==================== block 1
**Block 1: cell placement**

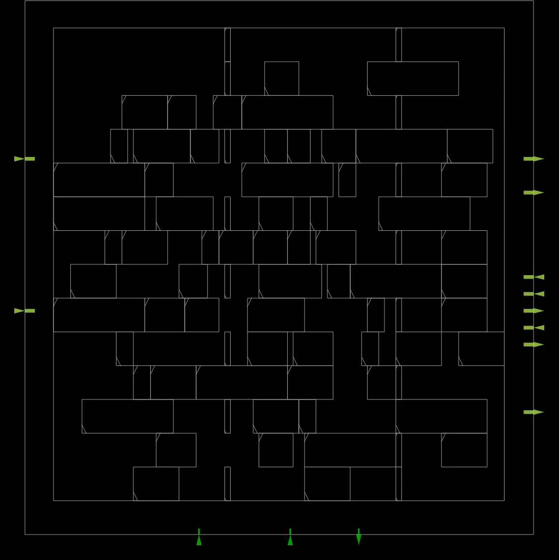

**config.mk**
```make
export PLATFORM = sky130hd
export DESIGN_NAME = digit_serial_addsub
export DESIGN_NICKNAME = d
export VERILOG_FILES = /design/src/rtl/digit_serial_addsub.sv
export SDC_FILE = /design/constraint.sdc
export NUM_CORES = 1
export LEC_CHECK = 0
export CAP_MARGIN = 10
export CORE_AREA = 2 2 39 41
export DETAILED_ROUTE_END_ITERATION = 10
export DIE_AREA = 0 0 41 43
export GPL_TIMING_DRIVEN = 0
export PLACE_DENSITY = 0.62
export SETUP_SLACK_MARGIN = 0.2
export SLEW_MARGIN = 30
export SYNTH_ARGS = -nofsm -noshare
export SYNTH_HDL_FRONTEND = slang
export SYNTH_SLANG_ARGS = --single-unit
```
**constraint.sdc**
```tcl
create_clock -name clk -period 3.5 [get_ports clk]
set_input_delay 0.7 -clock clk [delete_from_list [all_inputs] [get_ports clk]]
set_output_delay 0.7 -clock clk [all_outputs]
set_load 0.005 [all_outputs]
```
**src/rtl/digit_serial_addsub.sv**
```systemverilog
// Digit-serial two's-complement adder/subtractor: one DIGIT_W-bit digit per accepted
// cycle, LSD first, with word framing, stalls, mid-word restart and end-of-word flags.
module digit_serial_addsub #(
    parameter int DIGIT_W  = 1,
    parameter int WORD_LEN = 8
) (
    input  logic               clk,
    input  logic               rst,
    input  logic               start,
    input  logic               in_valid,
    input  logic               sub,
    input  logic [DIGIT_W-1:0] x,
    input  logic [DIGIT_W-1:0] y,
    output logic [DIGIT_W-1:0] s,
    output logic               out_valid,
    output logic               out_last,
    output logic               cout,
    output logic               ovf,
    output logic               aborted
);

    localparam int CNT_W = (WORD_LEN > 1) ? $clog2(WORD_LEN) : 1;
    localparam logic [CNT_W-1:0] LAST_IDX = CNT_W'(WORD_LEN - 1);

    typedef enum logic {IDLE, RUN} state_t;

    state_t           state, state_nxt;
    logic [CNT_W-1:0] cnt, cnt_nxt;
    logic             carry, carry_nxt;
    logic             mode, mode_nxt;

    logic             start_p0, accept_p0, abort_p0, last_p0;
    logic             mode_p0, cin_p0;
    logic [DIGIT_W-1:0] eff_b_p0;
    logic [DIGIT_W:0]   sum_p0;
    logic [CNT_W-1:0]   idx_p0;

    // Signed overflow of the word: carry into the MSB differs from carry out of it.
    function automatic logic msb_overflow(input logic a_msb, input logic b_msb,
                                          input logic [DIGIT_W:0] sum);
        logic carry_into_msb;
        carry_into_msb = a_msb ^ b_msb ^ sum[DIGIT_W-1];
        return carry_into_msb ^ sum[DIGIT_W];
    endfunction

    always_comb begin
        state_nxt = state;
        cnt_nxt   = cnt;
        carry_nxt = carry;
        mode_nxt  = mode;

        start_p0  = in_valid & start;
        accept_p0 = in_valid & (start | (state == RUN));
        abort_p0  = start_p0 & (state == RUN);

        // A start digit takes its mode and the +1 for subtraction straight from sub.
        mode_p0  = start_p0 ? sub : mode;
        cin_p0   = start_p0 ? sub : carry;
        eff_b_p0 = y ^ {DIGIT_W{mode_p0}};
        sum_p0   = {1'b0, x} + {1'b0, eff_b_p0} + {{DIGIT_W{1'b0}}, cin_p0};

        idx_p0  = start_p0 ? '0 : cnt;
        last_p0 = (idx_p0 == LAST_IDX);

        if (accept_p0) begin
            carry_nxt = sum_p0[DIGIT_W];
            mode_nxt  = mode_p0;
            if (last_p0) begin
                state_nxt = IDLE;
                cnt_nxt   = '0;
            end else begin
                state_nxt = RUN;
                cnt_nxt   = idx_p0 + CNT_W'(1);
            end
        end
    end

    // Stage p0 -> p1: registered result digit and word flags.
    always_ff @(posedge clk) begin
        if (rst) begin
            state     <= IDLE;
            cnt       <= '0;
            carry     <= 1'b0;
            mode      <= 1'b0;
            s         <= '0;
            out_valid <= 1'b0;
            out_last  <= 1'b0;
            cout      <= 1'b0;
            ovf       <= 1'b0;
            aborted   <= 1'b0;
        end else begin
            state     <= state_nxt;
            cnt       <= cnt_nxt;
            carry     <= carry_nxt;
            mode      <= mode_nxt;
            out_valid <= accept_p0;
            out_last  <= accept_p0 & last_p0;
            cout      <= accept_p0 & last_p0 & sum_p0[DIGIT_W];
            ovf       <= accept_p0 & last_p0 &
                         msb_overflow(x[DIGIT_W-1], eff_b_p0[DIGIT_W-1], sum_p0);
            aborted   <= abort_p0;
            if (accept_p0) begin
                s <= sum_p0[DIGIT_W-1:0];
            end
        end
    end

endmodule
```
==================== block 2
## src/rtl/axi4_stream_pipeline_chain_pkg.sv

```systemverilog
// Shared constants and width helpers for the AXI4-Stream register chain.
package axi4_stream_pipeline_pkg;

  localparam int FWD_SLICE  = 0;
  localparam int SKID_SLICE = 1;

  // Flat word = {tdata, tlast, tstrb, tkeep, tid, tdest, tuser}
  function automatic int word_width(input int tdata_w, input int tid_w,
                                    input int tdest_w, input int tuser_w);
    return tdata_w + 1 + 2 * (tdata_w / 8) + tid_w + tdest_w + tuser_w;
  endfunction

  function automatic int occ_width(input int stages, input int skid_mode);
    int w;
    w = $clog2(stages * (skid_mode + 1) + 1);
    return (w < 1) ? 1 : w;
  endfunction

endpackage

```

## src/rtl/axi4_stream_pipeline_chain_if.sv

```systemverilog
// AXI4-Stream bundle with master/slave views.
interface axi4_stream_if #(
  parameter int TDATA_WIDTH = 32,
  parameter int TID_WIDTH   = 1,
  parameter int TDEST_WIDTH = 1,
  parameter int TUSER_WIDTH = 1
) ();
  logic                       tvalid;
  logic                       tready;
  logic [TDATA_WIDTH-1:0]     tdata;
  logic [TDATA_WIDTH/8-1:0]   tstrb;
  logic [TDATA_WIDTH/8-1:0]   tkeep;
  logic                       tlast;
  logic [TID_WIDTH-1:0]       tid;
  logic [TDEST_WIDTH-1:0]     tdest;
  logic [TUSER_WIDTH-1:0]     tuser;

  modport master (output tvalid, tdata, tstrb, tkeep, tlast, tid, tdest, tuser,
                  input  tready);
  modport slave  (input  tvalid, tdata, tstrb, tkeep, tlast, tid, tdest, tuser,
                  output tready);
endinterface

```

## src/rtl/axi4_stream_pipeline_chain_slice.sv

```systemverilog
// One register slice on a flat word bus: skid (2 entries, registered ready)
// or forward-only (1 entry, combinational ready).
module axi4_stream_slice
  import axi4_stream_pipeline_pkg::*;
#(
  parameter int WORD_W    = 8,
  parameter int SKID_MODE = SKID_SLICE
) (
  input  logic              clk_i,
  input  logic              rst_n_i,
  input  logic              up_valid,
  input  logic [WORD_W-1:0] up_data,
  output logic              up_ready,
  output logic              dn_valid,
  output logic [WORD_W-1:0] dn_data,
  input  logic              dn_ready
);

  if (SKID_MODE == SKID_SLICE) begin : g_skid
    logic              valid_m, valid_s;
    logic [WORD_W-1:0] data_m, data_s;
    logic              up_hs, dn_hs;

    assign up_ready = !valid_s;
    assign up_hs    = up_valid && up_ready;
    assign dn_hs    = valid_m && dn_ready;
    assign dn_valid = valid_m;
    assign dn_data  = data_m;

    // up_ready is !valid_s, so an accepted word never finds the skid occupied
    always_ff @(posedge clk_i) begin
      if (!rst_n_i) begin
        valid_m <= 1'b0;
        valid_s <= 1'b0;
        data_m  <= '0;
        data_s  <= '0;
      end else if (up_hs) begin
        if (!valid_m || dn_ready) begin
          valid_m <= 1'b1;
          data_m  <= up_data;
        end else begin
          valid_s <= 1'b1;
          data_s  <= up_data;
        end
      end else if (dn_hs) begin
        if (valid_s) begin
          data_m  <= data_s;
          valid_s <= 1'b0;
        end else begin
          valid_m <= 1'b0;
        end
      end
    end
  end else begin : g_fwd
    logic              valid_m;
    logic [WORD_W-1:0] data_m;
    logic              up_hs, dn_hs;

    assign up_ready = !valid_m || dn_ready;
    assign up_hs    = up_valid && up_ready;
    assign dn_hs    = valid_m && dn_ready;
    assign dn_valid = valid_m;
    assign dn_data  = data_m;

    always_ff @(posedge clk_i) begin
      if (!rst_n_i) begin
        valid_m <= 1'b0;
        data_m  <= '0;
      end else if (up_hs) begin
        valid_m <= 1'b1;
        data_m  <= up_data;
      end else if (dn_hs) begin
        valid_m <= 1'b0;
      end
    end
  end

endmodule

```

## src/rtl/axi4_stream_pipeline_chain.sv

```systemverilog
// STAGES-deep AXI4-Stream register chain carrying all sideband fields.
// Optional occupancy_o counter under AXI4_STREAM_PIPELINE_CHAIN_OCCUPANCY_EN.
module axi4_stream_pipeline_chain
  import axi4_stream_pipeline_pkg::*;
#(
  parameter int TDATA_WIDTH = 32,
  parameter int TID_WIDTH   = 1,
  parameter int TDEST_WIDTH = 1,
  parameter int TUSER_WIDTH = 1,
  parameter int STAGES      = 2,
  parameter int SKID_MODE   = SKID_SLICE
) (
  input  logic          clk_i,
  input  logic          rst_n_i,
  axi4_stream_if.slave  pkt_i,
  axi4_stream_if.master pkt_o
`ifdef AXI4_STREAM_PIPELINE_CHAIN_OCCUPANCY_EN
  , output logic [occ_width(STAGES, SKID_MODE)-1:0] occupancy_o
`endif
);

  localparam int WORD_W = word_width(TDATA_WIDTH, TID_WIDTH, TDEST_WIDTH, TUSER_WIDTH);

  logic [WORD_W-1:0] word_in, word_out;

  assign word_in = {pkt_i.tdata, pkt_i.tlast, pkt_i.tstrb, pkt_i.tkeep,
                    pkt_i.tid, pkt_i.tdest, pkt_i.tuser};
  assign {pkt_o.tdata, pkt_o.tlast, pkt_o.tstrb, pkt_o.tkeep,
          pkt_o.tid, pkt_o.tdest, pkt_o.tuser} = word_out;

  if (STAGES == 0) begin : g_wire
    logic unused_clk_rst;
    assign unused_clk_rst = clk_i ^ rst_n_i;
    assign word_out       = word_in;
    assign pkt_o.tvalid   = pkt_i.tvalid;
    assign pkt_i.tready   = pkt_o.tready;
  end else begin : g_chain
    logic                         run_q;
    logic [STAGES:0]              vld;
    logic [STAGES:0][WORD_W-1:0]  data;

    // Holds the input side closed during reset, including the
    // forward-only case whose ready would otherwise be combinationally high.
    always_ff @(posedge clk_i) begin
      if (!rst_n_i) run_q <= 1'b0;
      else          run_q <= 1'b1;
    end

    assign vld[0]  = pkt_i.tvalid && run_q;
    assign data[0] = word_in;

    // Ready travels backwards through per-stage nets so the forward-only
    // chain does not form a self-referencing vector.
    for (genvar g = 0; g < STAGES; g++) begin : g_slice
      logic up_rdy, dn_rdy;
      if (g == STAGES - 1) begin : g_tail
        assign dn_rdy = pkt_o.tready;
      end else begin : g_link
        assign dn_rdy = g_slice[g+1].up_rdy;
      end

      axi4_stream_slice #(
        .WORD_W    (WORD_W),
        .SKID_MODE (SKID_MODE)
      ) u_slice (
        .clk_i    (clk_i),
        .rst_n_i  (rst_n_i),
        .up_valid (vld[g]),
        .up_data  (data[g]),
        .up_ready (up_rdy),
        .dn_valid (vld[g+1]),
        .dn_data  (data[g+1]),
        .dn_ready (dn_rdy)
      );
    end

    assign pkt_i.tready = g_slice[0].up_rdy && run_q;
    assign pkt_o.tvalid = vld[STAGES];
    assign word_out     = data[STAGES];
  end

`ifdef AXI4_STREAM_PIPELINE_CHAIN_OCCUPANCY_EN
  localparam int OCC_W = occ_width(STAGES, SKID_MODE);

  logic             in_hs, out_hs;
  logic [OCC_W-1:0] occ_q;

  assign in_hs  = pkt_i.tvalid && pkt_i.tready;
  assign out_hs = pkt_o.tvalid && pkt_o.tready;

  always_ff @(posedge clk_i) begin
    if (!rst_n_i)              occ_q <= '0;
    else if (in_hs && !out_hs) occ_q <= occ_q + 1'b1;
    else if (!in_hs && out_hs) occ_q <= occ_q - 1'b1;
  end

  assign occupancy_o = occ_q;
`endif

endmodule

```

## src/flat_wrapper.sv

```systemverilog
// flat-port wrapper written by rule: the top's interface ports become plain ports
module axi4_stream_pipeline_chain_flat import axi4_stream_pipeline_pkg::*;
#(
  parameter int TDATA_WIDTH = 32,
  parameter int TID_WIDTH   = 1,
  parameter int TDEST_WIDTH = 1,
  parameter int TUSER_WIDTH = 1,
  parameter int STAGES      = 2,
  parameter int SKID_MODE   = SKID_SLICE
)
  (clk_i, rst_n_i, pkt_i_tvalid, pkt_i_tdata, pkt_i_tstrb, pkt_i_tkeep, pkt_i_tlast, pkt_i_tid, pkt_i_tdest, pkt_i_tuser, pkt_i_tready, pkt_o_tvalid, pkt_o_tdata, pkt_o_tstrb, pkt_o_tkeep, pkt_o_tlast, pkt_o_tid, pkt_o_tdest, pkt_o_tuser, pkt_o_tready);
  axi4_stream_if #(.TDATA_WIDTH(TDATA_WIDTH), .TID_WIDTH(TID_WIDTH), .TDEST_WIDTH(TDEST_WIDTH), .TUSER_WIDTH(TUSER_WIDTH)) pkt_i_i ();
  axi4_stream_if #(.TDATA_WIDTH(TDATA_WIDTH), .TID_WIDTH(TID_WIDTH), .TDEST_WIDTH(TDEST_WIDTH), .TUSER_WIDTH(TUSER_WIDTH)) pkt_o_i ();
  input  logic clk_i;
  input  logic rst_n_i;
  input wire logic [$bits(pkt_i_i.tvalid)-1:0] pkt_i_tvalid;
  input wire logic [$bits(pkt_i_i.tdata)-1:0] pkt_i_tdata;
  input wire logic [$bits(pkt_i_i.tstrb)-1:0] pkt_i_tstrb;
  input wire logic [$bits(pkt_i_i.tkeep)-1:0] pkt_i_tkeep;
  input wire logic [$bits(pkt_i_i.tlast)-1:0] pkt_i_tlast;
  input wire logic [$bits(pkt_i_i.tid)-1:0] pkt_i_tid;
  input wire logic [$bits(pkt_i_i.tdest)-1:0] pkt_i_tdest;
  input wire logic [$bits(pkt_i_i.tuser)-1:0] pkt_i_tuser;
  output wire logic [$bits(pkt_i_i.tready)-1:0] pkt_i_tready;
  output wire logic [$bits(pkt_o_i.tvalid)-1:0] pkt_o_tvalid;
  output wire logic [$bits(pkt_o_i.tdata)-1:0] pkt_o_tdata;
  output wire logic [$bits(pkt_o_i.tstrb)-1:0] pkt_o_tstrb;
  output wire logic [$bits(pkt_o_i.tkeep)-1:0] pkt_o_tkeep;
  output wire logic [$bits(pkt_o_i.tlast)-1:0] pkt_o_tlast;
  output wire logic [$bits(pkt_o_i.tid)-1:0] pkt_o_tid;
  output wire logic [$bits(pkt_o_i.tdest)-1:0] pkt_o_tdest;
  output wire logic [$bits(pkt_o_i.tuser)-1:0] pkt_o_tuser;
  input wire logic [$bits(pkt_o_i.tready)-1:0] pkt_o_tready;
  assign pkt_i_i.tvalid = pkt_i_tvalid;
  assign pkt_i_i.tdata = pkt_i_tdata;
  assign pkt_i_i.tstrb = pkt_i_tstrb;
  assign pkt_i_i.tkeep = pkt_i_tkeep;
  assign pkt_i_i.tlast = pkt_i_tlast;
  assign pkt_i_i.tid = pkt_i_tid;
  assign pkt_i_i.tdest = pkt_i_tdest;
  assign pkt_i_i.tuser = pkt_i_tuser;
  assign pkt_i_tready = pkt_i_i.tready;
  assign pkt_o_tvalid = pkt_o_i.tvalid;
  assign pkt_o_tdata = pkt_o_i.tdata;
  assign pkt_o_tstrb = pkt_o_i.tstrb;
  assign pkt_o_tkeep = pkt_o_i.tkeep;
  assign pkt_o_tlast = pkt_o_i.tlast;
  assign pkt_o_tid = pkt_o_i.tid;
  assign pkt_o_tdest = pkt_o_i.tdest;
  assign pkt_o_tuser = pkt_o_i.tuser;
  assign pkt_o_i.tready = pkt_o_tready;
  axi4_stream_pipeline_chain #(.TDATA_WIDTH(TDATA_WIDTH), .TID_WIDTH(TID_WIDTH), .TDEST_WIDTH(TDEST_WIDTH), .TUSER_WIDTH(TUSER_WIDTH), .STAGES(STAGES), .SKID_MODE(SKID_MODE)) u_core (.clk_i(clk_i), .rst_n_i(rst_n_i), .pkt_i(pkt_i_i), .pkt_o(pkt_o_i));
endmodule
```

## config.mk

```make
export PLATFORM = sky130hd
export DESIGN_NAME = axi4_stream_pipeline_chain_flat
export DESIGN_NICKNAME = d
export VERILOG_FILES = /design/src/rtl/axi4_stream_pipeline_chain_pkg.sv /design/src/rtl/axi4_stream_pipeline_chain_if.sv /design/src/rtl/axi4_stream_pipeline_chain_slice.sv /design/src/rtl/axi4_stream_pipeline_chain.sv /design/src/flat_wrapper.sv
export SDC_FILE = /design/constraint.sdc
export NUM_CORES = 1
export LEC_CHECK = 0
export ABC_AREA = 1
export CAP_MARGIN = 20
export CORE_MARGIN = 4
export CORE_UTILIZATION = 48
export CTS_CLUSTER_SIZE = 14
export DETAILED_ROUTE_END_ITERATION = 8
export DONT_BUFFER_PORTS = 1
export GPL_TIMING_DRIVEN = 1
export PLACE_DENSITY = 0.66
export SLEW_MARGIN = 40
export SYNTH_ARGS = -nofsm -noshare
export SYNTH_HDL_FRONTEND = slang
export SYNTH_SLANG_ARGS = --single-unit
```

## constraint.sdc

```tcl
create_clock -name clk_i -period 1.4 [get_ports clk_i]
set_input_delay 0.35 -clock clk_i [delete_from_list [all_inputs] [get_ports clk_i]]
set_output_delay 0.35 -clock clk_i [all_outputs]
set_load 0.05 [all_outputs]
```

==================== block 3
### config.mk
export PLATFORM = sky130hd
export DESIGN_NAME = date_entry_loader
export DESIGN_NICKNAME = d
export VERILOG_FILES = /design/src/rtl/date_pkg.sv /design/src/rtl/date_entry_loader_month_days.sv /design/src/rtl/date_entry_loader.sv
export SDC_FILE = /design/constraint.sdc
export NUM_CORES = 1
export LEC_CHECK = 0
export ABC_AREA = 1
export CAP_MARGIN = 20
export CORE_MARGIN = 10
export CORE_UTILIZATION = 56
export DETAILED_ROUTE_END_ITERATION = 16
export PLACE_DENSITY = 0.78
export SYNTH_ARGS = -nofsm -noshare
export SYNTH_HDL_FRONTEND = slang
export SYNTH_HIERARCHICAL = 1
export SYNTH_SLANG_ARGS = --single-unit
### constraint.sdc
create_clock -name CLK_50 -period 4.93 [get_ports CLK_50]
set_input_delay 1.479 -clock CLK_50 [delete_from_list [all_inputs] [get_ports CLK_50]]
set_output_delay 1.479 -clock CLK_50 [all_outputs]
set_load 0.02 [all_outputs]
### src/rtl/date_pkg.sv
// Shared types and constants for the keypad date loader: FSM states, error codes,
// entry-size defaults and the Gregorian leap-year rule.
package date_pkg;

    localparam int DEF_NDIG     = 8;
    localparam int DEF_MAX_YEAR = 9999;

    typedef enum logic [2:0] {
        S_IDLE    = 3'd0,
        S_COLLECT = 3'd1,
        S_CONVERT = 3'd2,
        S_CHECK   = 3'd3,
        S_DONE    = 3'd4,
        S_FAIL    = 3'd5
    } state_t;

    localparam logic [1:0] ERR_NONE       = 2'd0;
    localparam logic [1:0] ERR_BAD_DIGIT  = 2'd1;
    localparam logic [1:0] ERR_INCOMPLETE = 2'd2;
    localparam logic [1:0] ERR_RANGE      = 2'd3;

    function automatic logic is_leap(input logic [13:0] year);
        return ((year[1:0] == 2'b00) && ((year % 14'd100) != 14'd0))
            || ((year % 14'd400) == 14'd0);
    endfunction

endpackage

### src/rtl/date_entry_loader_month_days.sv
// Days in a month for a given year; an out-of-range month reports 0 days.
module month_days
    import date_pkg::*;
(
    input  logic [3:0]  month,
    input  logic [13:0] year,
    output logic [4:0]  days
);

    always_comb begin
        days = 5'd0;
        case (month)
            4'd1, 4'd3, 4'd5, 4'd7, 4'd8, 4'd10, 4'd12: days = 5'd31;
            4'd4, 4'd6, 4'd9, 4'd11:                    days = 5'd30;
            4'd2:    days = is_leap(year) ? 5'd29 : 5'd28;
            default: days = 5'd0;
        endcase
    end

endmodule

### src/rtl/date_entry_loader.sv
// Keypad front end for the calendar: buffers DDMMYYYY BCD digits, converts them to
// binary with a one-digit-per-cycle multiply-accumulate, validates, and strobes a load.
module date_entry_loader
    import date_pkg::*;
#(
    parameter int NDIG     = DEF_NDIG,
    parameter int MAX_YEAR = DEF_MAX_YEAR
) (
    input  logic        CLK_50,
    input  logic        nCR,
    input  logic        entry_start,
    input  logic        digit_valid,
    input  logic [3:0]  digit,
    input  logic        entry_commit,
    output logic        ready,
    output logic        load,
    output logic [4:0]  load_day,
    output logic [3:0]  load_month,
    output logic [13:0] load_year,
    output logic        err,
    output logic [1:0]  err_code,
    output logic [2:0]  dbg_state
);

    localparam int CW = $clog2(NDIG + 1);
    localparam int IW = $clog2(NDIG);
    localparam logic [CW-1:0] FULL_COUNT = CW'(NDIG);
    localparam logic [IW-1:0] LAST_STEP  = IW'(NDIG - 1);
    localparam logic [IW-1:0] STEP_MONTH = IW'(2);
    localparam logic [IW-1:0] STEP_YEAR  = IW'(4);
    localparam logic [13:0]   YEAR_MAX   = 14'(MAX_YEAR);

    state_t               r_state;
    state_t               w_next_state;
    logic [NDIG-1:0][3:0] r_buf;
    logic [CW-1:0]        r_count;
    logic [IW-1:0]        r_step;
    logic [13:0]          r_acc_day;
    logic [13:0]          r_acc_month;
    logic [13:0]          r_acc_year;
    logic                 r_bad;
    logic                 r_start_pend;
    logic [4:0]           r_load_day;
    logic [3:0]           r_load_month;
    logic [13:0]          r_load_year;
    logic [1:0]           r_err_code;

    logic                 w_start;
    logic                 w_restart;
    logic [3:0]           w_digit;
    logic [4:0]           w_days;
    logic                 w_range_bad;
    logic [1:0]           w_fail_code;

    // acc*10 + digit without a multiplier
    function automatic logic [13:0] bcd_mac(input logic [13:0] acc, input logic [3:0] d);
        return (acc << 3) + (acc << 1) + {10'd0, d};
    endfunction

    // An entry_start seen in DONE/FAIL is remembered and acted on from IDLE.
    assign w_start   = entry_start | r_start_pend;
    assign w_restart = ((r_state == S_IDLE) && w_start)
                    || (entry_start && ((r_state == S_COLLECT) || (r_state == S_CONVERT)
                                        || (r_state == S_CHECK)));
    assign w_digit   = r_buf[r_step];

    month_days u_month_days (
        .month (r_acc_month[3:0]),
        .year  (r_acc_year),
        .days  (w_days)
    );

    always_comb begin
        w_range_bad = (r_acc_month == 14'd0) || (r_acc_month > 14'd12)
                   || (r_acc_year == 14'd0)  || (r_acc_year > YEAR_MAX)
                   || (r_acc_day == 14'd0)   || (r_acc_day > {9'd0, w_days});
        w_fail_code = ERR_RANGE;
        if (r_state == S_COLLECT) begin
            w_fail_code = ERR_INCOMPLETE;
        end else if (r_bad) begin
            w_fail_code = ERR_BAD_DIGIT;
        end
    end

    always_ff @(posedge CLK_50 or negedge nCR) begin
        if (!nCR) begin
            r_state <= S_IDLE;
        end else begin
            r_state <= w_next_state;
        end
    end

    always_comb begin
        w_next_state = r_state;
        case (r_state)
            S_IDLE: begin
                if (w_start) w_next_state = S_COLLECT;
            end
            S_COLLECT: begin
                if (entry_start) begin
                    w_next_state = S_COLLECT;
                end else if (entry_commit) begin
                    w_next_state = (r_count == FULL_COUNT) ? S_CONVERT : S_FAIL;
                end
            end
            S_CONVERT: begin
                if (entry_start) begin
                    w_next_state = S_COLLECT;
                end else if (r_step == LAST_STEP) begin
                    w_next_state = S_CHECK;
                end
            end
            S_CHECK: begin
                if (entry_start) begin
                    w_next_state = S_COLLECT;
                end else if (r_bad || w_range_bad) begin
                    w_next_state = S_FAIL;
                end else begin
                    w_next_state = S_DONE;
                end
            end
            S_DONE:  w_next_state = S_IDLE;
            S_FAIL:  w_next_state = S_IDLE;
            default: w_next_state = S_IDLE;
        endcase
    end

    always_comb begin
        ready = (r_state == S_IDLE) || (r_state == S_COLLECT);
        load  = (r_state == S_DONE);
        err   = (r_state == S_FAIL);
    end

    always_ff @(posedge CLK_50 or negedge nCR) begin
        if (!nCR) begin
            r_buf        <= '0;
            r_count      <= '0;
            r_step       <= '0;
            r_acc_day    <= 14'd0;
            r_acc_month  <= 14'd0;
            r_acc_year   <= 14'd0;
            r_bad        <= 1'b0;
            r_start_pend <= 1'b0;
            r_load_day   <= 5'd1;
            r_load_month <= 4'd1;
            r_load_year  <= 14'd1;
            r_err_code   <= ERR_NONE;
        end else begin
            r_start_pend <= entry_start && ((r_state == S_DONE) || (r_state == S_FAIL));
            if (w_restart) begin
                r_buf      <= '0;
                r_count    <= '0;
                r_err_code <= ERR_NONE;
            end else begin
                case (r_state)
                    S_COLLECT: begin
                        if (entry_commit) begin
                            r_step      <= '0;
                            r_acc_day   <= 14'd0;
                            r_acc_month <= 14'd0;
                            r_acc_year  <= 14'd0;
                            r_bad       <= 1'b0;
                        end else if (digit_valid && (r_count < FULL_COUNT)) begin
                            r_buf[r_count[IW-1:0]] <= digit;
                            r_count                <= r_count + 1'b1;
                        end
                    end
                    S_CONVERT: begin
                        if (w_digit > 4'd9) r_bad <= 1'b1;
                        if (r_step < STEP_MONTH) begin
                            r_acc_day <= bcd_mac(r_acc_day, w_digit);
                        end else if (r_step < STEP_YEAR) begin
                            r_acc_month <= bcd_mac(r_acc_month, w_digit);
                        end else begin
                            r_acc_year <= bcd_mac(r_acc_year, w_digit);
                        end
                        r_step <= r_step + 1'b1;
                    end
                    default: ;
                endcase
                if (w_next_state == S_FAIL) begin
                    r_err_code <= w_fail_code;
                end else if (w_next_state == S_DONE) begin
                    r_err_code   <= ERR_NONE;
                    r_load_day   <= r_acc_day[4:0];
                    r_load_month <= r_acc_month[3:0];
                    r_load_year  <= r_acc_year;
                end
            end
        end
    end

    assign load_day   = r_load_day;
    assign load_month = r_load_month;
    assign load_year  = r_load_year;
    assign err_code   = r_err_code;
    assign dbg_state  = r_state;

endmodule

==================== block 4
<file path="config.mk">
export PLATFORM = sky130hd
export DESIGN_NAME = cache_mem_interface
export DESIGN_NICKNAME = d
export VERILOG_FILES = /design/src/rtl/cache_mem_interface.sv
export SDC_FILE = /design/constraint.sdc
export NUM_CORES = 1
export LEC_CHECK = 0
export CAP_MARGIN = 20
export CORE_ASPECT_RATIO = 0.5
export CORE_UTILIZATION = 47
export DETAILED_ROUTE_END_ITERATION = 8
export GPL_ROUTABILITY_DRIVEN = 0
export HOLD_SLACK_MARGIN = 0.15
export PLACE_DENSITY = 0.8
export SLEW_MARGIN = 30
export SYNTH_ARGS = -nofsm -noshare
export SYNTH_HDL_FRONTEND = slang
export SYNTH_SLANG_ARGS = --single-unit
</file>
<file path="constraint.sdc">
create_clock -name i_clk -period 12.73 [get_ports i_clk]
set_clock_uncertainty 0.1 [all_clocks]
set_input_delay 1.273 -clock i_clk [delete_from_list [all_inputs] [get_ports i_clk]]
set_output_delay 1.273 -clock i_clk [all_outputs]
set_load 0.03 [all_outputs]
</file>
<file path="src/rtl/cache_mem_interface.sv">
// Cache-line memory sequencer: turns one line read/write request into a burst of
// BUS_WIDTH beats over a REQ/READY RAM bus, with a per-beat wait timeout.
module cache_mem_interface #(
   parameter int LINE_WIDTH      = 128,
   parameter int BUS_WIDTH       = 32,
   parameter int LINE_ADDR_WIDTH = 8,
   parameter int TIMEOUT         = 255,
   localparam int BEATS          = LINE_WIDTH / BUS_WIDTH,
   localparam int BEAT_W         = $clog2(BEATS),
   localparam int RAM_ADDR_W     = LINE_ADDR_WIDTH + BEAT_W,
   localparam int TMO_W          = $clog2(TIMEOUT + 1)
) (
   input  logic                       i_clk,
   input  logic                       i_reset,
   input  logic                       i_sig_ram_rd,
   input  logic                       i_sig_ram_wr,
   input  logic [LINE_ADDR_WIDTH-1:0] i_line_addr,
   input  logic [LINE_WIDTH-1:0]      i_mi_in_data,
   output logic [LINE_WIDTH-1:0]      o_mi_out_data,
   output logic                       o_mi_sig_ram_ack,
   output logic                       o_mi_sig_ram_err,
   output logic                       o_ram_req,
   output logic                       o_ram_we,
   output logic [RAM_ADDR_W-1:0]      o_ram_addr,
   output logic [BUS_WIDTH-1:0]       o_ram_wdata,
   input  logic [BUS_WIDTH-1:0]       i_ram_rdata,
   input  logic                       i_ram_ready
);

   typedef enum logic [2:0] {
      S_IDLE,
      S_WRITE,
      S_READ,
      S_ACK,
      S_RELEASE
   } state_t;

   state_t                     r_state, w_state_next;
   logic [LINE_ADDR_WIDTH-1:0] r_line_addr, w_line_addr_next;
   logic [LINE_WIDTH-1:0]      r_wline, w_wline_next;
   logic [LINE_WIDTH-1:0]      r_rbuf, w_rbuf_next;
   logic [LINE_WIDTH-1:0]      r_out, w_out_next;
   logic [BEAT_W-1:0]          r_beat, w_beat_next;
   logic [TMO_W-1:0]           r_tmo, w_tmo_next;
   logic                       r_req, w_req_next;
   logic                       r_we, w_we_next;
   logic [RAM_ADDR_W-1:0]      r_ram_addr, w_ram_addr_next;
   logic [BUS_WIDTH-1:0]       r_wdata, w_wdata_next;
   logic                       r_ack, w_ack_next;
   logic                       r_err, w_err_next;

   logic [BEAT_W-1:0]          w_beat_inc;
   logic                       w_last_beat;
   logic                       w_timed_out;
   logic [BUS_WIDTH-1:0]       w_wslice [BEATS];

   for (genvar gi = 0; gi < BEATS; gi++) begin : g_wslice
      assign w_wslice[gi] = r_wline[gi*BUS_WIDTH +: BUS_WIDTH];
   end

   assign w_beat_inc  = r_beat + 1'b1;
   assign w_last_beat = (r_beat == BEAT_W'(BEATS - 1));
   assign w_timed_out = (r_tmo == TMO_W'(TIMEOUT - 1));

   always_ff @(posedge i_clk or posedge i_reset) begin
      if (i_reset) begin
         r_state     <= S_IDLE;
         r_line_addr <= '0;
         r_wline     <= '0;
         r_rbuf      <= '0;
         r_out       <= '0;
         r_beat      <= '0;
         r_tmo       <= '0;
         r_req       <= 1'b0;
         r_we        <= 1'b0;
         r_ram_addr  <= '0;
         r_wdata     <= '0;
         r_ack       <= 1'b0;
         r_err       <= 1'b0;
      end else begin
         r_state     <= w_state_next;
         r_line_addr <= w_line_addr_next;
         r_wline     <= w_wline_next;
         r_rbuf      <= w_rbuf_next;
         r_out       <= w_out_next;
         r_beat      <= w_beat_next;
         r_tmo       <= w_tmo_next;
         r_req       <= w_req_next;
         r_we        <= w_we_next;
         r_ram_addr  <= w_ram_addr_next;
         r_wdata     <= w_wdata_next;
         r_ack       <= w_ack_next;
         r_err       <= w_err_next;
      end
   end

   always_comb begin
      w_state_next     = r_state;
      w_line_addr_next = r_line_addr;
      w_wline_next     = r_wline;
      w_rbuf_next      = r_rbuf;
      w_out_next       = r_out;
      w_beat_next      = r_beat;
      w_tmo_next       = r_tmo;
      w_req_next       = r_req;
      w_we_next        = r_we;
      w_ram_addr_next  = r_ram_addr;
      w_wdata_next     = r_wdata;
      w_ack_next       = 1'b0;
      w_err_next       = 1'b0;

      case (r_state)
         S_IDLE: begin
            // Write wins when both requests are raised together.
            if (i_sig_ram_wr || i_sig_ram_rd) begin
               w_line_addr_next = i_line_addr;
               w_beat_next      = '0;
               w_tmo_next       = '0;
               w_req_next       = 1'b1;
               w_we_next        = i_sig_ram_wr;
               w_ram_addr_next  = {i_line_addr, {BEAT_W{1'b0}}};
               w_state_next     = i_sig_ram_wr ? S_WRITE : S_READ;
               if (i_sig_ram_wr) begin
                  w_wline_next = i_mi_in_data;
                  w_wdata_next = i_mi_in_data[BUS_WIDTH-1:0];
               end
            end
         end

         S_WRITE, S_READ: begin
            if (i_ram_ready) begin
               if (r_state == S_READ) begin
                  w_rbuf_next[r_beat*BUS_WIDTH +: BUS_WIDTH] = i_ram_rdata;
               end
               w_tmo_next = '0;
               if (w_last_beat) begin
                  w_req_next   = 1'b0;
                  w_we_next    = 1'b0;
                  w_ack_next   = 1'b1;
                  w_state_next = S_ACK;
                  // Includes the final beat captured at this same edge.
                  if (r_state == S_READ) begin
                     w_out_next = w_rbuf_next;
                  end
               end else begin
                  w_beat_next     = w_beat_inc;
                  w_ram_addr_next = {r_line_addr, w_beat_inc};
                  w_wdata_next    = w_wslice[w_beat_inc];
               end
            end else if (w_timed_out) begin
               w_req_next   = 1'b0;
               w_we_next    = 1'b0;
               w_ack_next   = 1'b1;
               w_err_next   = 1'b1;
               w_state_next = S_ACK;
            end else begin
               w_tmo_next = r_tmo + 1'b1;
            end
         end

         S_ACK: begin
            w_state_next = S_RELEASE;
         end

         S_RELEASE: begin
            // Hold off until the control side has dropped its request.
            if (!i_sig_ram_rd && !i_sig_ram_wr) begin
               w_state_next = S_IDLE;
            end
         end

         default: begin
            w_state_next = S_IDLE;
         end
      endcase
   end

   assign o_mi_out_data    = r_out;
   assign o_mi_sig_ram_ack = r_ack;
   assign o_mi_sig_ram_err = r_err;
   assign o_ram_req        = r_req;
   assign o_ram_we         = r_we;
   assign o_ram_addr       = r_ram_addr;
   assign o_ram_wdata      = r_wdata;

endmodule

</file>
**Block 3: cells coloured by class**

(2 px per um) Fill, decap, tap and diode cells in grey.
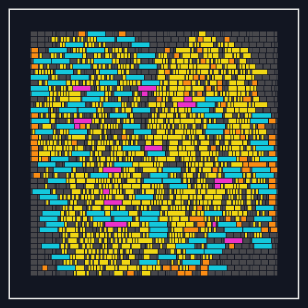
legend:
  cyan:
    class: flip-flops
    cells: 111
  yellow:
    class: all other logic
    cells: 1035
  orange:
    class: other buffers and delay cells
    cells: 82
  magenta:
    class: clock drivers and dummy loads
    cells: 16
share of cell area taken by flip-flops and latches: 27.4%
end-of-flow core utilization: 66.9%
Cell Rows: 45
area of the placeable core: 15100 um2
summed area of non-filler cells in the final layout: 10100 um2

==> notes.md, block 3 <==
Implementation numbers.

- The flow ran to the end, but the final reports show violations.
- The checks that failed: setup timing.
- The last timing report of the flow puts the setup violation total at 26.
- The final max-slew violation count is 0.
- The setup slack after placement reads -0.238 ns.
- Per the OpenROAD power report, leakage power amounts to between 0.005 and 0.006 uW.
- The count of flip-flops and latches reads ~110.
- TritonCTS built the clock tree.
- The relative area of clock buffers and inverters in the final design reads under 10%.
- The clock latency on the worst-skew pair reads between 0.3 and 0.4 ns.
- The final timing report gives a worst setup slack of -0.367 ns.
- For the final routed database, the setup TNS stands at -8.63 ns.
- The worst setup path startpoint is r_acc_year[10].
- The half-perimeter wire length of the detailed placement result reads ~16 mm.
- The flip-flop and latch area reads 2780 um2.
- The family of cells with the greatest summed delay on the critical path is simple AND/OR/NAND/NOR gates.
- The library cell contributing the largest single delay on the critical path is sky130_fd_sc_hd__dfrtp_1.
- The overflow left after global routing is 0.
- The number of signal-net buffers in the layout is between 80 and 90.
- The most used logic cell in the final layout reads sky130_fd_sc_hd__nand2_1.
==> block 3: path summary, 6_finish.rpt <==
kind,end,slack (ns),cells after the start
min in group asynchronous,r_acc_day[8],1.24,1
max in group asynchronous,load_year[0],2.77,2
setup / recovery,load_year[2],-0.37,49
hold reg to reg,load_month[0],0.46,2
hold / removal,load_month[0],0.46,2
setup reg to reg,load_year[2],-0.37,49
==> block 3: layer usage <==
layer / track usage, % / up-vias / routed length (um)
li1: - / 4050 / -
met3: 3.17 / 38 / 1190
met5: 0 / - / 0
met4: 6.29 / 0 / 402
met1: 28.2 / 3853 / 10000
met2: 37.1 / 247 / 11100
==> block 3: registers in the layout, indices dropped and copies added (netlist names), 4 cells and up <==
signal / flops
load_month: 4
r_acc_day: 14
r_acc_month: 14
r_acc_year: 14
r_buf: 32
load_year: 14
load_day: 5
r_count: 4
==> block 3: power breakdown <==
| part | total, uW | internal [uW] | switching, uW |
|---|---|---|---|
| clock network | 763 | 401 | 362 |
| registers | 997 | 957 | 39.3 |
| logic | 471 | 152 | 318 |
| total | 2230 | 1510 | 720 |
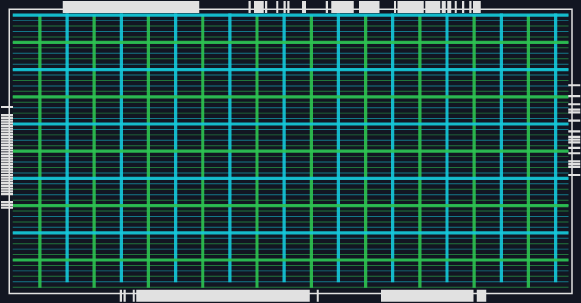
**Above:** block 4 (supply network).
(2 px per um) Pins as bars on the die edge.
legend:
  cyan:
    net: VDD
  green:
    net: VSS
met1 rails: 51
met5 straps: 10
rows: 50
met4 straps: 20
signal pins: 347
DIE WIDTH: 281 um
area of the placeable core: 37800 um2
vertical die size: 141 um
VDD IR-drop max: 166 uV

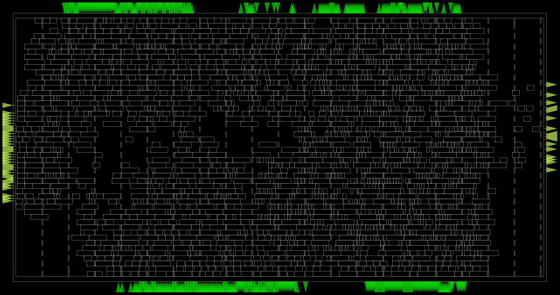
**Above:** block 4 (cell placement).
share of cell area taken by flip-flops and latches: 44.9%
well tap count: 520
Cell Count, Final, Fillers Out: 2502

==> notes.md, block 4 <==
Implementation numbers.

- The worst hold endpoint is r_rbuf[8].
- The flow ran to the end, and the final reports show no timing, DRC or antenna violations.
- The worst setup path startpoint is i_sig_ram_wr.
- The floorplan step records an initial core utilization of between 40% and 50%.
- The number of logic inverters in the finished layout is 5.
- Counting the fill cells in the layout gives 3042.
- The maximum operating frequency is 268 MHz.
- The fraction of registers with async set/reset reads 100%.
- The worst min-delay path category reads reg -> reg.
- The number of buffers added for setup after CTS reads 0.
- The complex-gate fraction of the synthesized area is under 10%.
- The design has around 420 sequential cells.
- The synthesis report names the predominant flop master as sky130_fd_sc_hd__dfrtp_1.
- The cell-mix breakdown from Yosys lists the simple-gate area share as 14.9%.
- The cell taking the most area after synthesis reads sky130_fd_sc_hd__dfrtp_1.
- The fraction of cell area in multi-input combinational cells is reported as between 30% and 40%.
- The met2 demand-to-capacity share in global routing reads between 40% and 50%.
- For this design the static power due to leakage is 0.00937 uW.
- Per the final report, the share of cell area in non-clock buffers is 16.1%.
- The most used logic cell in the final layout is sky130_fd_sc_hd__dfrtp_1.
- The number of H-tree levels is 2.
- The I/O pin count is about 350.
- The count of inserted antenna diode cells is 1.
- The netlist area before placement is 18200 um2.
- The most critical hold endpoint after final layout shows a slack of about 0.38 ns.
- The cell total after placement is between 2000 and 2500.
- In the detailed route, the total length drawn on met2 is 24.9 mm.
- The area share of the leading cell type in the synthesized netlist reads about 57%.
- The post-detailed-route DRC marker count is 0.
- The setup total negative slack is 0 ns.
- Once layout is complete, the utilization of the core stands at between 60 and 70%.
block 4: report_power, final:
group	switching [uW]	internal, uW
registers	304	1820
clock network	517	642
logic	1440	1150
block 4: synth_stat cells, types with 5 or more instances:
master / count
sky130_fd_sc_hd__buf_1: 27
sky130_fd_sc_hd__clkbuf_1: 82
sky130_fd_sc_hd__a31oi_1: 128
sky130_fd_sc_hd__inv_1: 5
sky130_fd_sc_hd__mux4_2: 32
sky130_fd_sc_hd__a22o_1: 32
sky130_fd_sc_hd__nand2_1: 359
sky130_fd_sc_hd__o21ai_0: 84
sky130_fd_sc_hd__nor2_1: 134
sky130_fd_sc_hd__ha_1: 7
sky130_fd_sc_hd__buf_4: 10
sky130_fd_sc_hd__dfrtp_1: 417
sky130_fd_sc_hd__nand3_1: 105
sky130_fd_sc_hd__mux2_2: 151
sky130_fd_sc_hd__o21ai_1: 16
sky130_fd_sc_hd__buf_2: 48
block 4: critical path, stage by stage:
cell                              delay, ns
sky130_fd_sc_hd__clkdlybuf4s50_1       0.56
sky130_fd_sc_hd__nor4b_4               0.22
sky130_fd_sc_hd__buf_4                 0.67
sky130_fd_sc_hd__buf_4                 0.80
sky130_fd_sc_hd__mux2_2                0.42
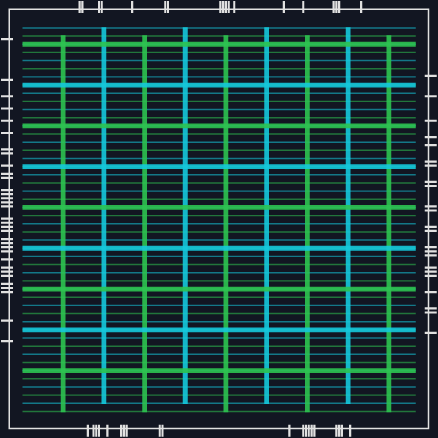
**Above:** block 2 (supply network).
(3 px per um) Pins as bars on the die edge.
legend:
  cyan:
    net: VDD
  green:
    net: VSS
signal pins: 94
met5 straps: 9
VDD IR-drop max: 896 uV
area of the placeable core: 16800 um2
vertical die size: 139 um

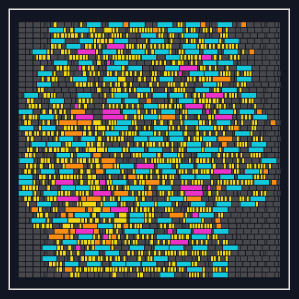
**Above:** block 2 (cells coloured by class).
(2 px per um) Fill, decap, tap and diode cells in grey.
legend:
  yellow:
    class: all other logic
    cells: 953
  orange:
    class: other buffers and delay cells
    cells: 53
  cyan:
    class: flip-flops
    cells: 181
  magenta:
    class: clock drivers and dummy loads
    cells: 32
Cell Rows: 47
share of cell area taken by flip-flops and latches: 39.7%
summed area of non-filler cells in the final layout: 9250 um2
end-of-flow core utilization: 55.2%

==> notes.md, block 2 <==
Implementation numbers.

- The setup-violating endpoint count in the final report reads 1.
- The clock latency on the worst-skew pair is ~0.44 ns.
- The flow ran to the end, but the final reports show violations.
- By count the netlist is led by sky130_fd_sc_hd__nand2_1 (358), sky130_fd_sc_hd__nor2_1 (265), sky130_fd_sc_hd__dfxtp_1 (181), sky130_fd_sc_hd__o21ai_0 (133), sky130_fd_sc_hd__inv_1 (95).
- The synthesis run identifies the leading combinational cell family as simple AND/OR/NAND/NOR gates.
- The maximum fanout count along the critical path reads 3.
- The top layer reached by signal wires reads met4.
- After synthesis, the largest area contributor takes up a little over two fifths of total cell area.
- The worst-case reg-to-reg path depth is 8.
- In the post-route analysis, the smallest setup slack over all paths is -0.0226 ns.
- The worst hold path startpoint reads pkt_i_tdata[10].
- The total wire length reads between 15 and 20 mm.
- The maximum number of buffers from clock root to sink reads 2.
- Per the summary, power density relative to cell area is between 1000 and 1500 nW/um2.
- The instance area at placement reads between 8000 and 9000 um2.
- The synthesized netlist devotes a little under a third of its cell area to simple gates.
- Entering global routing, the biggest net connects 137 pins.
- The Yosys chip area is ~8300 um2.
- The worst min-delay path category is in -> reg.
- The total nets after synthesis reads ~1300.
- Per the timing report, the most critical flop-to-flop path finishes at u_core.g_chain.g_slice[0].u_slice.dn_data[27].
- The global routing report lists met1 layer usage as approximately 29%.
- The checks that failed: setup timing.
- The count of inserted antenna diode cells is 0.
- The complex-gate fraction of the synthesized area is 11.0%.
- The TritonCTS clock tree is built.
block 2: what timing repair did:
action / CTS / global route
endpoints found under the hold margin: 1 / 0
hold buffers: 1 / 0
setup endpoints to repair: 34 / 162
pin swaps: 1 / 3
setup buffers: 2 / 3
cloned: 0 / 4
gates resized: 37 / 47
block 2: state kept, by name (all words and copies together) (netlist names):
| register | count |
|---|---|
| u_core.g_chain.g_slice.u_slice.dn_data | 88 |
| u_core.g_chain.g_slice.u_slice.g_skid.data_s | 88 |
| u_core.g_chain.g_slice.u_slice.dn_valid | 2 |
| u_core.g_chain.g_slice.u_slice.g_skid.valid_s | 2 |
| u_core.g_chain.run_q | 1 |
block 2: area by class of cell:
type,instances,area [um2],share of cell area [%]
Sequential cell,181,3670,39.7
Multi-Input combinational cell,856,3660,39.6
Timing Repair Buffer,53,679,7.35
Clock buffer,19,443,4.79
Inverter,97,364,3.94
Tap cell,220,275,2.98
Clock inverter,13,155,1.68
block 2: power breakdown:
part	switching (uW)	leakage (uW)	internal (uW)
clock	2020	0.000289	2850
combinational	590	0.00238	355
sequential	257	0.00149	5320
total	2860	0.00416	8520
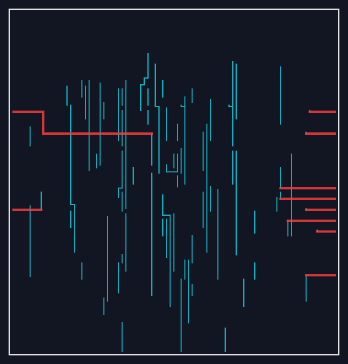
**Above:** block 1 (wiring by layer).
(8 px per um) Only two layers are drawn.
legend:
  cyan:
    layer: met2
    wire_length: 386 um
  red:
    layer: met3
    wire_length: 58.9 um
GRT Resource Usage Total: 12.1%
vias after detailed routing: 376
Total Routed Length: 879 um
detail-routed net length per standard cell: 10.9 um

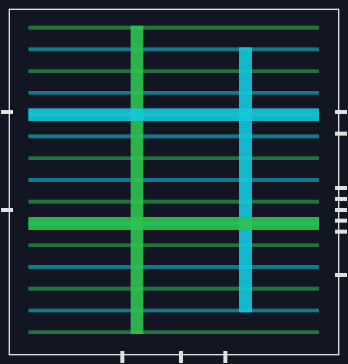
**Above:** block 1 (supply network).
(8 px per um) Pins as bars on the die edge.
legend:
  green:
    net: VSS
  cyan:
    net: VDD
signal pins: 13
met4 straps: 2
rows: 14
met5 straps: 2
met1 rails: 15
DIE WIDTH: 41 um
vertical die size: 43 um

Notes on 'cell placement' of block 1 above:
number of flip-flops and latches: 12
area of the placeable core: 1380 um2
share of cell area taken by flip-flops and latches: 35.2%
Cell Count, Final, Fillers Out: 81
end-of-flow core utilization: 49.4%

==> notes.md, block 1 <==
Implementation numbers.

- For this run, the leading register cell type out of synthesis is sky130_fd_sc_hd__dfxtp_1.
- Yosys reports that the most numerous cell types are sky130_fd_sc_hd__dfxtp_1 (12), sky130_fd_sc_hd__nor2_1 (7), sky130_fd_sc_hd__and2_1 (4), sky130_fd_sc_hd__mux2i_1 (4), sky130_fd_sc_hd__ha_1 (3).
- The register name with the most flops is cnt.
- The critical path startpoint category is an input port.
- The count of TritonRoute iterations in the first routing pass is 2.
- The count of buffers inserted at the top-level ports is 12.
- The die covers approximately 1800 um2.
- According to the I/O placement log, the pin count is 13.
- After its last routability iteration, the placer logged a weighted congestion of 0.687.
- The number of H-tree levels is 1.
- The hold violation total from the final report is 0.
- For this design, the CTS-stage hold fixing added 0 buffers.
- The sequential fraction of the synthesis area is ~47%.
- The run finished with clean final reports.
- Multiplexer cells account for ~7.9% of the synthesized area.
- The clock passes through at most 2 buffers.
- The number of buffers added for setup after CTS is 0.
- The met1 capacity usage during global routing is about 18%.
- The instance area at placement is ~650 um2.
- The worst register-to-register path depth is 5.
- The shortest period the worst path allows reads about 2.3 ns.
- The number of buffer and inverter instances along the worst setup path reads 1.
- The cell total after placement reads just under 80.
- Once the clock tree was built, the resizer swapped 0 gates to a different size.
- In the routed layout, each cell is associated on average with a via count of about 4.6.
- The via count of the first global-routing pass reads about 320.
- The number of stages on the worst hold path reads 2.
- The number of nets handed over by synthesis was roughly 60.
[block 1: area by class of cell]
cell class	instances	area, um2
multi-input cells	36	263
repair buffers	12	120
flip-flops and latches	12	240
well taps	16	20.0
fillers	153	701
plain buffers	1	3.75
clock buffers	4	36.3
[block 1: where the power goes]
group | switching, uW | leakage [uW] | internal, uW
registers | 3.02 | 0.0000977 | 142
logic | 18.9 | 0.000178 | 22.9
clock network | 48.3 | 0.0000210 | 63.2
total | 70.2 | 0.000297 | 228
[block 1: worst min-delay path, stage by stage (launching register included)]
cell and delay [ns]:
sky130_fd_sc_hd__dfxtp_1 0.33, sky130_fd_sc_hd__a21oi_2 0.06, sky130_fd_sc_hd__nor2_1 0.07
[block 1: path summary, 6_finish.rpt]
check	startpoint	endpoint	slack [ns]
worst max-delay path	in_valid	ovf	1.20
worst min register to register	mode	mode	0.50
worst min-delay path	mode	mode	0.50
worst max register to register	mode	ovf	2.15
[block 1: placed cells by master (no fill, tap or decap), drive strengths merged, types with 2 or more instances in the layout]
cell type	n
dfxtp	12
clkdlybuf4s50	12
nor2	7
clkbuf	5
and2	4
mux2i	4
ha	3
a21oi	3
nand2	2
xnor2	2
o21ai	2

==================== block 5
**Block 5: cell placement**

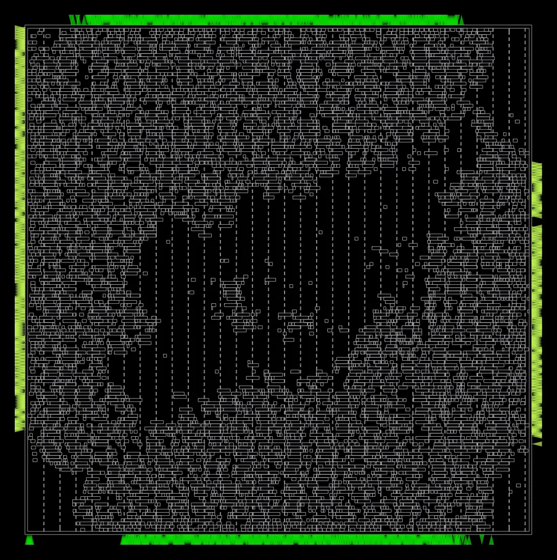

--- config.mk ---
export PLATFORM = sky130hd
export DESIGN_NAME = victim_fifo_buffer
export DESIGN_NICKNAME = d
export VERILOG_FILES = /design/src/rtl/victim_fifo_buffer.sv
export SDC_FILE = /design/constraint.sdc
export NUM_CORES = 2
export LEC_CHECK = 0
export ABC_AREA = 0
export CAP_MARGIN = 0
export CORE_AREA = 2 2 434 436
export DETAILED_ROUTE_END_ITERATION = 10
export DIE_AREA = 0 0 436 438
export GPL_ROUTABILITY_DRIVEN = 0
export PLACE_DENSITY = 0.57
export SYNTH_ARGS = -nofsm -noshare
export SYNTH_HDL_FRONTEND = slang
export SYNTH_SLANG_ARGS = --single-unit
--- constraint.sdc ---
create_clock -name clk -period 45.5 [get_ports clk]
set_clock_uncertainty 0.2 [all_clocks]
set_input_delay 6.825 -clock clk [delete_from_list [all_inputs] [get_ports clk]]
set_output_delay 6.825 -clock clk [all_outputs]
set_load 0.03 [all_outputs]
--- src/rtl/victim_fifo_buffer.sv ---
// Write-back victim buffer between the L1 dcache and the memory arbiter.
// Coalesces repeat evictions, serves read hits from buffered victims, drains FIFO-order when idle.
module victim_fifo_buffer #(
  parameter int CACHELINE_SIZE = 256,
  parameter int DEPTH          = 4
) (
  input  logic                      clk,
  input  logic                      rst,
  input  logic [31:0]               from_dcache_address,
  input  logic                      from_dcache_write,
  input  logic                      from_dcache_read,
  input  logic [CACHELINE_SIZE-1:0] from_dcache_wdata,
  output logic [CACHELINE_SIZE-1:0] to_dcache_rdata,
  output logic                      to_dcache_resp,
  input  logic [CACHELINE_SIZE-1:0] from_arbiter_rdata,
  input  logic                      from_arbiter_resp,
  output logic                      to_arbiter_read,
  output logic                      to_arbiter_write,
  output logic [31:0]               to_arbiter_address,
  output logic [CACHELINE_SIZE-1:0] to_arbiter_wdata,
  output logic [$clog2(DEPTH):0]    count,
  output logic                      full
);
  localparam int OFFSET = $clog2(CACHELINE_SIZE/8);
  localparam int TAG_W  = 32 - OFFSET;
  localparam int PTR_W  = $clog2(DEPTH);
  localparam int CNT_W  = PTR_W + 1;

  typedef enum logic [1:0] {IDLE, READ, WB} state_e;

  state_e                                 state_q, state_d;
  logic [DEPTH-1:0]                       valid_q, valid_d;
  logic [DEPTH-1:0][TAG_W-1:0]            tag_q;
  logic [DEPTH-1:0][CACHELINE_SIZE-1:0]   data_q;
  logic [PTR_W-1:0]                       head_q, head_d, tail_q, tail_d;
  logic [CNT_W-1:0]                       count_q, count_d;

  logic [TAG_W-1:0] req_tag;
  logic             hit;
  logic [PTR_W-1:0] hit_idx;
  logic             push, upd, pop;
  logic             unused_addr_bits;

  assign req_tag          = from_dcache_address[31:OFFSET];
  assign unused_addr_bits = ^from_dcache_address[OFFSET-1:0];
  assign full             = (count_q == CNT_W'(DEPTH));
  assign count            = count_q;

  // At most one valid entry can carry a given tag, so a priority scan is a plain select.
  always_comb begin
    hit     = 1'b0;
    hit_idx = '0;
    for (int i = 0; i < DEPTH; i++) begin
      if (valid_q[i] && tag_q[i] == req_tag) begin
        hit     = 1'b1;
        hit_idx = PTR_W'(i);
      end
    end
  end

  assign push = (state_q == IDLE) && from_dcache_write && !hit && !full;
  assign upd  = (state_q == IDLE) && from_dcache_write && hit;
  assign pop  = (state_q == WB) && from_arbiter_resp;

  always_ff @(posedge clk) begin
    if (rst) begin
      state_q <= IDLE;
      valid_q <= '0;
      head_q  <= '0;
      tail_q  <= '0;
      count_q <= '0;
    end else begin
      state_q <= state_d;
      valid_q <= valid_d;
      head_q  <= head_d;
      tail_q  <= tail_d;
      count_q <= count_d;
    end
  end

  // Payload needs no reset: valid bits gate every use.
  always_ff @(posedge clk) begin
    if (push) begin
      tag_q[tail_q]  <= req_tag;
      data_q[tail_q] <= from_dcache_wdata;
    end else if (upd) begin
      data_q[hit_idx] <= from_dcache_wdata;
    end
  end

  always_comb begin
    valid_d = valid_q;
    head_d  = head_q;
    tail_d  = tail_q;
    count_d = count_q;
    if (push) begin
      valid_d[tail_q] = 1'b1;
      tail_d          = tail_q + 1'b1;
      count_d         = count_q + 1'b1;
    end else if (pop) begin
      valid_d[head_q] = 1'b0;
      head_d          = head_q + 1'b1;
      count_d         = count_q - 1'b1;
    end
  end

  always_comb begin
    state_d = state_q;
    unique case (state_q)
      IDLE: begin
        if (from_dcache_write) begin
          if (!hit && full) state_d = WB;
        end else if (from_dcache_read) begin
          if (!hit) state_d = READ;
        end else if (count_q != '0) begin
          state_d = WB;
        end
      end
      READ:    if (from_arbiter_resp) state_d = IDLE;
      WB:      if (from_arbiter_resp) state_d = IDLE;
      default: state_d = IDLE;
    endcase
  end

  always_comb begin
    to_dcache_rdata    = '0;
    to_dcache_resp     = 1'b0;
    to_arbiter_read    = 1'b0;
    to_arbiter_write   = 1'b0;
    to_arbiter_address = '0;
    to_arbiter_wdata   = '0;
    unique case (state_q)
      IDLE: begin
        if (from_dcache_write) begin
          to_dcache_resp = hit || !full;
        end else if (from_dcache_read && hit) begin
          to_dcache_resp  = 1'b1;
          to_dcache_rdata = data_q[hit_idx];
        end
      end
      READ: begin
        to_arbiter_read    = 1'b1;
        to_arbiter_address = {req_tag, {OFFSET{1'b0}}};
        to_dcache_rdata    = from_arbiter_rdata;
        to_dcache_resp     = from_arbiter_resp;
      end
      WB: begin
        to_arbiter_write   = 1'b1;
        to_arbiter_address = {tag_q[head_q], {OFFSET{1'b0}}};
        to_arbiter_wdata   = data_q[head_q];
      end
      default: ;
    endcase
  end
endmodule

==================== block 6
## src/rtl/uart_param_bridge.sv

```systemverilog
// uart_param_bridge: framed command/response bridge from a UART byte stream to per-channel waveform parameters.
// Ports:
//   clk, reset (async, active-low)
//   rx_data/rx_valid/rx_error/rx_ready : request byte stream from the UART receiver
//   tx_data/tx_valid/tx_error/tx_ready : response byte stream to the UART transmitter
//   signal_number/adder/amplitude      : per-channel parameter registers, channel c in slice c
//   signal                             : per-channel live samples, captured for readback
//   update_strobe                      : one-cycle pulse on the channel whose parameter is written
//   frame_err                          : one-cycle pulse when a frame is dropped
module uart_param_bridge #(
    parameter int NUM_CH = 4,
    parameter int DATA_BYTES = 4,
    parameter logic [7:0] SYNC_BYTE = 8'hA5,
    parameter int TIMEOUT_CYC = 1_000_000,
    localparam int DW = 8 * DATA_BYTES
) (
    input  logic                 clk,
    input  logic                 reset,
    input  logic [7:0]           rx_data,
    input  logic                 rx_valid,
    input  logic                 rx_error,
    output logic                 rx_ready,
    output logic [7:0]           tx_data,
    output logic                 tx_valid,
    output logic                 tx_error,
    input  logic                 tx_ready,
    output logic [NUM_CH*8-1:0]  signal_number,
    output logic [NUM_CH*DW-1:0] adder,
    output logic [NUM_CH*DW-1:0] amplitude,
    input  logic [NUM_CH*DW-1:0] signal,
    output logic [NUM_CH-1:0]    update_strobe,
    output logic                 frame_err
);
    localparam int RL = DATA_BYTES + 3;
    localparam int TW = $clog2(TIMEOUT_CYC + 1);

    typedef enum logic [2:0] {S_IDLE, S_CMD, S_CH, S_DATA, S_CSUM, S_EXEC, S_RESP} state_t;
    state_t state, state_nx;

    logic          live;
    logic [7:0]    cmd_r, ch_r, acc_r, csum_r, bcnt, len_r, rcsum;
    logic [DW-1:0] data_r, rd_word;
    logic [TW-1:0] tmo;
    logic [8*RL-1:0] buf_r;
    logic [7:0]    sn_r [NUM_CH];
    logic [DW-1:0] add_r [NUM_CH];
    logic [DW-1:0] amp_r [NUM_CH];
    logic          in_rx, rx_fire, tx_fire, drop, is_wr, ok, wr;

    assign in_rx   = state inside {S_CMD, S_CH, S_DATA, S_CSUM};
    assign rx_fire = rx_valid & rx_ready;
    assign tx_fire = tx_valid & tx_ready;
    assign drop    = (state != S_IDLE && rx_valid && rx_error) || (in_rx && tmo == TW'(TIMEOUT_CYC));
    assign is_wr   = cmd_r inside {8'h01, 8'h02, 8'h03};
    assign ok      = (acc_r == csum_r) && (32'(ch_r) < 32'(NUM_CH)) && (is_wr || cmd_r == 8'h10);
    assign wr      = state == S_EXEC && ok && is_wr;
    assign rd_word = DW'(signal >> (DW * 32'(ch_r)));
    assign tx_error = 1'b0;

    always_comb begin
        rcsum = cmd_r;
        for (int i = 0; i < DATA_BYTES; i++) rcsum = rcsum ^ rd_word[8*i +: 8];
    end

    always_ff @(posedge clk or negedge reset) begin
        if (!reset) state <= S_IDLE;
        else        state <= state_nx;
    end

    always_comb begin
        state_nx = state;
        if (drop) state_nx = S_IDLE;
        else begin
            case (state)
                S_IDLE:  state_nx = (rx_fire && !rx_error && rx_data == SYNC_BYTE) ? S_CMD : S_IDLE;
                S_CMD:   state_nx = rx_fire ? S_CH : S_CMD;
                S_CH:    state_nx = rx_fire ? S_DATA : S_CH;
                S_DATA:  state_nx = (rx_fire && bcnt == 8'(DATA_BYTES - 1)) ? S_CSUM : S_DATA;
                S_CSUM:  state_nx = rx_fire ? S_EXEC : S_CSUM;
                S_EXEC:  state_nx = S_RESP;
                S_RESP:  state_nx = (tx_fire && len_r == 8'd1) ? S_IDLE : S_RESP;
                default: state_nx = S_IDLE;
            endcase
        end
    end

    always_comb begin
        rx_ready      = live && (state == S_IDLE || in_rx);
        tx_valid      = state == S_RESP;
        tx_data       = tx_valid ? buf_r[8*RL-1 -: 8] : 8'h00;
        frame_err     = drop;
        update_strobe = wr ? (NUM_CH'(1) << ch_r) : '0;
    end

    always_ff @(posedge clk or negedge reset) begin
        if (!reset) begin
            live   <= 1'b0;
            cmd_r  <= '0;
            ch_r   <= '0;
            acc_r  <= '0;
            csum_r <= '0;
            bcnt   <= '0;
            len_r  <= '0;
            data_r <= '0;
            tmo    <= '0;
            buf_r  <= '0;
            for (int c = 0; c < NUM_CH; c++) begin
                sn_r[c]  <= '0;
                add_r[c] <= '0;
                amp_r[c] <= '0;
            end
        end else begin
            live <= 1'b1;
            // Idle-cycle counter only runs while a frame is in progress.
            tmo  <= (in_rx && !rx_fire) ? tmo + 1'b1 : '0;
            if (rx_fire) begin
                if (state == S_CMD) begin
                    cmd_r <= rx_data;
                    acc_r <= rx_data;
                end
                if (state == S_CH) begin
                    ch_r  <= rx_data;
                    acc_r <= acc_r ^ rx_data;
                    bcnt  <= '0;
                end
                if (state == S_DATA) begin
                    data_r <= (data_r << 8) | DW'(rx_data);
                    acc_r  <= acc_r ^ rx_data;
                    bcnt   <= bcnt + 8'd1;
                end
                if (state == S_CSUM) csum_r <= rx_data;
            end
            // The response is built as a shift register; a NAK just sends its first two bytes.
            if (state == S_EXEC) begin
                len_r <= (ok && cmd_r == 8'h10) ? 8'(RL) : 8'd2;
                buf_r <= {ok ? 8'h06 : 8'h15, cmd_r, rd_word, rcsum};
            end else if (tx_fire) begin
                len_r <= len_r - 8'd1;
                buf_r <= buf_r << 8;
            end
            for (int c = 0; c < NUM_CH; c++) begin
                if (wr && ch_r == 8'(c) && cmd_r == 8'h01) sn_r[c]  <= data_r[7:0];
                if (wr && ch_r == 8'(c) && cmd_r == 8'h02) add_r[c] <= data_r;
                if (wr && ch_r == 8'(c) && cmd_r == 8'h03) amp_r[c] <= data_r;
            end
        end
    end

    for (genvar g = 0; g < NUM_CH; g++) begin : g_out
        assign signal_number[8*g +: 8] = sn_r[g];
        assign adder[DW*g +: DW]       = add_r[g];
        assign amplitude[DW*g +: DW]   = amp_r[g];
    end
endmodule

```

## config.mk

```make
export PLATFORM = sky130hd
export DESIGN_NAME = uart_param_bridge
export DESIGN_NICKNAME = d
export VERILOG_FILES = /design/src/rtl/uart_param_bridge.sv
export SDC_FILE = /design/constraint.sdc
export NUM_CORES = 1
export LEC_CHECK = 0
export ABC_AREA = 1
export CAP_MARGIN = 20
export CORE_MARGIN = 10
export CORE_UTILIZATION = 35
export CTS_CLUSTER_SIZE = 28
export DETAILED_ROUTE_END_ITERATION = 8
export GPL_TIMING_DRIVEN = 0
export PLACE_DENSITY = 0.64
export SETUP_SLACK_MARGIN = 0.3
export SLEW_MARGIN = 10
export SYNTH_ARGS = -nofsm -noshare
export SYNTH_HDL_FRONTEND = slang
export SYNTH_SLANG_ARGS = --single-unit
```

## constraint.sdc

```tcl
create_clock -name clk -period 2.6 [get_ports clk]
set_clock_uncertainty 0.15 [all_clocks]
set_input_delay 0.52 -clock clk [delete_from_list [all_inputs] [get_ports clk]]
set_output_delay 0.52 -clock clk [all_outputs]
set_load 0.01 [all_outputs]
```

**Block 5: cells coloured by class**

(1 px per um) Fill, decap, tap and diode cells in grey.
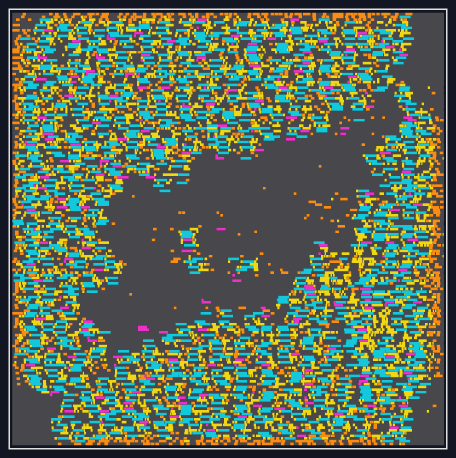
legend:
  cyan:
    class: flip-flops
    cells: 1145
  orange:
    class: other buffers and delay cells
    cells: 1179
  yellow:
    class: all other logic
    cells: 3433
  magenta:
    class: clock drivers and dummy loads
    cells: 247
area of the placeable core: 187000 um2
end-of-flow core utilization: 43.1%

Notes on 'cell placement' of block 5 above:
number of flip-flops and latches: 1145
Cell Count, Final, Fillers Out: 8561
well tap count: 2495
total of fill cells in the finished design: 17361
Cell Rows: 159

==> notes.md, block 5 <==
Implementation numbers.

- The hold violation total from the final report reads 0.
- The report shows a maximum critical-path fanout of 109.
- The cell area after layout reads 80500 um2.
- The H-tree was split into 4 levels.
- Setup slack on the worst path after placement came out at 25.00 ns.
- The cell taking the most area after synthesis is sky130_fd_sc_hd__edfxtp_1.
- In this run the layout overhead on the synthesized area is reported as 27.3%.
- The setup total negative slack is 0 ns.
- STA shows the worst reg2reg path with a cell count of 13.
- In this run the critical register-to-register path is captured at data_q[151].
- The run finished with clean final reports.
- Routing resource usage on met2 recorded by global route was 44.3%.
- The post-route worst hold slack reads between 0.3 and 0.4 ns.
- The total overflow left after global routing is 0.
- The critical path class reads in -> out.
- The horizontal die dimension reported for this design is around 440 um.
- For this configuration, the core starts out at a cell density of about a third.
- The number of standard cells after synthesis reads just over 5000.
- The worst pin sits at a relative slew slack of about 8.4%.
[block 5: logic make-up (layout without fill, tap and decap cells)]
logic type / count (synthesis) / count (layout)
flip-flops: 1145 / 1145
AND-OR/OR-AND: 1086 / 1086
XOR/XNOR: 110 / 110
multiplexers: 285 / 285
other: 1 / 67
AND/OR/NAND/NOR: 1917 / 1917
buffers and inverters: 541 / 1444
adder cells (fa/ha/maj): 12 / 12
[block 5: final cells by class]
cell class                      count  share of cell area [%]
Tap cell                         2495                    3.88
Clock buffer                      178                    4.61
Antenna cell                       62                   0.193
Multi-Input combinational cell   3415                    33.3
Inverter                           18                  0.0839
Timing Repair Buffer             1179                    14.6
Clock inverter                     69                   0.772
Sequential cell                  1145                    42.6
[block 5: per-stage QoR]
step / cells / power, uW
global route: 8557 / 3500
CTS: 8499 / 3410
detailed placement: 8252 / 2340
floorplan: 5101 / 1930
finish: 8561 / 3390
global placement: 8252 / 2330
[block 5: flip-flops by register name, indices dropped and copies added (netlist names)]
signal / cells
tag_q: 108
head_q: 2
state_q: 2
data_q: 1024
tail_q: 2
count: 3
valid_q: 4
[block 5: power breakdown]
group          internal (uW)  switching (uW)
Combinational            380             580
Clock                    603             470
Sequential              1300            56.7
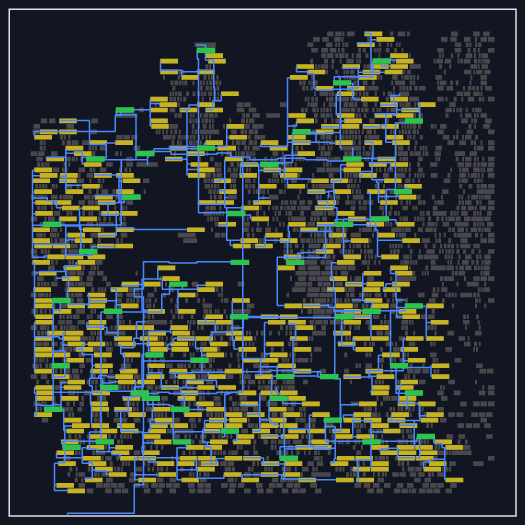
**Above:** block 6 (routed clock nets over the placement).
(2 px per um)
legend:
  green:
    item: cells driving clock nets
    count: 48
  blue:
    item: clock wires
    length: 5870 um
  yellow:
    item: flip-flops
    count: 448
flops lie: all over the die
routed clock nets: 49
clock network fraction of design power: 35.1%
clock insertion delay at the later pin of the skew report: 0.61 ns
Clock group: 7130 uW

==> notes.md, block 6 <==
Implementation numbers.

- The critical path in the final layout is reported with a setup slack of -0.436 ns.
- The power consumed by combinational cells reads roughly 5400 uW.
- The worst setup path startpoint is ch_r[1].
- Summed over all nets, wire length on met2 after detailed routing comes to approximately 37 mm.
- The first global-routing pass estimated roughly 120 mm of wire.
- The clock root buffer master reads sky130_fd_sc_hd__clkbuf_16.
- The worst-case reg-to-reg path depth reads 15.
- Per the OpenROAD timing report, the critical path contains 4 cells.
- The most used logic cell in the final layout reads sky130_fd_sc_hd__nand2_1.
- The final layout contains routed wiring with a total length of approximately 79 mm.
- The setup-violating endpoint count in the final report reads approximately 260.
- Per the detail_route report, vias per standard cell equal between 5 and 6.
- The final reports fail on setup timing.
- Yosys mapped a number of flops with a built-in enable equal to 0.
- The pre-CTS setup check shows a worst slack of -1.06 ns.
- The worst voltage drop across the vdd grid is approximately 520 uV.
- Per the slew report, the remaining headroom to the max-slew limit stands at 28.5%.
- The flow ran to the end, but the final reports show violations.
## block 6: worst register-to-register path: stages (launching register included)
cell	delay [ns]
sky130_fd_sc_hd__dfrtp_1	0.40
sky130_fd_sc_hd__nor2_4	0.17
sky130_fd_sc_hd__nand2_2	0.09
sky130_fd_sc_hd__nor2_4	0.14
sky130_fd_sc_hd__o2111ai_2	0.11
sky130_fd_sc_hd__nor2_2	0.14
sky130_fd_sc_hd__nand3_4	0.16
sky130_fd_sc_hd__buf_4	0.19
sky130_fd_sc_hd__buf_4	0.15
sky130_fd_sc_hd__nor2_4	0.14
sky130_fd_sc_hd__buf_4	0.14
sky130_fd_sc_hd__nand3_4	0.14
sky130_fd_sc_hd__buf_12	0.22
sky130_fd_sc_hd__clkbuf_4	0.18
sky130_fd_sc_hd__nand2_1	0.07
sky130_fd_sc_hd__o21ai_1	0.06
## block 6: timing repair
action	CTS	global route
hold endpoints to repair	58	0
cloned	3	5
gates resized	226	221
setup endpoints to repair	437	466
pin swaps	15	27
hold buffers	1	0
buffers inserted	45	31
## block 6: layer usage
metal	track usage, %	up-vias
li1	-	8225
met1	29.5	8918
met2	39.2	690
met3	8.12	127
met4	6.77	12
met5	0	-

==================== block 7
**Block 7: cell placement**

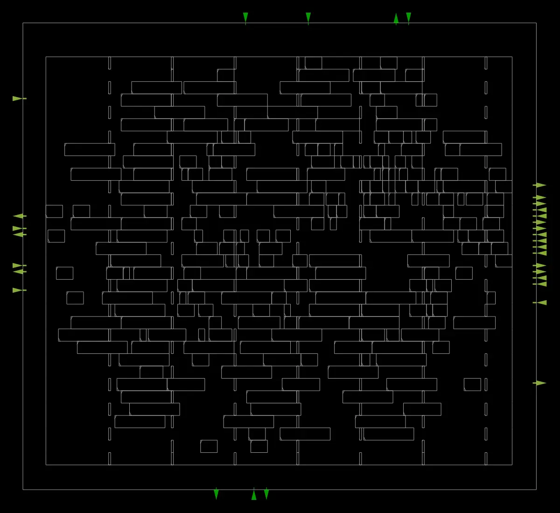

==> src/rtl/cpu_pkg.sv <==
// Shared core definitions: default address/stack geometry and the
// next-PC source selector used by the sequencer datapath mux.
package cpu_pkg;

  localparam int DEF_ADDR_W      = 8;
  localparam int DEF_STACK_DEPTH = 8;

  typedef enum logic [1:0] {
    PC_INC    = 2'd0,
    PC_TARGET = 2'd1,
    PC_POP    = 2'd2
  } pc_sel_t;

  // Occupancy counter width: must represent 0..depth inclusive.
  function automatic int sp_width(input int depth);
    return $clog2(depth) + 1;
  endfunction

endpackage

==> src/rtl/pc_sequencer_return_stack.sv <==
// Hardware return-address LIFO. Drops pushes when full and pops when empty
// on its own, so the caller only has to decide what it wants to do.
module return_stack
  import cpu_pkg::*;
#(
  parameter int ADDR_W      = DEF_ADDR_W,
  parameter int STACK_DEPTH = DEF_STACK_DEPTH,
  localparam int SP_W       = sp_width(STACK_DEPTH),
  localparam int IDX_W      = $clog2(STACK_DEPTH)
) (
  input  logic              clk,
  input  logic              rst_n,
  input  logic              push,
  input  logic              pop,
  input  logic [ADDR_W-1:0] push_data,
  output logic [ADDR_W-1:0] top,
  output logic [SP_W-1:0]   sp,
  output logic              full,
  output logic              empty
);

  logic [ADDR_W-1:0] entries [STACK_DEPTH];
  logic [IDX_W-1:0]  push_idx;
  logic [IDX_W-1:0]  top_idx;
  logic              do_push;
  logic              do_pop;

  assign full  = (sp == SP_W'(STACK_DEPTH));
  assign empty = (sp == '0);

  // Depth is a power of two, so the low index bits of sp-1 are correct even
  // when sp == STACK_DEPTH (low bits 0 wrap to STACK_DEPTH-1).
  assign push_idx = sp[IDX_W-1:0];
  assign top_idx  = sp[IDX_W-1:0] - IDX_W'(1);
  assign top      = entries[top_idx];

  assign do_pop  = pop && !empty;
  assign do_push = push && !pop && !full;

  always_ff @(posedge clk or negedge rst_n) begin
    if (!rst_n) begin
      sp <= '0;
    end else if (do_pop) begin
      sp <= sp - SP_W'(1);
    end else if (do_push) begin
      sp <= sp + SP_W'(1);
    end
  end

  // Entry storage carries no reset; contents survive pops and reset.
  always_ff @(posedge clk) begin
    if (do_push) begin
      entries[push_idx] <= push_data;
    end
  end

endmodule

==> src/rtl/pc_sequencer.sv <==
// Program-counter sequencer: priority next-PC selection (ret > call > jump >
// branch > increment), return-address stack and sticky stack error flags.
module pc_sequencer
  import cpu_pkg::*;
#(
  parameter int              ADDR_W      = DEF_ADDR_W,
  parameter int              STACK_DEPTH = DEF_STACK_DEPTH,
  parameter logic [ADDR_W-1:0] RESET_PC  = '0
) (
  input  logic                        clk,
  input  logic                        rst_n,
  input  logic                        stall,
  input  logic                        jump,
  input  logic                        branch,
  input  logic                        cond,
  input  logic                        call,
  input  logic                        ret,
  input  logic [ADDR_W-1:0]           target,
  input  logic                        clear_err,
  output logic [ADDR_W-1:0]           pc,
  output logic [$clog2(STACK_DEPTH):0] sp,
  output logic                        stack_overflow,
  output logic                        stack_underflow
);

  pc_sel_t           pc_sel;
  logic [ADDR_W-1:0] pc_inc;
  logic [ADDR_W-1:0] next_pc;
  logic [ADDR_W-1:0] stk_top;
  logic              stk_full;
  logic              stk_empty;
  logic              push_req;
  logic              pop_req;
  logic              ovf_event;
  logic              unf_event;

  assign pc_inc = pc + ADDR_W'(1);

  // Only the highest-priority strobe acts; multi-hot input is not an error.
  always_comb begin
    pc_sel    = PC_INC;
    push_req  = 1'b0;
    pop_req   = 1'b0;
    ovf_event = 1'b0;
    unf_event = 1'b0;
    if (ret) begin
      if (!stk_empty) begin
        pc_sel  = PC_POP;
        pop_req = 1'b1;
      end else begin
        unf_event = 1'b1;
      end
    end else if (call) begin
      pc_sel = PC_TARGET;
      if (stk_full) begin
        ovf_event = 1'b1;
      end else begin
        push_req = 1'b1;
      end
    end else if (jump || (branch && cond)) begin
      pc_sel = PC_TARGET;
    end
  end

  always_comb begin
    next_pc = pc_inc;
    case (pc_sel)
      PC_TARGET: next_pc = target;
      PC_POP:    next_pc = stk_top;
      default:   next_pc = pc_inc;
    endcase
  end

  return_stack #(
    .ADDR_W      (ADDR_W),
    .STACK_DEPTH (STACK_DEPTH)
  ) u_return_stack (
    .clk       (clk),
    .rst_n     (rst_n),
    .push      (push_req && !stall),
    .pop       (pop_req && !stall),
    .push_data (pc_inc),
    .top       (stk_top),
    .sp        (sp),
    .full      (stk_full),
    .empty     (stk_empty)
  );

  // A same-cycle error event overrides clear_err for its own flag.
  always_ff @(posedge clk or negedge rst_n) begin
    if (!rst_n) begin
      pc              <= RESET_PC;
      stack_overflow  <= 1'b0;
      stack_underflow <= 1'b0;
    end else if (!stall) begin
      pc              <= next_pc;
      stack_overflow  <= ovf_event | (stack_overflow & ~clear_err);
      stack_underflow <= unf_event | (stack_underflow & ~clear_err);
    end
  end

endmodule

==> config.mk <==
export PLATFORM = sky130hd
export DESIGN_NAME = pc_sequencer
export DESIGN_NICKNAME = d
export VERILOG_FILES = /design/src/rtl/cpu_pkg.sv /design/src/rtl/pc_sequencer_return_stack.sv /design/src/rtl/pc_sequencer.sv
export SDC_FILE = /design/constraint.sdc
export NUM_CORES = 1
export LEC_CHECK = 0
export CORE_ASPECT_RATIO = 0.9
export CORE_MARGIN = 5
export CORE_UTILIZATION = 35
export CTS_CLUSTER_SIZE = 30
export DETAILED_ROUTE_END_ITERATION = 8
export PLACE_DENSITY = 0.54
export REMOVE_ABC_BUFFERS = 1
export SETUP_SLACK_MARGIN = 0.02
export SLEW_MARGIN = 40
export SYNTH_ARGS = -nofsm -noshare
export SYNTH_HDL_FRONTEND = slang
export SYNTH_SLANG_ARGS = --single-unit
==> constraint.sdc <==
create_clock -name clk -period 3.7 [get_ports clk]
set_clock_uncertainty 0.1 [all_clocks]
set_input_delay 0.74 -clock clk [delete_from_list [all_inputs] [get_ports clk]]
set_output_delay 0.74 -clock clk [all_outputs]
set_load 0.03 [all_outputs]
==================== block 8
===== src/rtl/ipsxe_floating_point_rne_share_arb_v1_0.sv =====
// Round-robin sharing of one rounding APM between several requesters.
// Results return in accept order, tagged with the owning requester.
module ipsxe_floating_point_rne_share_arb_v1_0 #(
    parameter int MAN_WIDTH   = 52,
    parameter int RNE         = 2,
    parameter int RNE1        = 49,
    parameter int NUM_REQ     = 4,
    parameter int APM_LATENCY = 1,
    localparam int DW = MAN_WIDTH + 1 + RNE + RNE1 - 9,
    localparam int RW = MAN_WIDTH + 1 + RNE - 9,
    localparam int IW = $clog2(NUM_REQ)
) (
    input  logic                  i_clk,
    input  logic                  i_rst_n,
    input  logic [NUM_REQ-1:0]    i_req_valid,
    input  logic [NUM_REQ*DW-1:0] i_req_data,
    output logic [NUM_REQ-1:0]    o_req_ready,
    output logic [DW-1:0]         o_apm_din,
    input  logic [RW-1:0]         i_apm_dout,
    output logic [NUM_REQ-1:0]    o_res_valid,
    output logic [RW-1:0]         o_res_data,
    output logic [IW-1:0]         o_res_id,
    output logic                  o_busy
);

    localparam int D = 1 + APM_LATENCY;

    logic [IW-1:0] ptr;
    logic [IW-1:0] ptr_nxt;
    logic [IW-1:0] gnt_idx;
    logic [IW-1:0] scan_idx;
    logic          gnt_any;
    logic          accept;
    logic [DW-1:0] din_sel;
    logic [D-1:0]  tag_v;
    logic [IW-1:0] tag_id [D];
    logic          last_v;
    logic [IW-1:0] last_id;

    // First valid index at or after ptr, wrapping at NUM_REQ-1.
    always_comb begin
        gnt_idx  = '0;
        gnt_any  = 1'b0;
        scan_idx = '0;
        for (int k = 0; k < NUM_REQ; k++) begin
            scan_idx = IW'((int'(ptr) + k) % NUM_REQ);
            if (!gnt_any && i_req_valid[scan_idx]) begin
                gnt_any = 1'b1;
                gnt_idx = scan_idx;
            end
        end
    end

    assign accept = gnt_any && i_rst_n;

    assign o_req_ready = accept ? (NUM_REQ'(1) << gnt_idx) : '0;

    always_comb begin
        din_sel = '0;
        for (int k = 0; k < NUM_REQ; k++) begin
            if (gnt_idx == IW'(k)) begin
                din_sel = i_req_data[k*DW +: DW];
            end
        end
    end

    always_comb begin
        ptr_nxt = ptr;
        if (accept) begin
            if (gnt_idx == IW'(NUM_REQ - 1)) begin
                ptr_nxt = '0;
            end else begin
                ptr_nxt = gnt_idx + 1'b1;
            end
        end
    end

    always_ff @(posedge i_clk or negedge i_rst_n) begin
        if (!i_rst_n) begin
            ptr       <= '0;
            o_apm_din <= '0;
        end else begin
            ptr <= ptr_nxt;
            if (accept) begin
                o_apm_din <= din_sel;
            end
        end
    end

    // Stage 0 lines up with o_apm_din; the last stage with i_apm_dout.
    always_ff @(posedge i_clk or negedge i_rst_n) begin
        if (!i_rst_n) begin
            tag_v <= '0;
            for (int s = 0; s < D; s++) begin
                tag_id[s] <= '0;
            end
        end else begin
            tag_v[0]  <= accept;
            tag_id[0] <= gnt_idx;
            for (int s = D - 1; s > 0; s--) begin
                tag_v[s]  <= tag_v[s-1];
                tag_id[s] <= tag_id[s-1];
            end
        end
    end

    assign last_v  = tag_v[D-1];
    assign last_id = tag_id[D-1];

    assign o_res_valid = last_v ? (NUM_REQ'(1) << last_id) : '0;
    assign o_res_id    = last_v ? last_id : '0;
    assign o_res_data  = last_v ? i_apm_dout : '0;
    assign o_busy      = |tag_v;

endmodule


===== config.mk =====
export PLATFORM = sky130hd
export DESIGN_NAME = ipsxe_floating_point_rne_share_arb_v1_0
export DESIGN_NICKNAME = d
export VERILOG_FILES = /design/src/rtl/ipsxe_floating_point_rne_share_arb_v1_0.sv
export SDC_FILE = /design/constraint.sdc
export NUM_CORES = 1
export LEC_CHECK = 0
export CAP_MARGIN = 10
export CORE_AREA = 2 2 225 227
export DETAILED_ROUTE_END_ITERATION = 16
export DIE_AREA = 0 0 227 229
export PLACE_DENSITY_LB_ADDON = 0.15
export SLEW_MARGIN = 20
export SYNTH_ARGS = -nofsm -noshare
export SYNTH_HDL_FRONTEND = slang
export SYNTH_SLANG_ARGS = --single-unit

===== constraint.sdc =====
create_clock -name i_clk -period 2 [get_ports i_clk]
set_input_delay 0.3 -clock i_clk [delete_from_list [all_inputs] [get_ports i_clk]]
set_output_delay 0.3 -clock i_clk [all_outputs]
set_load 0.01 [all_outputs]

==================== block 9
==> src/rtl/regfile_wb_queue.sv <==
// In-order write-back queue in front of the register file's single write port.
// Optional lookup/forwarding of pending writes is enabled by defining WB_FORWARD_EN.
module regfile_wb_queue #(
  parameter int DEPTH = 4,
  parameter int AW    = 4,
  parameter int DW    = 16
) (
  input  logic                     clk,
  input  logic                     rst_n,
  input  logic                     alu_valid,
  output logic                     alu_ready,
  input  logic [AW-1:0]            alu_addr,
  input  logic [DW-1:0]            alu_data,
  input  logic                     ld_valid,
  output logic                     ld_ready,
  input  logic [AW-1:0]            ld_addr,
  input  logic [DW-1:0]            ld_data,
  input  logic                     wb_en,
  input  logic                     flush,
  output logic                     we3,
  output logic [AW-1:0]            wa3,
  output logic [DW-1:0]            wd3,
  input  logic [AW-1:0]            la1,
  input  logic [AW-1:0]            la2,
  output logic                     hit1,
  output logic                     hit2,
  output logic [DW-1:0]            fwd1,
  output logic [DW-1:0]            fwd2,
  output logic [$clog2(DEPTH):0]   count,
  output logic                     empty
);

  localparam int PW = $clog2(DEPTH);
  localparam int CW = PW + 1;
  localparam logic [CW-1:0] DEPTH_C = CW'(DEPTH);

  logic [AW-1:0] addr_r [DEPTH];
  logic [DW-1:0] data_r [DEPTH];
  logic [PW-1:0] head_r;
  logic [PW-1:0] tail_r;
  logic [CW-1:0] count_r;

  logic          space_s;
  logic          ld_fire_s;
  logic          alu_fire_s;
  logic          push_s;
  logic          pop_s;
  logic [AW-1:0] push_addr_s;
  logic [DW-1:0] push_data_s;

  assign count     = count_r;
  assign empty     = (count_r == {CW{1'b0}});
  assign we3       = ~empty;
  // Space comes from registered occupancy only, so a same-cycle drain never frees a slot.
  assign space_s   = (count_r < DEPTH_C);
  assign ld_ready  = space_s & ~flush;
  assign alu_ready = space_s & ~flush & ~ld_valid;
  assign ld_fire_s  = ld_valid & ld_ready;
  assign alu_fire_s = alu_valid & alu_ready;
  assign pop_s      = we3 & wb_en;

  // Select the accepted producer and drop writes to r0.
  always_comb begin
    push_addr_s = alu_addr;
    push_data_s = alu_data;
    if (ld_valid) begin
      push_addr_s = ld_addr;
      push_data_s = ld_data;
    end else begin
      push_addr_s = alu_addr;
      push_data_s = alu_data;
    end
    push_s = (ld_fire_s | alu_fire_s) & (push_addr_s != {AW{1'b0}});
  end

  // Queue storage, pointers and occupancy; flush outranks push/pop.
  always_ff @(posedge clk) begin
    if (!rst_n) begin
      head_r  <= {PW{1'b0}};
      tail_r  <= {PW{1'b0}};
      count_r <= {CW{1'b0}};
      for (int i = 0; i < DEPTH; i++) begin
        addr_r[i] <= {AW{1'b0}};
        data_r[i] <= {DW{1'b0}};
      end
    end else if (flush) begin
      head_r  <= {PW{1'b0}};
      tail_r  <= {PW{1'b0}};
      count_r <= {CW{1'b0}};
    end else begin
      if (push_s) begin
        addr_r[tail_r] <= push_addr_s;
        data_r[tail_r] <= push_data_s;
        tail_r         <= tail_r + PW'(1);
      end
      if (pop_s) begin
        head_r <= head_r + PW'(1);
      end
      case ({push_s, pop_s})
        2'b10:   count_r <= count_r + CW'(1);
        2'b01:   count_r <= count_r - CW'(1);
        default: count_r <= count_r;
      endcase
    end
  end

  // Head entry drives the write port; zeros when nothing is pending.
  always_comb begin
    wa3 = {AW{1'b0}};
    wd3 = {DW{1'b0}};
    if (empty) begin
      wa3 = {AW{1'b0}};
      wd3 = {DW{1'b0}};
    end else begin
      wa3 = addr_r[head_r];
      wd3 = data_r[head_r];
    end
  end

`ifdef WB_FORWARD_EN
  // Walk oldest to youngest so the last match is the youngest pending value.
  function automatic logic [DW:0] lookup(input logic [AW-1:0] la);
    logic [DW:0]   res;
    logic [PW-1:0] idx;
    res = {(DW+1){1'b0}};
    for (int k = 0; k < DEPTH; k++) begin
      idx = head_r + PW'(k);
      res = ((CW'(k) < count_r) && (addr_r[idx] == la)) ? {1'b1, data_r[idx]} : res;
    end
    return (la == {AW{1'b0}}) ? {(DW+1){1'b0}} : res;
  endfunction

  // Combinational search of the queued entries for both lookup ports.
  always_comb begin
    {hit1, fwd1} = lookup(la1);
    {hit2, fwd2} = lookup(la2);
  end
`else
  logic unused_lookup_s;
  assign unused_lookup_s = ^{la1, la2};
  assign hit1 = 1'b0;
  assign hit2 = 1'b0;
  assign fwd1 = {DW{1'b0}};
  assign fwd2 = {DW{1'b0}};
`endif

endmodule

==> config.mk <==
export PLATFORM = sky130hd
export DESIGN_NAME = regfile_wb_queue
export DESIGN_NICKNAME = d
export VERILOG_FILES = /design/src/rtl/regfile_wb_queue.sv
export SDC_FILE = /design/constraint.sdc
export NUM_CORES = 1
export LEC_CHECK = 0
export CAP_MARGIN = 15
export CORE_MARGIN = 2
export CORE_UTILIZATION = 30
export CTS_BUF_LIST = sky130_fd_sc_hd__clkbuf_16
export DETAILED_ROUTE_END_ITERATION = 16
export GPL_ROUTABILITY_DRIVEN = 0
export GPL_TIMING_DRIVEN = 0
export HOLD_SLACK_MARGIN = 0.02
export PLACE_DENSITY_LB_ADDON = 0.3
export SYNTH_ARGS = -nofsm -noshare
export SYNTH_HDL_FRONTEND = slang
export SYNTH_SLANG_ARGS = --single-unit
==> constraint.sdc <==
create_clock -name clk -period 4.45 [get_ports clk]
set_input_delay 0.89 -clock clk [delete_from_list [all_inputs] [get_ports clk]]
set_output_delay 0.89 -clock clk [all_outputs]
set_load 0.005 [all_outputs]
==================== block 10
**config.mk**
```make
export PLATFORM = sky130hd
export DESIGN_NAME = reg_write_arbiter_flat
export DESIGN_NICKNAME = d
export VERILOG_FILES = /design/src/rtl/reg_write_if.sv /design/src/rtl/reg_write_arbiter.sv /design/src/flat_wrapper.sv
export SDC_FILE = /design/constraint.sdc
export NUM_CORES = 1
export LEC_CHECK = 0
export ABC_AREA = 1
export CAP_MARGIN = 20
export CORE_MARGIN = 2
export CORE_UTILIZATION = 27
export DETAILED_ROUTE_END_ITERATION = 10
export GPL_TIMING_DRIVEN = 0
export MAX_ROUTING_LAYER = met4
export PLACE_DENSITY = 0.53
export SETUP_SLACK_MARGIN = 0.05
export SLEW_MARGIN = 20
export SYNTH_ARGS = -nofsm -noshare
export SYNTH_HDL_FRONTEND = slang
export SYNTH_SLANG_ARGS = --single-unit
```
**constraint.sdc**
```tcl
create_clock -name clk -period 1.79 [get_ports clk]
set_input_delay 0.179 -clock clk [delete_from_list [all_inputs] [get_ports clk]]
set_output_delay 0.179 -clock clk [all_outputs]
set_load 0.03 [all_outputs]
```
**src/rtl/reg_write_if.sv**
```systemverilog
// Write-path bundle between the two requesters (A: ALU writeback, B: immediate/load)
// and the register-bank write arbiter.
interface reg_write_if #(
    parameter int DATA_W = 4,
    parameter int ADDR_W = 2
);
    localparam int NUM_REGS = 2 ** ADDR_W;

    logic                hold;
    logic                req_a;
    logic [ADDR_W-1:0]   addr_a;
    logic [DATA_W-1:0]   data_a;
    logic                req_b;
    logic [ADDR_W-1:0]   addr_b;
    logic [DATA_W-1:0]   data_b;
    logic                gnt_a;
    logic                gnt_b;
    logic [NUM_REGS-1:0] reg_en;
    logic [DATA_W-1:0]   reg_din;
    logic                busy;

    // Requester / sequencer-control side
    modport master (
        output hold, req_a, addr_a, data_a, req_b, addr_b, data_b,
        input  gnt_a, gnt_b, reg_en, reg_din, busy
    );

    // Arbiter side
    modport slave (
        input  hold, req_a, addr_a, data_a, req_b, addr_b, data_b,
        output gnt_a, gnt_b, reg_en, reg_din, busy
    );
endinterface

```
**src/rtl/reg_write_arbiter.sv**
```systemverilog
// Round-robin write-port arbiter for the 4-bit register bank: grants A or B one
// write per cycle, drives a one-hot register enable plus shared write data.
module reg_write_arbiter #(
    parameter int DATA_W = 4,
    parameter int ADDR_W = 2
) (
    input  logic       clk,
    input  logic       rst_n,
    reg_write_if.slave wr_if
);
    localparam int NUM_REGS = 2 ** ADDR_W;

    typedef enum logic [1:0] {
        ST_IDLE = 2'd0,
        ST_WR_A = 2'd1,
        ST_WR_B = 2'd2
    } state_e;

    state_e              state_q, state_d;
    logic                last_q, last_d;   // 0: A granted last, 1: B granted last
    logic                gnt_a_q, gnt_a_d;
    logic                gnt_b_q, gnt_b_d;
    logic [NUM_REGS-1:0] reg_en_q, reg_en_d;
    logic [DATA_W-1:0]   reg_din_q, reg_din_d;
    logic                busy_q, busy_d;

    function automatic logic [NUM_REGS-1:0] onehot_dec(input logic [ADDR_W-1:0] addr);
        logic [NUM_REGS-1:0] dec;
        dec = {NUM_REGS{1'b0}};
        for (int i = 0; i < NUM_REGS; i++) begin
            if (addr == ADDR_W'(i)) begin
                dec[i] = 1'b1;
            end else begin
                dec[i] = 1'b0;
            end
        end
        return dec;
    endfunction

    // Next-state arbitration; the requester just granted is masked for one cycle
    always_comb begin
        state_d = state_q;
        case (state_q)
            ST_IDLE: begin
                if (wr_if.hold) begin
                    state_d = ST_IDLE;
                end else if (wr_if.req_a && wr_if.req_b) begin
                    state_d = last_q ? ST_WR_A : ST_WR_B;
                end else if (wr_if.req_a) begin
                    state_d = ST_WR_A;
                end else if (wr_if.req_b) begin
                    state_d = ST_WR_B;
                end else begin
                    state_d = ST_IDLE;
                end
            end
            ST_WR_A: begin
                if (wr_if.req_b && !wr_if.hold) begin
                    state_d = ST_WR_B;
                end else begin
                    state_d = ST_IDLE;
                end
            end
            ST_WR_B: begin
                if (wr_if.req_a && !wr_if.hold) begin
                    state_d = ST_WR_A;
                end else begin
                    state_d = ST_IDLE;
                end
            end
            default: state_d = ST_IDLE;
        endcase
    end

    // Output values for the state being entered, so every output is a flop
    always_comb begin
        last_d    = last_q;
        gnt_a_d   = 1'b0;
        gnt_b_d   = 1'b0;
        reg_en_d  = {NUM_REGS{1'b0}};
        reg_din_d = reg_din_q;
        busy_d    = 1'b0;
        case (state_d)
            ST_WR_A: begin
                last_d    = 1'b0;
                gnt_a_d   = 1'b1;
                reg_en_d  = onehot_dec(wr_if.addr_a);
                reg_din_d = wr_if.data_a;
                busy_d    = 1'b1;
            end
            ST_WR_B: begin
                last_d    = 1'b1;
                gnt_b_d   = 1'b1;
                reg_en_d  = onehot_dec(wr_if.addr_b);
                reg_din_d = wr_if.data_b;
                busy_d    = 1'b1;
            end
            ST_IDLE: begin
                reg_din_d = reg_din_q;
            end
            default: begin
                reg_din_d = reg_din_q;
            end
        endcase
    end

    // State and output registers; reset leaves A winning the first contention
    always_ff @(posedge clk or negedge rst_n) begin
        if (!rst_n) begin
            state_q   <= ST_IDLE;
            last_q    <= 1'b1;
            gnt_a_q   <= 1'b0;
            gnt_b_q   <= 1'b0;
            reg_en_q  <= {NUM_REGS{1'b0}};
            reg_din_q <= {DATA_W{1'b0}};
            busy_q    <= 1'b0;
        end else begin
            state_q   <= state_d;
            last_q    <= last_d;
            gnt_a_q   <= gnt_a_d;
            gnt_b_q   <= gnt_b_d;
            reg_en_q  <= reg_en_d;
            reg_din_q <= reg_din_d;
            busy_q    <= busy_d;
        end
    end

    assign wr_if.gnt_a   = gnt_a_q;
    assign wr_if.gnt_b   = gnt_b_q;
    assign wr_if.reg_en  = reg_en_q;
    assign wr_if.reg_din = reg_din_q;
    assign wr_if.busy    = busy_q;
endmodule

```
**src/flat_wrapper.sv**
```systemverilog
// flat-port wrapper written by rule: the top's interface ports become plain ports
module reg_write_arbiter_flat 
#(
    parameter int DATA_W = 4,
    parameter int ADDR_W = 2
)
  (clk, rst_n, wr_if_hold, wr_if_req_a, wr_if_addr_a, wr_if_data_a, wr_if_req_b, wr_if_addr_b, wr_if_data_b, wr_if_gnt_a, wr_if_gnt_b, wr_if_reg_en, wr_if_reg_din, wr_if_busy);
  reg_write_if #(.DATA_W(DATA_W), .ADDR_W(ADDR_W)) wr_if_i ();
  input  logic clk;
  input  logic rst_n;
  input wire logic [$bits(wr_if_i.hold)-1:0] wr_if_hold;
  input wire logic [$bits(wr_if_i.req_a)-1:0] wr_if_req_a;
  input wire logic [$bits(wr_if_i.addr_a)-1:0] wr_if_addr_a;
  input wire logic [$bits(wr_if_i.data_a)-1:0] wr_if_data_a;
  input wire logic [$bits(wr_if_i.req_b)-1:0] wr_if_req_b;
  input wire logic [$bits(wr_if_i.addr_b)-1:0] wr_if_addr_b;
  input wire logic [$bits(wr_if_i.data_b)-1:0] wr_if_data_b;
  output wire logic [$bits(wr_if_i.gnt_a)-1:0] wr_if_gnt_a;
  output wire logic [$bits(wr_if_i.gnt_b)-1:0] wr_if_gnt_b;
  output wire logic [$bits(wr_if_i.reg_en)-1:0] wr_if_reg_en;
  output wire logic [$bits(wr_if_i.reg_din)-1:0] wr_if_reg_din;
  output wire logic [$bits(wr_if_i.busy)-1:0] wr_if_busy;
  assign wr_if_i.hold = wr_if_hold;
  assign wr_if_i.req_a = wr_if_req_a;
  assign wr_if_i.addr_a = wr_if_addr_a;
  assign wr_if_i.data_a = wr_if_data_a;
  assign wr_if_i.req_b = wr_if_req_b;
  assign wr_if_i.addr_b = wr_if_addr_b;
  assign wr_if_i.data_b = wr_if_data_b;
  assign wr_if_gnt_a = wr_if_i.gnt_a;
  assign wr_if_gnt_b = wr_if_i.gnt_b;
  assign wr_if_reg_en = wr_if_i.reg_en;
  assign wr_if_reg_din = wr_if_i.reg_din;
  assign wr_if_busy = wr_if_i.busy;
  reg_write_arbiter #(.DATA_W(DATA_W), .ADDR_W(ADDR_W)) u_core (.clk(clk), .rst_n(rst_n), .wr_if(wr_if_i));
endmodule
```

==> gallery <==
Cell placement.
picture 1
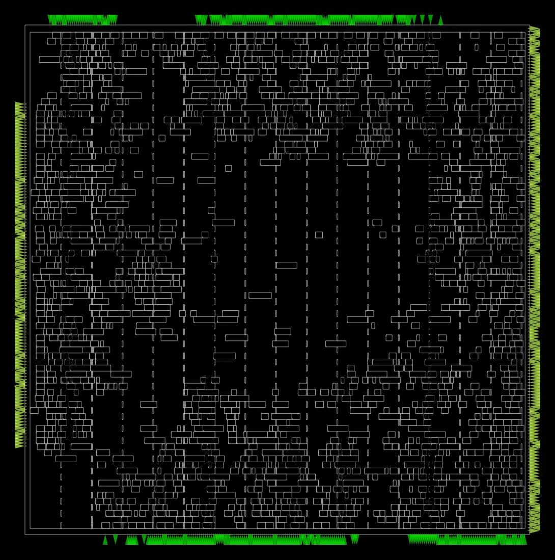
picture 2
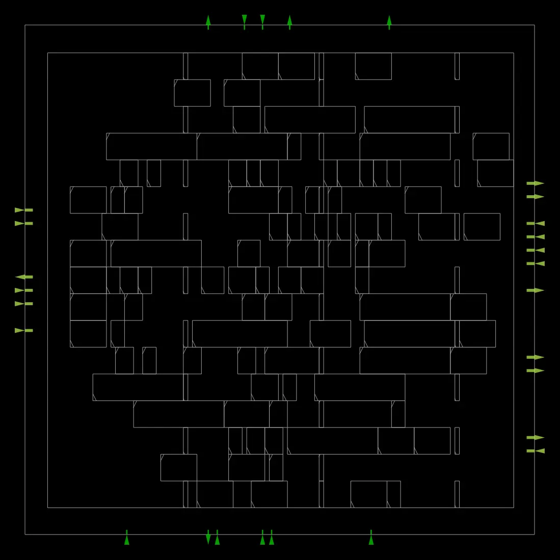
picture 3
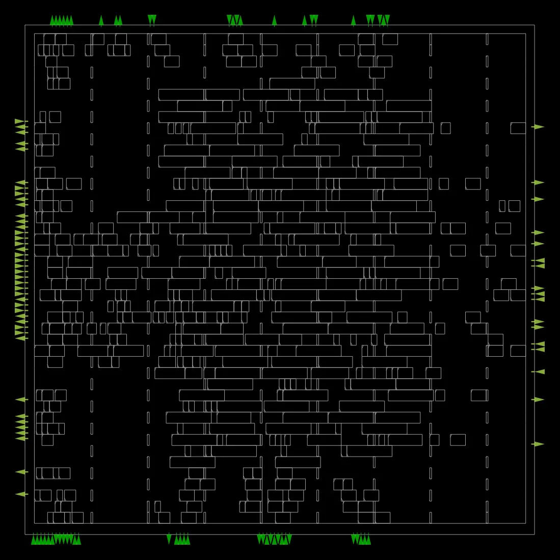
| picture | from |
|---|---|
| picture 1 | block 8 |
| picture 3 | block 9 |
| picture 2 | block 10 |

**Block 7: wiring by layer**

(3 px per um) Only two layers are drawn.
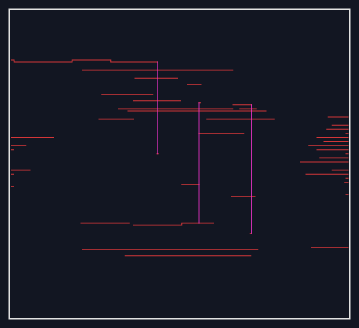
legend:
  red:
    layer: met3
    wire_length: 604 um
  magenta:
    layer: met4
    wire_length: 114 um
vias after detailed routing: 1899
Total Routed Length: 7.58 mm

About 'cell placement' of block 7:
end-of-flow core utilization: 43.6%
number of flip-flops and latches: 78
total of fill cells in the finished design: 825

==> notes.md, block 7 <==
Implementation numbers.

- The flow ran to the end, and the final reports show no timing, DRC or antenna violations.
- The clock edge transition at the registers on the reported setup and hold paths is roughly 0.08 ns.
- Summed over all failing endpoints, the final setup total negative slack is 0 ns.
- The worst setup path startpoint reads u_return_stack.sp[1].
- The non-clock buffer area fraction after layout is a little under 10%.
- The flop share of the area is between 50% and 60%.
- The maximum number of buffers from clock root to sink is 2.
- The beginning of the worst register-to-register path reads u_return_stack.sp[1].
- The cts-stage hold buffer count is 0.
- The transition time at the pin with the least slew margin is 0.773 ns.
- The DRC violation total left in the routed layout is recorded as 0.
- The static power due to leakage is between 0.001 and 0.0015 uW.
- In the synthesized netlist, the cells that appear most often are sky130_fd_sc_hd__edfxtp_1 (64), sky130_fd_sc_hd__nor2_1 (16), sky130_fd_sc_hd__dfrtp_1 (14), sky130_fd_sc_hd__mux4_2 (13), sky130_fd_sc_hd__xnor2_1 (8).
- The final critical-path setup slack reads between 0.8 and 0.9 ns.
- Measured along the x axis, the die boundary spans 113 um.
- The capture point of the worst reg-to-reg path reads u_return_stack.sp[2].
- The maximum number of pins on one net before global-route repair reads 21.
- The clock latency on the worst-skew pair is 0.35 ns.
- In this run the core area contains 33 standard-cell rows.
- The internal portion of total power reads roughly 2100 uW.
- Of the total power, registers draw 40.9%.
- The most critical setup path has its endpoint at u_return_stack.sp[2].
- Once detail routing completed, the nets flagged for antenna violations numbered 0.
- The met3 wire length reads 604 um.
[block 7: cells by family (layout without fill, tap and decap cells)]
kind of cell,Yosys count,count (layout),share of synthesized area [%]
buf+inv,11,63,1.76
simple gates,38,38,5.21
xor+xnor,11,11,3.45
mux,24,24,13.6
fa+ha+maj,3,3,1.12
flops,78,78,68.0
compound gates,26,26,6.86
[block 7: power by group through the flow]
| stage | clock (uW) | combinational, uW | sequential (uW) |
|---|---|---|---|
| 3_3_place_gp | 0 | 1440 | 1380 |
| 4_1_cts | 583 | 1430 | 1370 |
| 3_5_place_dp | 0 | 1430 | 1390 |
| 2_1_floorplan | 0 | 806 | 1520 |
| 6_report | 565 | 1410 | 1360 |
| 5_1_grt | 622 | 1520 | 1390 |
[block 7: through the flow]
step | util [%] | cells | cell area, um2
after floorplan | - | 185 | 3300
after global placement | 41.7 | 349 | 3840
after detailed placement | 41.7 | 349 | 3840
after CTS | 43.6 | 365 | 4020
after global routing | 43.6 | 365 | 4010
final | 43.6 | 365 | 4010
[block 7: registers in the layout, summed over array words and instances, names as in the netlist]
signal and cells:
stack_underflow 1, u_return_stack.sp 4, pc 8, u_return_stack.entries 64, stack_overflow 1
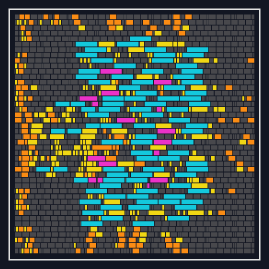
**Above:** block 9 (cells coloured by class).
(2 px per um) Fill, decap, tap and diode cells in grey.
legend:
  yellow:
    class: all other logic
    cells: 225
  orange:
    class: other buffers and delay cells
    cells: 126
  cyan:
    class: flip-flops
    cells: 89
  magenta:
    class: clock drivers and dummy loads
    cells: 16
Cell Rows: 44
share of cell area taken by flip-flops and latches: 44.4%
area of the placeable core: 14400 um2
end-of-flow core utilization: 40.4%

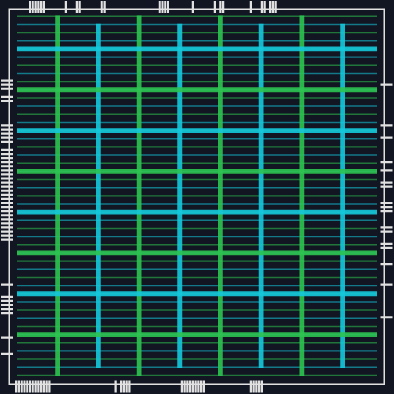
**Above:** block 9 (supply network).
(3 px per um) Pins as bars on the die edge.
legend:
  green:
    net: VSS
  cyan:
    net: VDD
met1 rails: 45
rows: 44
met5 straps: 8
signal pins: 115
met4 straps: 8
vertical die size: 125 um
DIE WIDTH: 125 um

==> notes.md, block 9 <==
Implementation numbers.

- The flow ran to the end, and the final reports show no timing, DRC or antenna violations.
- The setup-violating endpoint count in the final report reads 0.
- The ratio of routed vias to standard cells is between 4 and 5.
- The I/O pin count reads 115.
- The static power due to leakage is around 0.0023 uW.
- The worst-case reg-to-reg path depth is 8.
- Summing over the stages, the warning tally comes to 34.
- Data on the critical path arrives at its endpoint at between 3 and 4 ns.
- Static timing analysis puts the maximum clock frequency at around 310 MHz.
- The total overflow left after global routing is 0.
- Per the synth stats, the flop cell with the highest instance count is sky130_fd_sc_hd__edfxtp_1.
- The library cell contributing the largest single delay on the critical path reads sky130_fd_sc_hd__nor4_1.
- The number of flip-flops in the largest register is 64.
- The number of buffers added for setup after CTS is 0.
- For reference, the mux area share after synthesis is 15.2%.
- The number of signal-net buffers in the layout reads approximately 130.
- In this run the clock root is driven by a sky130_fd_sc_hd__clkbuf_16.
- The post-synthesis simple-gate area fraction reads 13.8%.
- The count of buffers inserted at the top-level ports is approximately 70.
- The post-route antenna net violation count is 0.
- Per the skew report, the later register of the worst-skew pair sees a clock latency of around 0.33 ns.
- The CTS log lists the clock sinks for this run as about 89.
- Yosys mapped a number of flops with a built-in enable equal to 80.
- Looking at the VDD voltage map, the peak drop is approximately 200 uV.
- The post-cts gate resize count is 0.
- The worst-case register-to-register setup slack is roughly 2.1 ns.
- The layer carrying the most global-route usage is met2.
block 9: power groups by stage:
stage | sequential, uW | clock (uW) | combinational (uW)
5_1_grt | 968 | 797 | 256
3_3_place_gp | 984 | 0 | 222
6_report | 964 | 755 | 233
4_1_cts | 965 | 766 | 237
3_5_place_dp | 983 | 0 | 236
2_1_floorplan | 980 | 0 | 129
block 9: routing by layer:
| layer | vias up | routed length (um) |
|---|---|---|
| li1 | 1353 | - |
| met1 | 1312 | 4250 |
| met2 | 99 | 4730 |
| met3 | 10 | 638 |
| met4 | 0 | 112 |
| met5 | - | 0 |
block 9: per-stage QoR:
stage          std cells  hold WS, ns  worst slack [ns]  power [uW]  util (%)
4_1_cts              640        0.538              1.22        1970      40.4
6_report             640        0.535              1.23        1950      40.4
5_1_grt              640        0.588              1.10        2020      40.4
2_1_floorplan        366        0.485             0.846        1110         -
3_5_place_dp         624        0.514             0.876        1220      38.3
3_3_place_gp         620        0.513            -0.757        1210      37.7
block 9: critical path: cells and delay by family:
kind | cells | cell delay (ns)
XOR/XNOR | 1 | 0.16
buffers and inverters | 2 | 0.49
adder cells (fa/ha/maj) | 2 | 0.62
AND-OR/OR-AND | 2 | 0.30
AND/OR/NAND/NOR | 3 | 1.01
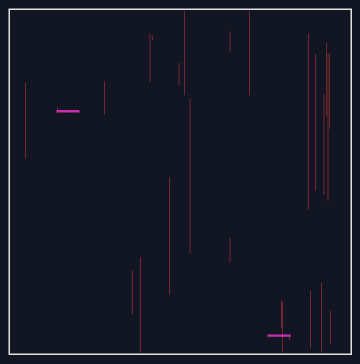
**Above:** block 8 (wiring by layer).
(1.5 px per um) Only two layers are drawn.
legend:
  red:
    layer: met4
    wire_length: 1170 um
  magenta:
    layer: met5
    wire_length: 27.6 um
vias after detailed routing: 9926
GRT Resource Usage Total: 17.6%
Total Routed Length: 51.3 mm
detail-routed net length per standard cell: 22.9 um

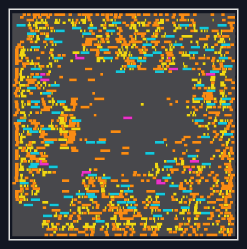
**Above:** block 8 (cells coloured by class).
(1 px per um) Fill, decap, tap and diode cells in grey.
legend:
  yellow:
    class: all other logic
    cells: 744
  orange:
    class: other buffers and delay cells
    cells: 707
  magenta:
    class: clock drivers and dummy loads
    cells: 16
  cyan:
    class: flip-flops
    cells: 103
area of the placeable core: 49700 um2
share of cell area taken by flip-flops and latches: 15.8%
Cell Rows: 82

==> notes.md, block 8 <==
Implementation numbers.

- The maximum operating frequency reads between 400 and 500 MHz.
- The number of standard cells after synthesis is between 900 and 1000.
- The clock edge transition at the registers on the reported setup and hold paths reads ~0.080 ns.
- The sequential fraction of the synthesis area is 34.5%.
- Per the final report, max-transition violations number 0.
- The number of gates resized after CTS was roughly 140.
- The final reports fail on setup timing.
- In this run the clock root is driven by a sky130_fd_sc_hd__clkbuf_16.
- about 580 I/O pins were placed.
- The setup-violating endpoint count in the final report reads 99.
- The netlist area before placement reads between 7000 and 8000 um2.
- The number of warnings printed during yosys synthesis reads 0.
- The worst-case register-to-register setup slack is -0.40 ns.
- The post-route worst hold slack is between 0.04 and 0.05 ns.
- The capture point of the worst reg-to-reg path is o_apm_din[19].
- The share of total power dissipated in sequential elements is around 20%.
- TritonRoute reported its final design rule violation total as 0.
- The run finished, with violations left.
- The starting density of the core reads between 10% and 20%.
- The final critical-path setup slack is -0.459 ns.
- The run reported a max-capacitance violation count of 0.
- The final weighted congestion in routability-driven placement reads between 0.8 and 0.9.
- The ratio of routed vias to standard cells is 4.42.
- The via count of the first global-routing pass reads ~9900.
- The library cell contributing the largest single delay on the critical path is sky130_fd_sc_hd__dfrtp_2.
- The fill cell instance count of the final layout is approximately 5300.
- The depth of the critical timing path with buffers and inverters included is 9.
[block 8: power by group through the flow]
stage	Combinational (uW)	Sequential [uW]	Clock [uW]
floorplan	3990	3720	0
global placement	8770	3430	0
detailed placement	8770	3460	0
CTS	10800	3430	2010
global route	12700	3540	2050
finish	11900	3420	1890
[block 8: cells by family (layout without fill, tap and decap cells)]
| family | Yosys count | after routing | synth area share (%) |
|---|---|---|---|
| buf+inv | 196 | 818 | 12.2 |
| mux | 2 | 2 | 0.335 |
| other cells | 0 | 3 | 0 |
| simple gates | 352 | 352 | 24.7 |
| fa+ha+maj | 4 | 4 | 0.670 |
| compound gates | 291 | 291 | 27.7 |
| flops | 103 | 103 | 34.5 |
[block 8: routing by layer]
metal  track usage (%)  vias up  part of all wire, %
li1                  -     4619                    -
met1              19.4     4821                   40
met2              31.5      426                   49
met3              6.29       56                  8.7
met4              5.07        4                  2.3
met5                 0        -                0.053
[block 8: area by class of cell]
cell class | count | area share, %
diodes | 3 | 0.0459
clock buffers | 14 | 1.61
clock inverters | 2 | 0.0842
inverters | 95 | 2.18
multi-input cells | 649 | 25.8
flip-flops and latches | 103 | 15.8
well taps | 672 | 5.14
repair buffers | 707 | 49.4
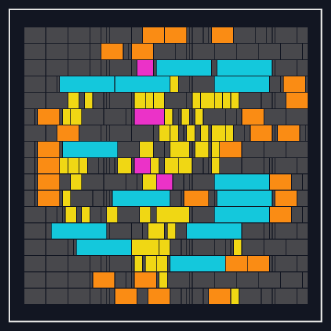
**Above:** block 10 (cells coloured by class).
(6 px per um) Fill, decap, tap and diode cells in grey.
legend:
  yellow:
    class: all other logic
    cells: 52
  magenta:
    class: clock drivers and dummy loads
    cells: 4
  cyan:
    class: flip-flops
    cells: 14
  orange:
    class: other buffers and delay cells
    cells: 28
end-of-flow core utilization: 44.0%
Cell Rows: 17
summed area of non-filler cells in the final layout: 965 um2
share of cell area taken by flip-flops and latches: 36.4%

==> notes.md, block 10 <==
Implementation numbers.

- The total global-route track usage reads between 10% and 20%.
- The synthesis log from Yosys contains 0 warnings.
- In this run the most used layer during global routing was met2.
- The flip-flop and latch area reads approximately 350 um2.
- The number of maximum-capacitance constraint violations reads 0.
- According to the dpl log, the detail-placed design has an HPWL of 980 um.
- The highest supply drop recorded on VDD is approximately 410 uV.
- The cell taking the most area after synthesis is sky130_fd_sc_hd__dfrtp_1.
- The final weighted congestion in routability-driven placement reads ~0.8.
- The final max-slew violation count recorded for this run is 0.
- The fraction of registers with async set/reset reads 100%.
- The die height is around 52 um.
- The register bit count reported by yosys is 14.
- The overflow left after global routing reads 0.
- The clock latency on the worst-skew pair reads 0.28 ns.
- The area of the core reads between 2000 and 2500 um2.
- The largest clock skew in the final design is 0.00435 ns.
- The max-slew headroom at the worst pin is about three fifths.
- The count of buffers inserted at the top-level ports reads 27.
- The starting density of the core reads between 20 and 30%.
- The hold violation total from the final report reads 0.
- The post-cts gate resize count reads 0.
- According to the Yosys statistics, the synthesized design has a chip area of ~620 um2.
- The total nets after synthesis reads ~86.
- Hold repair after CTS inserted 0 buffers.
- The capture point of the worst reg-to-reg path is u_core.wr_if.reg_en[1].
- The run finished with clean final reports.
- The number of DRC violations after detailed-routing iteration 0 is 6.
block 10: where the power goes:
part           leakage [uW]  internal (uW)  switching [uW]  total (uW)
clock             0.0000210            124             102         226
combinational      0.000251            140             180         320
sequential         0.000176            367            22.9         390
block 10: final cells by class:
cell class,instances,area share (%)
Buffer,1,1.17
Clock buffer,4,3.76
Inverter,8,3.63
Multi-Input combinational cell,44,23.3
Sequential cell,14,36.4
Tap cell,28,3.63
Timing Repair Buffer,27,28.0
block 10: per-stage QoR:
stage               setup TNS (ns)  utilization (%)  hold WS (ns)  setup slack, ns  cells
floorplan                        0                -        -0.117            0.310     67
global placement            -0.253             42.1         0.521          -0.0860    122
detailed placement          -0.440             42.1         0.519           -0.113    122
CTS                              0             43.7         0.307            0.119    126
global route                     0             44.0         0.337           0.0318    126
finish                           0             44.0         0.277            0.160    126
block 10: cells by family (layout without fill, tap and decap cells):
group,after synthesis,count (layout),share of synthesized area [%]
AND-OR/OR-AND,12,12,10.1
adder cells (fa/ha/maj),2,2,4.06
buffers and inverters,9,40,7.50
flip-flops,14,14,57.0
AND/OR/NAND/NOR,30,30,21.3

==================== block 11
**Block 11: wiring by layer**

(4 px per um) Only two layers are drawn.
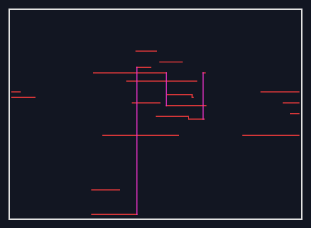

### config.mk
export PLATFORM = sky130hd
export DESIGN_NAME = px_seq
export DESIGN_NICKNAME = d
export VERILOG_FILES = /design/src/rtl/px_seq.sv
export SDC_FILE = /design/constraint.sdc
export NUM_CORES = 1
export LEC_CHECK = 0
export CAP_MARGIN = 20
export CELL_PAD_IN_SITES_DETAIL_PLACEMENT = 0
export CELL_PAD_IN_SITES_GLOBAL_PLACEMENT = 1
export CORE_ASPECT_RATIO = 0.7
export CORE_MARGIN = 2
export CORE_UTILIZATION = 31
export CTS_CLUSTER_SIZE = 25
export DETAILED_ROUTE_END_ITERATION = 8
export GPL_TIMING_DRIVEN = 0
export MAX_ROUTING_LAYER = met4
export PLACE_DENSITY = 0.83
export SYNTH_ARGS = -nofsm -noshare
export SYNTH_HDL_FRONTEND = slang
export SYNTH_SLANG_ARGS = --single-unit
### constraint.sdc
create_clock -name __clk -period 1.9 [get_ports __clk]
set_clock_uncertainty 0.15 [all_clocks]
set_input_delay 0.285 -clock __clk [delete_from_list [all_inputs] [get_ports __clk]]
set_output_delay 0.285 -clock __clk [all_outputs]
set_load 0.05 [all_outputs]
### src/rtl/px_seq.sv
// Main-loop state sequencer for the P-M microinstruction unit: one-hot control
// state plus clocked STROB1/STROB2/GOT timing in place of univibrator delays.
module px_seq #(
  parameter int STROB_TICKS = 2,
  parameter int GAP_TICKS   = 1
) (
  input  logic __clk,
  input  logic __rst_,
  input  logic clo,
  input  logic stp0,
  input  logic ep0,
  input  logic ep1,
  input  logic ep2,
  input  logic ep3,
  input  logic ep4,
  input  logic ep5,
  input  logic ek1,
  input  logic ek2,
  input  logic pp,
  input  logic ekc_w,
  output logic p0,
  output logic p1,
  output logic p2,
  output logic p3,
  output logic p4,
  output logic p5,
  output logic k1,
  output logic k2,
  output logic wx,
  output logic strob1,
  output logic strob2,
  output logic got,
  output logic busy
);

  // state | meaning
  // P0    | main idle/fetch state, waits for stp0 before cycling
  // P1-P5 | main-loop states, P1/P3 use two strobes
  // K1/K2 | auxiliary states, K2 uses two strobes
  // WX    | instruction execution, no strobes until ekc_w
  typedef enum logic [8:0] {
    ST_P0 = 9'b000000001,
    ST_P1 = 9'b000000010,
    ST_P2 = 9'b000000100,
    ST_P3 = 9'b000001000,
    ST_P4 = 9'b000010000,
    ST_P5 = 9'b000100000,
    ST_K1 = 9'b001000000,
    ST_K2 = 9'b010000000,
    ST_WX = 9'b100000000
  } state_t;

  typedef enum logic [2:0] {
    PH_IDLE,
    PH_S1,
    PH_GAP,
    PH_S2,
    PH_GOT
  } phase_t;

  localparam logic [3:0] STROB_LOAD = 4'(STROB_TICKS - 1);
  localparam logic [3:0] GAP_LOAD   = 4'(GAP_TICKS - 1);

  state_t     state, state_n, pick;
  phase_t     phase, phase_n;
  logic [3:0] cnt, cnt_n;
  logic       two_strobe;

  assign two_strobe = (state == ST_P1) || (state == ST_P3) || (state == ST_K2);
  assign {wx, k2, k1, p5, p4, p3, p2, p1, p0} = state;

  always_comb begin
    pick = ST_P0;
    if (ep0)      pick = ST_P0;
    else if (ek2) pick = ST_K2;
    else if (ek1) pick = ST_K1;
    else if (ep1) pick = ST_P1;
    else if (ep2) pick = ST_P2;
    else if (ep3) pick = ST_P3;
    else if (ep4) pick = ST_P4;
    else if (ep5) pick = ST_P5;
    else if (pp)  pick = ST_WX;
  end

  always_comb begin
    state_n = state;
    phase_n = phase;
    cnt_n   = cnt;
    case (phase)
      PH_IDLE: begin
        if (state == ST_WX) begin
          if (ekc_w) state_n = ST_P0;
        end else if (state != ST_P0 || stp0) begin
          phase_n = PH_S1;
          cnt_n   = STROB_LOAD;
        end
      end
      PH_S1: begin
        if (cnt != 4'd0) begin
          cnt_n = cnt - 4'd1;
        end else if (!two_strobe) begin
          phase_n = PH_GOT;
        end else if (GAP_TICKS == 0) begin
          phase_n = PH_S2;
          cnt_n   = STROB_LOAD;
        end else begin
          phase_n = PH_GAP;
          cnt_n   = GAP_LOAD;
        end
      end
      PH_GAP: begin
        if (cnt != 4'd0) begin
          cnt_n = cnt - 4'd1;
        end else begin
          phase_n = PH_S2;
          cnt_n   = STROB_LOAD;
        end
      end
      PH_S2: begin
        if (cnt != 4'd0) cnt_n = cnt - 4'd1;
        else             phase_n = PH_GOT;
      end
      PH_GOT: begin
        // Decision uses the requests present in the GOT clock itself
        state_n = pick;
        if (pick == ST_WX || (pick == ST_P0 && !stp0)) begin
          phase_n = PH_IDLE;
          cnt_n   = 4'd0;
        end else begin
          phase_n = PH_S1;
          cnt_n   = STROB_LOAD;
        end
      end
      default: begin
        phase_n = PH_IDLE;
        cnt_n   = 4'd0;
      end
    endcase
  end

  always_ff @(posedge __clk) begin
    if (!__rst_ || clo) begin
      state  <= ST_P0;
      phase  <= PH_IDLE;
      cnt    <= 4'd0;
      strob1 <= 1'b0;
      strob2 <= 1'b0;
      got    <= 1'b0;
      busy   <= 1'b0;
    end else begin
      state  <= state_n;
      phase  <= phase_n;
      cnt    <= cnt_n;
      strob1 <= (phase_n == PH_S1);
      strob2 <= (phase_n == PH_S2);
      got    <= (phase_n == PH_GOT);
      busy   <= (phase_n != PH_IDLE);
    end
  end

endmodule
==================== block 12
`src/rtl/video_pattern_gen.sv`:
```
// video_pattern_gen
//   Generates test frames of H_ACTIVE x V_ACTIVE pixels as a valid/ready
//   stream. Frame generation starts when en is high and only stops on a
//   frame boundary. The pattern is chosen by mode, which is latched at each
//   frame start.
//
// Ports
//   clk        : clock, rising edge
//   rst        : asynchronous reset, active-high
//   en         : keep generating frames while high
//   mode       : pattern select (0 index, 1 x, 2 y, 3 checkerboard)
//   down_valid : stream valid (registered, independent of down_ready)
//   down_ready : stream ready from the downstream sink
//   down_data  : pixel value
//   down_tlast : last pixel of a line
//   down_tuser : first pixel of a frame
//   frame_done : one-cycle pulse after the last pixel of a frame is accepted
//   busy       : high while a frame is being generated
module video_pattern_gen #(
    parameter int D_WIDTH  = 8,
    parameter int H_ACTIVE = 8,
    parameter int V_ACTIVE = 4
) (
    input  logic               clk,
    input  logic               rst,
    input  logic               en,
    input  logic [1:0]         mode,
    output logic               down_valid,
    input  logic               down_ready,
    output logic [D_WIDTH-1:0] down_data,
    output logic               down_tlast,
    output logic               down_tuser,
    output logic               frame_done,
    output logic               busy
);

    localparam int XW = $clog2(H_ACTIVE);
    localparam int YW = $clog2(V_ACTIVE);
    // y*H_ACTIVE+x never exceeds H_ACTIVE*V_ACTIVE-1 < 2^(XW+YW)
    localparam int IW = XW + YW;

    localparam logic [XW-1:0] X_LAST = XW'(H_ACTIVE - 1);
    localparam logic [YW-1:0] Y_LAST = YW'(V_ACTIVE - 1);

    typedef enum logic {IDLE, RUN} state_t;

    state_t               state_q;
    logic [XW-1:0]        x_q;
    logic [YW-1:0]        y_q;
    logic [1:0]           mode_q;
    logic                 valid_q;
    logic [D_WIDTH-1:0]   data_q;
    logic                 tlast_q;
    logic                 tuser_q;
    logic                 frame_done_q;
    logic                 busy_q;

    logic [XW-1:0]        x_d;
    logic [YW-1:0]        y_d;
    logic                 xfer;
    logic                 last_x;
    logic                 last_y;

    // Pixel value for a coordinate and pattern; values are zero-extended
    // before truncation so any D_WIDTH works.
    function automatic logic [D_WIDTH-1:0] pixel(input logic [XW-1:0] px,
                                                 input logic [YW-1:0] py,
                                                 input logic [1:0]    m);
        logic [IW-1:0]         idx;
        logic [IW+D_WIDTH-1:0] idx_w;
        logic [XW+D_WIDTH-1:0] x_w;
        logic [YW+D_WIDTH-1:0] y_w;
        logic [D_WIDTH-1:0]    res;
        idx   = IW'(py) * IW'(H_ACTIVE) + IW'(px);
        idx_w = {{D_WIDTH{1'b0}}, idx};
        x_w   = {{D_WIDTH{1'b0}}, px};
        y_w   = {{D_WIDTH{1'b0}}, py};
        case (m)
            2'd0:    res = idx_w[D_WIDTH-1:0];
            2'd1:    res = x_w[D_WIDTH-1:0];
            2'd2:    res = y_w[D_WIDTH-1:0];
            default: res = {D_WIDTH{px[0] ^ py[0]}};
        endcase
        return res;
    endfunction

    always_comb begin
        xfer   = valid_q & down_ready;
        last_x = (x_q == X_LAST);
        last_y = (y_q == Y_LAST);
        x_d    = last_x ? '0 : x_q + 1'b1;
        y_d    = y_q;
        if (last_x) begin
            y_d = last_y ? '0 : y_q + 1'b1;
        end
    end

    // Outputs are registered from the coordinate being presented, so they
    // hold naturally while the sink stalls.
    always_ff @(posedge clk or posedge rst) begin
        if (rst) begin
            state_q      <= IDLE;
            x_q          <= '0;
            y_q          <= '0;
            mode_q       <= 2'd0;
            valid_q      <= 1'b0;
            data_q       <= '0;
            tlast_q      <= 1'b0;
            tuser_q      <= 1'b0;
            frame_done_q <= 1'b0;
            busy_q       <= 1'b0;
        end else begin
            frame_done_q <= 1'b0;
            case (state_q)
                IDLE: begin
                    if (en) begin
                        state_q <= RUN;
                        busy_q  <= 1'b1;
                        x_q     <= '0;
                        y_q     <= '0;
                        mode_q  <= mode;
                        valid_q <= 1'b1;
                        data_q  <= pixel('0, '0, mode);
                        tlast_q <= 1'b0;  // H_ACTIVE >= 2, so x=0 is never last
                        tuser_q <= 1'b1;
                    end
                end
                RUN: begin
                    if (xfer) begin
                        if (last_x && last_y) begin
                            frame_done_q <= 1'b1;
                            x_q          <= '0;
                            y_q          <= '0;
                            if (en) begin
                                // Back-to-back frame: no idle bubble.
                                mode_q  <= mode;
                                data_q  <= pixel('0, '0, mode);
                                tlast_q <= 1'b0;
                                tuser_q <= 1'b1;
                            end else begin
                                state_q <= IDLE;
                                busy_q  <= 1'b0;
                                valid_q <= 1'b0;
                                data_q  <= '0;
                                tlast_q <= 1'b0;
                                tuser_q <= 1'b0;
                            end
                        end else begin
                            // (0,0) is only reached at a frame wrap, so tuser drops.
                            x_q     <= x_d;
                            y_q     <= y_d;
                            data_q  <= pixel(x_d, y_d, mode_q);
                            tlast_q <= (x_d == X_LAST);
                            tuser_q <= 1'b0;
                        end
                    end
                end
                default: state_q <= IDLE;
            endcase
        end
    end

    assign down_valid = valid_q;
    assign down_data  = data_q;
    assign down_tlast = tlast_q;
    assign down_tuser = tuser_q;
    assign frame_done = frame_done_q;
    assign busy       = busy_q;

endmodule

```
`config.mk`:
```
export PLATFORM = sky130hd
export DESIGN_NAME = video_pattern_gen
export DESIGN_NICKNAME = d
export VERILOG_FILES = /design/src/rtl/video_pattern_gen.sv
export SDC_FILE = /design/constraint.sdc
export NUM_CORES = 1
export LEC_CHECK = 0
export ABC_AREA = 1
export CAP_MARGIN = 20
export CORE_MARGIN = 5
export CORE_UTILIZATION = 40
export CTS_BUF_LIST = sky130_fd_sc_hd__clkbuf_8
export DETAILED_ROUTE_END_ITERATION = 16
export DONT_BUFFER_PORTS = 1
export PLACE_DENSITY = 0.58
export SYNTH_ARGS = -nofsm -noshare
export SYNTH_HDL_FRONTEND = slang
export SYNTH_SLANG_ARGS = --single-unit
```
`constraint.sdc`:
```
create_clock -name clk -period 1.8 [get_ports clk]
set_input_delay 0.36 -clock clk [delete_from_list [all_inputs] [get_ports clk]]
set_output_delay 0.36 -clock clk [all_outputs]
set_load 0.05 [all_outputs]
```
**Block 11: cell placement**

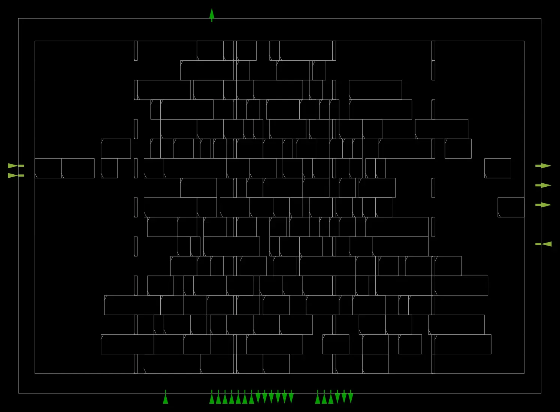
total of fill cells in the finished design: 294
area of the placeable core: 3150 um2
share of cell area taken by flip-flops and latches: 27.5%
Cell Count, Final, Fillers Out: 189

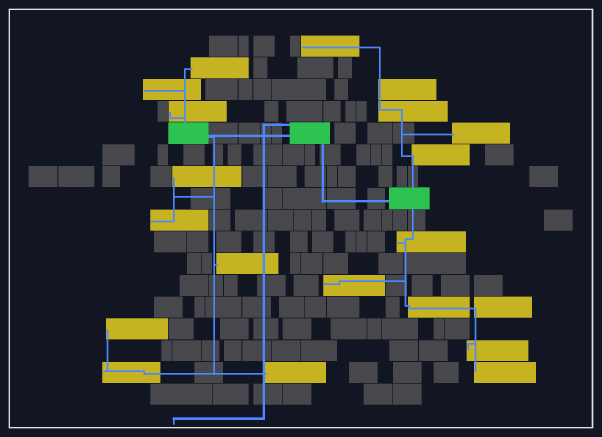
**Above:** block 11 (routed clock nets over the placement).
(8 px per um)
legend:
  green:
    item: cells driving clock nets
    count: 3
  blue:
    item: clock wires
    length: 269 um
  yellow:
    item: flip-flops
    count: 20
routed clock nets: 4
clock network fraction of design power: 36.3%
clock insertion delay at the later pin of the skew report: 0.26 ns
Clock group: 323 uW

Notes on 'wiring by layer' of block 11 above:
legend:
  magenta:
    layer: met4
    wire_length: 56.4 um
  red:
    layer: met3
    wire_length: 161 um
Total Routed Length: 2.81 mm
GRT Resource Usage Total: 16.4%
detail-routed net length per standard cell: 14.9 um
vias after detailed routing: 1042

==> notes.md, block 11 <==
Implementation numbers.

- The I/O pin count reads 27.
- The synthesized design contains 0 enable-type register cells.
- By startpoint and endpoint, the worst setup path is classified as reg -> out.
- The design received a total of 38 well taps at floorplan.
- The initial utilization of the core area, before any placement, comes to between 30 and 40%.
- The depth of the critical timing path with buffers and inverters included is 1.
- The max-slew headroom at the worst pin reads between 60% and 70%.
- The kind of end point of the critical path is a primary output.
- The required arrival time at the worst endpoint reads ~1.5 ns.
- The area share of the leading cell type in the synthesized netlist reads approximately two fifths.
- The half-perimeter wire length of the detailed placement result reads just over 2 mm.
- The die covers between 3000 and 4000 um2.
- The worst-case register-to-register setup slack is roughly 0.036 ns.
- The capture point of the worst reg-to-reg path reads state[4].
- The mean instance size in the synthesized netlist reads 8.91 um2.
- The die height reads 52.1 um.
- The layout report lists the clock-cell share of area as under 10%.
- The post-synthesis simple-gate area fraction reads between 20% and 30%.
- The worst min-delay path category reads in -> reg.
- The combinational gate area reads ~650 um2.
- The instance area at placement is 1340 um2.
- By area, combinational gates come first.
- The post-detailed-route DRC marker count is 0.
- The netlist area before placement reads between 1000 and 1500 um2.
- The hold violation total from the final report reads 0.
- The number of distinct standard cells referenced by the synthesized netlist reads 40.
- Ranked by flip-flop count, first place goes to state.
- The run finished with clean final reports.
- Per the OpenROAD floorplan log, the width of the die is 72.7 um.
- The number of standard cells after synthesis reads 115.
- The count of buffers inserted at the top-level ports reads 26.
- The number of buffers added by the clock tree synthesis step is 3.
- The fraction of final layout cells sized beyond drive strength 1 is 29.1%.
-- block 11: routing by layer --
metal	vias up	GRT usage (%)	wire [um]
met2	28	24.5	1260
met5	-	-	0
met1	505	21.0	1340
met3	6	4.65	160
li1	503	-	-
met4	0	6.48	56
-- block 11: per-stage QoR --
step | TNS, ns | total power [uW]
CTS | -0.102 | 889
finish | 0 | 888
floorplan | 0 | 502
detailed placement | -5.27 | 557
global route | -0.0600 | 932
global placement | -5.35 | 556
-- block 11: cells in the final DEF (no fill, tap or decap), drive strengths merged, types with 2 or more instances in the layout --
cell,netlist,routed
clkdlybuf4s50,0,20
dfxtp,20,20
nor2,12,12
buf,1,9
a21oi,8,8
inv,7,7
o21ai,6,6
nand2,6,6
nor3,5,5
a22o,4,4
a32o,4,4
clkbuf,2,4
dlymetal6s2s,0,4
nor4,4,4
nor2b,3,3
and2,3,3
or3b,2,2
o211ai,2,2
o211a,2,2
ha,2,2
dlygate4sd2,0,2
nor3b,2,2
a311oi,2,2
a31oi,2,2
or3,2,2
-- block 11: power breakdown --
group | internal [uW] | switching (uW)
Combinational | 67.7 | 71.6
Clock | 185 | 138
Sequential | 422 | 4.19
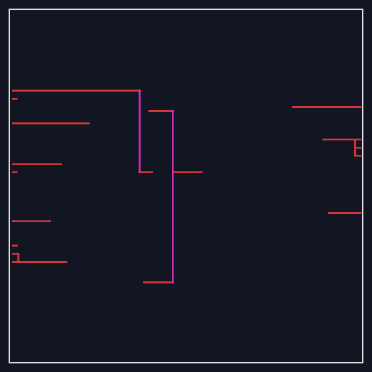
**Above:** block 12 (wiring by layer).
(6 px per um) Only two layers are drawn.
legend:
  red:
    layer: met3
    wire_length: 104 um
  magenta:
    layer: met4
    wire_length: 42.2 um
GRT Resource Usage Total: 12.5%
vias after detailed routing: 719

==> notes.md, block 12 <==
Implementation numbers.

- The flow ran to the end, and the final reports show no timing, DRC or antenna violations.
- In the final layout, non-clock buffers account for under 10% of the cell area.
- The count of TritonRoute iterations in the first routing pass is 4.
- The adder and majority gate portion of the synthesized area reads under 10%.
- The synthesized netlist occupies a cell area of 947 um2.
- The internal power of the cells totals 923 uW.
- For this run, the final setup violation count is recorded as 0.
- The power consumed by combinational cells is between 600 and 700 uW.
- The floorplan report gives the top-level pin count as 19.
- The wire length of the first global-routing pass is between 3 and 4 mm.
- The proportion of power drawn by flip-flops and latches is 46.4%.
- The clock passes through at most 2 buffers.
- Across all hold checks on the routed design, the worst slack comes to about 0.086 ns.
- The hold violation total from the final report is 0.
- The most numerous cell on the critical path is sky130_fd_sc_hd__nand2_1.
- OpenSTA lists the critical path endpoint as down_data[0].
- Of the synthesized area, sequential elements account for 47.6%.
- The fraction of registers with async set/reset is 100%.
- For this run, combinational gates with multiple inputs come to 82.
- The power of the clock network reads approximately 330 uW.
## block 12: cell usage in the layout (no fill, tap or decap)
cell                       synthesis  routed
sky130_fd_sc_hd__nor2_2            0       1
sky130_fd_sc_hd__ha_1              4       3
sky130_fd_sc_hd__o21ai_2           2       2
sky130_fd_sc_hd__nand3_1           5       5
sky130_fd_sc_hd__a21oi_1           3       3
sky130_fd_sc_hd__nand2_4           1       1
sky130_fd_sc_hd__nand3_2           1       1
sky130_fd_sc_hd__o22ai_1           1       1
sky130_fd_sc_hd__buf_4             3       3
sky130_fd_sc_hd__dfrtp_1          18      18
sky130_fd_sc_hd__inv_1            16      16
sky130_fd_sc_hd__nand2_2           3       3
sky130_fd_sc_hd__ha_2              0       1
sky130_fd_sc_hd__nor2_4            1       1
sky130_fd_sc_hd__nand2_1          43      43
sky130_fd_sc_hd__clkbuf_8          0       4
sky130_fd_sc_hd__nand4_1           1       1
sky130_fd_sc_hd__inv_2             1       1
sky130_fd_sc_hd__a22o_1            1       1
sky130_fd_sc_hd__nor2_1           11      10
sky130_fd_sc_hd__a22oi_1           1       1
sky130_fd_sc_hd__o21ai_0           4       4

==> gallery <==
Supply network.
Plate I
(6 px per um) Pins as bars on the die edge.
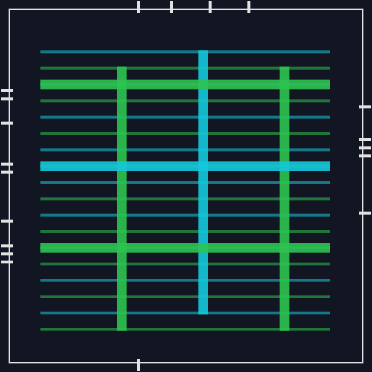
Plate II
(4 px per um) Pins as bars on the die edge.
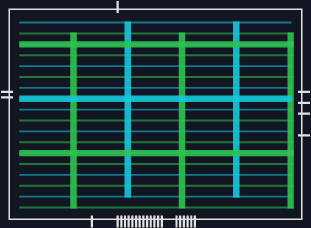
The one with the most pins is Plate II.
For block 12, see Plate I.
For block 11, see Plate II.


==================== block 13
**Block 13: cells coloured by class**

(2 px per um) Fill, decap, tap and diode cells in grey.
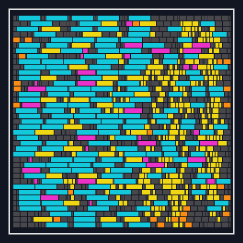

## src/rtl/uart_pkg.sv

```systemverilog
// Shared types and helpers for the buffered UART transmitter.
package uart_pkg;

  typedef enum logic [1:0] {
    PAR_NONE = 2'd0,
    PAR_EVEN = 2'd1,
    PAR_ODD  = 2'd2
  } parity_e;

  typedef enum logic [2:0] {
    ST_IDLE,
    ST_START,
    ST_DATA,
    ST_PARITY,
    ST_STOP
  } tx_state_e;

  // Serial bits in one frame: start + data + optional parity + stop.
  function automatic int frame_bits(input int data_bits, input int parity, input int stop_bits);
    return 1 + data_bits + ((parity != 0) ? 1 : 0) + stop_bits;
  endfunction

endpackage

```

## src/rtl/sync_fifo.sv

```systemverilog
// Single-clock FIFO with wrap-bit pointers and show-ahead head word.
module sync_fifo #(
  parameter int WIDTH = 8,
  parameter int DEPTH = 16
) (
  input  logic                   clk,
  input  logic                   rst,
  input  logic                   push,
  input  logic [WIDTH-1:0]       push_data,
  input  logic                   pop,
  output logic [WIDTH-1:0]       head,
  output logic [$clog2(DEPTH):0] count,
  output logic                   full,
  output logic                   empty
);
  localparam int AW = $clog2(DEPTH);

  logic [AW:0]      wr_ptr, rd_ptr;
  logic [WIDTH-1:0] mem [DEPTH];
  logic             do_push, do_pop;

  // A full FIFO refuses a push even if a pop happens in the same cycle.
  assign do_push = push && !full;
  assign do_pop  = pop && !empty;

  always_ff @(posedge clk) begin
    if (rst) begin
      wr_ptr <= '0;
      rd_ptr <= '0;
    end else begin
      if (do_push) wr_ptr <= wr_ptr + (AW+1)'(1);
      if (do_pop)  rd_ptr <= rd_ptr + (AW+1)'(1);
    end
  end

  always_ff @(posedge clk) begin
    if (do_push) mem[wr_ptr[AW-1:0]] <= push_data;
  end

  assign count = wr_ptr - rd_ptr;
  assign full  = (count == (AW+1)'(DEPTH));
  assign empty = (wr_ptr == rd_ptr);
  assign head  = mem[rd_ptr[AW-1:0]];

endmodule

```

## src/rtl/uart_tx_stream.sv

```systemverilog
// Buffered UART transmitter: FIFO-fed frame serialiser gated by enb.
module uart_tx_stream
  import uart_pkg::*;
#(
  parameter int CLKS_PER_BIT = 868,
  parameter int DATA_BITS    = 8,
  parameter int FIFO_DEPTH   = 16,
  parameter int PARITY       = 0,
  parameter int STOP_BITS    = 1
) (
  input  logic                            clk,
  input  logic                            rst,
  input  logic                            enb,
  input  logic                            wr_valid,
  input  logic [DATA_BITS-1:0]            wr_data,
  output logic                            wr_ready,
  output logic                            tx_data,
  output logic                            busy,
  output logic [$clog2(FIFO_DEPTH+1)-1:0] fifo_count,
  output logic                            overflow,
  input  logic                            clr_ovf
);
  localparam int      CW       = (CLKS_PER_BIT > 2) ? $clog2(CLKS_PER_BIT) : 1;
  localparam int      IW       = 4;
  localparam parity_e PAR_MODE = parity_e'(2'(PARITY));

  tx_state_e            state, state_nx;
  logic [CW-1:0]        baud;
  logic [IW-1:0]        idx, idx_nx;
  logic [DATA_BITS-1:0] shreg, shreg_nx, head;
  logic                 par_q, par_nx;
  logic                 pop, new_bit, bit_done, start_ok;
  logic                 tx_nx, busy_nx;
  logic                 full, empty;

  sync_fifo #(.WIDTH(DATA_BITS), .DEPTH(FIFO_DEPTH)) u_fifo (
    .clk       (clk),
    .rst       (rst),
    .push      (wr_valid && wr_ready),
    .push_data (wr_data),
    .pop       (pop),
    .head      (head),
    .count     (fifo_count),
    .full      (full),
    .empty     (empty)
  );

  assign wr_ready = !full;
  assign bit_done = (baud == '0);
  assign start_ok = enb && !empty;

  // State register, baud counter and registered line outputs.
  always_ff @(posedge clk) begin
    if (rst) begin
      state   <= ST_IDLE;
      baud    <= '0;
      idx     <= '0;
      shreg   <= '0;
      par_q   <= 1'b0;
      tx_data <= 1'b1;
      busy    <= 1'b0;
    end else begin
      state   <= state_nx;
      idx     <= idx_nx;
      shreg   <= shreg_nx;
      par_q   <= par_nx;
      tx_data <= tx_nx;
      busy    <= busy_nx;
      if (new_bit)        baud <= CW'(CLKS_PER_BIT - 1);
      else if (!bit_done) baud <= baud - CW'(1);
    end
  end

  // Next-state: a pop loads the shifter and latches the word's parity.
  always_comb begin
    state_nx = state;
    idx_nx   = idx;
    shreg_nx = shreg;
    par_nx   = par_q;
    pop      = 1'b0;
    new_bit  = 1'b0;
    case (state)
      ST_IDLE: begin
        if (start_ok) begin
          pop      = 1'b1;
          shreg_nx = head;
          par_nx   = (^head) ^ (PAR_MODE == PAR_ODD);
          state_nx = ST_START;
          new_bit  = 1'b1;
        end
      end
      ST_START: begin
        if (bit_done) begin
          state_nx = ST_DATA;
          idx_nx   = '0;
          new_bit  = 1'b1;
        end
      end
      ST_DATA: begin
        if (bit_done) begin
          new_bit = 1'b1;
          if (idx == IW'(DATA_BITS - 1)) begin
            idx_nx   = '0;
            state_nx = (PAR_MODE != PAR_NONE) ? ST_PARITY : ST_STOP;
          end else begin
            idx_nx   = idx + IW'(1);
            shreg_nx = shreg >> 1;
          end
        end
      end
      ST_PARITY: begin
        if (bit_done) begin
          state_nx = ST_STOP;
          idx_nx   = '0;
          new_bit  = 1'b1;
        end
      end
      ST_STOP: begin
        if (bit_done) begin
          if (idx == IW'(STOP_BITS - 1)) begin
            idx_nx = '0;
            if (start_ok) begin
              pop      = 1'b1;
              shreg_nx = head;
              par_nx   = (^head) ^ (PAR_MODE == PAR_ODD);
              state_nx = ST_START;
              new_bit  = 1'b1;
            end else begin
              state_nx = ST_IDLE;
            end
          end else begin
            idx_nx  = idx + IW'(1);
            new_bit = 1'b1;
          end
        end
      end
      default: state_nx = ST_IDLE;
    endcase
  end

  // Line level for the coming cycle, registered above.
  always_comb begin
    tx_nx   = 1'b1;
    busy_nx = (state_nx != ST_IDLE);
    case (state_nx)
      ST_START:  tx_nx = 1'b0;
      ST_DATA:   tx_nx = shreg_nx[0];
      ST_PARITY: tx_nx = par_nx;
      default:   tx_nx = 1'b1;
    endcase
  end

  // A refused write wins over a clear in the same cycle.
  always_ff @(posedge clk) begin
    if (rst)                        overflow <= 1'b0;
    else if (wr_valid && !wr_ready) overflow <= 1'b1;
    else if (clr_ovf)               overflow <= 1'b0;
  end

endmodule

```

## config.mk

```make
export PLATFORM = sky130hd
export DESIGN_NAME = uart_tx_stream
export DESIGN_NICKNAME = d
export VERILOG_FILES = /design/src/rtl/uart_pkg.sv /design/src/rtl/sync_fifo.sv /design/src/rtl/uart_tx_stream.sv
export SDC_FILE = /design/constraint.sdc
export NUM_CORES = 1
export LEC_CHECK = 0
export CORE_MARGIN = 1
export CORE_UTILIZATION = 60
export DETAILED_ROUTE_END_ITERATION = 16
export GPL_ROUTABILITY_DRIVEN = 0
export HOLD_SLACK_MARGIN = 0.05
export PLACE_DENSITY_LB_ADDON = 0.12
export RECOVER_POWER = 50
export SYNTH_ARGS = -nofsm -noshare
export SYNTH_HDL_FRONTEND = slang
export SYNTH_SLANG_ARGS = --single-unit
```

## constraint.sdc

```tcl
create_clock -name clk -period 5.93 [get_ports clk]
set_input_delay 1.186 -clock clk [delete_from_list [all_inputs] [get_ports clk]]
set_output_delay 1.186 -clock clk [all_outputs]
set_load 0.01 [all_outputs]
```

==================== block 14
--- src/rtl/vga_fx_pkg.sv ---
// Shared types and constants for the TinyVGA effect blocks.
package vga_fx_pkg;

  typedef struct packed {
    logic [1:0] r;
    logic [1:0] g;
    logic [1:0] b;
  } rgb222_t;

  localparam int H_CENTER = 320;
  localparam int H_ACTIVE = 640;
  localparam int V_ACTIVE = 480;

  // Zoom factor of layer i; layer 0 is the largest copy.
  function automatic logic [7:0] layer_scale(input int step, input int layer);
    int d;
    d = 255 - step * layer;
    return d[7:0];
  endfunction

endpackage

--- src/rtl/vga_layer_hit.sv ---
// Combinational hit test for one scaled copy of the stripe pattern.
module vga_layer_hit
  import vga_fx_pkg::*;
#(
  parameter int LAYER       = 0,
  parameter int LAYER_STEP  = 2,
  parameter int SCALE_SHIFT = 6,
  parameter int CX          = H_CENTER,
  parameter int FRAME_W     = 10
) (
  input  logic [9:0]         hpos,
  input  logic [9:0]         vpos,
  input  logic [FRAME_W-1:0] frame,
  output logic               hit
);

  localparam logic [7:0]        D    = layer_scale(LAYER_STEP, LAYER);
  localparam logic [8:0]        MASK = 9'((LAYER * 8) % 512);
  localparam logic signed [10:0] CX_S = 11'(CX);

  logic signed [10:0] hrel;
  logic signed [19:0] xprod;
  logic [17:0]        yprod;
  logic [7:0]         xs;
  logic [8:0]         ys;

  assign hrel  = $signed({1'b0, hpos}) - CX_S;
  assign xprod = hrel * $signed({1'b0, D});
  assign yprod = vpos * D;

  // Only the low bits of xs/ys are tested, so the wider sums are truncated early.
  assign xs = 8'(xprod >>> SCALE_SHIFT) + 8'(frame);
  assign ys = 9'(yprod >> SCALE_SHIFT);

  assign hit = ((ys & MASK) == 9'd0) && (xs[7:5] == 3'b000);

endmodule

--- src/rtl/vga_zoom_layers.sv ---
// Zoom-layer pattern generator: per-layer hit tests, priority select, 2-stage pipeline.
// Optional colour cycling enabled by defining VGA_PALETTE_CYCLE_EN.
module vga_zoom_layers
  import vga_fx_pkg::*;
#(
  parameter int NUM_LAYERS  = 32,
  parameter int LAYER_STEP  = 2,
  parameter int SCALE_SHIFT = 6,
  parameter int CX          = 320,
  parameter int FRAME_W     = 10
) (
  input  logic               clk,
  input  logic               reset,
  input  logic [9:0]         hpos,
  input  logic [9:0]         vpos,
  input  logic               display_on,
  input  logic               vsync,
  input  logic [1:0]         speed,
  input  logic               dir,
  input  logic               freeze,
  output logic [5:0]         rgb,
  output logic               pix_valid,
  output logic [FRAME_W-1:0] frame
);

  localparam int IDX_W = $clog2(NUM_LAYERS);

  logic                  vsync_q;
  logic [FRAME_W-1:0]    frame_reg;
  logic [FRAME_W-1:0]    step;
  logic [NUM_LAYERS-1:0] hit_comb;
  logic [NUM_LAYERS-1:0] hit_reg;
  logic                  valid_reg;
  logic [IDX_W-1:0]      idx;
  rgb222_t               col;
  rgb222_t               rgb_reg;
  logic                  pix_valid_reg;

  assign step = FRAME_W'(1) << speed;

  always_ff @(posedge clk) begin
    if (reset) begin
      vsync_q   <= 1'b1;
      frame_reg <= '0;
    end else begin
      vsync_q <= vsync;
      if (vsync && !vsync_q && !freeze) begin
        frame_reg <= dir ? (frame_reg - step) : (frame_reg + step);
      end
    end
  end

  generate
    for (genvar gi = 0; gi < NUM_LAYERS; gi++) begin : g_layer
      vga_layer_hit #(
        .LAYER      (gi),
        .LAYER_STEP (LAYER_STEP),
        .SCALE_SHIFT(SCALE_SHIFT),
        .CX         (CX),
        .FRAME_W    (FRAME_W)
      ) u_hit (
        .hpos (hpos),
        .vpos (vpos),
        .frame(frame_reg),
        .hit  (hit_comb[gi])
      );
    end
  endgenerate

  // Later iterations overwrite earlier ones, so the highest hit layer wins.
  always_comb begin
    idx = '0;
    for (int i = 0; i < NUM_LAYERS; i++) begin
      if (hit_reg[i]) idx = IDX_W'(i);
    end
  end

  always_comb begin
`ifdef VGA_PALETTE_CYCLE_EN
    col = (idx == '0) ? rgb222_t'(6'd0) : rgb222_t'(6'(6'(idx) + frame_reg[5:0]));
`else
    col = rgb222_t'(6'(idx));
`endif
  end

  always_ff @(posedge clk) begin
    if (reset) begin
      hit_reg       <= '0;
      valid_reg     <= 1'b0;
      rgb_reg       <= '0;
      pix_valid_reg <= 1'b0;
    end else begin
      hit_reg       <= hit_comb;
      valid_reg     <= display_on;
      rgb_reg       <= valid_reg ? col : rgb222_t'(6'd0);
      pix_valid_reg <= valid_reg;
    end
  end

  assign rgb       = rgb_reg;
  assign pix_valid = pix_valid_reg;
  assign frame     = frame_reg;

endmodule

--- config.mk ---
export PLATFORM = sky130hd
export DESIGN_NAME = vga_zoom_layers
export DESIGN_NICKNAME = d
export VERILOG_FILES = /design/src/rtl/vga_fx_pkg.sv /design/src/rtl/vga_layer_hit.sv /design/src/rtl/vga_zoom_layers.sv
export SDC_FILE = /design/constraint.sdc
export NUM_CORES = 2
export LEC_CHECK = 0
export CORE_ASPECT_RATIO = 1.2
export CORE_MARGIN = 2
export CORE_UTILIZATION = 64
export DETAILED_ROUTE_END_ITERATION = 6
export GPL_ROUTABILITY_DRIVEN = 0
export HOLD_SLACK_MARGIN = 0.02
export PLACE_DENSITY = 0.8
export SLEW_MARGIN = 0
export SYNTH_ARGS = -nofsm -noshare
export SYNTH_HDL_FRONTEND = slang
export SYNTH_HIERARCHICAL = 1
export SYNTH_SLANG_ARGS = --single-unit
export TNS_END_PERCENT = 1
--- constraint.sdc ---
create_clock -name clk -period 12.8 [get_ports clk]
set_input_delay 2.56 -clock clk [delete_from_list [all_inputs] [get_ports clk]]
set_output_delay 2.56 -clock clk [all_outputs]
set_load 0.02 [all_outputs]

## Gallery

Wiring by layer.
shot_01.png
(3 px per um) Only two layers are drawn.
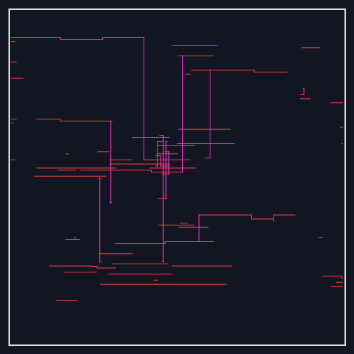
shot_02.png
(1 px per um) Only two layers are drawn.
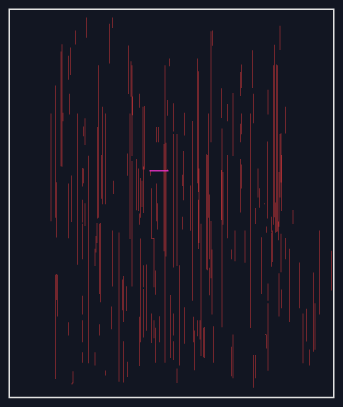
Of these, most wire: shot_02.png
Of these, largest die: shot_02.png
block 13 -> shot_01.png
block 14 -> shot_02.png

Key to shot_02.png:
legend:
  red:
    layer: met4
    wire_length: 9990 um
  magenta:
    layer: met5
    wire_length: 17.5 um

**Block 14: routed clock nets over the placement**

(1.5 px per um)
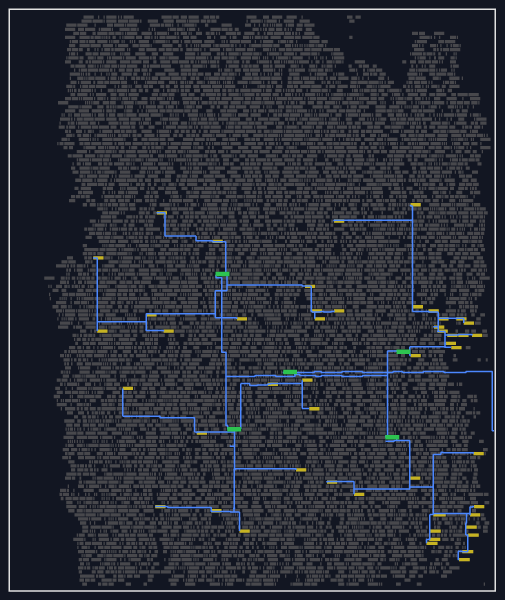
legend:
  yellow:
    item: flip-flops
    count: 49
  blue:
    item: clock wires
    length: 1780 um
  green:
    item: cells driving clock nets
    count: 5
routed clock nets: 6
Clock group: 200 uW
clock network fraction of design power: 1.4%

==> notes.md, block 14 <==
Implementation numbers.

- The maximum fanout count along the critical path reads around 55.
- The met3 wire length reads about 4.8 mm.
- The number of cell instances after yosys synthesis reads between 8000 and 9000.
- The wire length of the first global-routing pass reads 292 mm.
- The I/O pin count reads 45.
- Leaving out fill and tap cells, the most frequent cells in the layout are sky130_fd_sc_hd__inv_1 (2575), sky130_fd_sc_hd__ha_1 (1986), sky130_fd_sc_hd__fa_1 (1189), sky130_fd_sc_hd__xnor2_1 (542), sky130_fd_sc_hd__a21oi_1 (278).
- The critical path startpoint category reads an input port.
- The setup slack after placement is between 3 and 4 ns.
- The commonest cells after synthesis are sky130_fd_sc_hd__inv_1 (2575), sky130_fd_sc_hd__ha_1 (1986), sky130_fd_sc_hd__fa_1 (1189), sky130_fd_sc_hd__xnor2_1 (542), sky130_fd_sc_hd__a21oi_1 (278).
- The count of TritonRoute iterations in the first routing pass reads 7.
- The total wire length reads 169 mm.
- For this run, the script counts the antenna cells in the layout as 0.
- The number of sinks on the clock net reads about 50.
- The flow ran to the end, and the final reports show no timing, DRC or antenna violations.
- The share of synthesized area in the top cell type comes to a little under a third.
- The setup total negative slack reads 0 ns.
==> block 14: area by class of cell <==
cell class / count / share of cell area [%]
tap: 1633 / 2.52
sequential: 49 / 1.22
clock buffer: 6 / 0.159
timing repair buffer: 87 / 1.01
inverter: 2578 / 11.9
clock inverter: 2 / 0.0478
multi-input combinational: 5753 / 83.1
==> block 14: worst min-delay path, stage by stage (launching register included) <==
cell and delay, ns:
sky130_fd_sc_hd__dfxtp_1 0.35, sky130_fd_sc_hd__nand2_1 0.06, sky130_fd_sc_hd__a21oi_1 0.05
==> block 14: path summary, 6_finish.rpt <==
check | start | endpoint | slack, ns | cells after the start
worst max-delay path | hpos[6] | hit_reg[8] | 3.77 | 23
worst min-delay path | frame[8] | frame[8] | 0.50 | 2
worst max register to register | frame[2] | hit_reg[13] | 9.14 | 9
worst min register to register | frame[8] | frame[8] | 0.50 | 2
==> block 14: routing by layer <==
metal	vias up	global-route usage, %
met2	888	53.1
met3	400	2.03
met1	27868	32.9
met5	-	0
li1	26619	-
met4	2	14.2
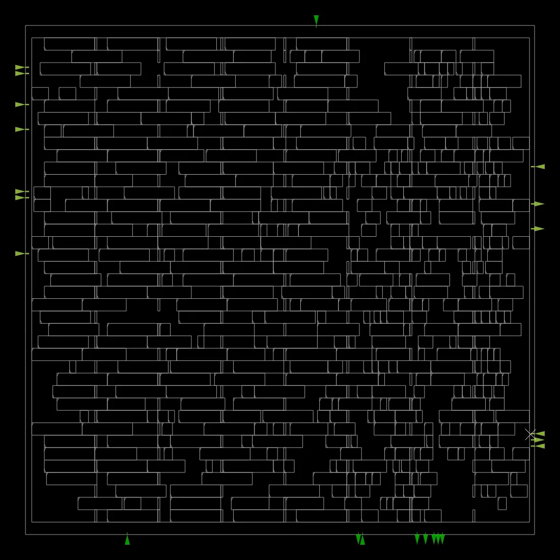
**Above:** block 13 (cell placement).
Cell Rows: 39
share of cell area taken by flip-flops and latches: 58.9%
area of the placeable core: 11600 um2

About 'cells coloured by class' of block 13:
legend:
  magenta:
    class: clock drivers and dummy loads
    cells: 32
  cyan:
    class: flip-flops
    cells: 171
  orange:
    class: other buffers and delay cells
    cells: 24
  yellow:
    class: all other logic
    cells: 284
end-of-flow core utilization: 69.1%
summed area of non-filler cells in the final layout: 7990 um2

==> notes.md, block 13 <==
Implementation numbers.

- The final critical-path setup slack is about 1.9 ns.
- TritonCTS built the clock tree.
- The final reports fail on DRC, capacitance limit, slew limit.
- The net switching power is 1040 uW.
- The shortest period the worst path allows is approximately 4 ns.
- The area growth from synthesis to layout reads 11.1%.
- The area share of the leading cell type in the synthesized netlist reads 53.4%.
- The count of inserted antenna diode cells is 0.
- The number of maximum-capacitance constraint violations reads 1.
- The end-of-flow timing check tallies setup violations at 0.
- The number of warnings printed during yosys synthesis reads 0.
- The die covers around 12000 um2.
- The via count of the first global-routing pass is ~4000.
- For this run, design rule violations remaining after detail routing come to 1.
- The register bit count reported by yosys is between 150 and 200.
- The run finished, with violations left.
- Pins over their slew limit in the final report were tallied at 17.
[block 13: cell families after synthesis]
| family | Yosys count | share of synthesized area (%) |
|---|---|---|
| XOR/XNOR | 24 | 2.92 |
| multiplexers | 36 | 11.2 |
| AND/OR/NAND/NOR | 125 | 9.36 |
| adder cells (fa/ha/maj) | 13 | 2.37 |
| buffers and inverters | 38 | 2.63 |
| flip-flops | 171 | 65.4 |
| AND-OR/OR-AND | 68 | 6.12 |
[block 13: layout by cell type, fill, tap and decap left out, drive strengths merged, types with 12 or more instances in the layout]
cell         count
edfxtp         128
dfxtp           43
nor2            37
mux4            32
nand2           26
a22oi           24
inv             23
a21oi           22
xnor2           19
clkbuf          18
and3            16
ha              12
dlygate4sd3     12
[block 13: cell type report]
class                           count  area, um2
Clock buffer                       18        429
Multi-Input combinational cell    266       2280
Tap cell                          143        179
Timing Repair Buffer               24        233
Inverter                           18       67.6
Clock inverter                     14       95.1
Sequential cell                   171       4710
Fill cell                         790       3570
[block 13: per-layer routing]
layer / vias to the layer above / global-route usage (%) / share of wire (%)
li1: 1864 / - / -
met1: 2031 / 32.5 / 43
met2: 113 / 40.5 / 51
met3: 22 / 5.01 / 4.8
met4: 0 / 8.74 / 1.8
met5: - / 0 / 0

==================== block 15
**Block 15: cell placement**

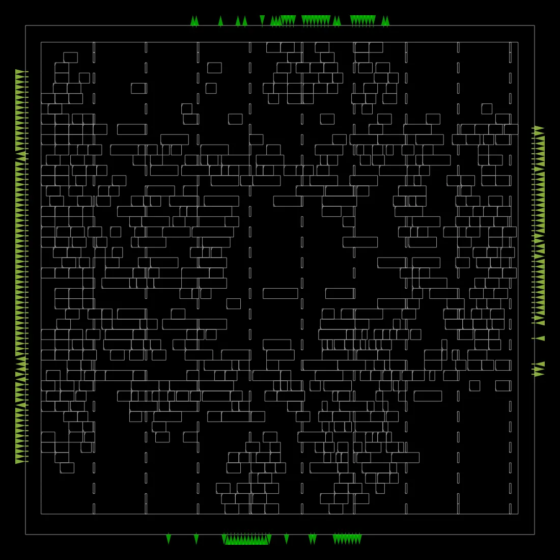

### src/rtl/onehot_mux_buffered.sv
// onehot_mux_buffered: N-input one-hot word multiplexer feeding a 2-entry
// valid/ready output buffer. Illegal selects (zero-hot or multi-hot) store an
// all-zero word, raise a one-cycle sel_err pulse and bump a saturating counter.
//
// Optional build macro ONEHOT_MUX_LOWEST_WINS_EN: a multi-hot select picks
// the lowest-index set channel instead of zero (still flagged as an error).
module onehot_mux_buffered #(
  parameter int NUM_IN    = 4,
  parameter int WIDTH     = 32,
  parameter int ERR_CNT_W = 8
) (
  input  logic                    clk,
  input  logic                    rst,
  input  logic [NUM_IN*WIDTH-1:0] in_data,
  input  logic [NUM_IN-1:0]       sel,
  input  logic                    sel_valid,
  output logic                    sel_ready,
  output logic [WIDTH-1:0]        out_data,
  output logic                    out_valid,
  input  logic                    out_ready,
  output logic                    sel_err,
  output logic [ERR_CNT_W-1:0]    err_count
);

  localparam int PC_W = $clog2(NUM_IN + 1);
  localparam logic [PC_W-1:0] PC_ONE = {{(PC_W-1){1'b0}}, 1'b1};
  localparam logic [ERR_CNT_W-1:0] ERR_MAX = {ERR_CNT_W{1'b1}};
  localparam logic [ERR_CNT_W-1:0] ERR_ONE = {{(ERR_CNT_W-1){1'b0}}, 1'b1};

  // Number of set bits in a select vector.
  function automatic logic [PC_W-1:0] count_ones(input logic [NUM_IN-1:0] s);
    logic [PC_W-1:0] pc;
    pc = {PC_W{1'b0}};
    for (int i = 0; i < NUM_IN; i++) begin
      pc = pc + {{(PC_W-1){1'b0}}, s[i]};
    end
    return pc;
  endfunction

  // Word chosen by a select vector; illegal selects collapse to zero unless
  // the lowest-wins build is enabled, where multi-hot keeps the lowest channel.
  function automatic logic [WIDTH-1:0] pick_word(
    input logic [NUM_IN*WIDTH-1:0] d,
    input logic [NUM_IN-1:0]       s
  );
    logic [WIDTH-1:0] w;
    logic             found;
    w     = {WIDTH{1'b0}};
    found = 1'b0;
    for (int i = 0; i < NUM_IN; i++) begin
      if (s[i] && !found) begin
        w     = d[i*WIDTH +: WIDTH];
        found = 1'b1;
      end
    end
`ifdef ONEHOT_MUX_LOWEST_WINS_EN
    // Zero-hot never sets found, so w is already zero in that case.
`else
    if (count_ones(s) != PC_ONE) begin
      w = {WIDTH{1'b0}};
    end
`endif
    return w;
  endfunction

  // Buffer state: head_r is always the word presented on out_data.
  logic [1:0]           count_r;
  logic [WIDTH-1:0]     head_r;
  logic [WIDTH-1:0]     tail_r;
  logic                 ready_r;
  logic                 valid_r;
  logic                 err_pulse_r;
  logic [ERR_CNT_W-1:0] err_cnt_r;

  logic                 push_s;
  logic                 pop_s;
  logic                 illegal_s;
  logic [WIDTH-1:0]     word_s;
  logic [1:0]           count_nxt_s;
  logic [WIDTH-1:0]     head_nxt_s;
  logic [WIDTH-1:0]     tail_nxt_s;

  assign push_s    = sel_valid && ready_r;
  assign pop_s     = valid_r && out_ready;
  assign illegal_s = (count_ones(sel) != PC_ONE);
  assign word_s    = pick_word(in_data, sel);

  // Next buffer contents from the push/pop combination at this edge.
  always_comb begin
    count_nxt_s = count_r;
    head_nxt_s  = head_r;
    tail_nxt_s  = tail_r;
    case (count_r)
      2'd0: begin
        if (push_s) begin
          count_nxt_s = 2'd1;
          head_nxt_s  = word_s;
        end else begin
          count_nxt_s = 2'd0;
        end
      end
      2'd1: begin
        if (push_s && pop_s) begin
          head_nxt_s = word_s;
        end else if (push_s) begin
          count_nxt_s = 2'd2;
          tail_nxt_s  = word_s;
        end else if (pop_s) begin
          count_nxt_s = 2'd0;
          head_nxt_s  = {WIDTH{1'b0}};
        end else begin
          count_nxt_s = 2'd1;
        end
      end
      2'd2: begin
        // Full: ready_r is low, so only a pop can happen here.
        if (pop_s) begin
          count_nxt_s = 2'd1;
          head_nxt_s  = tail_r;
          tail_nxt_s  = {WIDTH{1'b0}};
        end else begin
          count_nxt_s = 2'd2;
        end
      end
      default: begin
        count_nxt_s = 2'd0;
        head_nxt_s  = {WIDTH{1'b0}};
        tail_nxt_s  = {WIDTH{1'b0}};
      end
    endcase
  end

  // Buffer registers; ready/valid are registered so out_ready never reaches sel_ready.
  always_ff @(posedge clk) begin
    if (rst) begin
      count_r <= 2'd0;
      head_r  <= {WIDTH{1'b0}};
      tail_r  <= {WIDTH{1'b0}};
      ready_r <= 1'b1;
      valid_r <= 1'b0;
    end else begin
      count_r <= count_nxt_s;
      head_r  <= head_nxt_s;
      tail_r  <= tail_nxt_s;
      ready_r <= (count_nxt_s != 2'd2);
      valid_r <= (count_nxt_s != 2'd0);
    end
  end

  // Illegal-select pulse and saturating error counter.
  always_ff @(posedge clk) begin
    if (rst) begin
      err_pulse_r <= 1'b0;
      err_cnt_r   <= {ERR_CNT_W{1'b0}};
    end else begin
      err_pulse_r <= push_s && illegal_s;
      if (push_s && illegal_s && (err_cnt_r != ERR_MAX)) begin
        err_cnt_r <= err_cnt_r + ERR_ONE;
      end else begin
        err_cnt_r <= err_cnt_r;
      end
    end
  end

  assign sel_ready = ready_r;
  assign out_valid = valid_r;
  assign out_data  = head_r;
  assign sel_err   = err_pulse_r;
  assign err_count = err_cnt_r;

endmodule

### config.mk
export PLATFORM = sky130hd
export DESIGN_NAME = onehot_mux_buffered
export DESIGN_NICKNAME = d
export VERILOG_FILES = /design/src/rtl/onehot_mux_buffered.sv
export SDC_FILE = /design/constraint.sdc
export NUM_CORES = 1
export LEC_CHECK = 0
export CAP_MARGIN = 20
export CORE_MARGIN = 4
export CORE_UTILIZATION = 23
export DETAILED_ROUTE_END_ITERATION = 8
export PLACE_DENSITY = 0.57
export SLEW_MARGIN = 20
export SYNTH_ARGS = -nofsm -noshare
export SYNTH_HDL_FRONTEND = slang
export SYNTH_SLANG_ARGS = --single-unit
### constraint.sdc
create_clock -name clk -period 7.4 [get_ports clk]
set_input_delay 1.48 -clock clk [delete_from_list [all_inputs] [get_ports clk]]
set_output_delay 1.48 -clock clk [all_outputs]
set_load 0.02 [all_outputs]
==================== block 16
==> config.mk <==
export PLATFORM = sky130hd
export DESIGN_NAME = fb_burst_arb
export DESIGN_NICKNAME = d
export VERILOG_FILES = /design/src/rtl/fb_arb_pkg.sv /design/src/rtl/fb_addr_ctr.sv /design/src/rtl/fb_burst_arb.sv
export SDC_FILE = /design/constraint.sdc
export NUM_CORES = 1
export LEC_CHECK = 0
export CORE_ASPECT_RATIO = 2
export CORE_MARGIN = 1
export CORE_UTILIZATION = 45
export CTS_CLUSTER_DIAMETER = 200
export DETAILED_ROUTE_END_ITERATION = 7
export PLACE_DENSITY = 0.71
export REMOVE_ABC_BUFFERS = 1
export SETUP_SLACK_MARGIN = 0.05
export SYNTH_ARGS = -nofsm -noshare
export SYNTH_HDL_FRONTEND = slang
export SYNTH_HIERARCHICAL = 1
export SYNTH_SLANG_ARGS = --single-unit
==> constraint.sdc <==
create_clock -name clk -period 3.3 [get_ports clk]
set_input_delay 0.66 -clock clk [delete_from_list [all_inputs] [get_ports clk]]
set_output_delay 0.66 -clock clk [all_outputs]
set_load 0.05 [all_outputs]
==> src/rtl/fb_arb_pkg.sv <==
// rtl/fb_arb_pkg.sv - shared types and constants for the framebuffer burst arbiter
package fb_arb_pkg;

    typedef enum logic [1:0] {
        S_IDLE = 2'd0,
        S_WR   = 2'd1,
        S_RD   = 2'd2,
        S_GAP  = 2'd3
    } state_e;

    localparam logic ASSERT_H   = 1'b1;
    localparam logic DEASSERT_H = 1'b0;

    // Side that owned the most recently completed burst.
    typedef enum logic {
        LG_WRITE = 1'b0,
        LG_READ  = 1'b1
    } last_grant_e;

endpackage

==> src/rtl/fb_addr_ctr.sv <==
// rtl/fb_addr_ctr.sv - per-side frame word address with wrap and frame-done flag
module fb_addr_ctr
    import fb_arb_pkg::*;
#(
    parameter int FRAME_WORDS = 307200,
    parameter int ADDR_W      = 19
) (
    input  logic              clk_i,
    input  logic              rst_ni,
    input  logic              inc_i,
    input  logic              clr_i,
    output logic [ADDR_W-1:0] addr_o,
    output logic              done_o
);

    localparam logic [ADDR_W-1:0] LAST_ADDR = ADDR_W'(FRAME_WORDS - 1);

    logic [ADDR_W-1:0] addr_q, addr_d;
    logic              done_q, done_d;

    always_ff @(posedge clk_i or negedge rst_ni) begin
        if (!rst_ni) begin
            addr_q <= '0;
            done_q <= DEASSERT_H;
        end else begin
            addr_q <= addr_d;
            done_q <= done_d;
        end
    end

    // The wrap beat is always the last beat of a burst, so clear and set never collide.
    always_comb begin
        addr_d = addr_q;
        done_d = done_q;
        if (clr_i) begin
            done_d = DEASSERT_H;
        end
        if (inc_i) begin
            if (addr_q == LAST_ADDR) begin
                addr_d = '0;
                done_d = ASSERT_H;
            end else begin
                addr_d = addr_q + ADDR_W'(1);
            end
        end
    end

    assign addr_o = addr_q;
    assign done_o = done_q;

endmodule

==> src/rtl/fb_burst_arb.sv <==
// rtl/fb_burst_arb.sv - ping-pong framebuffer burst arbiter between camera writes and display reads
module fb_burst_arb
    import fb_arb_pkg::*;
#(
    parameter int BURST_SIZE  = 8,
    parameter int FRAME_WORDS = 307200,
    parameter int ADDR_W      = 19
) (
    input  logic              clk,
    input  logic              reset,
    input  logic              wr_req,
    input  logic              rd_req,
    input  logic              rd_urgent,
    input  logic              avl_ready,
    output logic              wr_grant,
    output logic              rd_grant,
    output logic [ADDR_W-1:0] wr_addr,
    output logic [ADDR_W-1:0] rd_addr,
    output logic              wr_buf,
    output logic              rd_buf,
    output logic              swap,
    output logic [31:0]       frame_num
);

    localparam int CNT_W = (BURST_SIZE > 1) ? $clog2(BURST_SIZE) : 1;
    localparam logic [CNT_W-1:0] LAST_BEAT = CNT_W'(BURST_SIZE - 1);

    state_e            state_q, state_d;
    logic [CNT_W-1:0]  beat_cnt_q, beat_cnt_d;
    last_grant_e       last_grant_q, last_grant_d;
    logic              wr_grant_q, wr_grant_d;
    logic              rd_grant_q, rd_grant_d;
    logic              wr_buf_q, wr_buf_d;
    logic              rd_buf_q, rd_buf_d;
    logic              swap_q, swap_d;
    logic [31:0]       frame_num_q, frame_num_d;

    logic wr_done, rd_done;
    logic wr_ok, rd_ok;
    logic wr_beat, rd_beat;

    assign wr_beat = wr_grant_q & avl_ready;
    assign rd_beat = rd_grant_q & avl_ready;
    assign wr_ok   = wr_req & ~wr_done;
    assign rd_ok   = rd_req & ~rd_done;
    assign swap_d  = wr_done & rd_done;

    fb_addr_ctr #(
        .FRAME_WORDS (FRAME_WORDS),
        .ADDR_W      (ADDR_W)
    ) u_wr_ctr (
        .clk_i  (clk),
        .rst_ni (reset),
        .inc_i  (wr_beat),
        .clr_i  (swap_d),
        .addr_o (wr_addr),
        .done_o (wr_done)
    );

    fb_addr_ctr #(
        .FRAME_WORDS (FRAME_WORDS),
        .ADDR_W      (ADDR_W)
    ) u_rd_ctr (
        .clk_i  (clk),
        .rst_ni (reset),
        .inc_i  (rd_beat),
        .clr_i  (swap_d),
        .addr_o (rd_addr),
        .done_o (rd_done)
    );

    always_ff @(posedge clk or negedge reset) begin
        if (!reset) begin
            state_q      <= S_IDLE;
            beat_cnt_q   <= '0;
            last_grant_q <= LG_READ;
            wr_grant_q   <= DEASSERT_H;
            rd_grant_q   <= DEASSERT_H;
            wr_buf_q     <= DEASSERT_H;
            rd_buf_q     <= ASSERT_H;
            swap_q       <= DEASSERT_H;
            frame_num_q  <= '0;
        end else begin
            state_q      <= state_d;
            beat_cnt_q   <= beat_cnt_d;
            last_grant_q <= last_grant_d;
            wr_grant_q   <= wr_grant_d;
            rd_grant_q   <= rd_grant_d;
            wr_buf_q     <= wr_buf_d;
            rd_buf_q     <= rd_buf_d;
            swap_q       <= swap_d;
            frame_num_q  <= frame_num_d;
        end
    end

    always_comb begin
        state_d      = state_q;
        beat_cnt_d   = beat_cnt_q;
        last_grant_d = last_grant_q;
        wr_buf_d     = wr_buf_q;
        rd_buf_d     = rd_buf_q;
        frame_num_d  = frame_num_q;

        unique case (state_q)
            S_IDLE: begin
                // Urgent reads pre-empt round-robin; ties go to the side that did not go last.
                if (rd_ok && rd_urgent) begin
                    state_d = S_RD;
                end else if (wr_ok && rd_ok) begin
                    state_d = (last_grant_q == LG_READ) ? S_WR : S_RD;
                end else if (wr_ok) begin
                    state_d = S_WR;
                end else if (rd_ok) begin
                    state_d = S_RD;
                end
            end
            S_WR, S_RD: begin
                if (wr_beat || rd_beat) begin
                    if (beat_cnt_q == LAST_BEAT) begin
                        beat_cnt_d   = '0;
                        state_d      = S_GAP;
                        last_grant_d = (state_q == S_WR) ? LG_WRITE : LG_READ;
                    end else begin
                        beat_cnt_d = beat_cnt_q + CNT_W'(1);
                    end
                end
            end
            S_GAP: begin
                state_d = S_IDLE;
            end
            default: begin
                state_d = S_IDLE;
            end
        endcase

        if (swap_d) begin
            wr_buf_d    = ~wr_buf_q;
            rd_buf_d    = ~rd_buf_q;
            frame_num_d = frame_num_q + 32'd1;
        end

        wr_grant_d = (state_d == S_WR);
        rd_grant_d = (state_d == S_RD);
    end

    assign wr_grant  = wr_grant_q;
    assign rd_grant  = rd_grant_q;
    assign wr_buf    = wr_buf_q;
    assign rd_buf    = rd_buf_q;
    assign swap      = swap_q;
    assign frame_num = frame_num_q;

endmodule


==> screenshots <==
Routed clock nets over the placement.
(a)
(6 px per um)
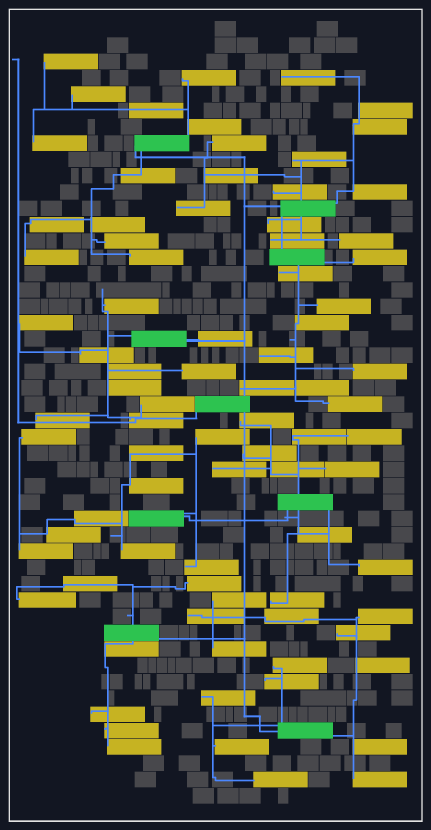
(b)
(4 px per um)
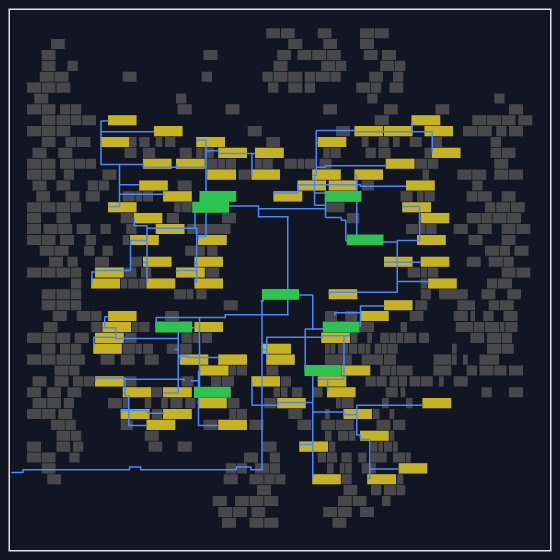
(a) -> block 16
(b) -> block 15
The one with the largest die is (b).

Key to (b):
legend:
  blue:
    item: clock wires
    length: 1050 um
  yellow:
    item: flip-flops
    count: 77
  green:
    item: cells driving clock nets
    count: 9
routed clock nets: 10

**Block 15: wiring by layer**

(3 px per um) Only two layers are drawn.
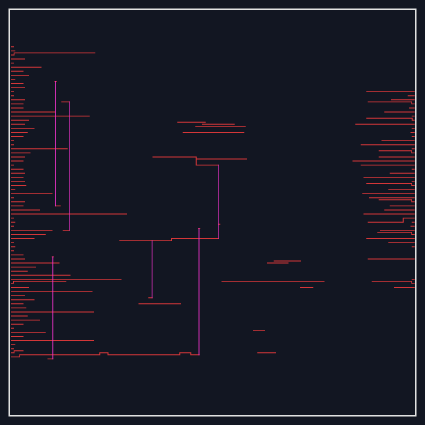
legend:
  red:
    layer: met3
    wire_length: 1280 um
  magenta:
    layer: met4
    wire_length: 204 um
vias after detailed routing: 3842
GRT Resource Usage Total: 15.3%
detail-routed net length per standard cell: 18.5 um
Total Routed Length: 14.2 mm

About 'cell placement' of block 15:
total of fill cells in the finished design: 1549
number of flip-flops and latches: 77
well tap count: 216
Cell Count, Final, Fillers Out: 767
area of the placeable core: 15800 um2

==> notes.md, block 15 <==
Implementation numbers.

- The sequential fraction of the synthesis area reads 41.6%.
- The flow reported a cell area power density of 189 nW/um2.
- The worst min-delay path category reads reg -> reg.
- In the setup report, the worst path falls into the class in -> reg.
- Pin placement for this block handled 179 I/O pins.
- TritonCTS built the clock tree.
- The worst register-to-register path has a depth of 5.
- The number of sinks on the clock net is 77.
- The worst pin sits at a relative slew slack of about 39%.
- After synthesis, the share of flip-flops with an asynchronous set or reset is 0%.
- The beginning of the worst register-to-register path is sel_ready.
- The final max-slew violation count reads 0.
- STA classifies the critical path endpoint as a register.
- The critical path startpoint category reads an input port.
- After synthesis, the largest area contributor takes up 41.6% of total cell area.
- The run finished with clean final reports.
- The hold violation total from the final report reads 0.
- Yosys reports that the most numerous cell types are sky130_fd_sc_hd__dfxtp_1 (77), sky130_fd_sc_hd__o211ai_1 (33), sky130_fd_sc_hd__a22oi_1 (32), sky130_fd_sc_hd__nand3b_1 (32), sky130_fd_sc_hd__o2bb2ai_1 (32).
- STA reports a reg2reg setup slack of 5.37 ns.
- The critical path arrival reads between 4 and 5 ns.
- The post-cts gate resize count reads 0.
- The number of clock buffers added by TritonCTS is 9.
- The worst setup path startpoint reads sel[0].
- The overall power is ~1100 uW.
- The net total in the final layout is 688.
- Setup repair after global routing left no endpoint under its margin.
- The number of standard cells after synthesis is 387.
- The top layer reached by signal wires is met4.
- Per the detail_route report, vias per standard cell equal around 5.
- Yosys shows that the main logic family after synthesis is AND-OR/OR-AND gates.
- The wire length of the first global-routing pass reads approximately 22 mm.
==> block 15: report_power, final <==
part / leakage, uW / total [uW] / switching [uW] / internal (uW)
Combinational: 0.00122 / 242 / 113 / 129
Clock: 0.000149 / 450 / 177 / 273
Sequential: 0.000622 / 444 / 13.6 / 431
Total: 0.00199 / 1140 / 303 / 832
==> block 15: area by class of cell <==
cell class                 count  area (um2)
clock inverter                 6        72.6
clock buffer                  10         239
tap                          216         270
inverter                       6        22.5
multi-input combinational    266        2010
sequential                    77        1540
timing repair buffer         186        1850
fill                        1549        9820
==> block 15: through the flow <==
stage / hold slack, ns / util (%) / area (um2) / setup slack [ns] / instances
floorplan: 0.433 / - / 3710 / 3.69 / 387
global placement: 0.445 / 35.9 / 5680 / 2.42 / 750
detailed placement: 0.447 / 36.0 / 5700 / 2.44 / 751
CTS: 0.466 / 38.0 / 6010 / 2.76 / 767
global route: 0.480 / 38.0 / 6010 / 2.45 / 767
finish: 0.466 / 38.0 / 6010 / 2.76 / 767
==> block 15: state kept, by name (all words and copies together), names as in the netlist <==
name,cells
err_count,8
out_data,32
out_valid,1
sel_err,1
count_r,2
tail_r,32
sel_ready,1
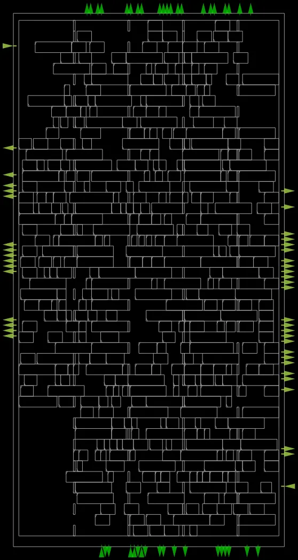
**Above:** block 16 (cell placement).
end-of-flow core utilization: 60.6%
total of fill cells in the finished design: 717
number of flip-flops and latches: 83

==> notes.md, block 16 <==
Implementation numbers.

- The clock latency on the worst-skew pair is between 0.3 and 0.4 ns.
- For flop-to-flop paths, the worst setup slack is 1.23 ns.
- The critical path class is reg -> out.
- The post-route antenna net violation count reads 0.
- The tightest min-delay check is of the reg -> reg type.
- In this run the cell area of the synthesized design comes to about 4000 um2.
- The capture point of the worst reg-to-reg path reads frame_num[18].
- TritonCTS built the clock tree.
- The combinational gate area is approximately 1800 um2.
- On the worst setup and hold paths after CTS, the clock-pin slew comes to 0.06 ns.
- Per the detail_route log, met3 wirelength is between 300 and 400 um.
- The flow ran to the end, and the final reports show no timing, DRC or antenna violations.
- The first global-routing pass estimated ~14 mm of wire.
- The final timing report lists a max-slew violation count of 0.
- Setup slack closes at 0.905 ns.
- Counting every instance in the synthesized netlist gives ~360.
- The setup-violating endpoint count in the final report is 0.
==> block 16: power by group <==
group	switching [uW]	internal, uW	leakage (uW)
Combinational	449	255	0.000998
Clock	409	707	0.000158
Sequential	150	1120	0.00111
Total	1010	2090	0.00226
==> block 16: logic make-up after synthesis <==
kind of cell	share of synthesized area (%)
AND/OR/NAND/NOR	24.5
flip-flops	52.2
XOR/XNOR	13.9
buffers and inverters	2.42
AND-OR/OR-AND	2.48
multiplexers	2.36
adder cells (fa/ha/maj)	2.20
==> block 16: layout make-up <==
type	count	share of cell area, %
Clock buffer	11	4.85
Clock inverter	5	1.61
Inverter	16	1.15
Multi-Input combinational cell	253	34.7
Sequential cell	83	39.9
Tap cell	100	2.40
Timing Repair Buffer	80	15.3
==> block 16: through the flow <==
step           utilization (%)  area, um2  hold WS [ns]  cells  total power [uW]
2_1_floorplan                -       3950         0.364    352              1740
3_5_place_dp              56.7       4870         0.461    532              2000
3_3_place_gp              56.7       4870         0.462    532              1970
4_1_cts                   60.6       5210         0.473    548              3130
6_report                  60.6       5210         0.468    548              3090
5_1_grt                   60.6       5210         0.491    548              3230

==================== block 17
**Block 17: routed clock nets over the placement**

(2 px per um)
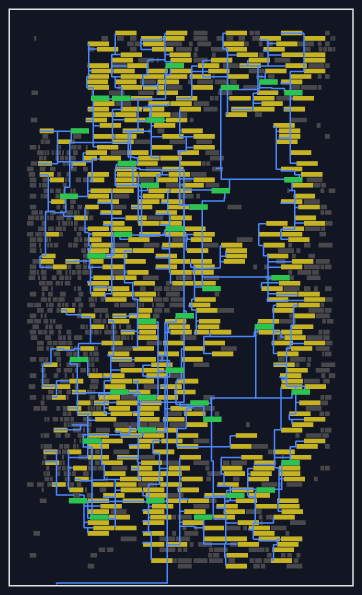

--- config.mk ---
export PLATFORM = sky130hd
export DESIGN_NAME = mercury_ifu
export DESIGN_NICKNAME = d
export VERILOG_FILES = /design/src/rtl/mercury_ifu.sv
export SDC_FILE = /design/constraint.sdc
export NUM_CORES = 1
export LEC_CHECK = 0
export ABC_AREA = 0
export CAP_MARGIN = 20
export CORE_ASPECT_RATIO = 1.75
export CORE_MARGIN = 8
export CORE_UTILIZATION = 40
export DETAILED_ROUTE_END_ITERATION = 7
export HOLD_SLACK_MARGIN = 0.06
export PLACE_DENSITY = 0.65
export SETUP_SLACK_MARGIN = 0.05
export SYNTH_ARGS = -nofsm -noshare
export SYNTH_HDL_FRONTEND = slang
export SYNTH_SLANG_ARGS = --single-unit
--- constraint.sdc ---
create_clock -name clk -period 3.75 [get_ports clk]
set_input_delay 0.75 -clock clk [delete_from_list [all_inputs] [get_ports clk]]
set_output_delay 0.75 -clock clk [all_outputs]
set_load 0.03 [all_outputs]
--- src/rtl/mercury_ifu.sv ---
// Instruction fetch unit: credit-limited fetch requests, in-order response pairing and an instruction queue toward decode.
// Optional performance counters are built when MERCURY_IFU_PERF_EN is defined.
module mercury_ifu #(
   parameter logic [31:0] RESET_PC    = 32'h0000_0000,
   parameter int          QUEUE_DEPTH = 4
) (
   input  logic        clk,
   input  logic        rst,
   output logic        req_valid,
   input  logic        req_ready,
   output logic [31:0] req_addr,
   input  logic        rsp_valid,
   input  logic [31:0] rsp_data,
   input  logic        redirect_valid,
   input  logic [31:0] redirect_pc,
   output logic        inst_valid,
   input  logic        inst_ready,
   output logic [31:0] inst_data,
   output logic [31:0] inst_pc
`ifdef MERCURY_IFU_PERF_EN
   ,
   output logic [31:0] perf_fetch_cnt,
   output logic [31:0] perf_stall_cnt
`endif
);

   localparam int AW = (QUEUE_DEPTH > 1) ? $clog2(QUEUE_DEPTH) : 1;
   localparam int CW = AW + 1;
   localparam logic [CW:0] QD_L = (CW+1)'(QUEUE_DEPTH);

   logic [31:0]   fetch_pc;
   logic [CW-1:0] oc;
   logic [CW-1:0] dc;
   logic [CW-1:0] qc;

   logic [31:0]   pcq [QUEUE_DEPTH];
   logic [AW-1:0] pcq_wr;
   logic [AW-1:0] pcq_rd;

   logic [31:0]   iq_pc   [QUEUE_DEPTH];
   logic [31:0]   iq_data [QUEUE_DEPTH];
   logic [AW-1:0] iq_wr;
   logic [AW-1:0] iq_rd;

   logic          req_fire;
   logic          rsp_take;
   logic          rsp_enq;
   logic          inst_pop;
   logic [CW:0]   inflight;
   logic [CW-1:0] oc_nx;
   logic [CW-1:0] qc_nx;

   // Queue entries plus outstanding requests never exceed the queue depth, so
   // every response already has a reserved queue slot.
   assign inflight  = {1'b0, qc} + {1'b0, oc};
   assign req_valid = !rst && !redirect_valid && (inflight < QD_L);
   assign req_addr  = fetch_pc & ~32'h3;
   assign req_fire  = req_valid && req_ready;

   // A response with nothing outstanding is a protocol error and is ignored.
   assign rsp_take  = rsp_valid && (oc != '0);
   assign rsp_enq   = rsp_take && (dc == '0) && !redirect_valid;

   assign inst_valid = !rst && (qc != '0);
   assign inst_data  = inst_valid ? iq_data[iq_rd] : 32'h0;
   assign inst_pc    = inst_valid ? iq_pc[iq_rd]   : 32'h0;
   assign inst_pop   = inst_valid && inst_ready && !redirect_valid;

   assign oc_nx = oc + CW'(req_fire) - CW'(rsp_take);
   assign qc_nx = qc + CW'(rsp_enq) - CW'(inst_pop);

   always_ff @(posedge clk) begin
      if (rst) begin
         fetch_pc <= RESET_PC;
         oc       <= '0;
         dc       <= '0;
         qc       <= '0;
         pcq_wr   <= '0;
         pcq_rd   <= '0;
         iq_wr    <= '0;
         iq_rd    <= '0;
      end else begin
         oc <= oc_nx;
         if (req_fire) pcq_wr <= pcq_wr + 1'b1;
         if (rsp_take) pcq_rd <= pcq_rd + 1'b1;
         if (redirect_valid) begin
            // Everything still in flight belongs to the old path and is dropped on arrival.
            fetch_pc <= redirect_pc & ~32'h3;
            dc       <= oc_nx;
            qc       <= '0;
            iq_wr    <= '0;
            iq_rd    <= '0;
         end else begin
            if (req_fire) fetch_pc <= fetch_pc + 32'd4;
            if (rsp_take && (dc != '0)) dc <= dc - 1'b1;
            qc <= qc_nx;
            if (rsp_enq)  iq_wr <= iq_wr + 1'b1;
            if (inst_pop) iq_rd <= iq_rd + 1'b1;
         end
      end
   end

   always_ff @(posedge clk) begin
      if (req_fire) pcq[pcq_wr] <= req_addr;
      if (rsp_enq) begin
         iq_pc[iq_wr]   <= pcq[pcq_rd];
         iq_data[iq_wr] <= rsp_data;
      end
   end

`ifdef MERCURY_IFU_PERF_EN
   always_ff @(posedge clk) begin
      if (rst) begin
         perf_fetch_cnt <= 32'h0;
         perf_stall_cnt <= 32'h0;
      end else begin
         if (req_fire)    perf_fetch_cnt <= perf_fetch_cnt + 32'd1;
         if (!inst_valid) perf_stall_cnt <= perf_stall_cnt + 32'd1;
      end
   end
`endif

endmodule

==================== block 18
## config.mk

```make
export PLATFORM = sky130hd
export DESIGN_NAME = rr_arbiter_8
export DESIGN_NICKNAME = d
export VERILOG_FILES = /design/src/rtl/rr_arbiter_8_pkg.sv /design/src/rtl/rr_arbiter_8_decoder.sv /design/src/rtl/rr_arbiter_8.sv
export SDC_FILE = /design/constraint.sdc
export NUM_CORES = 1
export LEC_CHECK = 0
export CAP_MARGIN = 20
export CORE_UTILIZATION = 50
export DETAILED_ROUTE_END_ITERATION = 10
export PLACE_DENSITY_LB_ADDON = 0.2
export SYNTH_ARGS = -nofsm -noshare
export SYNTH_HDL_FRONTEND = slang
export SYNTH_SLANG_ARGS = --single-unit
```

## constraint.sdc

```tcl
create_clock -name clk -period 8.9 [get_ports clk]
set_clock_uncertainty 0.1 [all_clocks]
set_input_delay 0.89 -clock clk [delete_from_list [all_inputs] [get_ports clk]]
set_output_delay 0.89 -clock clk [all_outputs]
set_load 0.005 [all_outputs]
```

## src/rtl/rr_arbiter_8_pkg.sv

```systemverilog
// Purpose: shared definitions for the 8-way round-robin arbiter.
//   NUM_REQ / IDX_W : requester count and grant index width
//   state_e         : arbiter FSM state encodings
//   rr_select()     : rotate-priority pick of the next grantee after ptr
package rr_arbiter_8_pkg;

  localparam int unsigned NUM_REQ = 8;
  localparam int unsigned IDX_W   = 3;
  localparam int unsigned IDX_W1  = IDX_W + 1;

  typedef enum logic {
    ST_IDLE  = 1'b0,
    ST_GRANT = 1'b1
  } state_e;

  // Rotate req so bit 0 is requester ptr+1, take the lowest set bit,
  // then add the rotation back (mod NUM_REQ). Returns ptr+1 when req is 0;
  // callers only use the result when some request is present.
  function automatic logic [IDX_W-1:0] rr_select(
    input logic [NUM_REQ-1:0] req,
    input logic [IDX_W-1:0]   ptr
  );
    logic [2*NUM_REQ-1:0] dbl;
    logic [IDX_W1-1:0]    start;
    logic [NUM_REQ-1:0]   rot;
    logic [IDX_W-1:0]     ofs;
    dbl   = {req, req};
    start = {1'b0, ptr} + IDX_W1'(1);
    rot   = dbl[start +: NUM_REQ];
    ofs   = '0;
    for (int i = int'(NUM_REQ) - 1; i >= 0; i--) begin
      if (rot[i]) ofs = IDX_W'(i);
    end
    return IDX_W'(start + {1'b0, ofs});
  endfunction

endpackage

```

## src/rtl/rr_arbiter_8_decoder.sv

```systemverilog
// Purpose: gate-level 3-to-8 one-hot decoder.
//   a : 3-bit binary index in
//   y : one-hot output, y[a] = 1
module rr_arbiter_8_decoder
  import rr_arbiter_8_pkg::*;
(
  input  logic [IDX_W-1:0]   a,
  output logic [NUM_REQ-1:0] y
);

  logic [IDX_W-1:0] a_n;

  assign a_n  = ~a;

  assign y[0] = a_n[2] & a_n[1] & a_n[0];
  assign y[1] = a_n[2] & a_n[1] & a[0];
  assign y[2] = a_n[2] & a[1]   & a_n[0];
  assign y[3] = a_n[2] & a[1]   & a[0];
  assign y[4] = a[2]   & a_n[1] & a_n[0];
  assign y[5] = a[2]   & a_n[1] & a[0];
  assign y[6] = a[2]   & a[1]   & a_n[0];
  assign y[7] = a[2]   & a[1]   & a[0];

endmodule

```

## src/rtl/rr_arbiter_8.sv

```systemverilog
// Purpose: round-robin arbiter for 8 requesters with optional hold limit.
//   clk       : clock, all state on rising edge
//   rst_n     : synchronous active-low reset
//   en        : allows new grants; never revokes an active grant
//   req[7:0]  : level requests, held until serviced
//   gnt[7:0]  : one-hot grant, zero when no grant is active
//   gnt_idx   : index of the current/last grantee
//   gnt_valid : grant active
//   timeout   : one-cycle pulse when a grant is revoked by MAX_HOLD
module rr_arbiter_8
  import rr_arbiter_8_pkg::*;
#(
  parameter int unsigned MAX_HOLD = 16,
  parameter int unsigned CNT_W    = 5
) (
  input  logic               clk,
  input  logic               rst_n,
  input  logic               en,
  input  logic [NUM_REQ-1:0] req,
  output logic [NUM_REQ-1:0] gnt,
  output logic [IDX_W-1:0]   gnt_idx,
  output logic               gnt_valid,
  output logic               timeout
);

  state_e             state_q, state_d;
  logic [IDX_W-1:0]   ptr_q, ptr_d;
  logic [CNT_W-1:0]   hold_cnt_q, hold_cnt_d;
  logic [IDX_W-1:0]   gnt_idx_q, gnt_idx_d;
  logic               gnt_valid_q, gnt_valid_d;
  logic               timeout_q, timeout_d;

  logic [IDX_W-1:0]   sel;
  logic               req_any;
  logic               owner_req;
  logic               hold_limit;
  logic [NUM_REQ-1:0] dec_y;

  assign sel        = rr_select(req, ptr_q);
  assign req_any    = |req;
  assign owner_req  = req[gnt_idx_q];
  assign hold_limit = (MAX_HOLD != 0) && (hold_cnt_q == CNT_W'(MAX_HOLD));

  // State and datapath registers
  always_ff @(posedge clk) begin
    if (!rst_n) begin
      state_q     <= ST_IDLE;
      ptr_q       <= IDX_W'(NUM_REQ - 1);
      hold_cnt_q  <= '0;
      gnt_idx_q   <= '0;
      gnt_valid_q <= 1'b0;
      timeout_q   <= 1'b0;
    end else begin
      state_q     <= state_d;
      ptr_q       <= ptr_d;
      hold_cnt_q  <= hold_cnt_d;
      gnt_idx_q   <= gnt_idx_d;
      gnt_valid_q <= gnt_valid_d;
      timeout_q   <= timeout_d;
    end
  end

  // Next-state logic
  always_comb begin
    state_d = state_q;
    unique case (state_q)
      ST_IDLE: begin
        if (en && req_any) state_d = ST_GRANT;
      end
      ST_GRANT: begin
        if (!owner_req || hold_limit) state_d = ST_IDLE;
      end
      default: state_d = ST_IDLE;
    endcase
  end

  // Registered output / datapath next values
  always_comb begin
    ptr_d       = ptr_q;
    hold_cnt_d  = hold_cnt_q;
    gnt_idx_d   = gnt_idx_q;
    gnt_valid_d = gnt_valid_q;
    timeout_d   = 1'b0;
    unique case (state_q)
      ST_IDLE: begin
        if (en && req_any) begin
          gnt_idx_d   = sel;
          gnt_valid_d = 1'b1;
          ptr_d       = sel;
          hold_cnt_d  = CNT_W'(1);
        end
      end
      ST_GRANT: begin
        if (!owner_req) begin
          gnt_valid_d = 1'b0;
        end else if (hold_limit) begin
          // ptr already equals the revoked grantee, so it drops to lowest priority
          gnt_valid_d = 1'b0;
          timeout_d   = 1'b1;
        end else if (hold_cnt_q != {CNT_W{1'b1}}) begin
          hold_cnt_d  = hold_cnt_q + CNT_W'(1);
        end
      end
      default: begin
        gnt_valid_d = 1'b0;
      end
    endcase
  end

  rr_arbiter_8_decoder u_dec (
    .a (gnt_idx_q),
    .y (dec_y)
  );

  // gnt is a pure function of flops, so it stays glitch-free
  assign gnt       = dec_y & {NUM_REQ{gnt_valid_q}};
  assign gnt_idx   = gnt_idx_q;
  assign gnt_valid = gnt_valid_q;
  assign timeout   = timeout_q;

endmodule

```

==================== block 19
[src/rtl/alarm_pkg.sv]
// Shared types, widths and time arithmetic for the alarm bank.
package alarm_pkg;

    localparam int HOUR_W = 5;
    localparam int MIN_W  = 6;

    typedef enum logic [1:0] {
        IDLE    = 2'd0,
        ARMED   = 2'd1,
        RINGING = 2'd2,
        SNOOZED = 2'd3
    } slot_state_t;

    typedef struct packed {
        logic [HOUR_W-1:0] hour;
        logic [MIN_W-1:0]  min;
    } hm_t;

    // Add delta minutes to hour:min, wrapping minutes into the hour and the hour into the day.
    function automatic hm_t time_add_min(
        input logic [HOUR_W-1:0] hour,
        input logic [MIN_W-1:0]  min,
        input logic [MIN_W-1:0]  delta,
        input int                hour_max,
        input int                min_max
    );
        logic [MIN_W:0]  m;
        logic [HOUR_W:0] h;
        hm_t             r;
        m = {1'b0, min} + {1'b0, delta};
        h = {1'b0, hour};
        if (m >= (MIN_W+1)'(min_max)) begin
            m = m - (MIN_W+1)'(min_max);
            h = h + (HOUR_W+1)'(1);
        end else begin
            m = m;
        end
        if (h >= (HOUR_W+1)'(hour_max)) begin
            h = '0;
        end else begin
            h = h;
        end
        r.hour = h[HOUR_W-1:0];
        r.min  = m[MIN_W-1:0];
        return r;
    endfunction

endpackage

[src/rtl/alarm_bank_if.sv]
// Programming / read-back bus of the alarm bank.
interface alarm_bank_if #(
    parameter int N_ALARMS = 4
);
    localparam int IDX_W = (N_ALARMS > 1) ? $clog2(N_ALARMS) : 1;

    logic                          wr_en;
    logic [IDX_W-1:0]              wr_idx;
    logic [alarm_pkg::HOUR_W-1:0]  wr_hour;
    logic [alarm_pkg::MIN_W-1:0]   wr_min;
    logic                          wr_enable;
    logic                          wr_err;
    logic [IDX_W-1:0]              rd_idx;
    logic [alarm_pkg::HOUR_W-1:0]  rd_hour;
    logic [alarm_pkg::MIN_W-1:0]   rd_min;
    logic                          rd_enable;

    modport master (
        output wr_en, wr_idx, wr_hour, wr_min, wr_enable, rd_idx,
        input  wr_err, rd_hour, rd_min, rd_enable
    );

    modport slave (
        input  wr_en, wr_idx, wr_hour, wr_min, wr_enable, rd_idx,
        output wr_err, rd_hour, rd_min, rd_enable
    );
endinterface

[src/rtl/alarm_slot.sv]
// One alarm slot: programmed time, snooze target, snooze count and ring timeout.
module alarm_slot
    import alarm_pkg::*;
#(
    parameter int HOUR_MAX         = 24,
    parameter int MIN_MAX          = 60,
    parameter int SNOOZE_MIN       = 5,
    parameter int MAX_SNOOZE       = 3,
    parameter int RING_TIMEOUT_SEC = 60
) (
    input  logic              clk,
    input  logic              rst,
    input  logic              tick_1s,
    input  logic [HOUR_W-1:0] cur_hour,
    input  logic [MIN_W-1:0]  cur_min,
    input  logic [5:0]        cur_sec,
    input  logic              wr_sel,
    input  logic [HOUR_W-1:0] wr_hour,
    input  logic [MIN_W-1:0]  wr_min,
    input  logic              wr_enable,
    input  logic              ack_sel,
    input  logic              snz_sel,
    output logic [HOUR_W-1:0] base_hour,
    output logic [MIN_W-1:0]  base_min,
    output logic              enable,
    output logic              ring_nx,
    output logic              snz_nx,
    output logic              en_nx
);
    localparam int SNZ_W = (MAX_SNOOZE < 1) ? 1 : $clog2(MAX_SNOOZE + 1);
    localparam int TO_W  = $clog2(RING_TIMEOUT_SEC + 1);

    slot_state_t       state_r, state_s;
    logic [HOUR_W-1:0] base_hour_r, base_hour_s, tgt_hour_r, tgt_hour_s;
    logic [MIN_W-1:0]  base_min_r, base_min_s, tgt_min_r, tgt_min_s;
    logic [SNZ_W-1:0]  snz_cnt_r, snz_cnt_s;
    logic [TO_W-1:0]   to_cnt_r, to_cnt_s, to_inc_s;
    logic              enable_r, enable_s;
    logic              hit_s;
    hm_t               snz_tgt_s;

    assign hit_s     = tick_1s && (cur_sec == 6'd0) && (cur_hour == tgt_hour_r) && (cur_min == tgt_min_r);
    assign to_inc_s  = to_cnt_r + TO_W'(1);
    assign snz_tgt_s = time_add_min(cur_hour, cur_min, MIN_W'(SNOOZE_MIN), HOUR_MAX, MIN_MAX);

    // Next-state: write > ack > snooze > match/timeout.
    always_comb begin
        state_s     = state_r;
        base_hour_s = base_hour_r;
        base_min_s  = base_min_r;
        tgt_hour_s  = tgt_hour_r;
        tgt_min_s   = tgt_min_r;
        snz_cnt_s   = snz_cnt_r;
        to_cnt_s    = to_cnt_r;
        enable_s    = enable_r;
        if (wr_sel) begin
            base_hour_s = wr_hour;
            base_min_s  = wr_min;
            tgt_hour_s  = wr_hour;
            tgt_min_s   = wr_min;
            snz_cnt_s   = '0;
            to_cnt_s    = '0;
            enable_s    = wr_enable;
            state_s     = wr_enable ? ARMED : IDLE;
        end else if (ack_sel || (snz_sel && (snz_cnt_r >= SNZ_W'(MAX_SNOOZE)))) begin
            state_s    = ARMED;
            tgt_hour_s = base_hour_r;
            tgt_min_s  = base_min_r;
            snz_cnt_s  = '0;
            to_cnt_s   = '0;
        end else if (snz_sel) begin
            state_s    = SNOOZED;
            tgt_hour_s = snz_tgt_s.hour;
            tgt_min_s  = snz_tgt_s.min;
            snz_cnt_s  = snz_cnt_r + SNZ_W'(1);
            to_cnt_s   = '0;
        end else begin
            case (state_r)
                IDLE: begin
                    state_s = IDLE;
                end
                ARMED, SNOOZED: begin
                    if (hit_s) begin
                        state_s  = RINGING;
                        to_cnt_s = '0;
                    end else begin
                        state_s = state_r;
                    end
                end
                RINGING: begin
                    if (tick_1s && (to_inc_s == TO_W'(RING_TIMEOUT_SEC))) begin
                        state_s    = ARMED;
                        tgt_hour_s = base_hour_r;
                        tgt_min_s  = base_min_r;
                        snz_cnt_s  = '0;
                        to_cnt_s   = '0;
                    end else if (tick_1s) begin
                        to_cnt_s = to_inc_s;
                    end else begin
                        to_cnt_s = to_cnt_r;
                    end
                end
                default: begin
                    state_s = IDLE;
                end
            endcase
        end
    end

    // Slot state registers.
    always_ff @(posedge clk) begin
        if (rst) begin
            state_r     <= IDLE;
            base_hour_r <= '0;
            base_min_r  <= '0;
            tgt_hour_r  <= '0;
            tgt_min_r   <= '0;
            snz_cnt_r   <= '0;
            to_cnt_r    <= '0;
            enable_r    <= 1'b0;
        end else begin
            state_r     <= state_s;
            base_hour_r <= base_hour_s;
            base_min_r  <= base_min_s;
            tgt_hour_r  <= tgt_hour_s;
            tgt_min_r   <= tgt_min_s;
            snz_cnt_r   <= snz_cnt_s;
            to_cnt_r    <= to_cnt_s;
            enable_r    <= enable_s;
        end
    end

    assign base_hour = base_hour_r;
    assign base_min  = base_min_r;
    assign enable    = enable_r;
    assign ring_nx   = (state_s == RINGING);
    assign snz_nx    = (state_s == SNOOZED);
    assign en_nx     = enable_s;

endmodule

[src/rtl/alarm_bank.sv]
// Multi-slot alarm engine: write validation, slot array, ring priority and status outputs.
module alarm_bank
    import alarm_pkg::*;
#(
    parameter int N_ALARMS         = 4,
    parameter int HOUR_MAX         = 24,
    parameter int MIN_MAX          = 60,
    parameter int SNOOZE_MIN       = 5,
    parameter int MAX_SNOOZE       = 3,
    parameter int RING_TIMEOUT_SEC = 60,
    localparam int IDX_W           = (N_ALARMS > 1) ? $clog2(N_ALARMS) : 1
) (
    input  logic                clk,
    input  logic                rst,
    input  logic                tick_1s,
    input  logic [HOUR_W-1:0]   cur_hour,
    input  logic [MIN_W-1:0]    cur_min,
    input  logic [5:0]          cur_sec,
    alarm_bank_if.slave         bus,
    input  logic                ack,
    input  logic                snooze,
    output logic                ringing,
    output logic [IDX_W-1:0]    ring_idx,
    output logic [N_ALARMS-1:0] enabled_mask,
    output logic [N_ALARMS-1:0] snoozing_mask
);
    logic [N_ALARMS-1:0] wr_sel_s, ack_sel_s, snz_sel_s;
    logic [N_ALARMS-1:0] ring_nx_s, snz_nx_s, en_nx_s, slot_en_s;
    logic [HOUR_W-1:0]   base_hour_s [N_ALARMS];
    logic [MIN_W-1:0]    base_min_s  [N_ALARMS];
    logic                wr_ok_s, wr_bad_s;
    logic [IDX_W-1:0]    ring_idx_s;

    logic                ringing_r, wr_err_r;
    logic [IDX_W-1:0]    ring_idx_r;
    logic [N_ALARMS-1:0] enabled_mask_r, snoozing_mask_r;

    // Range-check a write request.
    always_comb begin
        wr_ok_s  = 1'b0;
        wr_bad_s = 1'b0;
        if (bus.wr_en) begin
            if ((int'(bus.wr_hour) < HOUR_MAX) && (int'(bus.wr_min) < MIN_MAX)) begin
                wr_ok_s = 1'b1;
            end else begin
                wr_bad_s = 1'b1;
            end
        end else begin
            wr_ok_s  = 1'b0;
            wr_bad_s = 1'b0;
        end
    end

    // Per-slot strobes; ack/snooze only target the reported ringing slot.
    always_comb begin
        wr_sel_s  = '0;
        ack_sel_s = '0;
        snz_sel_s = '0;
        for (int i = 0; i < N_ALARMS; i++) begin
            wr_sel_s[i]  = wr_ok_s && (int'(bus.wr_idx) == i);
            ack_sel_s[i] = ack && ringing_r && (int'(ring_idx_r) == i);
            snz_sel_s[i] = snooze && !ack && ringing_r && (int'(ring_idx_r) == i);
        end
    end

    for (genvar g = 0; g < N_ALARMS; g++) begin : g_slot
        alarm_slot #(
            .HOUR_MAX         (HOUR_MAX),
            .MIN_MAX          (MIN_MAX),
            .SNOOZE_MIN       (SNOOZE_MIN),
            .MAX_SNOOZE       (MAX_SNOOZE),
            .RING_TIMEOUT_SEC (RING_TIMEOUT_SEC)
        ) u_slot (
            .clk       (clk),
            .rst       (rst),
            .tick_1s   (tick_1s),
            .cur_hour  (cur_hour),
            .cur_min   (cur_min),
            .cur_sec   (cur_sec),
            .wr_sel    (wr_sel_s[g]),
            .wr_hour   (bus.wr_hour),
            .wr_min    (bus.wr_min),
            .wr_enable (bus.wr_enable),
            .ack_sel   (ack_sel_s[g]),
            .snz_sel   (snz_sel_s[g]),
            .base_hour (base_hour_s[g]),
            .base_min  (base_min_s[g]),
            .enable    (slot_en_s[g]),
            .ring_nx   (ring_nx_s[g]),
            .snz_nx    (snz_nx_s[g]),
            .en_nx     (en_nx_s[g])
        );
    end

    // Lowest-index ringing slot among next-cycle slot states.
    always_comb begin
        ring_idx_s = '0;
        for (int i = N_ALARMS - 1; i >= 0; i--) begin
            if (ring_nx_s[i]) begin
                ring_idx_s = IDX_W'(i);
            end else begin
                ring_idx_s = ring_idx_s;
            end
        end
    end

    // Combinational read-back of the selected slot.
    always_comb begin
        bus.rd_hour   = '0;
        bus.rd_min    = '0;
        bus.rd_enable = 1'b0;
        if (int'(bus.rd_idx) < N_ALARMS) begin
            bus.rd_hour   = base_hour_s[bus.rd_idx];
            bus.rd_min    = base_min_s[bus.rd_idx];
            bus.rd_enable = slot_en_s[bus.rd_idx];
        end else begin
            bus.rd_enable = 1'b0;
        end
    end

    // Output registers, aligned with the slot state registers.
    always_ff @(posedge clk) begin
        if (rst) begin
            ringing_r       <= 1'b0;
            ring_idx_r      <= '0;
            enabled_mask_r  <= '0;
            snoozing_mask_r <= '0;
            wr_err_r        <= 1'b0;
        end else begin
            ringing_r       <= |ring_nx_s;
            ring_idx_r      <= ring_idx_s;
            enabled_mask_r  <= en_nx_s;
            snoozing_mask_r <= snz_nx_s;
            wr_err_r        <= wr_bad_s;
        end
    end

    assign ringing       = ringing_r;
    assign ring_idx      = ring_idx_r;
    assign enabled_mask  = enabled_mask_r;
    assign snoozing_mask = snoozing_mask_r;
    assign bus.wr_err    = wr_err_r;

endmodule

[src/flat_wrapper.sv]
// flat-port wrapper written by rule: the top's interface ports become plain ports
module alarm_bank_flat import alarm_pkg::*;
#(
    parameter int N_ALARMS         = 4,
    parameter int HOUR_MAX         = 24,
    parameter int MIN_MAX          = 60,
    parameter int SNOOZE_MIN       = 5,
    parameter int MAX_SNOOZE       = 3,
    parameter int RING_TIMEOUT_SEC = 60,
    localparam int IDX_W           = (N_ALARMS > 1) ? $clog2(N_ALARMS) : 1
)
  (clk, rst, tick_1s, cur_hour, cur_min, cur_sec, ack, snooze, ringing, ring_idx, enabled_mask, snoozing_mask, bus_wr_en, bus_wr_idx, bus_wr_hour, bus_wr_min, bus_wr_enable, bus_rd_idx, bus_wr_err, bus_rd_hour, bus_rd_min, bus_rd_enable);
  alarm_bank_if #(.N_ALARMS(N_ALARMS)) bus_i ();
  input  logic clk;
  input  logic rst;
  input  logic tick_1s;
  input  logic [HOUR_W-1:0] cur_hour;
  input  logic [MIN_W-1:0] cur_min;
  input  logic [5:0] cur_sec;
  input  logic ack;
  input  logic snooze;
  output logic ringing;
  output logic [IDX_W-1:0] ring_idx;
  output logic [N_ALARMS-1:0] enabled_mask;
  output logic [N_ALARMS-1:0] snoozing_mask;
  input wire logic [$bits(bus_i.wr_en)-1:0] bus_wr_en;
  input wire logic [$bits(bus_i.wr_idx)-1:0] bus_wr_idx;
  input wire logic [$bits(bus_i.wr_hour)-1:0] bus_wr_hour;
  input wire logic [$bits(bus_i.wr_min)-1:0] bus_wr_min;
  input wire logic [$bits(bus_i.wr_enable)-1:0] bus_wr_enable;
  input wire logic [$bits(bus_i.rd_idx)-1:0] bus_rd_idx;
  output wire logic [$bits(bus_i.wr_err)-1:0] bus_wr_err;
  output wire logic [$bits(bus_i.rd_hour)-1:0] bus_rd_hour;
  output wire logic [$bits(bus_i.rd_min)-1:0] bus_rd_min;
  output wire logic [$bits(bus_i.rd_enable)-1:0] bus_rd_enable;
  assign bus_i.wr_en = bus_wr_en;
  assign bus_i.wr_idx = bus_wr_idx;
  assign bus_i.wr_hour = bus_wr_hour;
  assign bus_i.wr_min = bus_wr_min;
  assign bus_i.wr_enable = bus_wr_enable;
  assign bus_i.rd_idx = bus_rd_idx;
  assign bus_wr_err = bus_i.wr_err;
  assign bus_rd_hour = bus_i.rd_hour;
  assign bus_rd_min = bus_i.rd_min;
  assign bus_rd_enable = bus_i.rd_enable;
  alarm_bank #(.N_ALARMS(N_ALARMS), .HOUR_MAX(HOUR_MAX), .MIN_MAX(MIN_MAX), .SNOOZE_MIN(SNOOZE_MIN), .MAX_SNOOZE(MAX_SNOOZE), .RING_TIMEOUT_SEC(RING_TIMEOUT_SEC)) u_core (.clk(clk), .rst(rst), .tick_1s(tick_1s), .cur_hour(cur_hour), .cur_min(cur_min), .cur_sec(cur_sec), .bus(bus_i), .ack(ack), .snooze(snooze), .ringing(ringing), .ring_idx(ring_idx), .enabled_mask(enabled_mask), .snoozing_mask(snoozing_mask));
endmodule
[config.mk]
export PLATFORM = sky130hd
export DESIGN_NAME = alarm_bank_flat
export DESIGN_NICKNAME = d
export VERILOG_FILES = /design/src/rtl/alarm_pkg.sv /design/src/rtl/alarm_bank_if.sv /design/src/rtl/alarm_slot.sv /design/src/rtl/alarm_bank.sv /design/src/flat_wrapper.sv
export SDC_FILE = /design/constraint.sdc
export NUM_CORES = 1
export LEC_CHECK = 0
export ABC_AREA = 1
export CAP_MARGIN = 20
export CORE_MARGIN = 5
export CORE_UTILIZATION = 55
export CTS_BUF_LIST = sky130_fd_sc_hd__clkbuf_16
export CTS_CLUSTER_SIZE = 30
export DETAILED_ROUTE_END_ITERATION = 10
export PLACE_DENSITY_LB_ADDON = 0.15
export SLEW_MARGIN = 20
export SYNTH_ARGS = -nofsm -noshare
export SYNTH_HDL_FRONTEND = slang
export SYNTH_SLANG_ARGS = --single-unit
[constraint.sdc]
create_clock -name clk -period 3.2 [get_ports clk]
set_input_delay 0.64 -clock clk [delete_from_list [all_inputs] [get_ports clk]]
set_output_delay 0.64 -clock clk [all_outputs]
set_load 0.05 [all_outputs]
==================== block 20
<file path="config.mk">
export PLATFORM = sky130hd
export DESIGN_NAME = lepton_vospi_emulator
export DESIGN_NICKNAME = d
export VERILOG_FILES = /design/src/rtl/lepton_vospi_emulator.sv
export SDC_FILE = /design/constraint.sdc
export NUM_CORES = 1
export LEC_CHECK = 0
export CAP_MARGIN = 10
export CORE_MARGIN = 4
export CORE_UTILIZATION = 53
export DETAILED_ROUTE_END_ITERATION = 8
export PLACE_DENSITY_LB_ADDON = 0.15
export SYNTH_ARGS = -nofsm -noshare
export SYNTH_HDL_FRONTEND = slang
export SYNTH_SLANG_ARGS = --single-unit
</file>
<file path="constraint.sdc">
create_clock -name CLK_25 -period 3.27 [get_ports CLK_25]
set_input_delay 0.327 -clock CLK_25 [delete_from_list [all_inputs] [get_ports CLK_25]]
set_output_delay 0.327 -clock CLK_25 [all_outputs]
set_load 0.05 [all_outputs]
</file>
<file path="src/rtl/lepton_vospi_emulator.sv">
// Camera-side VoSPI responder: streams 164-byte Lepton packets (video lines, then discards) as an SPI slave.
// Define LEPTON_EMU_CRC_EN to build the CRC-16-CCITT engine; otherwise the CRC field is always zero.
module lepton_vospi_emulator #(
  parameter int LINES        = 60,
  parameter int DISCARD_PKTS = 4
) (
  input  logic CLK_25,
  input  logic RST,
  input  logic CAM_CS,
  input  logic CAM_CLK,
  output logic CAM_MISO,
  output logic PKT_SENT,
  output logic FRAME_DONE,
  output logic dbg_state
);
  localparam logic [6:0]  FIRST_DISC = 7'(LINES);
  localparam logic [6:0]  LAST_LINE  = 7'(LINES - 1);
  localparam logic [6:0]  LAST_POS   = 7'(LINES + DISCARD_PKTS - 1);
  localparam logic [10:0] LAST_BIT   = 11'd1311;

  typedef enum logic {IDLE = 1'b0, SHIFT = 1'b1} state_t;
  state_t state, state_next;

  logic        cam_clk_q, rise, last_edge, seq_adv;
  logic [10:0] bit_cnt, bit_cnt_next;
  logic [6:0]  head_pos;
  logic [7:0]  head_frame;
  logic        force_disc, cur_disc, cur_valid;
  logic [15:0] crc_cur, cur_word;

  function automatic logic [6:0] adv_pos(input logic [6:0] p);
    return (p == LAST_POS) ? 7'd0 : p + 7'd1;
  endfunction

  // Word w of a packet with the CRC field reading as zero; positions >= LINES are discards.
  function automatic logic [15:0] pkt_word(input logic disc, input logic [5:0] line,
                                           input logic f0, input logic [6:0] w);
    logic [6:0] col;
    col = w - 7'd2;
    if (w == 7'd1) return 16'h0000;
    if (disc) return (w == 7'd0) ? 16'h0FFF : 16'h0000;
    if (w == 7'd0) return {10'd0, line};
    return {2'b00, line, col, f0};
  endfunction

`ifdef LEPTON_EMU_CRC_EN
  localparam logic RST_FORCE = 1'b1;

  logic [6:0]  eng_pos, p1, p2;
  logic        eng_f0, f1, f2, eng_busy, eng_to_cur;
  logic [7:0]  eng_byte, eng_data;
  logic [15:0] eng_crc, eng_upd, eng_word, crc_next;

  function automatic logic [15:0] crc_byte(input logic [15:0] c, input logic [7:0] d);
    logic [15:0] r;
    r = c ^ {d, 8'h00};
    for (int i = 0; i < 8; i++) r = r[15] ? ((r << 1) ^ 16'h1021) : (r << 1);
    return r;
  endfunction

  always_comb begin
    p1       = adv_pos(head_pos);
    f1       = head_frame[0] ^ (head_pos == LAST_POS);
    p2       = adv_pos(p1);
    f2       = f1 ^ (p1 == LAST_POS);
    eng_word = pkt_word(eng_pos >= FIRST_DISC, eng_pos[5:0], eng_f0, eng_byte[7:1]);
    eng_data = eng_byte[0] ? eng_word[7:0] : eng_word[15:8];
    eng_upd  = crc_byte(eng_crc, eng_data);
  end

  // After reset the engine fills crc_cur for the head packet, then runs one packet ahead into crc_next.
  always_ff @(posedge CLK_25 or posedge RST) begin
    if (RST) begin
      eng_pos    <= 7'd0;
      eng_f0     <= 1'b0;
      eng_byte   <= 8'd0;
      eng_crc    <= 16'h0000;
      eng_busy   <= 1'b1;
      eng_to_cur <= 1'b1;
      crc_cur    <= 16'h0000;
      crc_next   <= 16'h0000;
      cur_valid  <= 1'b0;
    end else if (seq_adv) begin
      crc_cur    <= crc_next;
      eng_pos    <= p2;
      eng_f0     <= f2;
      eng_byte   <= 8'd0;
      eng_crc    <= 16'h0000;
      eng_busy   <= 1'b1;
      eng_to_cur <= 1'b0;
    end else if (eng_busy) begin
      if (eng_byte != 8'd163) begin
        eng_byte <= eng_byte + 8'd1;
        eng_crc  <= eng_upd;
      end else if (eng_to_cur) begin
        crc_cur    <= eng_upd;
        cur_valid  <= 1'b1;
        eng_to_cur <= 1'b0;
        eng_pos    <= p1;
        eng_f0     <= f1;
        eng_byte   <= 8'd0;
        eng_crc    <= 16'h0000;
      end else begin
        crc_next <= eng_upd;
        eng_busy <= 1'b0;
      end
    end
  end
`else
  localparam logic RST_FORCE = 1'b0;
  assign crc_cur   = 16'h0000;
  assign cur_valid = 1'b1;
`endif

  always_comb begin
    state_next   = CAM_CS ? IDLE : SHIFT;
    rise         = ~CAM_CS & CAM_CLK & ~cam_clk_q;
    last_edge    = rise & (bit_cnt == LAST_BIT);
    seq_adv      = last_edge & ~force_disc;
    bit_cnt_next = bit_cnt;
    if (CAM_CS || last_edge) bit_cnt_next = 11'd0;
    else if (rise)           bit_cnt_next = bit_cnt + 11'd1;
    cur_disc     = force_disc | (head_pos >= FIRST_DISC);
    cur_word     = pkt_word(cur_disc, head_pos[5:0], head_frame[0], bit_cnt[10:4]);
    if (bit_cnt[10:4] == 7'd1 && !cur_disc) cur_word = crc_cur;
    CAM_MISO     = ~CAM_CS & cur_word[4'hF - bit_cnt[3:0]];
    dbg_state    = state;
  end

  // cam_clk_q is held high while deselected so a clock already high at CS fall is not an edge.
  always_ff @(posedge CLK_25 or posedge RST) begin
    if (RST) begin
      state      <= IDLE;
      bit_cnt    <= 11'd0;
      cam_clk_q  <= 1'b1;
      PKT_SENT   <= 1'b0;
      FRAME_DONE <= 1'b0;
      head_pos   <= 7'd0;
      head_frame <= 8'd0;
      force_disc <= RST_FORCE;
    end else begin
      state      <= state_next;
      bit_cnt    <= bit_cnt_next;
      cam_clk_q  <= CAM_CS | CAM_CLK;
      PKT_SENT   <= last_edge;
      FRAME_DONE <= seq_adv & (head_pos == LAST_LINE);
      if (CAM_CS || last_edge) force_disc <= ~cur_valid;
      if (seq_adv) begin
        head_pos <= adv_pos(head_pos);
        if (head_pos == LAST_POS) head_frame <= head_frame + 8'd1;
      end
    end
  end
endmodule
</file>
**Block 19: wiring by layer**

(3 px per um) Only two layers are drawn.
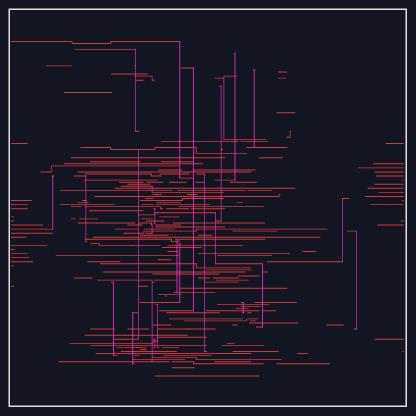
legend:
  magenta:
    layer: met4
    wire_length: 676 um
  red:
    layer: met3
    wire_length: 2860 um
Total Routed Length: 24.2 mm
GRT Resource Usage Total: 28.0%

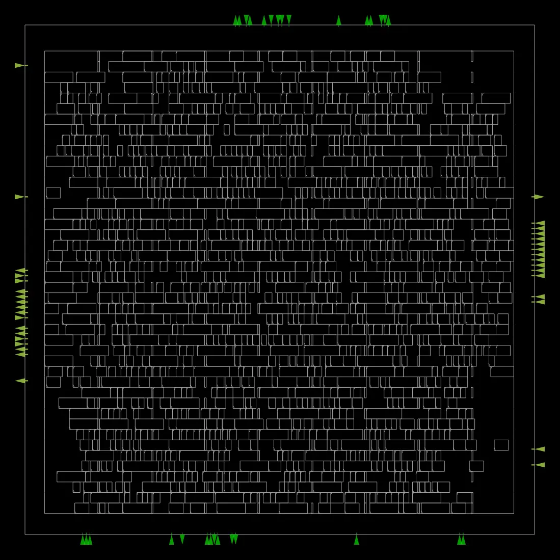
**Above:** block 19 (cell placement).
Cell Rows: 44
share of cell area taken by flip-flops and latches: 29.1%

==> notes.md, block 19 <==
Implementation numbers.

- The run finished with clean final reports.
- The adder and majority gate portion of the synthesized area is ~2.5%.
- The fill cell instance count of the final layout is approximately 1300.
- The final max-slew violation count is 0.
- The count of inserted antenna diode cells is 0.
- The post-route antenna net violation count is 0.
- The number of cell instances after yosys synthesis is 1188.
- The die area is approximately 17000 um2.
- On the worst path, the slowest cell contributes a delay of 0.41 ns.
- The worst setup path is launched from an input port.
- The complex-gate fraction of the synthesized area is 18.8%.
- The final weighted congestion recorded by global placement is a little over 0.9.
- Broken down by cell family, the worst path's largest delay share belongs to buffers and inverters.
- The placement stage leaves a total instance area of between 9000 and 10000 um2.
- The die height reads 132 um.
- After layout, the minimum clock period comes to 2.87 ns.
- Total power for the finished layout comes to 4070 uW.
==> block 19: layout make-up <==
class,count,share of cell area (%)
multi-input cells,875,48.0
well taps,184,2.39
flip-flops and latches,140,29.1
clock inverters,15,0.729
inverters,114,4.51
repair buffers,101,10.8
clock buffers,17,4.42
==> block 19: per-layer routing <==
layer  vias to the layer above  GRT usage (%)  part of all wire [%]
li1                       4024              -                     -
met1                      3610           38.0                    43
met2                       383           41.1                    42
met3                        60           10.3                    12
met4                         0           9.77                   2.8
met5                         -              0                     0
==> block 19: final timing paths <==
| check | to | slack [ns] | start | cells after the start |
|---|---|---|---|---|
| setup / recovery | bus_rd_min[1] | 0.33 | bus_rd_idx[1] | 5 |
| hold / removal | u_core.g_slot[3].u_slot.snz_cnt_r[0] | 0.46 | u_core.g_slot[3].u_slot.snz_cnt_r[0] | 1 |
| setup reg to reg | u_core.g_slot[3].u_slot.tgt_hour_r[1] | 1.00 | u_core.g_slot[3].u_slot.to_cnt_r[0] | 11 |
| hold reg to reg | u_core.g_slot[3].u_slot.snz_cnt_r[0] | 0.46 | u_core.g_slot[3].u_slot.snz_cnt_r[0] | 1 |
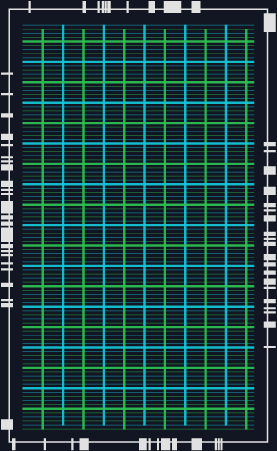
**Above:** block 17 (supply network).
(1.5 px per um) Pins as bars on the die edge.
legend:
  green:
    net: VSS
  cyan:
    net: VDD
signal pins: 168
rows: 99
met1 rails: 100
met4 straps: 11
vertical die size: 288 um
VDD IR-drop max: 276 uV
area of the placeable core: 41600 um2

About 'routed clock nets over the placement' of block 17:
legend:
  blue:
    item: clock wires
    length: 4770 um
  yellow:
    item: flip-flops
    count: 419
  green:
    item: cells driving clock nets
    count: 38
routed clock nets: 39
worst clock skew: 0.0215 ns
clock insertion delay at the later pin of the skew report: 0.54 ns
clock network fraction of design power: 36.3%
Clock group: 3870 uW

==> notes.md, block 17 <==
Implementation numbers.

- The most numerous cell on the critical path is sky130_fd_sc_hd__clkdlybuf4s50_1.
- The critical path class is in -> out.
- iq_data holds more flip-flops than any other register.
- The internal portion of total power reads 8200 uW.
- Routability-driven placement finished with a final weighted congestion of a little under 0.9.
- The number of flops mapped to enable cells by yosys reads roughly 370.
- The detailed-routing wirelength on met1 is around 14 mm.
- The total global-route track usage reads between 10% and 20%.
- The flow ran to the end, and the final reports show no timing, DRC or antenna violations.
- The clock edge transition at the registers on the reported setup and hold paths reads 0.07 ns.
- The maximum number of buffers from clock root to sink reads 3.
- For this run, the post-layout net count is 1208.
- The sequential power is 5570 uW.
- The number of buffers added by the clock tree synthesis step is 38.
- The registers reported with the highest flop counts are iq_data: 128 flops, iq_pc: 120 flops, pcq: 120 flops.
- The post-cts gate resize count reads 0.
- The routed layout reports a DRC error count of 0.
- The area share of the leading cell type in the synthesized netlist is around 66%.
- The largest contributor to cell area by class reads flip-flops and latches.
- The family of cells with the greatest summed delay on the critical path is buffers and inverters.
- Of all nets on the critical path, the largest fanout is 22.
- After layout, the design draws a total of between 10000 and 15000 uW.
- The setup-violating endpoint count in the final report is 0.
- After detailed routing, the average wire length per cell comes to around 21 um.
- The number of logic inverters in the finished layout is 24.
- Of all flip-flops after synthesis, the portion carrying an async set or reset was 0%.
-- block 17: final timing paths --
kind / startpoint / endpoint / cells past startpoint
max: rst / inst_data[19] / 4
min: pcq_wr[1] / pcq_wr[1] / 2
max reg2reg: qc[2] / dc[2] / 11
min reg2reg: pcq_wr[1] / pcq_wr[1] / 2
-- block 17: Yosys cell counts (10+ instances only) --
library cell,count
sky130_fd_sc_hd__nand3_1,18
sky130_fd_sc_hd__edfxtp_1,368
sky130_fd_sc_hd__nor2b_1,68
sky130_fd_sc_hd__or3_1,13
sky130_fd_sc_hd__dfxtp_1,51
sky130_fd_sc_hd__inv_1,23
sky130_fd_sc_hd__and2_1,12
sky130_fd_sc_hd__ha_1,17
sky130_fd_sc_hd__nor2_1,30
sky130_fd_sc_hd__xnor2_1,10
sky130_fd_sc_hd__nor3_1,12
sky130_fd_sc_hd__nand2_1,32
sky130_fd_sc_hd__a31oi_1,14
sky130_fd_sc_hd__mux4_2,92
sky130_fd_sc_hd__or4_1,10
sky130_fd_sc_hd__clkbuf_1,33
sky130_fd_sc_hd__nand4_1,12
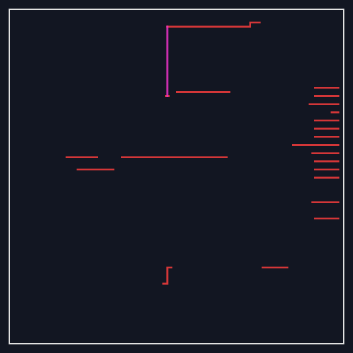
**Above:** block 18 (wiring by layer).
(6 px per um) Only two layers are drawn.
legend:
  red:
    layer: met3
    wire_length: 119 um
  magenta:
    layer: met4
    wire_length: 11.6 um
vias after detailed routing: 1315
Total Routed Length: 3.19 mm
GRT Resource Usage Total: 21.9%
detail-routed net length per standard cell: 14.8 um

==> notes.md, block 18 <==
Implementation numbers.

- The die is between 50 and 60 um tall.
- The run finished with clean final reports.
- The number of buffers added by the clock tree synthesis step is 3.
- The wire length of the first global-routing pass is around 5.4 mm.
- The multiplexer area fraction after synthesis is ~11%.
- The clock drives 14 sinks.
- sky130_fd_sc_hd__nor2_1 is the most common cell in the netlist.
- Entering global routing, the biggest net connects 25 pins.
- When the netlist entered floorplanning its net count stood at about 190.
- According to the tapcell log, the count of inserted taps is 31.
- The capture point of the worst reg-to-reg path is ptr_q[2].
- In this run the count of I/O pins placed on the die edge is 24.
- The flip-flop and latch area is 280 um2.
- The synthesized netlist occupies a cell area of approximately 1400 um2.
- The worst hold endpoint reads timeout.
- The transition time recorded at the tightest slew-check pin is around 0.88 ns.
- The most used logic cell in the final layout reads sky130_fd_sc_hd__clkdlybuf4s50_1.
- The depth of the critical timing path with buffers and inverters included is 13.
- The critical path in this run is classified as in -> reg.
- The post-detailed-route DRC marker count is 0.
- The number of standard cells after synthesis reads roughly 170.
block 18: layer usage:
layer	wire length, um	global-route usage [%]	vias to the layer above
li1	-	-	657
met1	1540	29.9	627
met2	1520	36.3	29
met3	119	4.45	2
met4	11	3.21	0
met5	0	0	-
block 18: stage by stage:
step / total power (uW) / cells / area [um2] / hold slack (ns) / utilization [%]
floorplan: 182 / 168 / 1430 / 0.360 / -
global placement: 204 / 211 / 1600 / 0.377 / 58.6
detailed placement: 207 / 211 / 1600 / 0.398 / 58.6
CTS: 253 / 215 / 1640 / 0.408 / 60.0
global route: 272 / 215 / 1640 / 0.456 / 60.0
finish: 253 / 215 / 1640 / 0.416 / 60.0
block 18: registers in the layout (all words and copies together), names as in the netlist:
name and flops:
hold_cnt_q 5, gnt_idx 3, ptr_q 3, gnt_valid 1
state_q 1, timeout 1
block 18: power groups by stage:
| stage | Clock, uW | Combinational, uW | Sequential (uW) |
|---|---|---|---|
| after floorplan | 0 | 103 | 78.6 |
| after global placement | 0 | 113 | 90.7 |
| after detailed placement | 0 | 116 | 91.4 |
| after CTS | 46.6 | 117 | 89.8 |
| after global routing | 50.0 | 129 | 93.2 |
| final | 45.0 | 117 | 90.3 |
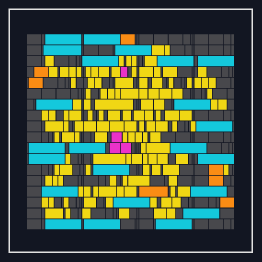
**Above:** block 20 (cells coloured by class).
(4 px per um) Fill, decap, tap and diode cells in grey.
legend:
  cyan:
    class: flip-flops
    cells: 23
  magenta:
    class: clock drivers and dummy loads
    cells: 4
  orange:
    class: other buffers and delay cells
    cells: 7
  yellow:
    class: all other logic
    cells: 128
end-of-flow core utilization: 61.2%
Cell Rows: 18
share of cell area taken by flip-flops and latches: 37.0%
summed area of non-filler cells in the final layout: 1560 um2

==> notes.md, block 20 <==
Implementation numbers.

- The chip occupies 3650 um2.
- The number of cell instances after yosys synthesis is approximately 160.
- In this run the number of H-tree levels came out at 1.
- The number of DRC violations after detailed-routing iteration 0 reads 32.
- The maximum fanout count along the critical path is 11.
- In the synthesis report, Yosys lists the chip area as about 1500 um2.
- For this floorplan the total number of well-tap instances is 30.
- The maximum operating frequency reads between 300 and 400 MHz.
- The final standard cell count with taps included and fillers excluded is about 190.
- The run finished with clean final reports.
- The clock root buffer master is sky130_fd_sc_hd__clkbuf_4.
- The number of flops mapped to enable cells by yosys reads 0.
- In this run the post-CTS setup repair buffer count came out at 0.
- The stage logs contain a warning count of 29.
- The hold violation total from the final report reads 0.
- For the pin with the worst max-slew slack, the measured transition is a little under 0.9 ns.
- The initial antenna violation count is 0.
- Note, the detailed placer reported a final HPWL of roughly 2.1 mm.
- The critical path goes through or4_1, or3_1, o32ai_2, o211ai_1, a311oi_2, buf_12.
-- block 20: per-stage QoR --
step	util (%)	setup slack [ns]	instance area (um2)	total power, uW
finish	61.2	0.178	1560	460
detailed placement	60.1	0.538	1530	329
global placement	60.1	0.562	1530	328
CTS	61.2	0.176	1560	463
global route	61.2	0.0201	1560	483
floorplan	-	0.310	1460	316
-- block 20: flip-flops by register name (all words and copies together), names as in the netlist --
name and count:
bit_cnt 11, head_pos 7, FRAME_DONE 1, PKT_SENT 1
cam_clk_q 1, dbg_state 1, head_frame 1
-- block 20: placed cells by master, fill, tap and decap left out, drive strengths merged, types with 2 or more instances in the layout --
cell type / netlist / routed
a21oi: 8 / 8
nor3b: 2 / 2
nand2: 17 / 17
dfrtp: 22 / 22
clkbuf: 7 / 3
nand3: 6 / 6
nand2b: 3 / 3
mux4: 2 / 2
inv: 13 / 13
clkdlybuf4s50: 0 / 6
ha: 5 / 5
nand4: 3 / 3
or4: 3 / 3
or2: 3 / 3
xnor2: 7 / 7
nor2: 11 / 11
xor2: 3 / 3
or3: 8 / 8
o211a: 2 / 2
o21a: 3 / 3
o21ai: 10 / 10
nor4: 2 / 2

==================== block 21
$ cat src/rtl/vga_sync_decoder.sv
// Receiving end of a VGA timing stream: rebuilds h/v position from hSync/vSync,
// checks line and frame lengths against nominal totals, and reports lock and active-area coordinates.
module vga_sync_decoder #(
  parameter int   H_ACTIVE    = 640,
  parameter int   H_FP        = 16,
  parameter int   H_SYNC      = 96,
  parameter int   H_BP        = 48,
  parameter int   V_ACTIVE    = 480,
  parameter int   V_FP        = 10,
  parameter int   V_SYNC      = 2,
  parameter int   V_BP        = 33,
  parameter logic SYNC_POL    = 1'b0,
  parameter int   LOCK_FRAMES = 2
) (
  input  logic       clk,
  input  logic       rst,
  input  logic       pixel_en,
  input  logic       hSync,
  input  logic       vSync,
  output logic [9:0] horiz_pos,
  output logic [9:0] vert_pos,
  output logic       active,
  output logic       locked,
  output logic       frame_start,
  output logic       h_err,
  output logic       v_err
);

  localparam int H_TOTAL = H_ACTIVE + H_FP + H_SYNC + H_BP;
  localparam int V_TOTAL = V_ACTIVE + V_FP + V_SYNC + V_BP;

  localparam logic [10:0] H_LAST  = 11'(H_TOTAL - 1);
  localparam logic [10:0] H_START = 11'(H_SYNC + H_BP);
  localparam logic [10:0] H_END   = 11'(H_SYNC + H_BP + H_ACTIVE - 1);
  localparam logic [9:0]  V_LAST  = 10'(V_TOTAL - 1);
  localparam logic [9:0]  V_START = 10'(V_SYNC + V_BP);
  localparam logic [9:0]  V_END   = 10'(V_SYNC + V_BP + V_ACTIVE - 1);
  localparam logic [3:0]  LOCK_N  = 4'(LOCK_FRAMES);

  // state   | meaning
  // ACQUIRE | waiting for the first vSync edge after reset
  // TRACK   | counting consecutive clean frames toward lock
  // LOCKED  | timing stable; any line/frame error drops back to TRACK
  typedef enum logic [1:0] {ACQUIRE, TRACK, LOCKED} state_t;

  state_t      state, state_nx;
  logic [3:0]  good, good_nx, good_inc;
  logic        frame_err, frame_err_nx;

  logic        hs_now, vs_now, hs_prev, vs_prev;
  logic        h_edge, v_edge;
  logic [10:0] hcnt, hcnt_nx;
  logic [9:0]  vcnt, vcnt_nx;
  logic        v_hold, v_hold_nx;
  logic        h_seen, v_seen;
  logic        h_err_c, v_err_c, any_err;
  logic        lock_nx, h_win, v_win, act_nx;

  assign hs_now = (hSync == SYNC_POL);
  assign vs_now = (vSync == SYNC_POL);
  assign h_edge = pixel_en & hs_now & ~hs_prev;
  assign v_edge = pixel_en & vs_now & ~vs_prev;

  // Errors use the count as it stands before the edge resets it.
  assign h_err_c  = h_edge & h_seen & (hcnt != H_LAST);
  assign v_err_c  = v_edge & v_seen & (vcnt != V_LAST);
  assign any_err  = h_err_c | v_err_c;
  assign good_inc = good + 4'd1;

  always_comb begin
    hcnt_nx   = hcnt;
    vcnt_nx   = vcnt;
    v_hold_nx = v_hold;
    if (h_edge) begin
      hcnt_nx = '0;
    end else if (pixel_en && (hcnt != '1)) begin
      hcnt_nx = hcnt + 11'd1;
    end
    // A vSync edge off the line boundary must not let the next hSync edge bump vcnt.
    if (v_edge) begin
      vcnt_nx   = '0;
      v_hold_nx = ~h_edge;
    end else if (h_edge) begin
      if (v_hold) begin
        v_hold_nx = 1'b0;
      end else if (vcnt != '1) begin
        vcnt_nx = vcnt + 10'd1;
      end
    end
  end

  always_comb begin
    state_nx     = state;
    good_nx      = good;
    frame_err_nx = frame_err;
    case (state)
      ACQUIRE: begin
        if (v_edge) begin
          state_nx     = TRACK;
          good_nx      = '0;
          frame_err_nx = 1'b0;
        end
      end
      TRACK: begin
        if (v_edge) begin
          frame_err_nx = 1'b0;
          if (!frame_err && !any_err) begin
            good_nx = good_inc;
            if (good_inc == LOCK_N) state_nx = LOCKED;
          end else begin
            good_nx = '0;
          end
        end else if (any_err) begin
          frame_err_nx = 1'b1;
        end
      end
      LOCKED: begin
        // An error on a vSync edge belongs to the frame that just ended.
        if (any_err) begin
          state_nx     = TRACK;
          good_nx      = '0;
          frame_err_nx = ~v_edge;
        end
      end
      default: begin
        state_nx = ACQUIRE;
        good_nx  = '0;
      end
    endcase
  end

  assign lock_nx = (state_nx == LOCKED);
  assign h_win   = (hcnt_nx >= H_START) && (hcnt_nx <= H_END);
  assign v_win   = (vcnt_nx >= V_START) && (vcnt_nx <= V_END);
  assign act_nx  = h_win & v_win & lock_nx;

  always_ff @(posedge clk) begin
    if (rst) begin
      state     <= ACQUIRE;
      good      <= '0;
      frame_err <= 1'b0;
    end else begin
      state     <= state_nx;
      good      <= good_nx;
      frame_err <= frame_err_nx;
    end
  end

  always_ff @(posedge clk) begin
    if (rst) begin
      hs_prev <= 1'b0;
      vs_prev <= 1'b0;
      hcnt    <= '0;
      vcnt    <= '0;
      v_hold  <= 1'b0;
      h_seen  <= 1'b0;
      v_seen  <= 1'b0;
    end else begin
      if (pixel_en) begin
        hs_prev <= hs_now;
        vs_prev <= vs_now;
      end
      hcnt   <= hcnt_nx;
      vcnt   <= vcnt_nx;
      v_hold <= v_hold_nx;
      h_seen <= h_seen | h_edge;
      v_seen <= v_seen | v_edge;
    end
  end

  always_ff @(posedge clk) begin
    if (rst) begin
      horiz_pos   <= '0;
      vert_pos    <= '0;
      active      <= 1'b0;
      locked      <= 1'b0;
      frame_start <= 1'b0;
      h_err       <= 1'b0;
      v_err       <= 1'b0;
    end else begin
      frame_start <= v_edge;
      h_err       <= h_err_c;
      v_err       <= v_err_c;
      locked      <= lock_nx;
      if (pixel_en) begin
        active    <= act_nx;
        horiz_pos <= act_nx ? 10'(hcnt_nx - H_START) : '0;
        vert_pos  <= act_nx ? (vcnt_nx - V_START) : '0;
      end
    end
  end

endmodule

$ cat config.mk
export PLATFORM = sky130hd
export DESIGN_NAME = vga_sync_decoder
export DESIGN_NICKNAME = d
export VERILOG_FILES = /design/src/rtl/vga_sync_decoder.sv
export SDC_FILE = /design/constraint.sdc
export NUM_CORES = 1
export LEC_CHECK = 0
export CAP_MARGIN = 20
export CORE_MARGIN = 2
export CORE_UTILIZATION = 55
export CTS_CLUSTER_SIZE = 20
export DETAILED_ROUTE_END_ITERATION = 6
export DONT_BUFFER_PORTS = 1
export GPL_TIMING_DRIVEN = 0
export HOLD_SLACK_MARGIN = 0.12
export PLACE_DENSITY_LB_ADDON = 0.3
export SYNTH_ARGS = -nofsm -noshare
export SYNTH_HDL_FRONTEND = slang
export SYNTH_SLANG_ARGS = --single-unit
$ cat constraint.sdc
create_clock -name clk -period 9.7 [get_ports clk]
set_input_delay 2.425 -clock clk [delete_from_list [all_inputs] [get_ports clk]]
set_output_delay 2.425 -clock clk [all_outputs]
set_load 0.005 [all_outputs]
==================== block 22
--- src/rtl/fork_join_ctrl.sv ---
// Fork/join controller: launches a masked job group and signals when its join policy is met.
// Optional watchdog enabled by defining FJC_TIMEOUT_EN.
module fork_join_ctrl #(
    parameter int unsigned NUM_JOBS       = 4,
    parameter int unsigned TIMEOUT_CYCLES = 255
) (
    input  logic                        clk,
    input  logic                        rst,
    input  logic                        start,
    input  logic [1:0]                  mode,
    input  logic [NUM_JOBS-1:0]         job_en,
    input  logic [NUM_JOBS-1:0]         job_done,
    output logic [NUM_JOBS-1:0]         job_start,
    output logic                        busy,
    output logic                        joined,
    output logic                        all_done,
    output logic [$clog2(NUM_JOBS)-1:0] first_id,
    output logic [NUM_JOBS-1:0]         done_mask,
    output logic                        timeout
);
    localparam int unsigned IDW = $clog2(NUM_JOBS);

    typedef enum logic [1:0] {IDLE, LAUNCH, WAIT, DRAIN} state_t;
    typedef enum logic [1:0] {
        JOIN_ALL  = 2'b00,
        JOIN_ANY  = 2'b01,
        JOIN_NONE = 2'b10
    } join_t;

    state_t              state_q;
    join_t               mode_q;
    logic [NUM_JOBS-1:0] mask_q;
    logic [NUM_JOBS-1:0] done_mask_q;
    logic [NUM_JOBS-1:0] done_mask_d;
    logic [NUM_JOBS-1:0] job_start_q;
    logic [IDW-1:0]      first_id_q;
    logic                joined_q;
    logic                all_done_q;
    logic                joined_flag_q;
    logic [NUM_JOBS-1:0] new_done;
    logic [IDW-1:0]      new_id;
    logic                complete;
    logic                join_hit;
    logic                to_hit;
    join_t               mode_in;

`ifdef FJC_TIMEOUT_EN
    localparam int unsigned CW = $clog2(TIMEOUT_CYCLES + 1);
    logic [CW-1:0] cnt_q;
    logic          timeout_q;
`endif

    always_comb begin
        new_done    = job_done & mask_q & ~done_mask_q;
        done_mask_d = done_mask_q | new_done;
        complete    = (done_mask_d == mask_q);
        new_id      = '0;
        // Scan from the top so the lowest set index wins.
        for (int unsigned i = 0; i < NUM_JOBS; i++) begin
            if (new_done[NUM_JOBS-1-i]) new_id = IDW'(NUM_JOBS - 1 - i);
        end
        join_hit = !joined_flag_q &&
                   (((mode_q == JOIN_NONE) && (state_q == LAUNCH)) ||
                    ((mode_q == JOIN_ANY) && (new_done != '0)));
`ifdef FJC_TIMEOUT_EN
        to_hit = (state_q != LAUNCH) && (cnt_q == CW'(TIMEOUT_CYCLES - 1));
`else
        to_hit = 1'b0;
`endif
        case (mode)
            2'b01:   mode_in = JOIN_ANY;
            2'b10:   mode_in = JOIN_NONE;
            default: mode_in = JOIN_ALL;
        endcase
    end

    always_ff @(posedge clk) begin
        if (rst) begin
            state_q       <= IDLE;
            mode_q        <= JOIN_ALL;
            mask_q        <= '0;
            done_mask_q   <= '0;
            job_start_q   <= '0;
            first_id_q    <= '0;
            joined_q      <= 1'b0;
            all_done_q    <= 1'b0;
            joined_flag_q <= 1'b0;
`ifdef FJC_TIMEOUT_EN
            cnt_q         <= '0;
            timeout_q     <= 1'b0;
`endif
        end else begin
            job_start_q <= '0;
            joined_q    <= 1'b0;
            all_done_q  <= 1'b0;
`ifdef FJC_TIMEOUT_EN
            timeout_q   <= 1'b0;
            if (state_q != IDLE) cnt_q <= cnt_q + 1'b1;
`endif
            case (state_q)
                IDLE: begin
                    if (start) begin
                        mode_q        <= mode_in;
                        mask_q        <= job_en;
                        done_mask_q   <= '0;
                        first_id_q    <= '0;
                        joined_flag_q <= 1'b0;
`ifdef FJC_TIMEOUT_EN
                        cnt_q         <= '0;
`endif
                        if (job_en == '0) begin
                            joined_q   <= 1'b1;
                            all_done_q <= 1'b1;
                        end else begin
                            job_start_q <= job_en;
                            state_q     <= LAUNCH;
                        end
                    end
                end
                default: begin
                    done_mask_q <= done_mask_d;
                    if ((done_mask_q == '0) && (new_done != '0)) first_id_q <= new_id;
                    // Completion outranks the watchdog, which outranks a plain join.
                    if (complete) begin
                        all_done_q <= 1'b1;
                        joined_q   <= !joined_flag_q;
                        state_q    <= IDLE;
                    end else if (to_hit) begin
`ifdef FJC_TIMEOUT_EN
                        timeout_q <= 1'b1;
`endif
                        joined_q  <= !joined_flag_q;
                        state_q   <= IDLE;
                    end else if (join_hit) begin
                        joined_q      <= 1'b1;
                        joined_flag_q <= 1'b1;
                        state_q       <= DRAIN;
                    end else if (state_q == LAUNCH) begin
                        state_q <= WAIT;
                    end
                end
            endcase
        end
    end

    assign job_start = job_start_q;
    assign busy      = (state_q != IDLE);
    assign joined    = joined_q;
    assign all_done  = all_done_q;
    assign first_id  = first_id_q;
    assign done_mask = done_mask_q;
`ifdef FJC_TIMEOUT_EN
    assign timeout   = timeout_q;
`else
    assign timeout   = 1'b0;
`endif

endmodule
--- config.mk ---
export PLATFORM = sky130hd
export DESIGN_NAME = fork_join_ctrl
export DESIGN_NICKNAME = d
export VERILOG_FILES = /design/src/rtl/fork_join_ctrl.sv
export SDC_FILE = /design/constraint.sdc
export NUM_CORES = 1
export LEC_CHECK = 0
export CORE_MARGIN = 2
export CORE_UTILIZATION = 35
export DETAILED_ROUTE_END_ITERATION = 8
export GPL_ROUTABILITY_DRIVEN = 0
export RECOVER_POWER = 25
export SLEW_MARGIN = 20
export SYNTH_ARGS = -nofsm -noshare
export SYNTH_HDL_FRONTEND = slang
export SYNTH_SLANG_ARGS = --single-unit
--- constraint.sdc ---
create_clock -name clk -period 1.7 [get_ports clk]
set_input_delay 0.17 -clock clk [delete_from_list [all_inputs] [get_ports clk]]
set_output_delay 0.17 -clock clk [all_outputs]
set_load 0.01 [all_outputs]
==================== block 23
--- config.mk ---
export PLATFORM = sky130hd
export DESIGN_NAME = alu_sequencer
export DESIGN_NICKNAME = d
export VERILOG_FILES = /design/src/rtl/alu_sequencer.sv
export SDC_FILE = /design/constraint.sdc
export NUM_CORES = 1
export LEC_CHECK = 0
export ABC_CLOCK_PERIOD_IN_PS = 2600
export CAP_MARGIN = 20
export CORE_MARGIN = 3
export CORE_UTILIZATION = 57
export CTS_CLUSTER_SIZE = 8
export DETAILED_ROUTE_END_ITERATION = 10
export HOLD_SLACK_MARGIN = 0.1
export MAX_ROUTING_LAYER = met4
export PLACE_DENSITY = 0.91
export SYNTH_ARGS = -nofsm -noshare
export SYNTH_HDL_FRONTEND = slang
export SYNTH_SLANG_ARGS = --single-unit
export TNS_END_PERCENT = 20
--- constraint.sdc ---
create_clock -name clk -period 2.6 [get_ports clk]
set_input_delay 0.52 -clock clk [delete_from_list [all_inputs] [get_ports clk]]
set_output_delay 0.52 -clock clk [all_outputs]
set_load 0.01 [all_outputs]
--- src/rtl/alu_sequencer.sv ---
// Command front-end for the 16-bit combinational ALU.
// It holds the register file, registers the ALU operands and returns each result over valid/ready.
module alu_sequencer #(
  parameter int unsigned W     = 16,
  parameter int unsigned NREGS = 8,
  parameter int unsigned RW    = 3
) (
  input  logic          clk,
  input  logic          rst,
  input  logic          cmd_valid,
  output logic          cmd_ready,
  input  logic          cmd_load,
  input  logic          cmd_mode,
  input  logic [3:0]    cmd_select,
  input  logic          cmd_use_carry,
  input  logic [RW-1:0] cmd_rd,
  input  logic [RW-1:0] cmd_ra,
  input  logic [RW-1:0] cmd_rb,
  input  logic [W-1:0]  cmd_imm,
  output logic [W-1:0]  alu_in_a,
  output logic [W-1:0]  alu_in_b,
  output logic [3:0]    alu_select,
  output logic          alu_mode,
  output logic          alu_carry_in,
  input  logic [W-1:0]  alu_result,
  input  logic          alu_carry_out,
  input  logic          alu_compare,
  output logic          rsp_valid,
  input  logic          rsp_ready,
  output logic [W-1:0]  rsp_data,
  output logic          rsp_carry,
  output logic          rsp_zero,
  output logic          rsp_compare
);

  typedef enum logic [1:0] {StIdle, StExec, StResp} state_e;

  state_e        state_q;
  logic [W-1:0]  regs_q [NREGS];
  logic [RW-1:0] rd_q;
  logic          carry_q;

  always_ff @(posedge clk or negedge rst) begin
    if (!rst) begin
      state_q      <= StIdle;
      rd_q         <= '0;
      carry_q      <= 1'b0;
      alu_in_a     <= '0;
      alu_in_b     <= '0;
      alu_select   <= '0;
      alu_mode     <= 1'b0;
      alu_carry_in <= 1'b0;
      rsp_data     <= '0;
      rsp_compare  <= 1'b0;
      for (int i = 0; i < int'(NREGS); i++) begin
        regs_q[i] <= '0;
      end
    end else begin
      unique case (state_q)
        StIdle: begin
          if (cmd_valid) begin
            if (cmd_load) begin
              regs_q[cmd_rd] <= cmd_imm;
              rsp_data       <= cmd_imm;
              rsp_compare    <= 1'b0;
              state_q        <= StResp;
            end else begin
              // Operands are sampled here, so ra/rb may alias rd safely.
              alu_in_a     <= regs_q[cmd_ra];
              alu_in_b     <= regs_q[cmd_rb];
              alu_select   <= cmd_select;
              alu_mode     <= cmd_mode;
              alu_carry_in <= cmd_use_carry & carry_q;
              rd_q         <= cmd_rd;
              state_q      <= StExec;
            end
          end
        end
        StExec: begin
          regs_q[rd_q] <= alu_result;
          rsp_data     <= alu_result;
          carry_q      <= alu_carry_out;
          rsp_compare  <= alu_compare;
          state_q      <= StResp;
        end
        StResp: begin
          if (rsp_ready) begin
            state_q <= StIdle;
          end
        end
        default: state_q <= StIdle;
      endcase
    end
  end

  assign cmd_ready = (state_q == StIdle);
  assign rsp_valid = (state_q == StResp);
  // Flags are qualified by rsp_valid so they read 0 out of reset.
  assign rsp_zero  = rsp_valid && (rsp_data == '0);
  assign rsp_carry = rsp_valid && carry_q;

endmodule

**Block 21: cell placement**

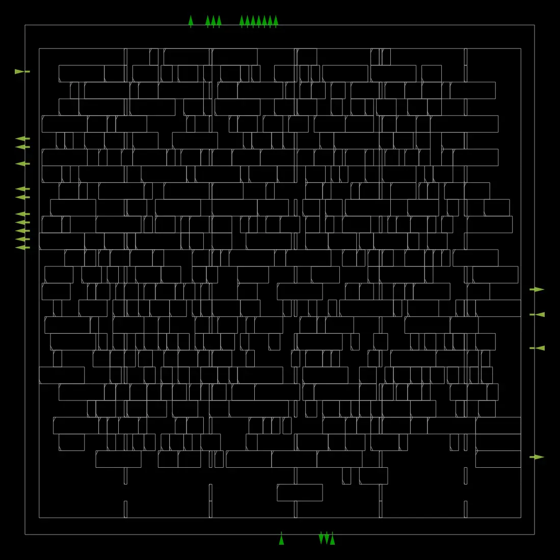
end-of-flow core utilization: 62.0%
total of fill cells in the finished design: 518
Cell Rows: 28

==> notes.md, block 21 <==
Implementation numbers.

- Summed over its instances, the top area cell type makes up approximately a third of the synthesized netlist area.
- The area growth from synthesis to layout reads 8.45%.
- The number of DRC violations after detailed-routing iteration 0 reads around 160.
- The overall power reads between 500 and 600 uW.
- The commonest cells after synthesis are sky130_fd_sc_hd__dfxtp_1 (58), sky130_fd_sc_hd__nor2_1 (47), sky130_fd_sc_hd__nand2_1 (41), sky130_fd_sc_hd__o21ai_2 (19), sky130_fd_sc_hd__nand3_1 (16).
- The timing endpoint of the critical path is vert_pos[5].
- The hold violation total from the final report reads 0.
- Power attributed to the clock group is 222 uW.
- In this run, the synthesized area fraction spent on and/or/nand/nor cells is recorded as between 20 and 30%.
- The multiplexer area fraction after synthesis reads roughly 1.5%.
- The count of buffers inserted at the top-level ports reads 0.
- The flow ran to the end, and the final reports show no timing, DRC or antenna violations.
- The total wire length reads ~8.1 mm.
- The static power due to leakage reads 0.00139 uW.
- The number of distinct standard cells referenced by the synthesized netlist is roughly 65.
- The number of H-tree levels is 3.
- STA classifies the critical path endpoint as a register.
- The total vias in the final route reads 3003.
- The count of inserted antenna diode cells reads 0.
- The clock reaches the later pin of the worst-skew pair after roughly 0.35 ns.
- The cell taking the most area after synthesis reads sky130_fd_sc_hd__dfxtp_1.
[block 21: per-stage QoR]
stage	setup WS (ns)	cell area, um2
6_report	4.33	3690
5_1_grt	4.11	3690
3_5_place_dp	3.97	3500
3_3_place_gp	3.99	3500
2_1_floorplan	4.63	3410
4_1_cts	4.34	3690
[block 21: area by class of cell]
type,instances,area share (%)
sequential,58,31.4
inverter,9,0.914
clock buffer,9,3.35
clock inverter,7,1.90
tap,75,2.54
buffer,18,3.05
multi-input combinational,310,56.8
[block 21: metal layers]
layer | vias up | track usage (%) | part of all wire (%) | wire [um]
met1 | 1409 | 31.7 | 45 | 3630
met5 | - | 0 | 0 | 0
met2 | 108 | 40.6 | 47 | 3830
li1 | 1469 | - | - | -
met4 | 0 | 8.03 | 1.6 | 133
met3 | 17 | 7.93 | 6.5 | 529
[block 21: flip-flops by register name (all words and copies together), names as in the netlist, 2 cells and up]
name	cells
state	2
good	4
hcnt	11
vcnt	10
vert_pos	10
horiz_pos	10
[block 21: cell families (layout without fill, tap and decap cells)]
group           after synthesis  after routing
flops                        58             58
xor+xnor                     19             19
mux                           5              5
compound gates               96             96
buf+inv                      27             43
fa+ha+maj                    14             14
simple gates                176            176
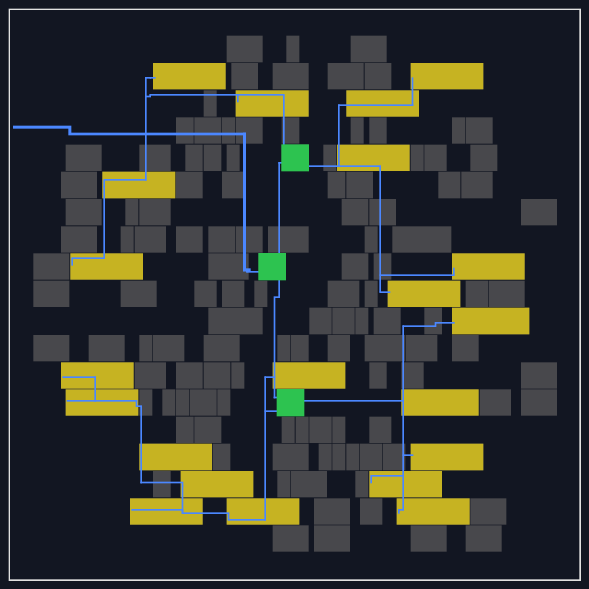
**Above:** block 22 (routed clock nets over the placement).
(10 px per um)
legend:
  green:
    item: cells driving clock nets
    count: 3
  yellow:
    item: flip-flops
    count: 21
  blue:
    item: clock wires
    length: 259 um
routed clock nets: 4
clock insertion delay at the later pin of the skew report: 0.30 ns
worst clock skew: 0.00315 ns
clock network fraction of design power: 25.5%
Clock group: 240 uW

==> notes.md, block 22 <==
Implementation numbers.

- The flow ran to the end, and the final reports show no timing, DRC or antenna violations.
- According to the timing report, the data required time at the worst endpoint equals roughly 1.5 ns.
- Counting flops with a built-in enable in the synthesized netlist gives 0.
- The adder and majority gate portion of the synthesized area reads 0%.
- In the final layout, the share of cells above drive strength 1 is between 10% and 20%.
- The horizontal die dimension reported for this design is between 50 and 60 um.
- In this run, the synthesized area fraction spent on AND-OR/OR-AND gates is recorded as between 10% and 20%.
- The script extracted a net switching power of 256 uW.
- Once the floorplan was initialized, standard cells occupied between 30% and 40% of the core.
- The worst min-delay path category reads in -> reg.
- The delay contributed by the slowest stage of the critical path reads about 0.55 ns.
- The critical path arrival reads between 1 and 1.5 ns.
- Wire segments on met2 add up to ~1000 um in the final route.
- The first global-routing pass estimated ~4 mm of wire.
- The combinational family with the most area after synthesis is simple AND/OR/NAND/NOR gates.
- The post-detailed-route DRC marker count reads 0.
- The number of DRC violations after detailed-routing iteration 0 is 10.
- The leading cell type by number of instances after synthesis reads sky130_fd_sc_hd__dfxtp_1.
- The via count of the first global-routing pass reads roughly 950.
- Sequential cells were found to cover a little over two fifths of the synthesized design area.
- The top layer reached by signal wires reads met4.
- The number of warnings printed during yosys synthesis reads 0.
- The worst hold path startpoint is job_en[0].
- TritonCTS built the clock tree.
- The met2 demand-to-capacity share in global routing reads roughly a quarter.
block 22: worst min path at each step:
stage                        end  slack, ns  depth (start not counted)
floorplan           job_start[0]       0.30                          2
global placement       mask_q[1]       0.50                          2
detailed placement     mask_q[1]       0.51                          2
global route        job_start[3]       0.45                          3
CTS                 job_start[0]       0.44                          3
finish              job_start[0]       0.45                          3
block 22: tightest hold or removal path, cell delays in order:
cell	delay [ns]
sky130_fd_sc_hd__clkdlybuf4s50_1	0.43
sky130_fd_sc_hd__inv_1	0.08
sky130_fd_sc_hd__nor2_2	0.04
block 22: metrics by stage:
| stage | worst slack (ns) | std cells | hold WS [ns] |
|---|---|---|---|
| after global placement | 0.0815 | 168 | 0.503 |
| after global routing | 0.0306 | 172 | 0.451 |
| final | 0.140 | 172 | 0.449 |
| after detailed placement | 0.0399 | 168 | 0.506 |
| after floorplan | 0.320 | 113 | 0.297 |
| after CTS | 0.0559 | 172 | 0.438 |
block 22: flip-flops by register name (all words and copies together) (netlist names):
register / cells
done_mask: 4
job_start: 4
mask_q: 4
all_done: 1
first_id: 2
mode_q: 2
joined: 1
joined_flag_q: 1
state_q: 2
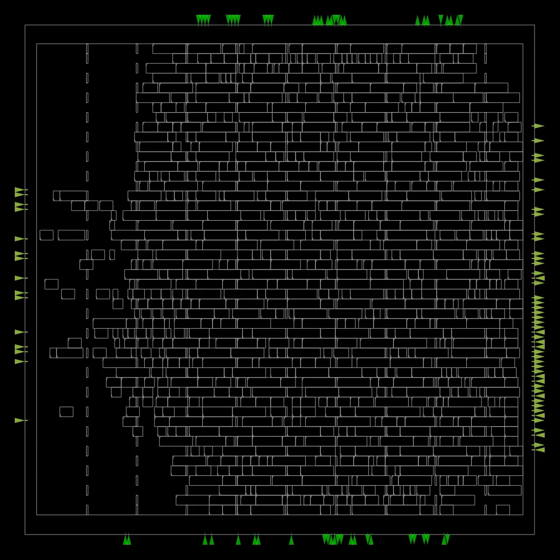
**Above:** block 23 (cell placement).
number of flip-flops and latches: 189
end-of-flow core utilization: 72.0%
Cell Rows: 48
Cell Count, Final, Fillers Out: 1165

==> notes.md, block 23 <==
Implementation numbers.

- In this run the top signal layer used is met4.
- The first global-routing pass estimated between 50 and 60 mm of wire.
- The initial antenna violation count reads 0.
- The total tool warning count is 26.
- The beginning of the worst register-to-register path reads state_q[1].
- On the reported timing paths, the clock transition at the registers reads around 0.070 ns.
- The setup total negative slack reads 0 ns.
- In this run the vertical extent of the chip is 141 um.
- Buffers placed on the I/O ports in this run total around 110.
- The number of warnings printed during yosys synthesis is 0.
- The worst min-delay path category reads reg -> reg.
- The number of tap cells added at floorplan reads 225.
- The number of DRC violations after detailed-routing iteration 0 reads about 1800.
- The number of cell instances after yosys synthesis reads about 810.
- The number of distinct standard cells referenced by the synthesized netlist is 34.
- The count of multi-input gates reads 546.
- The die outline width is 141 um.
- In the global route stage, met2 resource usage came out at 54.9%.
- The most used logic cell in the final layout is sky130_fd_sc_hd__dfrtp_1.
- The register bit count reported by yosys reads around 190.
- The layer carrying the most global-route usage reads met2.
- The maximum number of buffers from clock root to sink reads 2.
- The clock root buffer master reads sky130_fd_sc_hd__clkbuf_16.
- The via count of the first global-routing pass is slightly above 9000.
- The placement summary gives the final routability congestion estimate as between 0.9 and 1.
- The maximum operating frequency reads 390 MHz.
- The run finished with clean final reports.
- For the clock group, total power comes out at 2730 uW.
- The combinational gate area is roughly 5300 um2.
- The hold violation total from the final report reads 0.
- The flop share of the area reads 37.4%.
- The delay contributed by the slowest stage of the critical path is about 0.41 ns.
- Entering global routing, the biggest net connects ~50 pins.
- At the placement stage, the worst setup path has a slack of between 0.02 and 0.025 ns.
- According to the floorplan report, the placeable core area is ~18000 um2.
-- block 23: sequential cells by signal (all words and copies together) (netlist names) --
signal	flops
rsp_compare	1
alu_in_a	16
state_q	2
rsp_data	16
alu_mode	1
alu_carry_in	1
alu_select	4
carry_q	1
rd_q	3
alu_in_b	16
regs_q	128
-- block 23: cell families (layout without fill, tap and decap cells) --
logic type             Yosys count  in the layout  synth area share [%]
multiplexers                   236            236                  33.6
flip-flops                     189            189                  45.4
AND-OR/OR-AND                  184            184                  10.9
AND/OR/NAND/NOR                126            126                  6.05
buffers and inverters           73            205                  4.00
-- block 23: Yosys cell counts (all sizes together) --
library cell,n,area share [%]
and2,1,0.060
or3b,6,0.50
dfrtp,189,45
mux2,140,17
mux4,64,14
nor2b,1,0.060
inv,2,0.072
a21oi,33,1.6
nand2b,2,0.12
mux2i,32,3.1
nor3,1,0.048
nand3b,6,0.43
nand3,4,0.19
nor4b,1,0.084
clkbuf,28,1.0
nor2,46,2.3
or4,1,0.072
nor4,3,0.18
o21ai,6,0.43
o211ai,16,1.2
a22o,1,0.084
or2,1,0.060
buf,43,2.9
or3,2,0.12
nand2,51,1.8
o22ai,128,7.7


==> layout pictures side by side <==
Supply network.
image #1
(3 px per um) Pins as bars on the die edge.
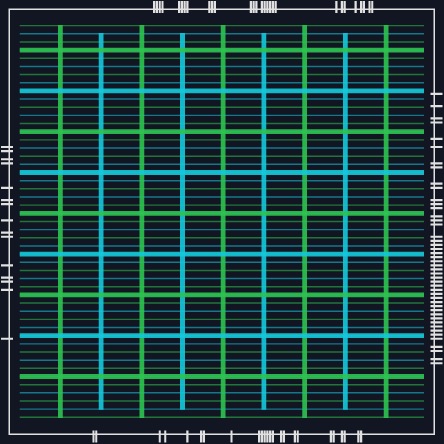
image #2
(3 px per um) Pins as bars on the die edge.
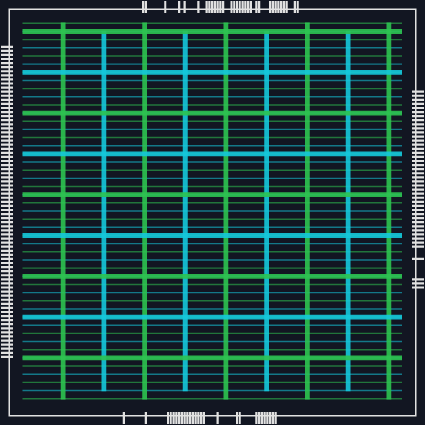
image #3
(6 px per um) Pins as bars on the die edge.
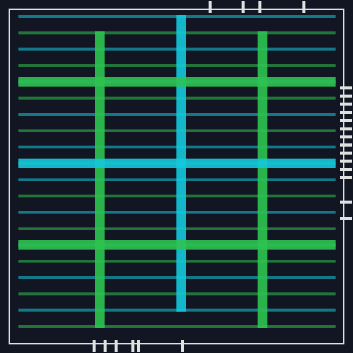
image #4
(6 px per um) Pins as bars on the die edge.
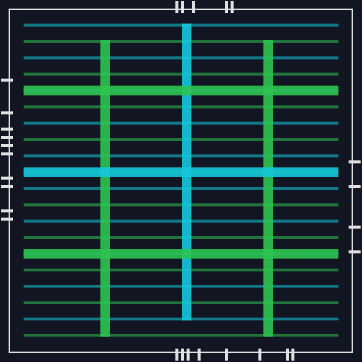
image #5
Pins as bars on the die edge.
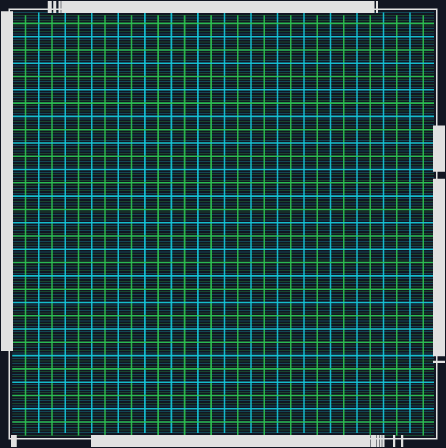
image #6
(3 px per um) Pins as bars on the die edge.
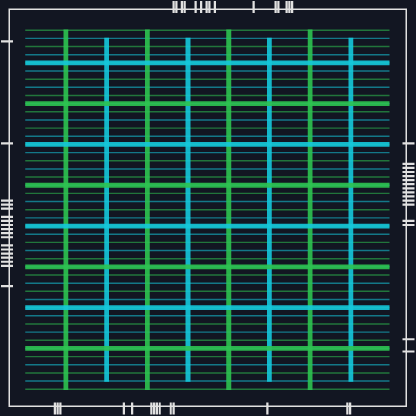
The one with the largest die is image #5.
The one with the most pins is image #5.
| picture | from |
|---|---|
| image #1 | block 23 |
| image #4 | block 22 |
| image #2 | block 15 |
| image #3 | block 18 |
| image #6 | block 19 |
| image #5 | block 5 |

Key to image #2:
legend:
  cyan:
    net: VDD
  green:
    net: VSS
rows: 46
met4 straps: 9
signal pins: 179
met5 straps: 9


==> notes/layouts.md <==
Pictures saved along the way, in no particular order.

Wiring by layer.
panel A
(6 px per um) Only two layers are drawn.
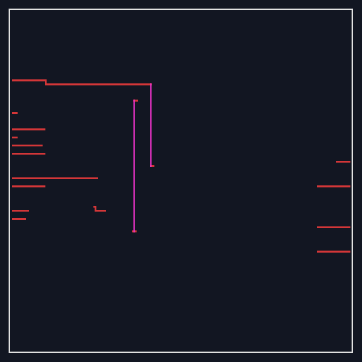
panel B
(8 px per um) Only two layers are drawn.
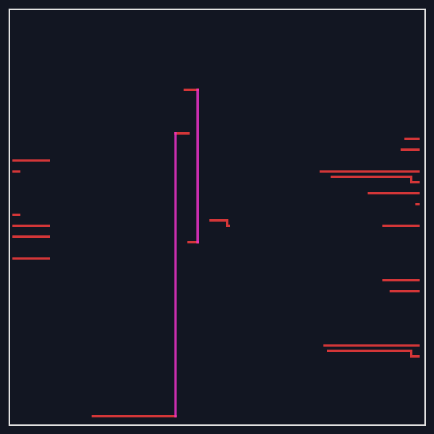
panel C
(3 px per um) Only two layers are drawn.
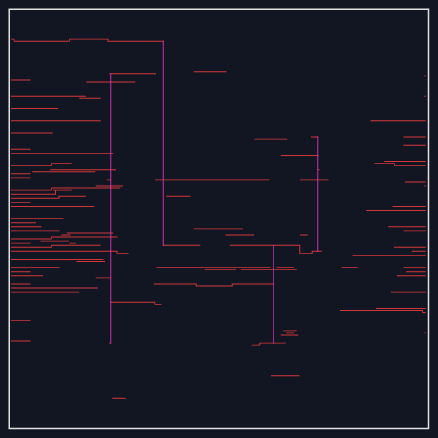
panel D
(3 px per um) Only two layers are drawn.
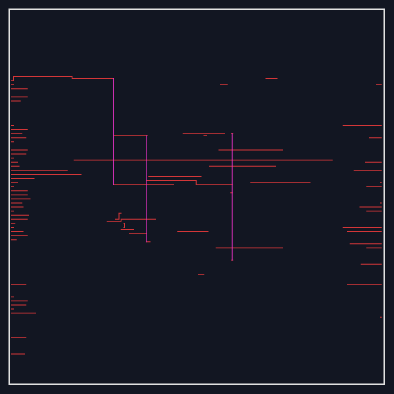
panel E
(1.5 px per um) Only two layers are drawn.
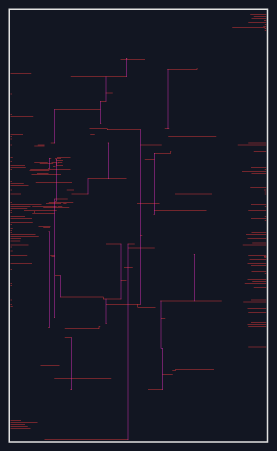
panel F
(2 px per um) Only two layers are drawn.
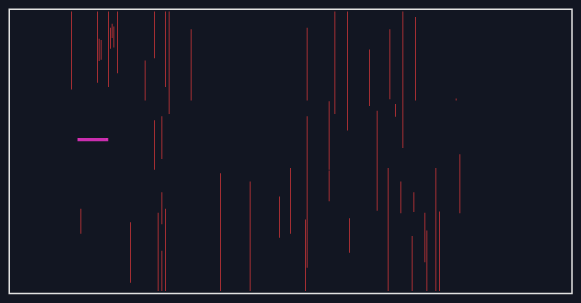
block 4: panel F
block 9: panel D
block 10: panel B
block 17: panel E
block 2: panel C
block 22: panel A
The one with the least wire is panel B.
The one with the largest die is panel E.

Power and IR drop assume default switching activity.
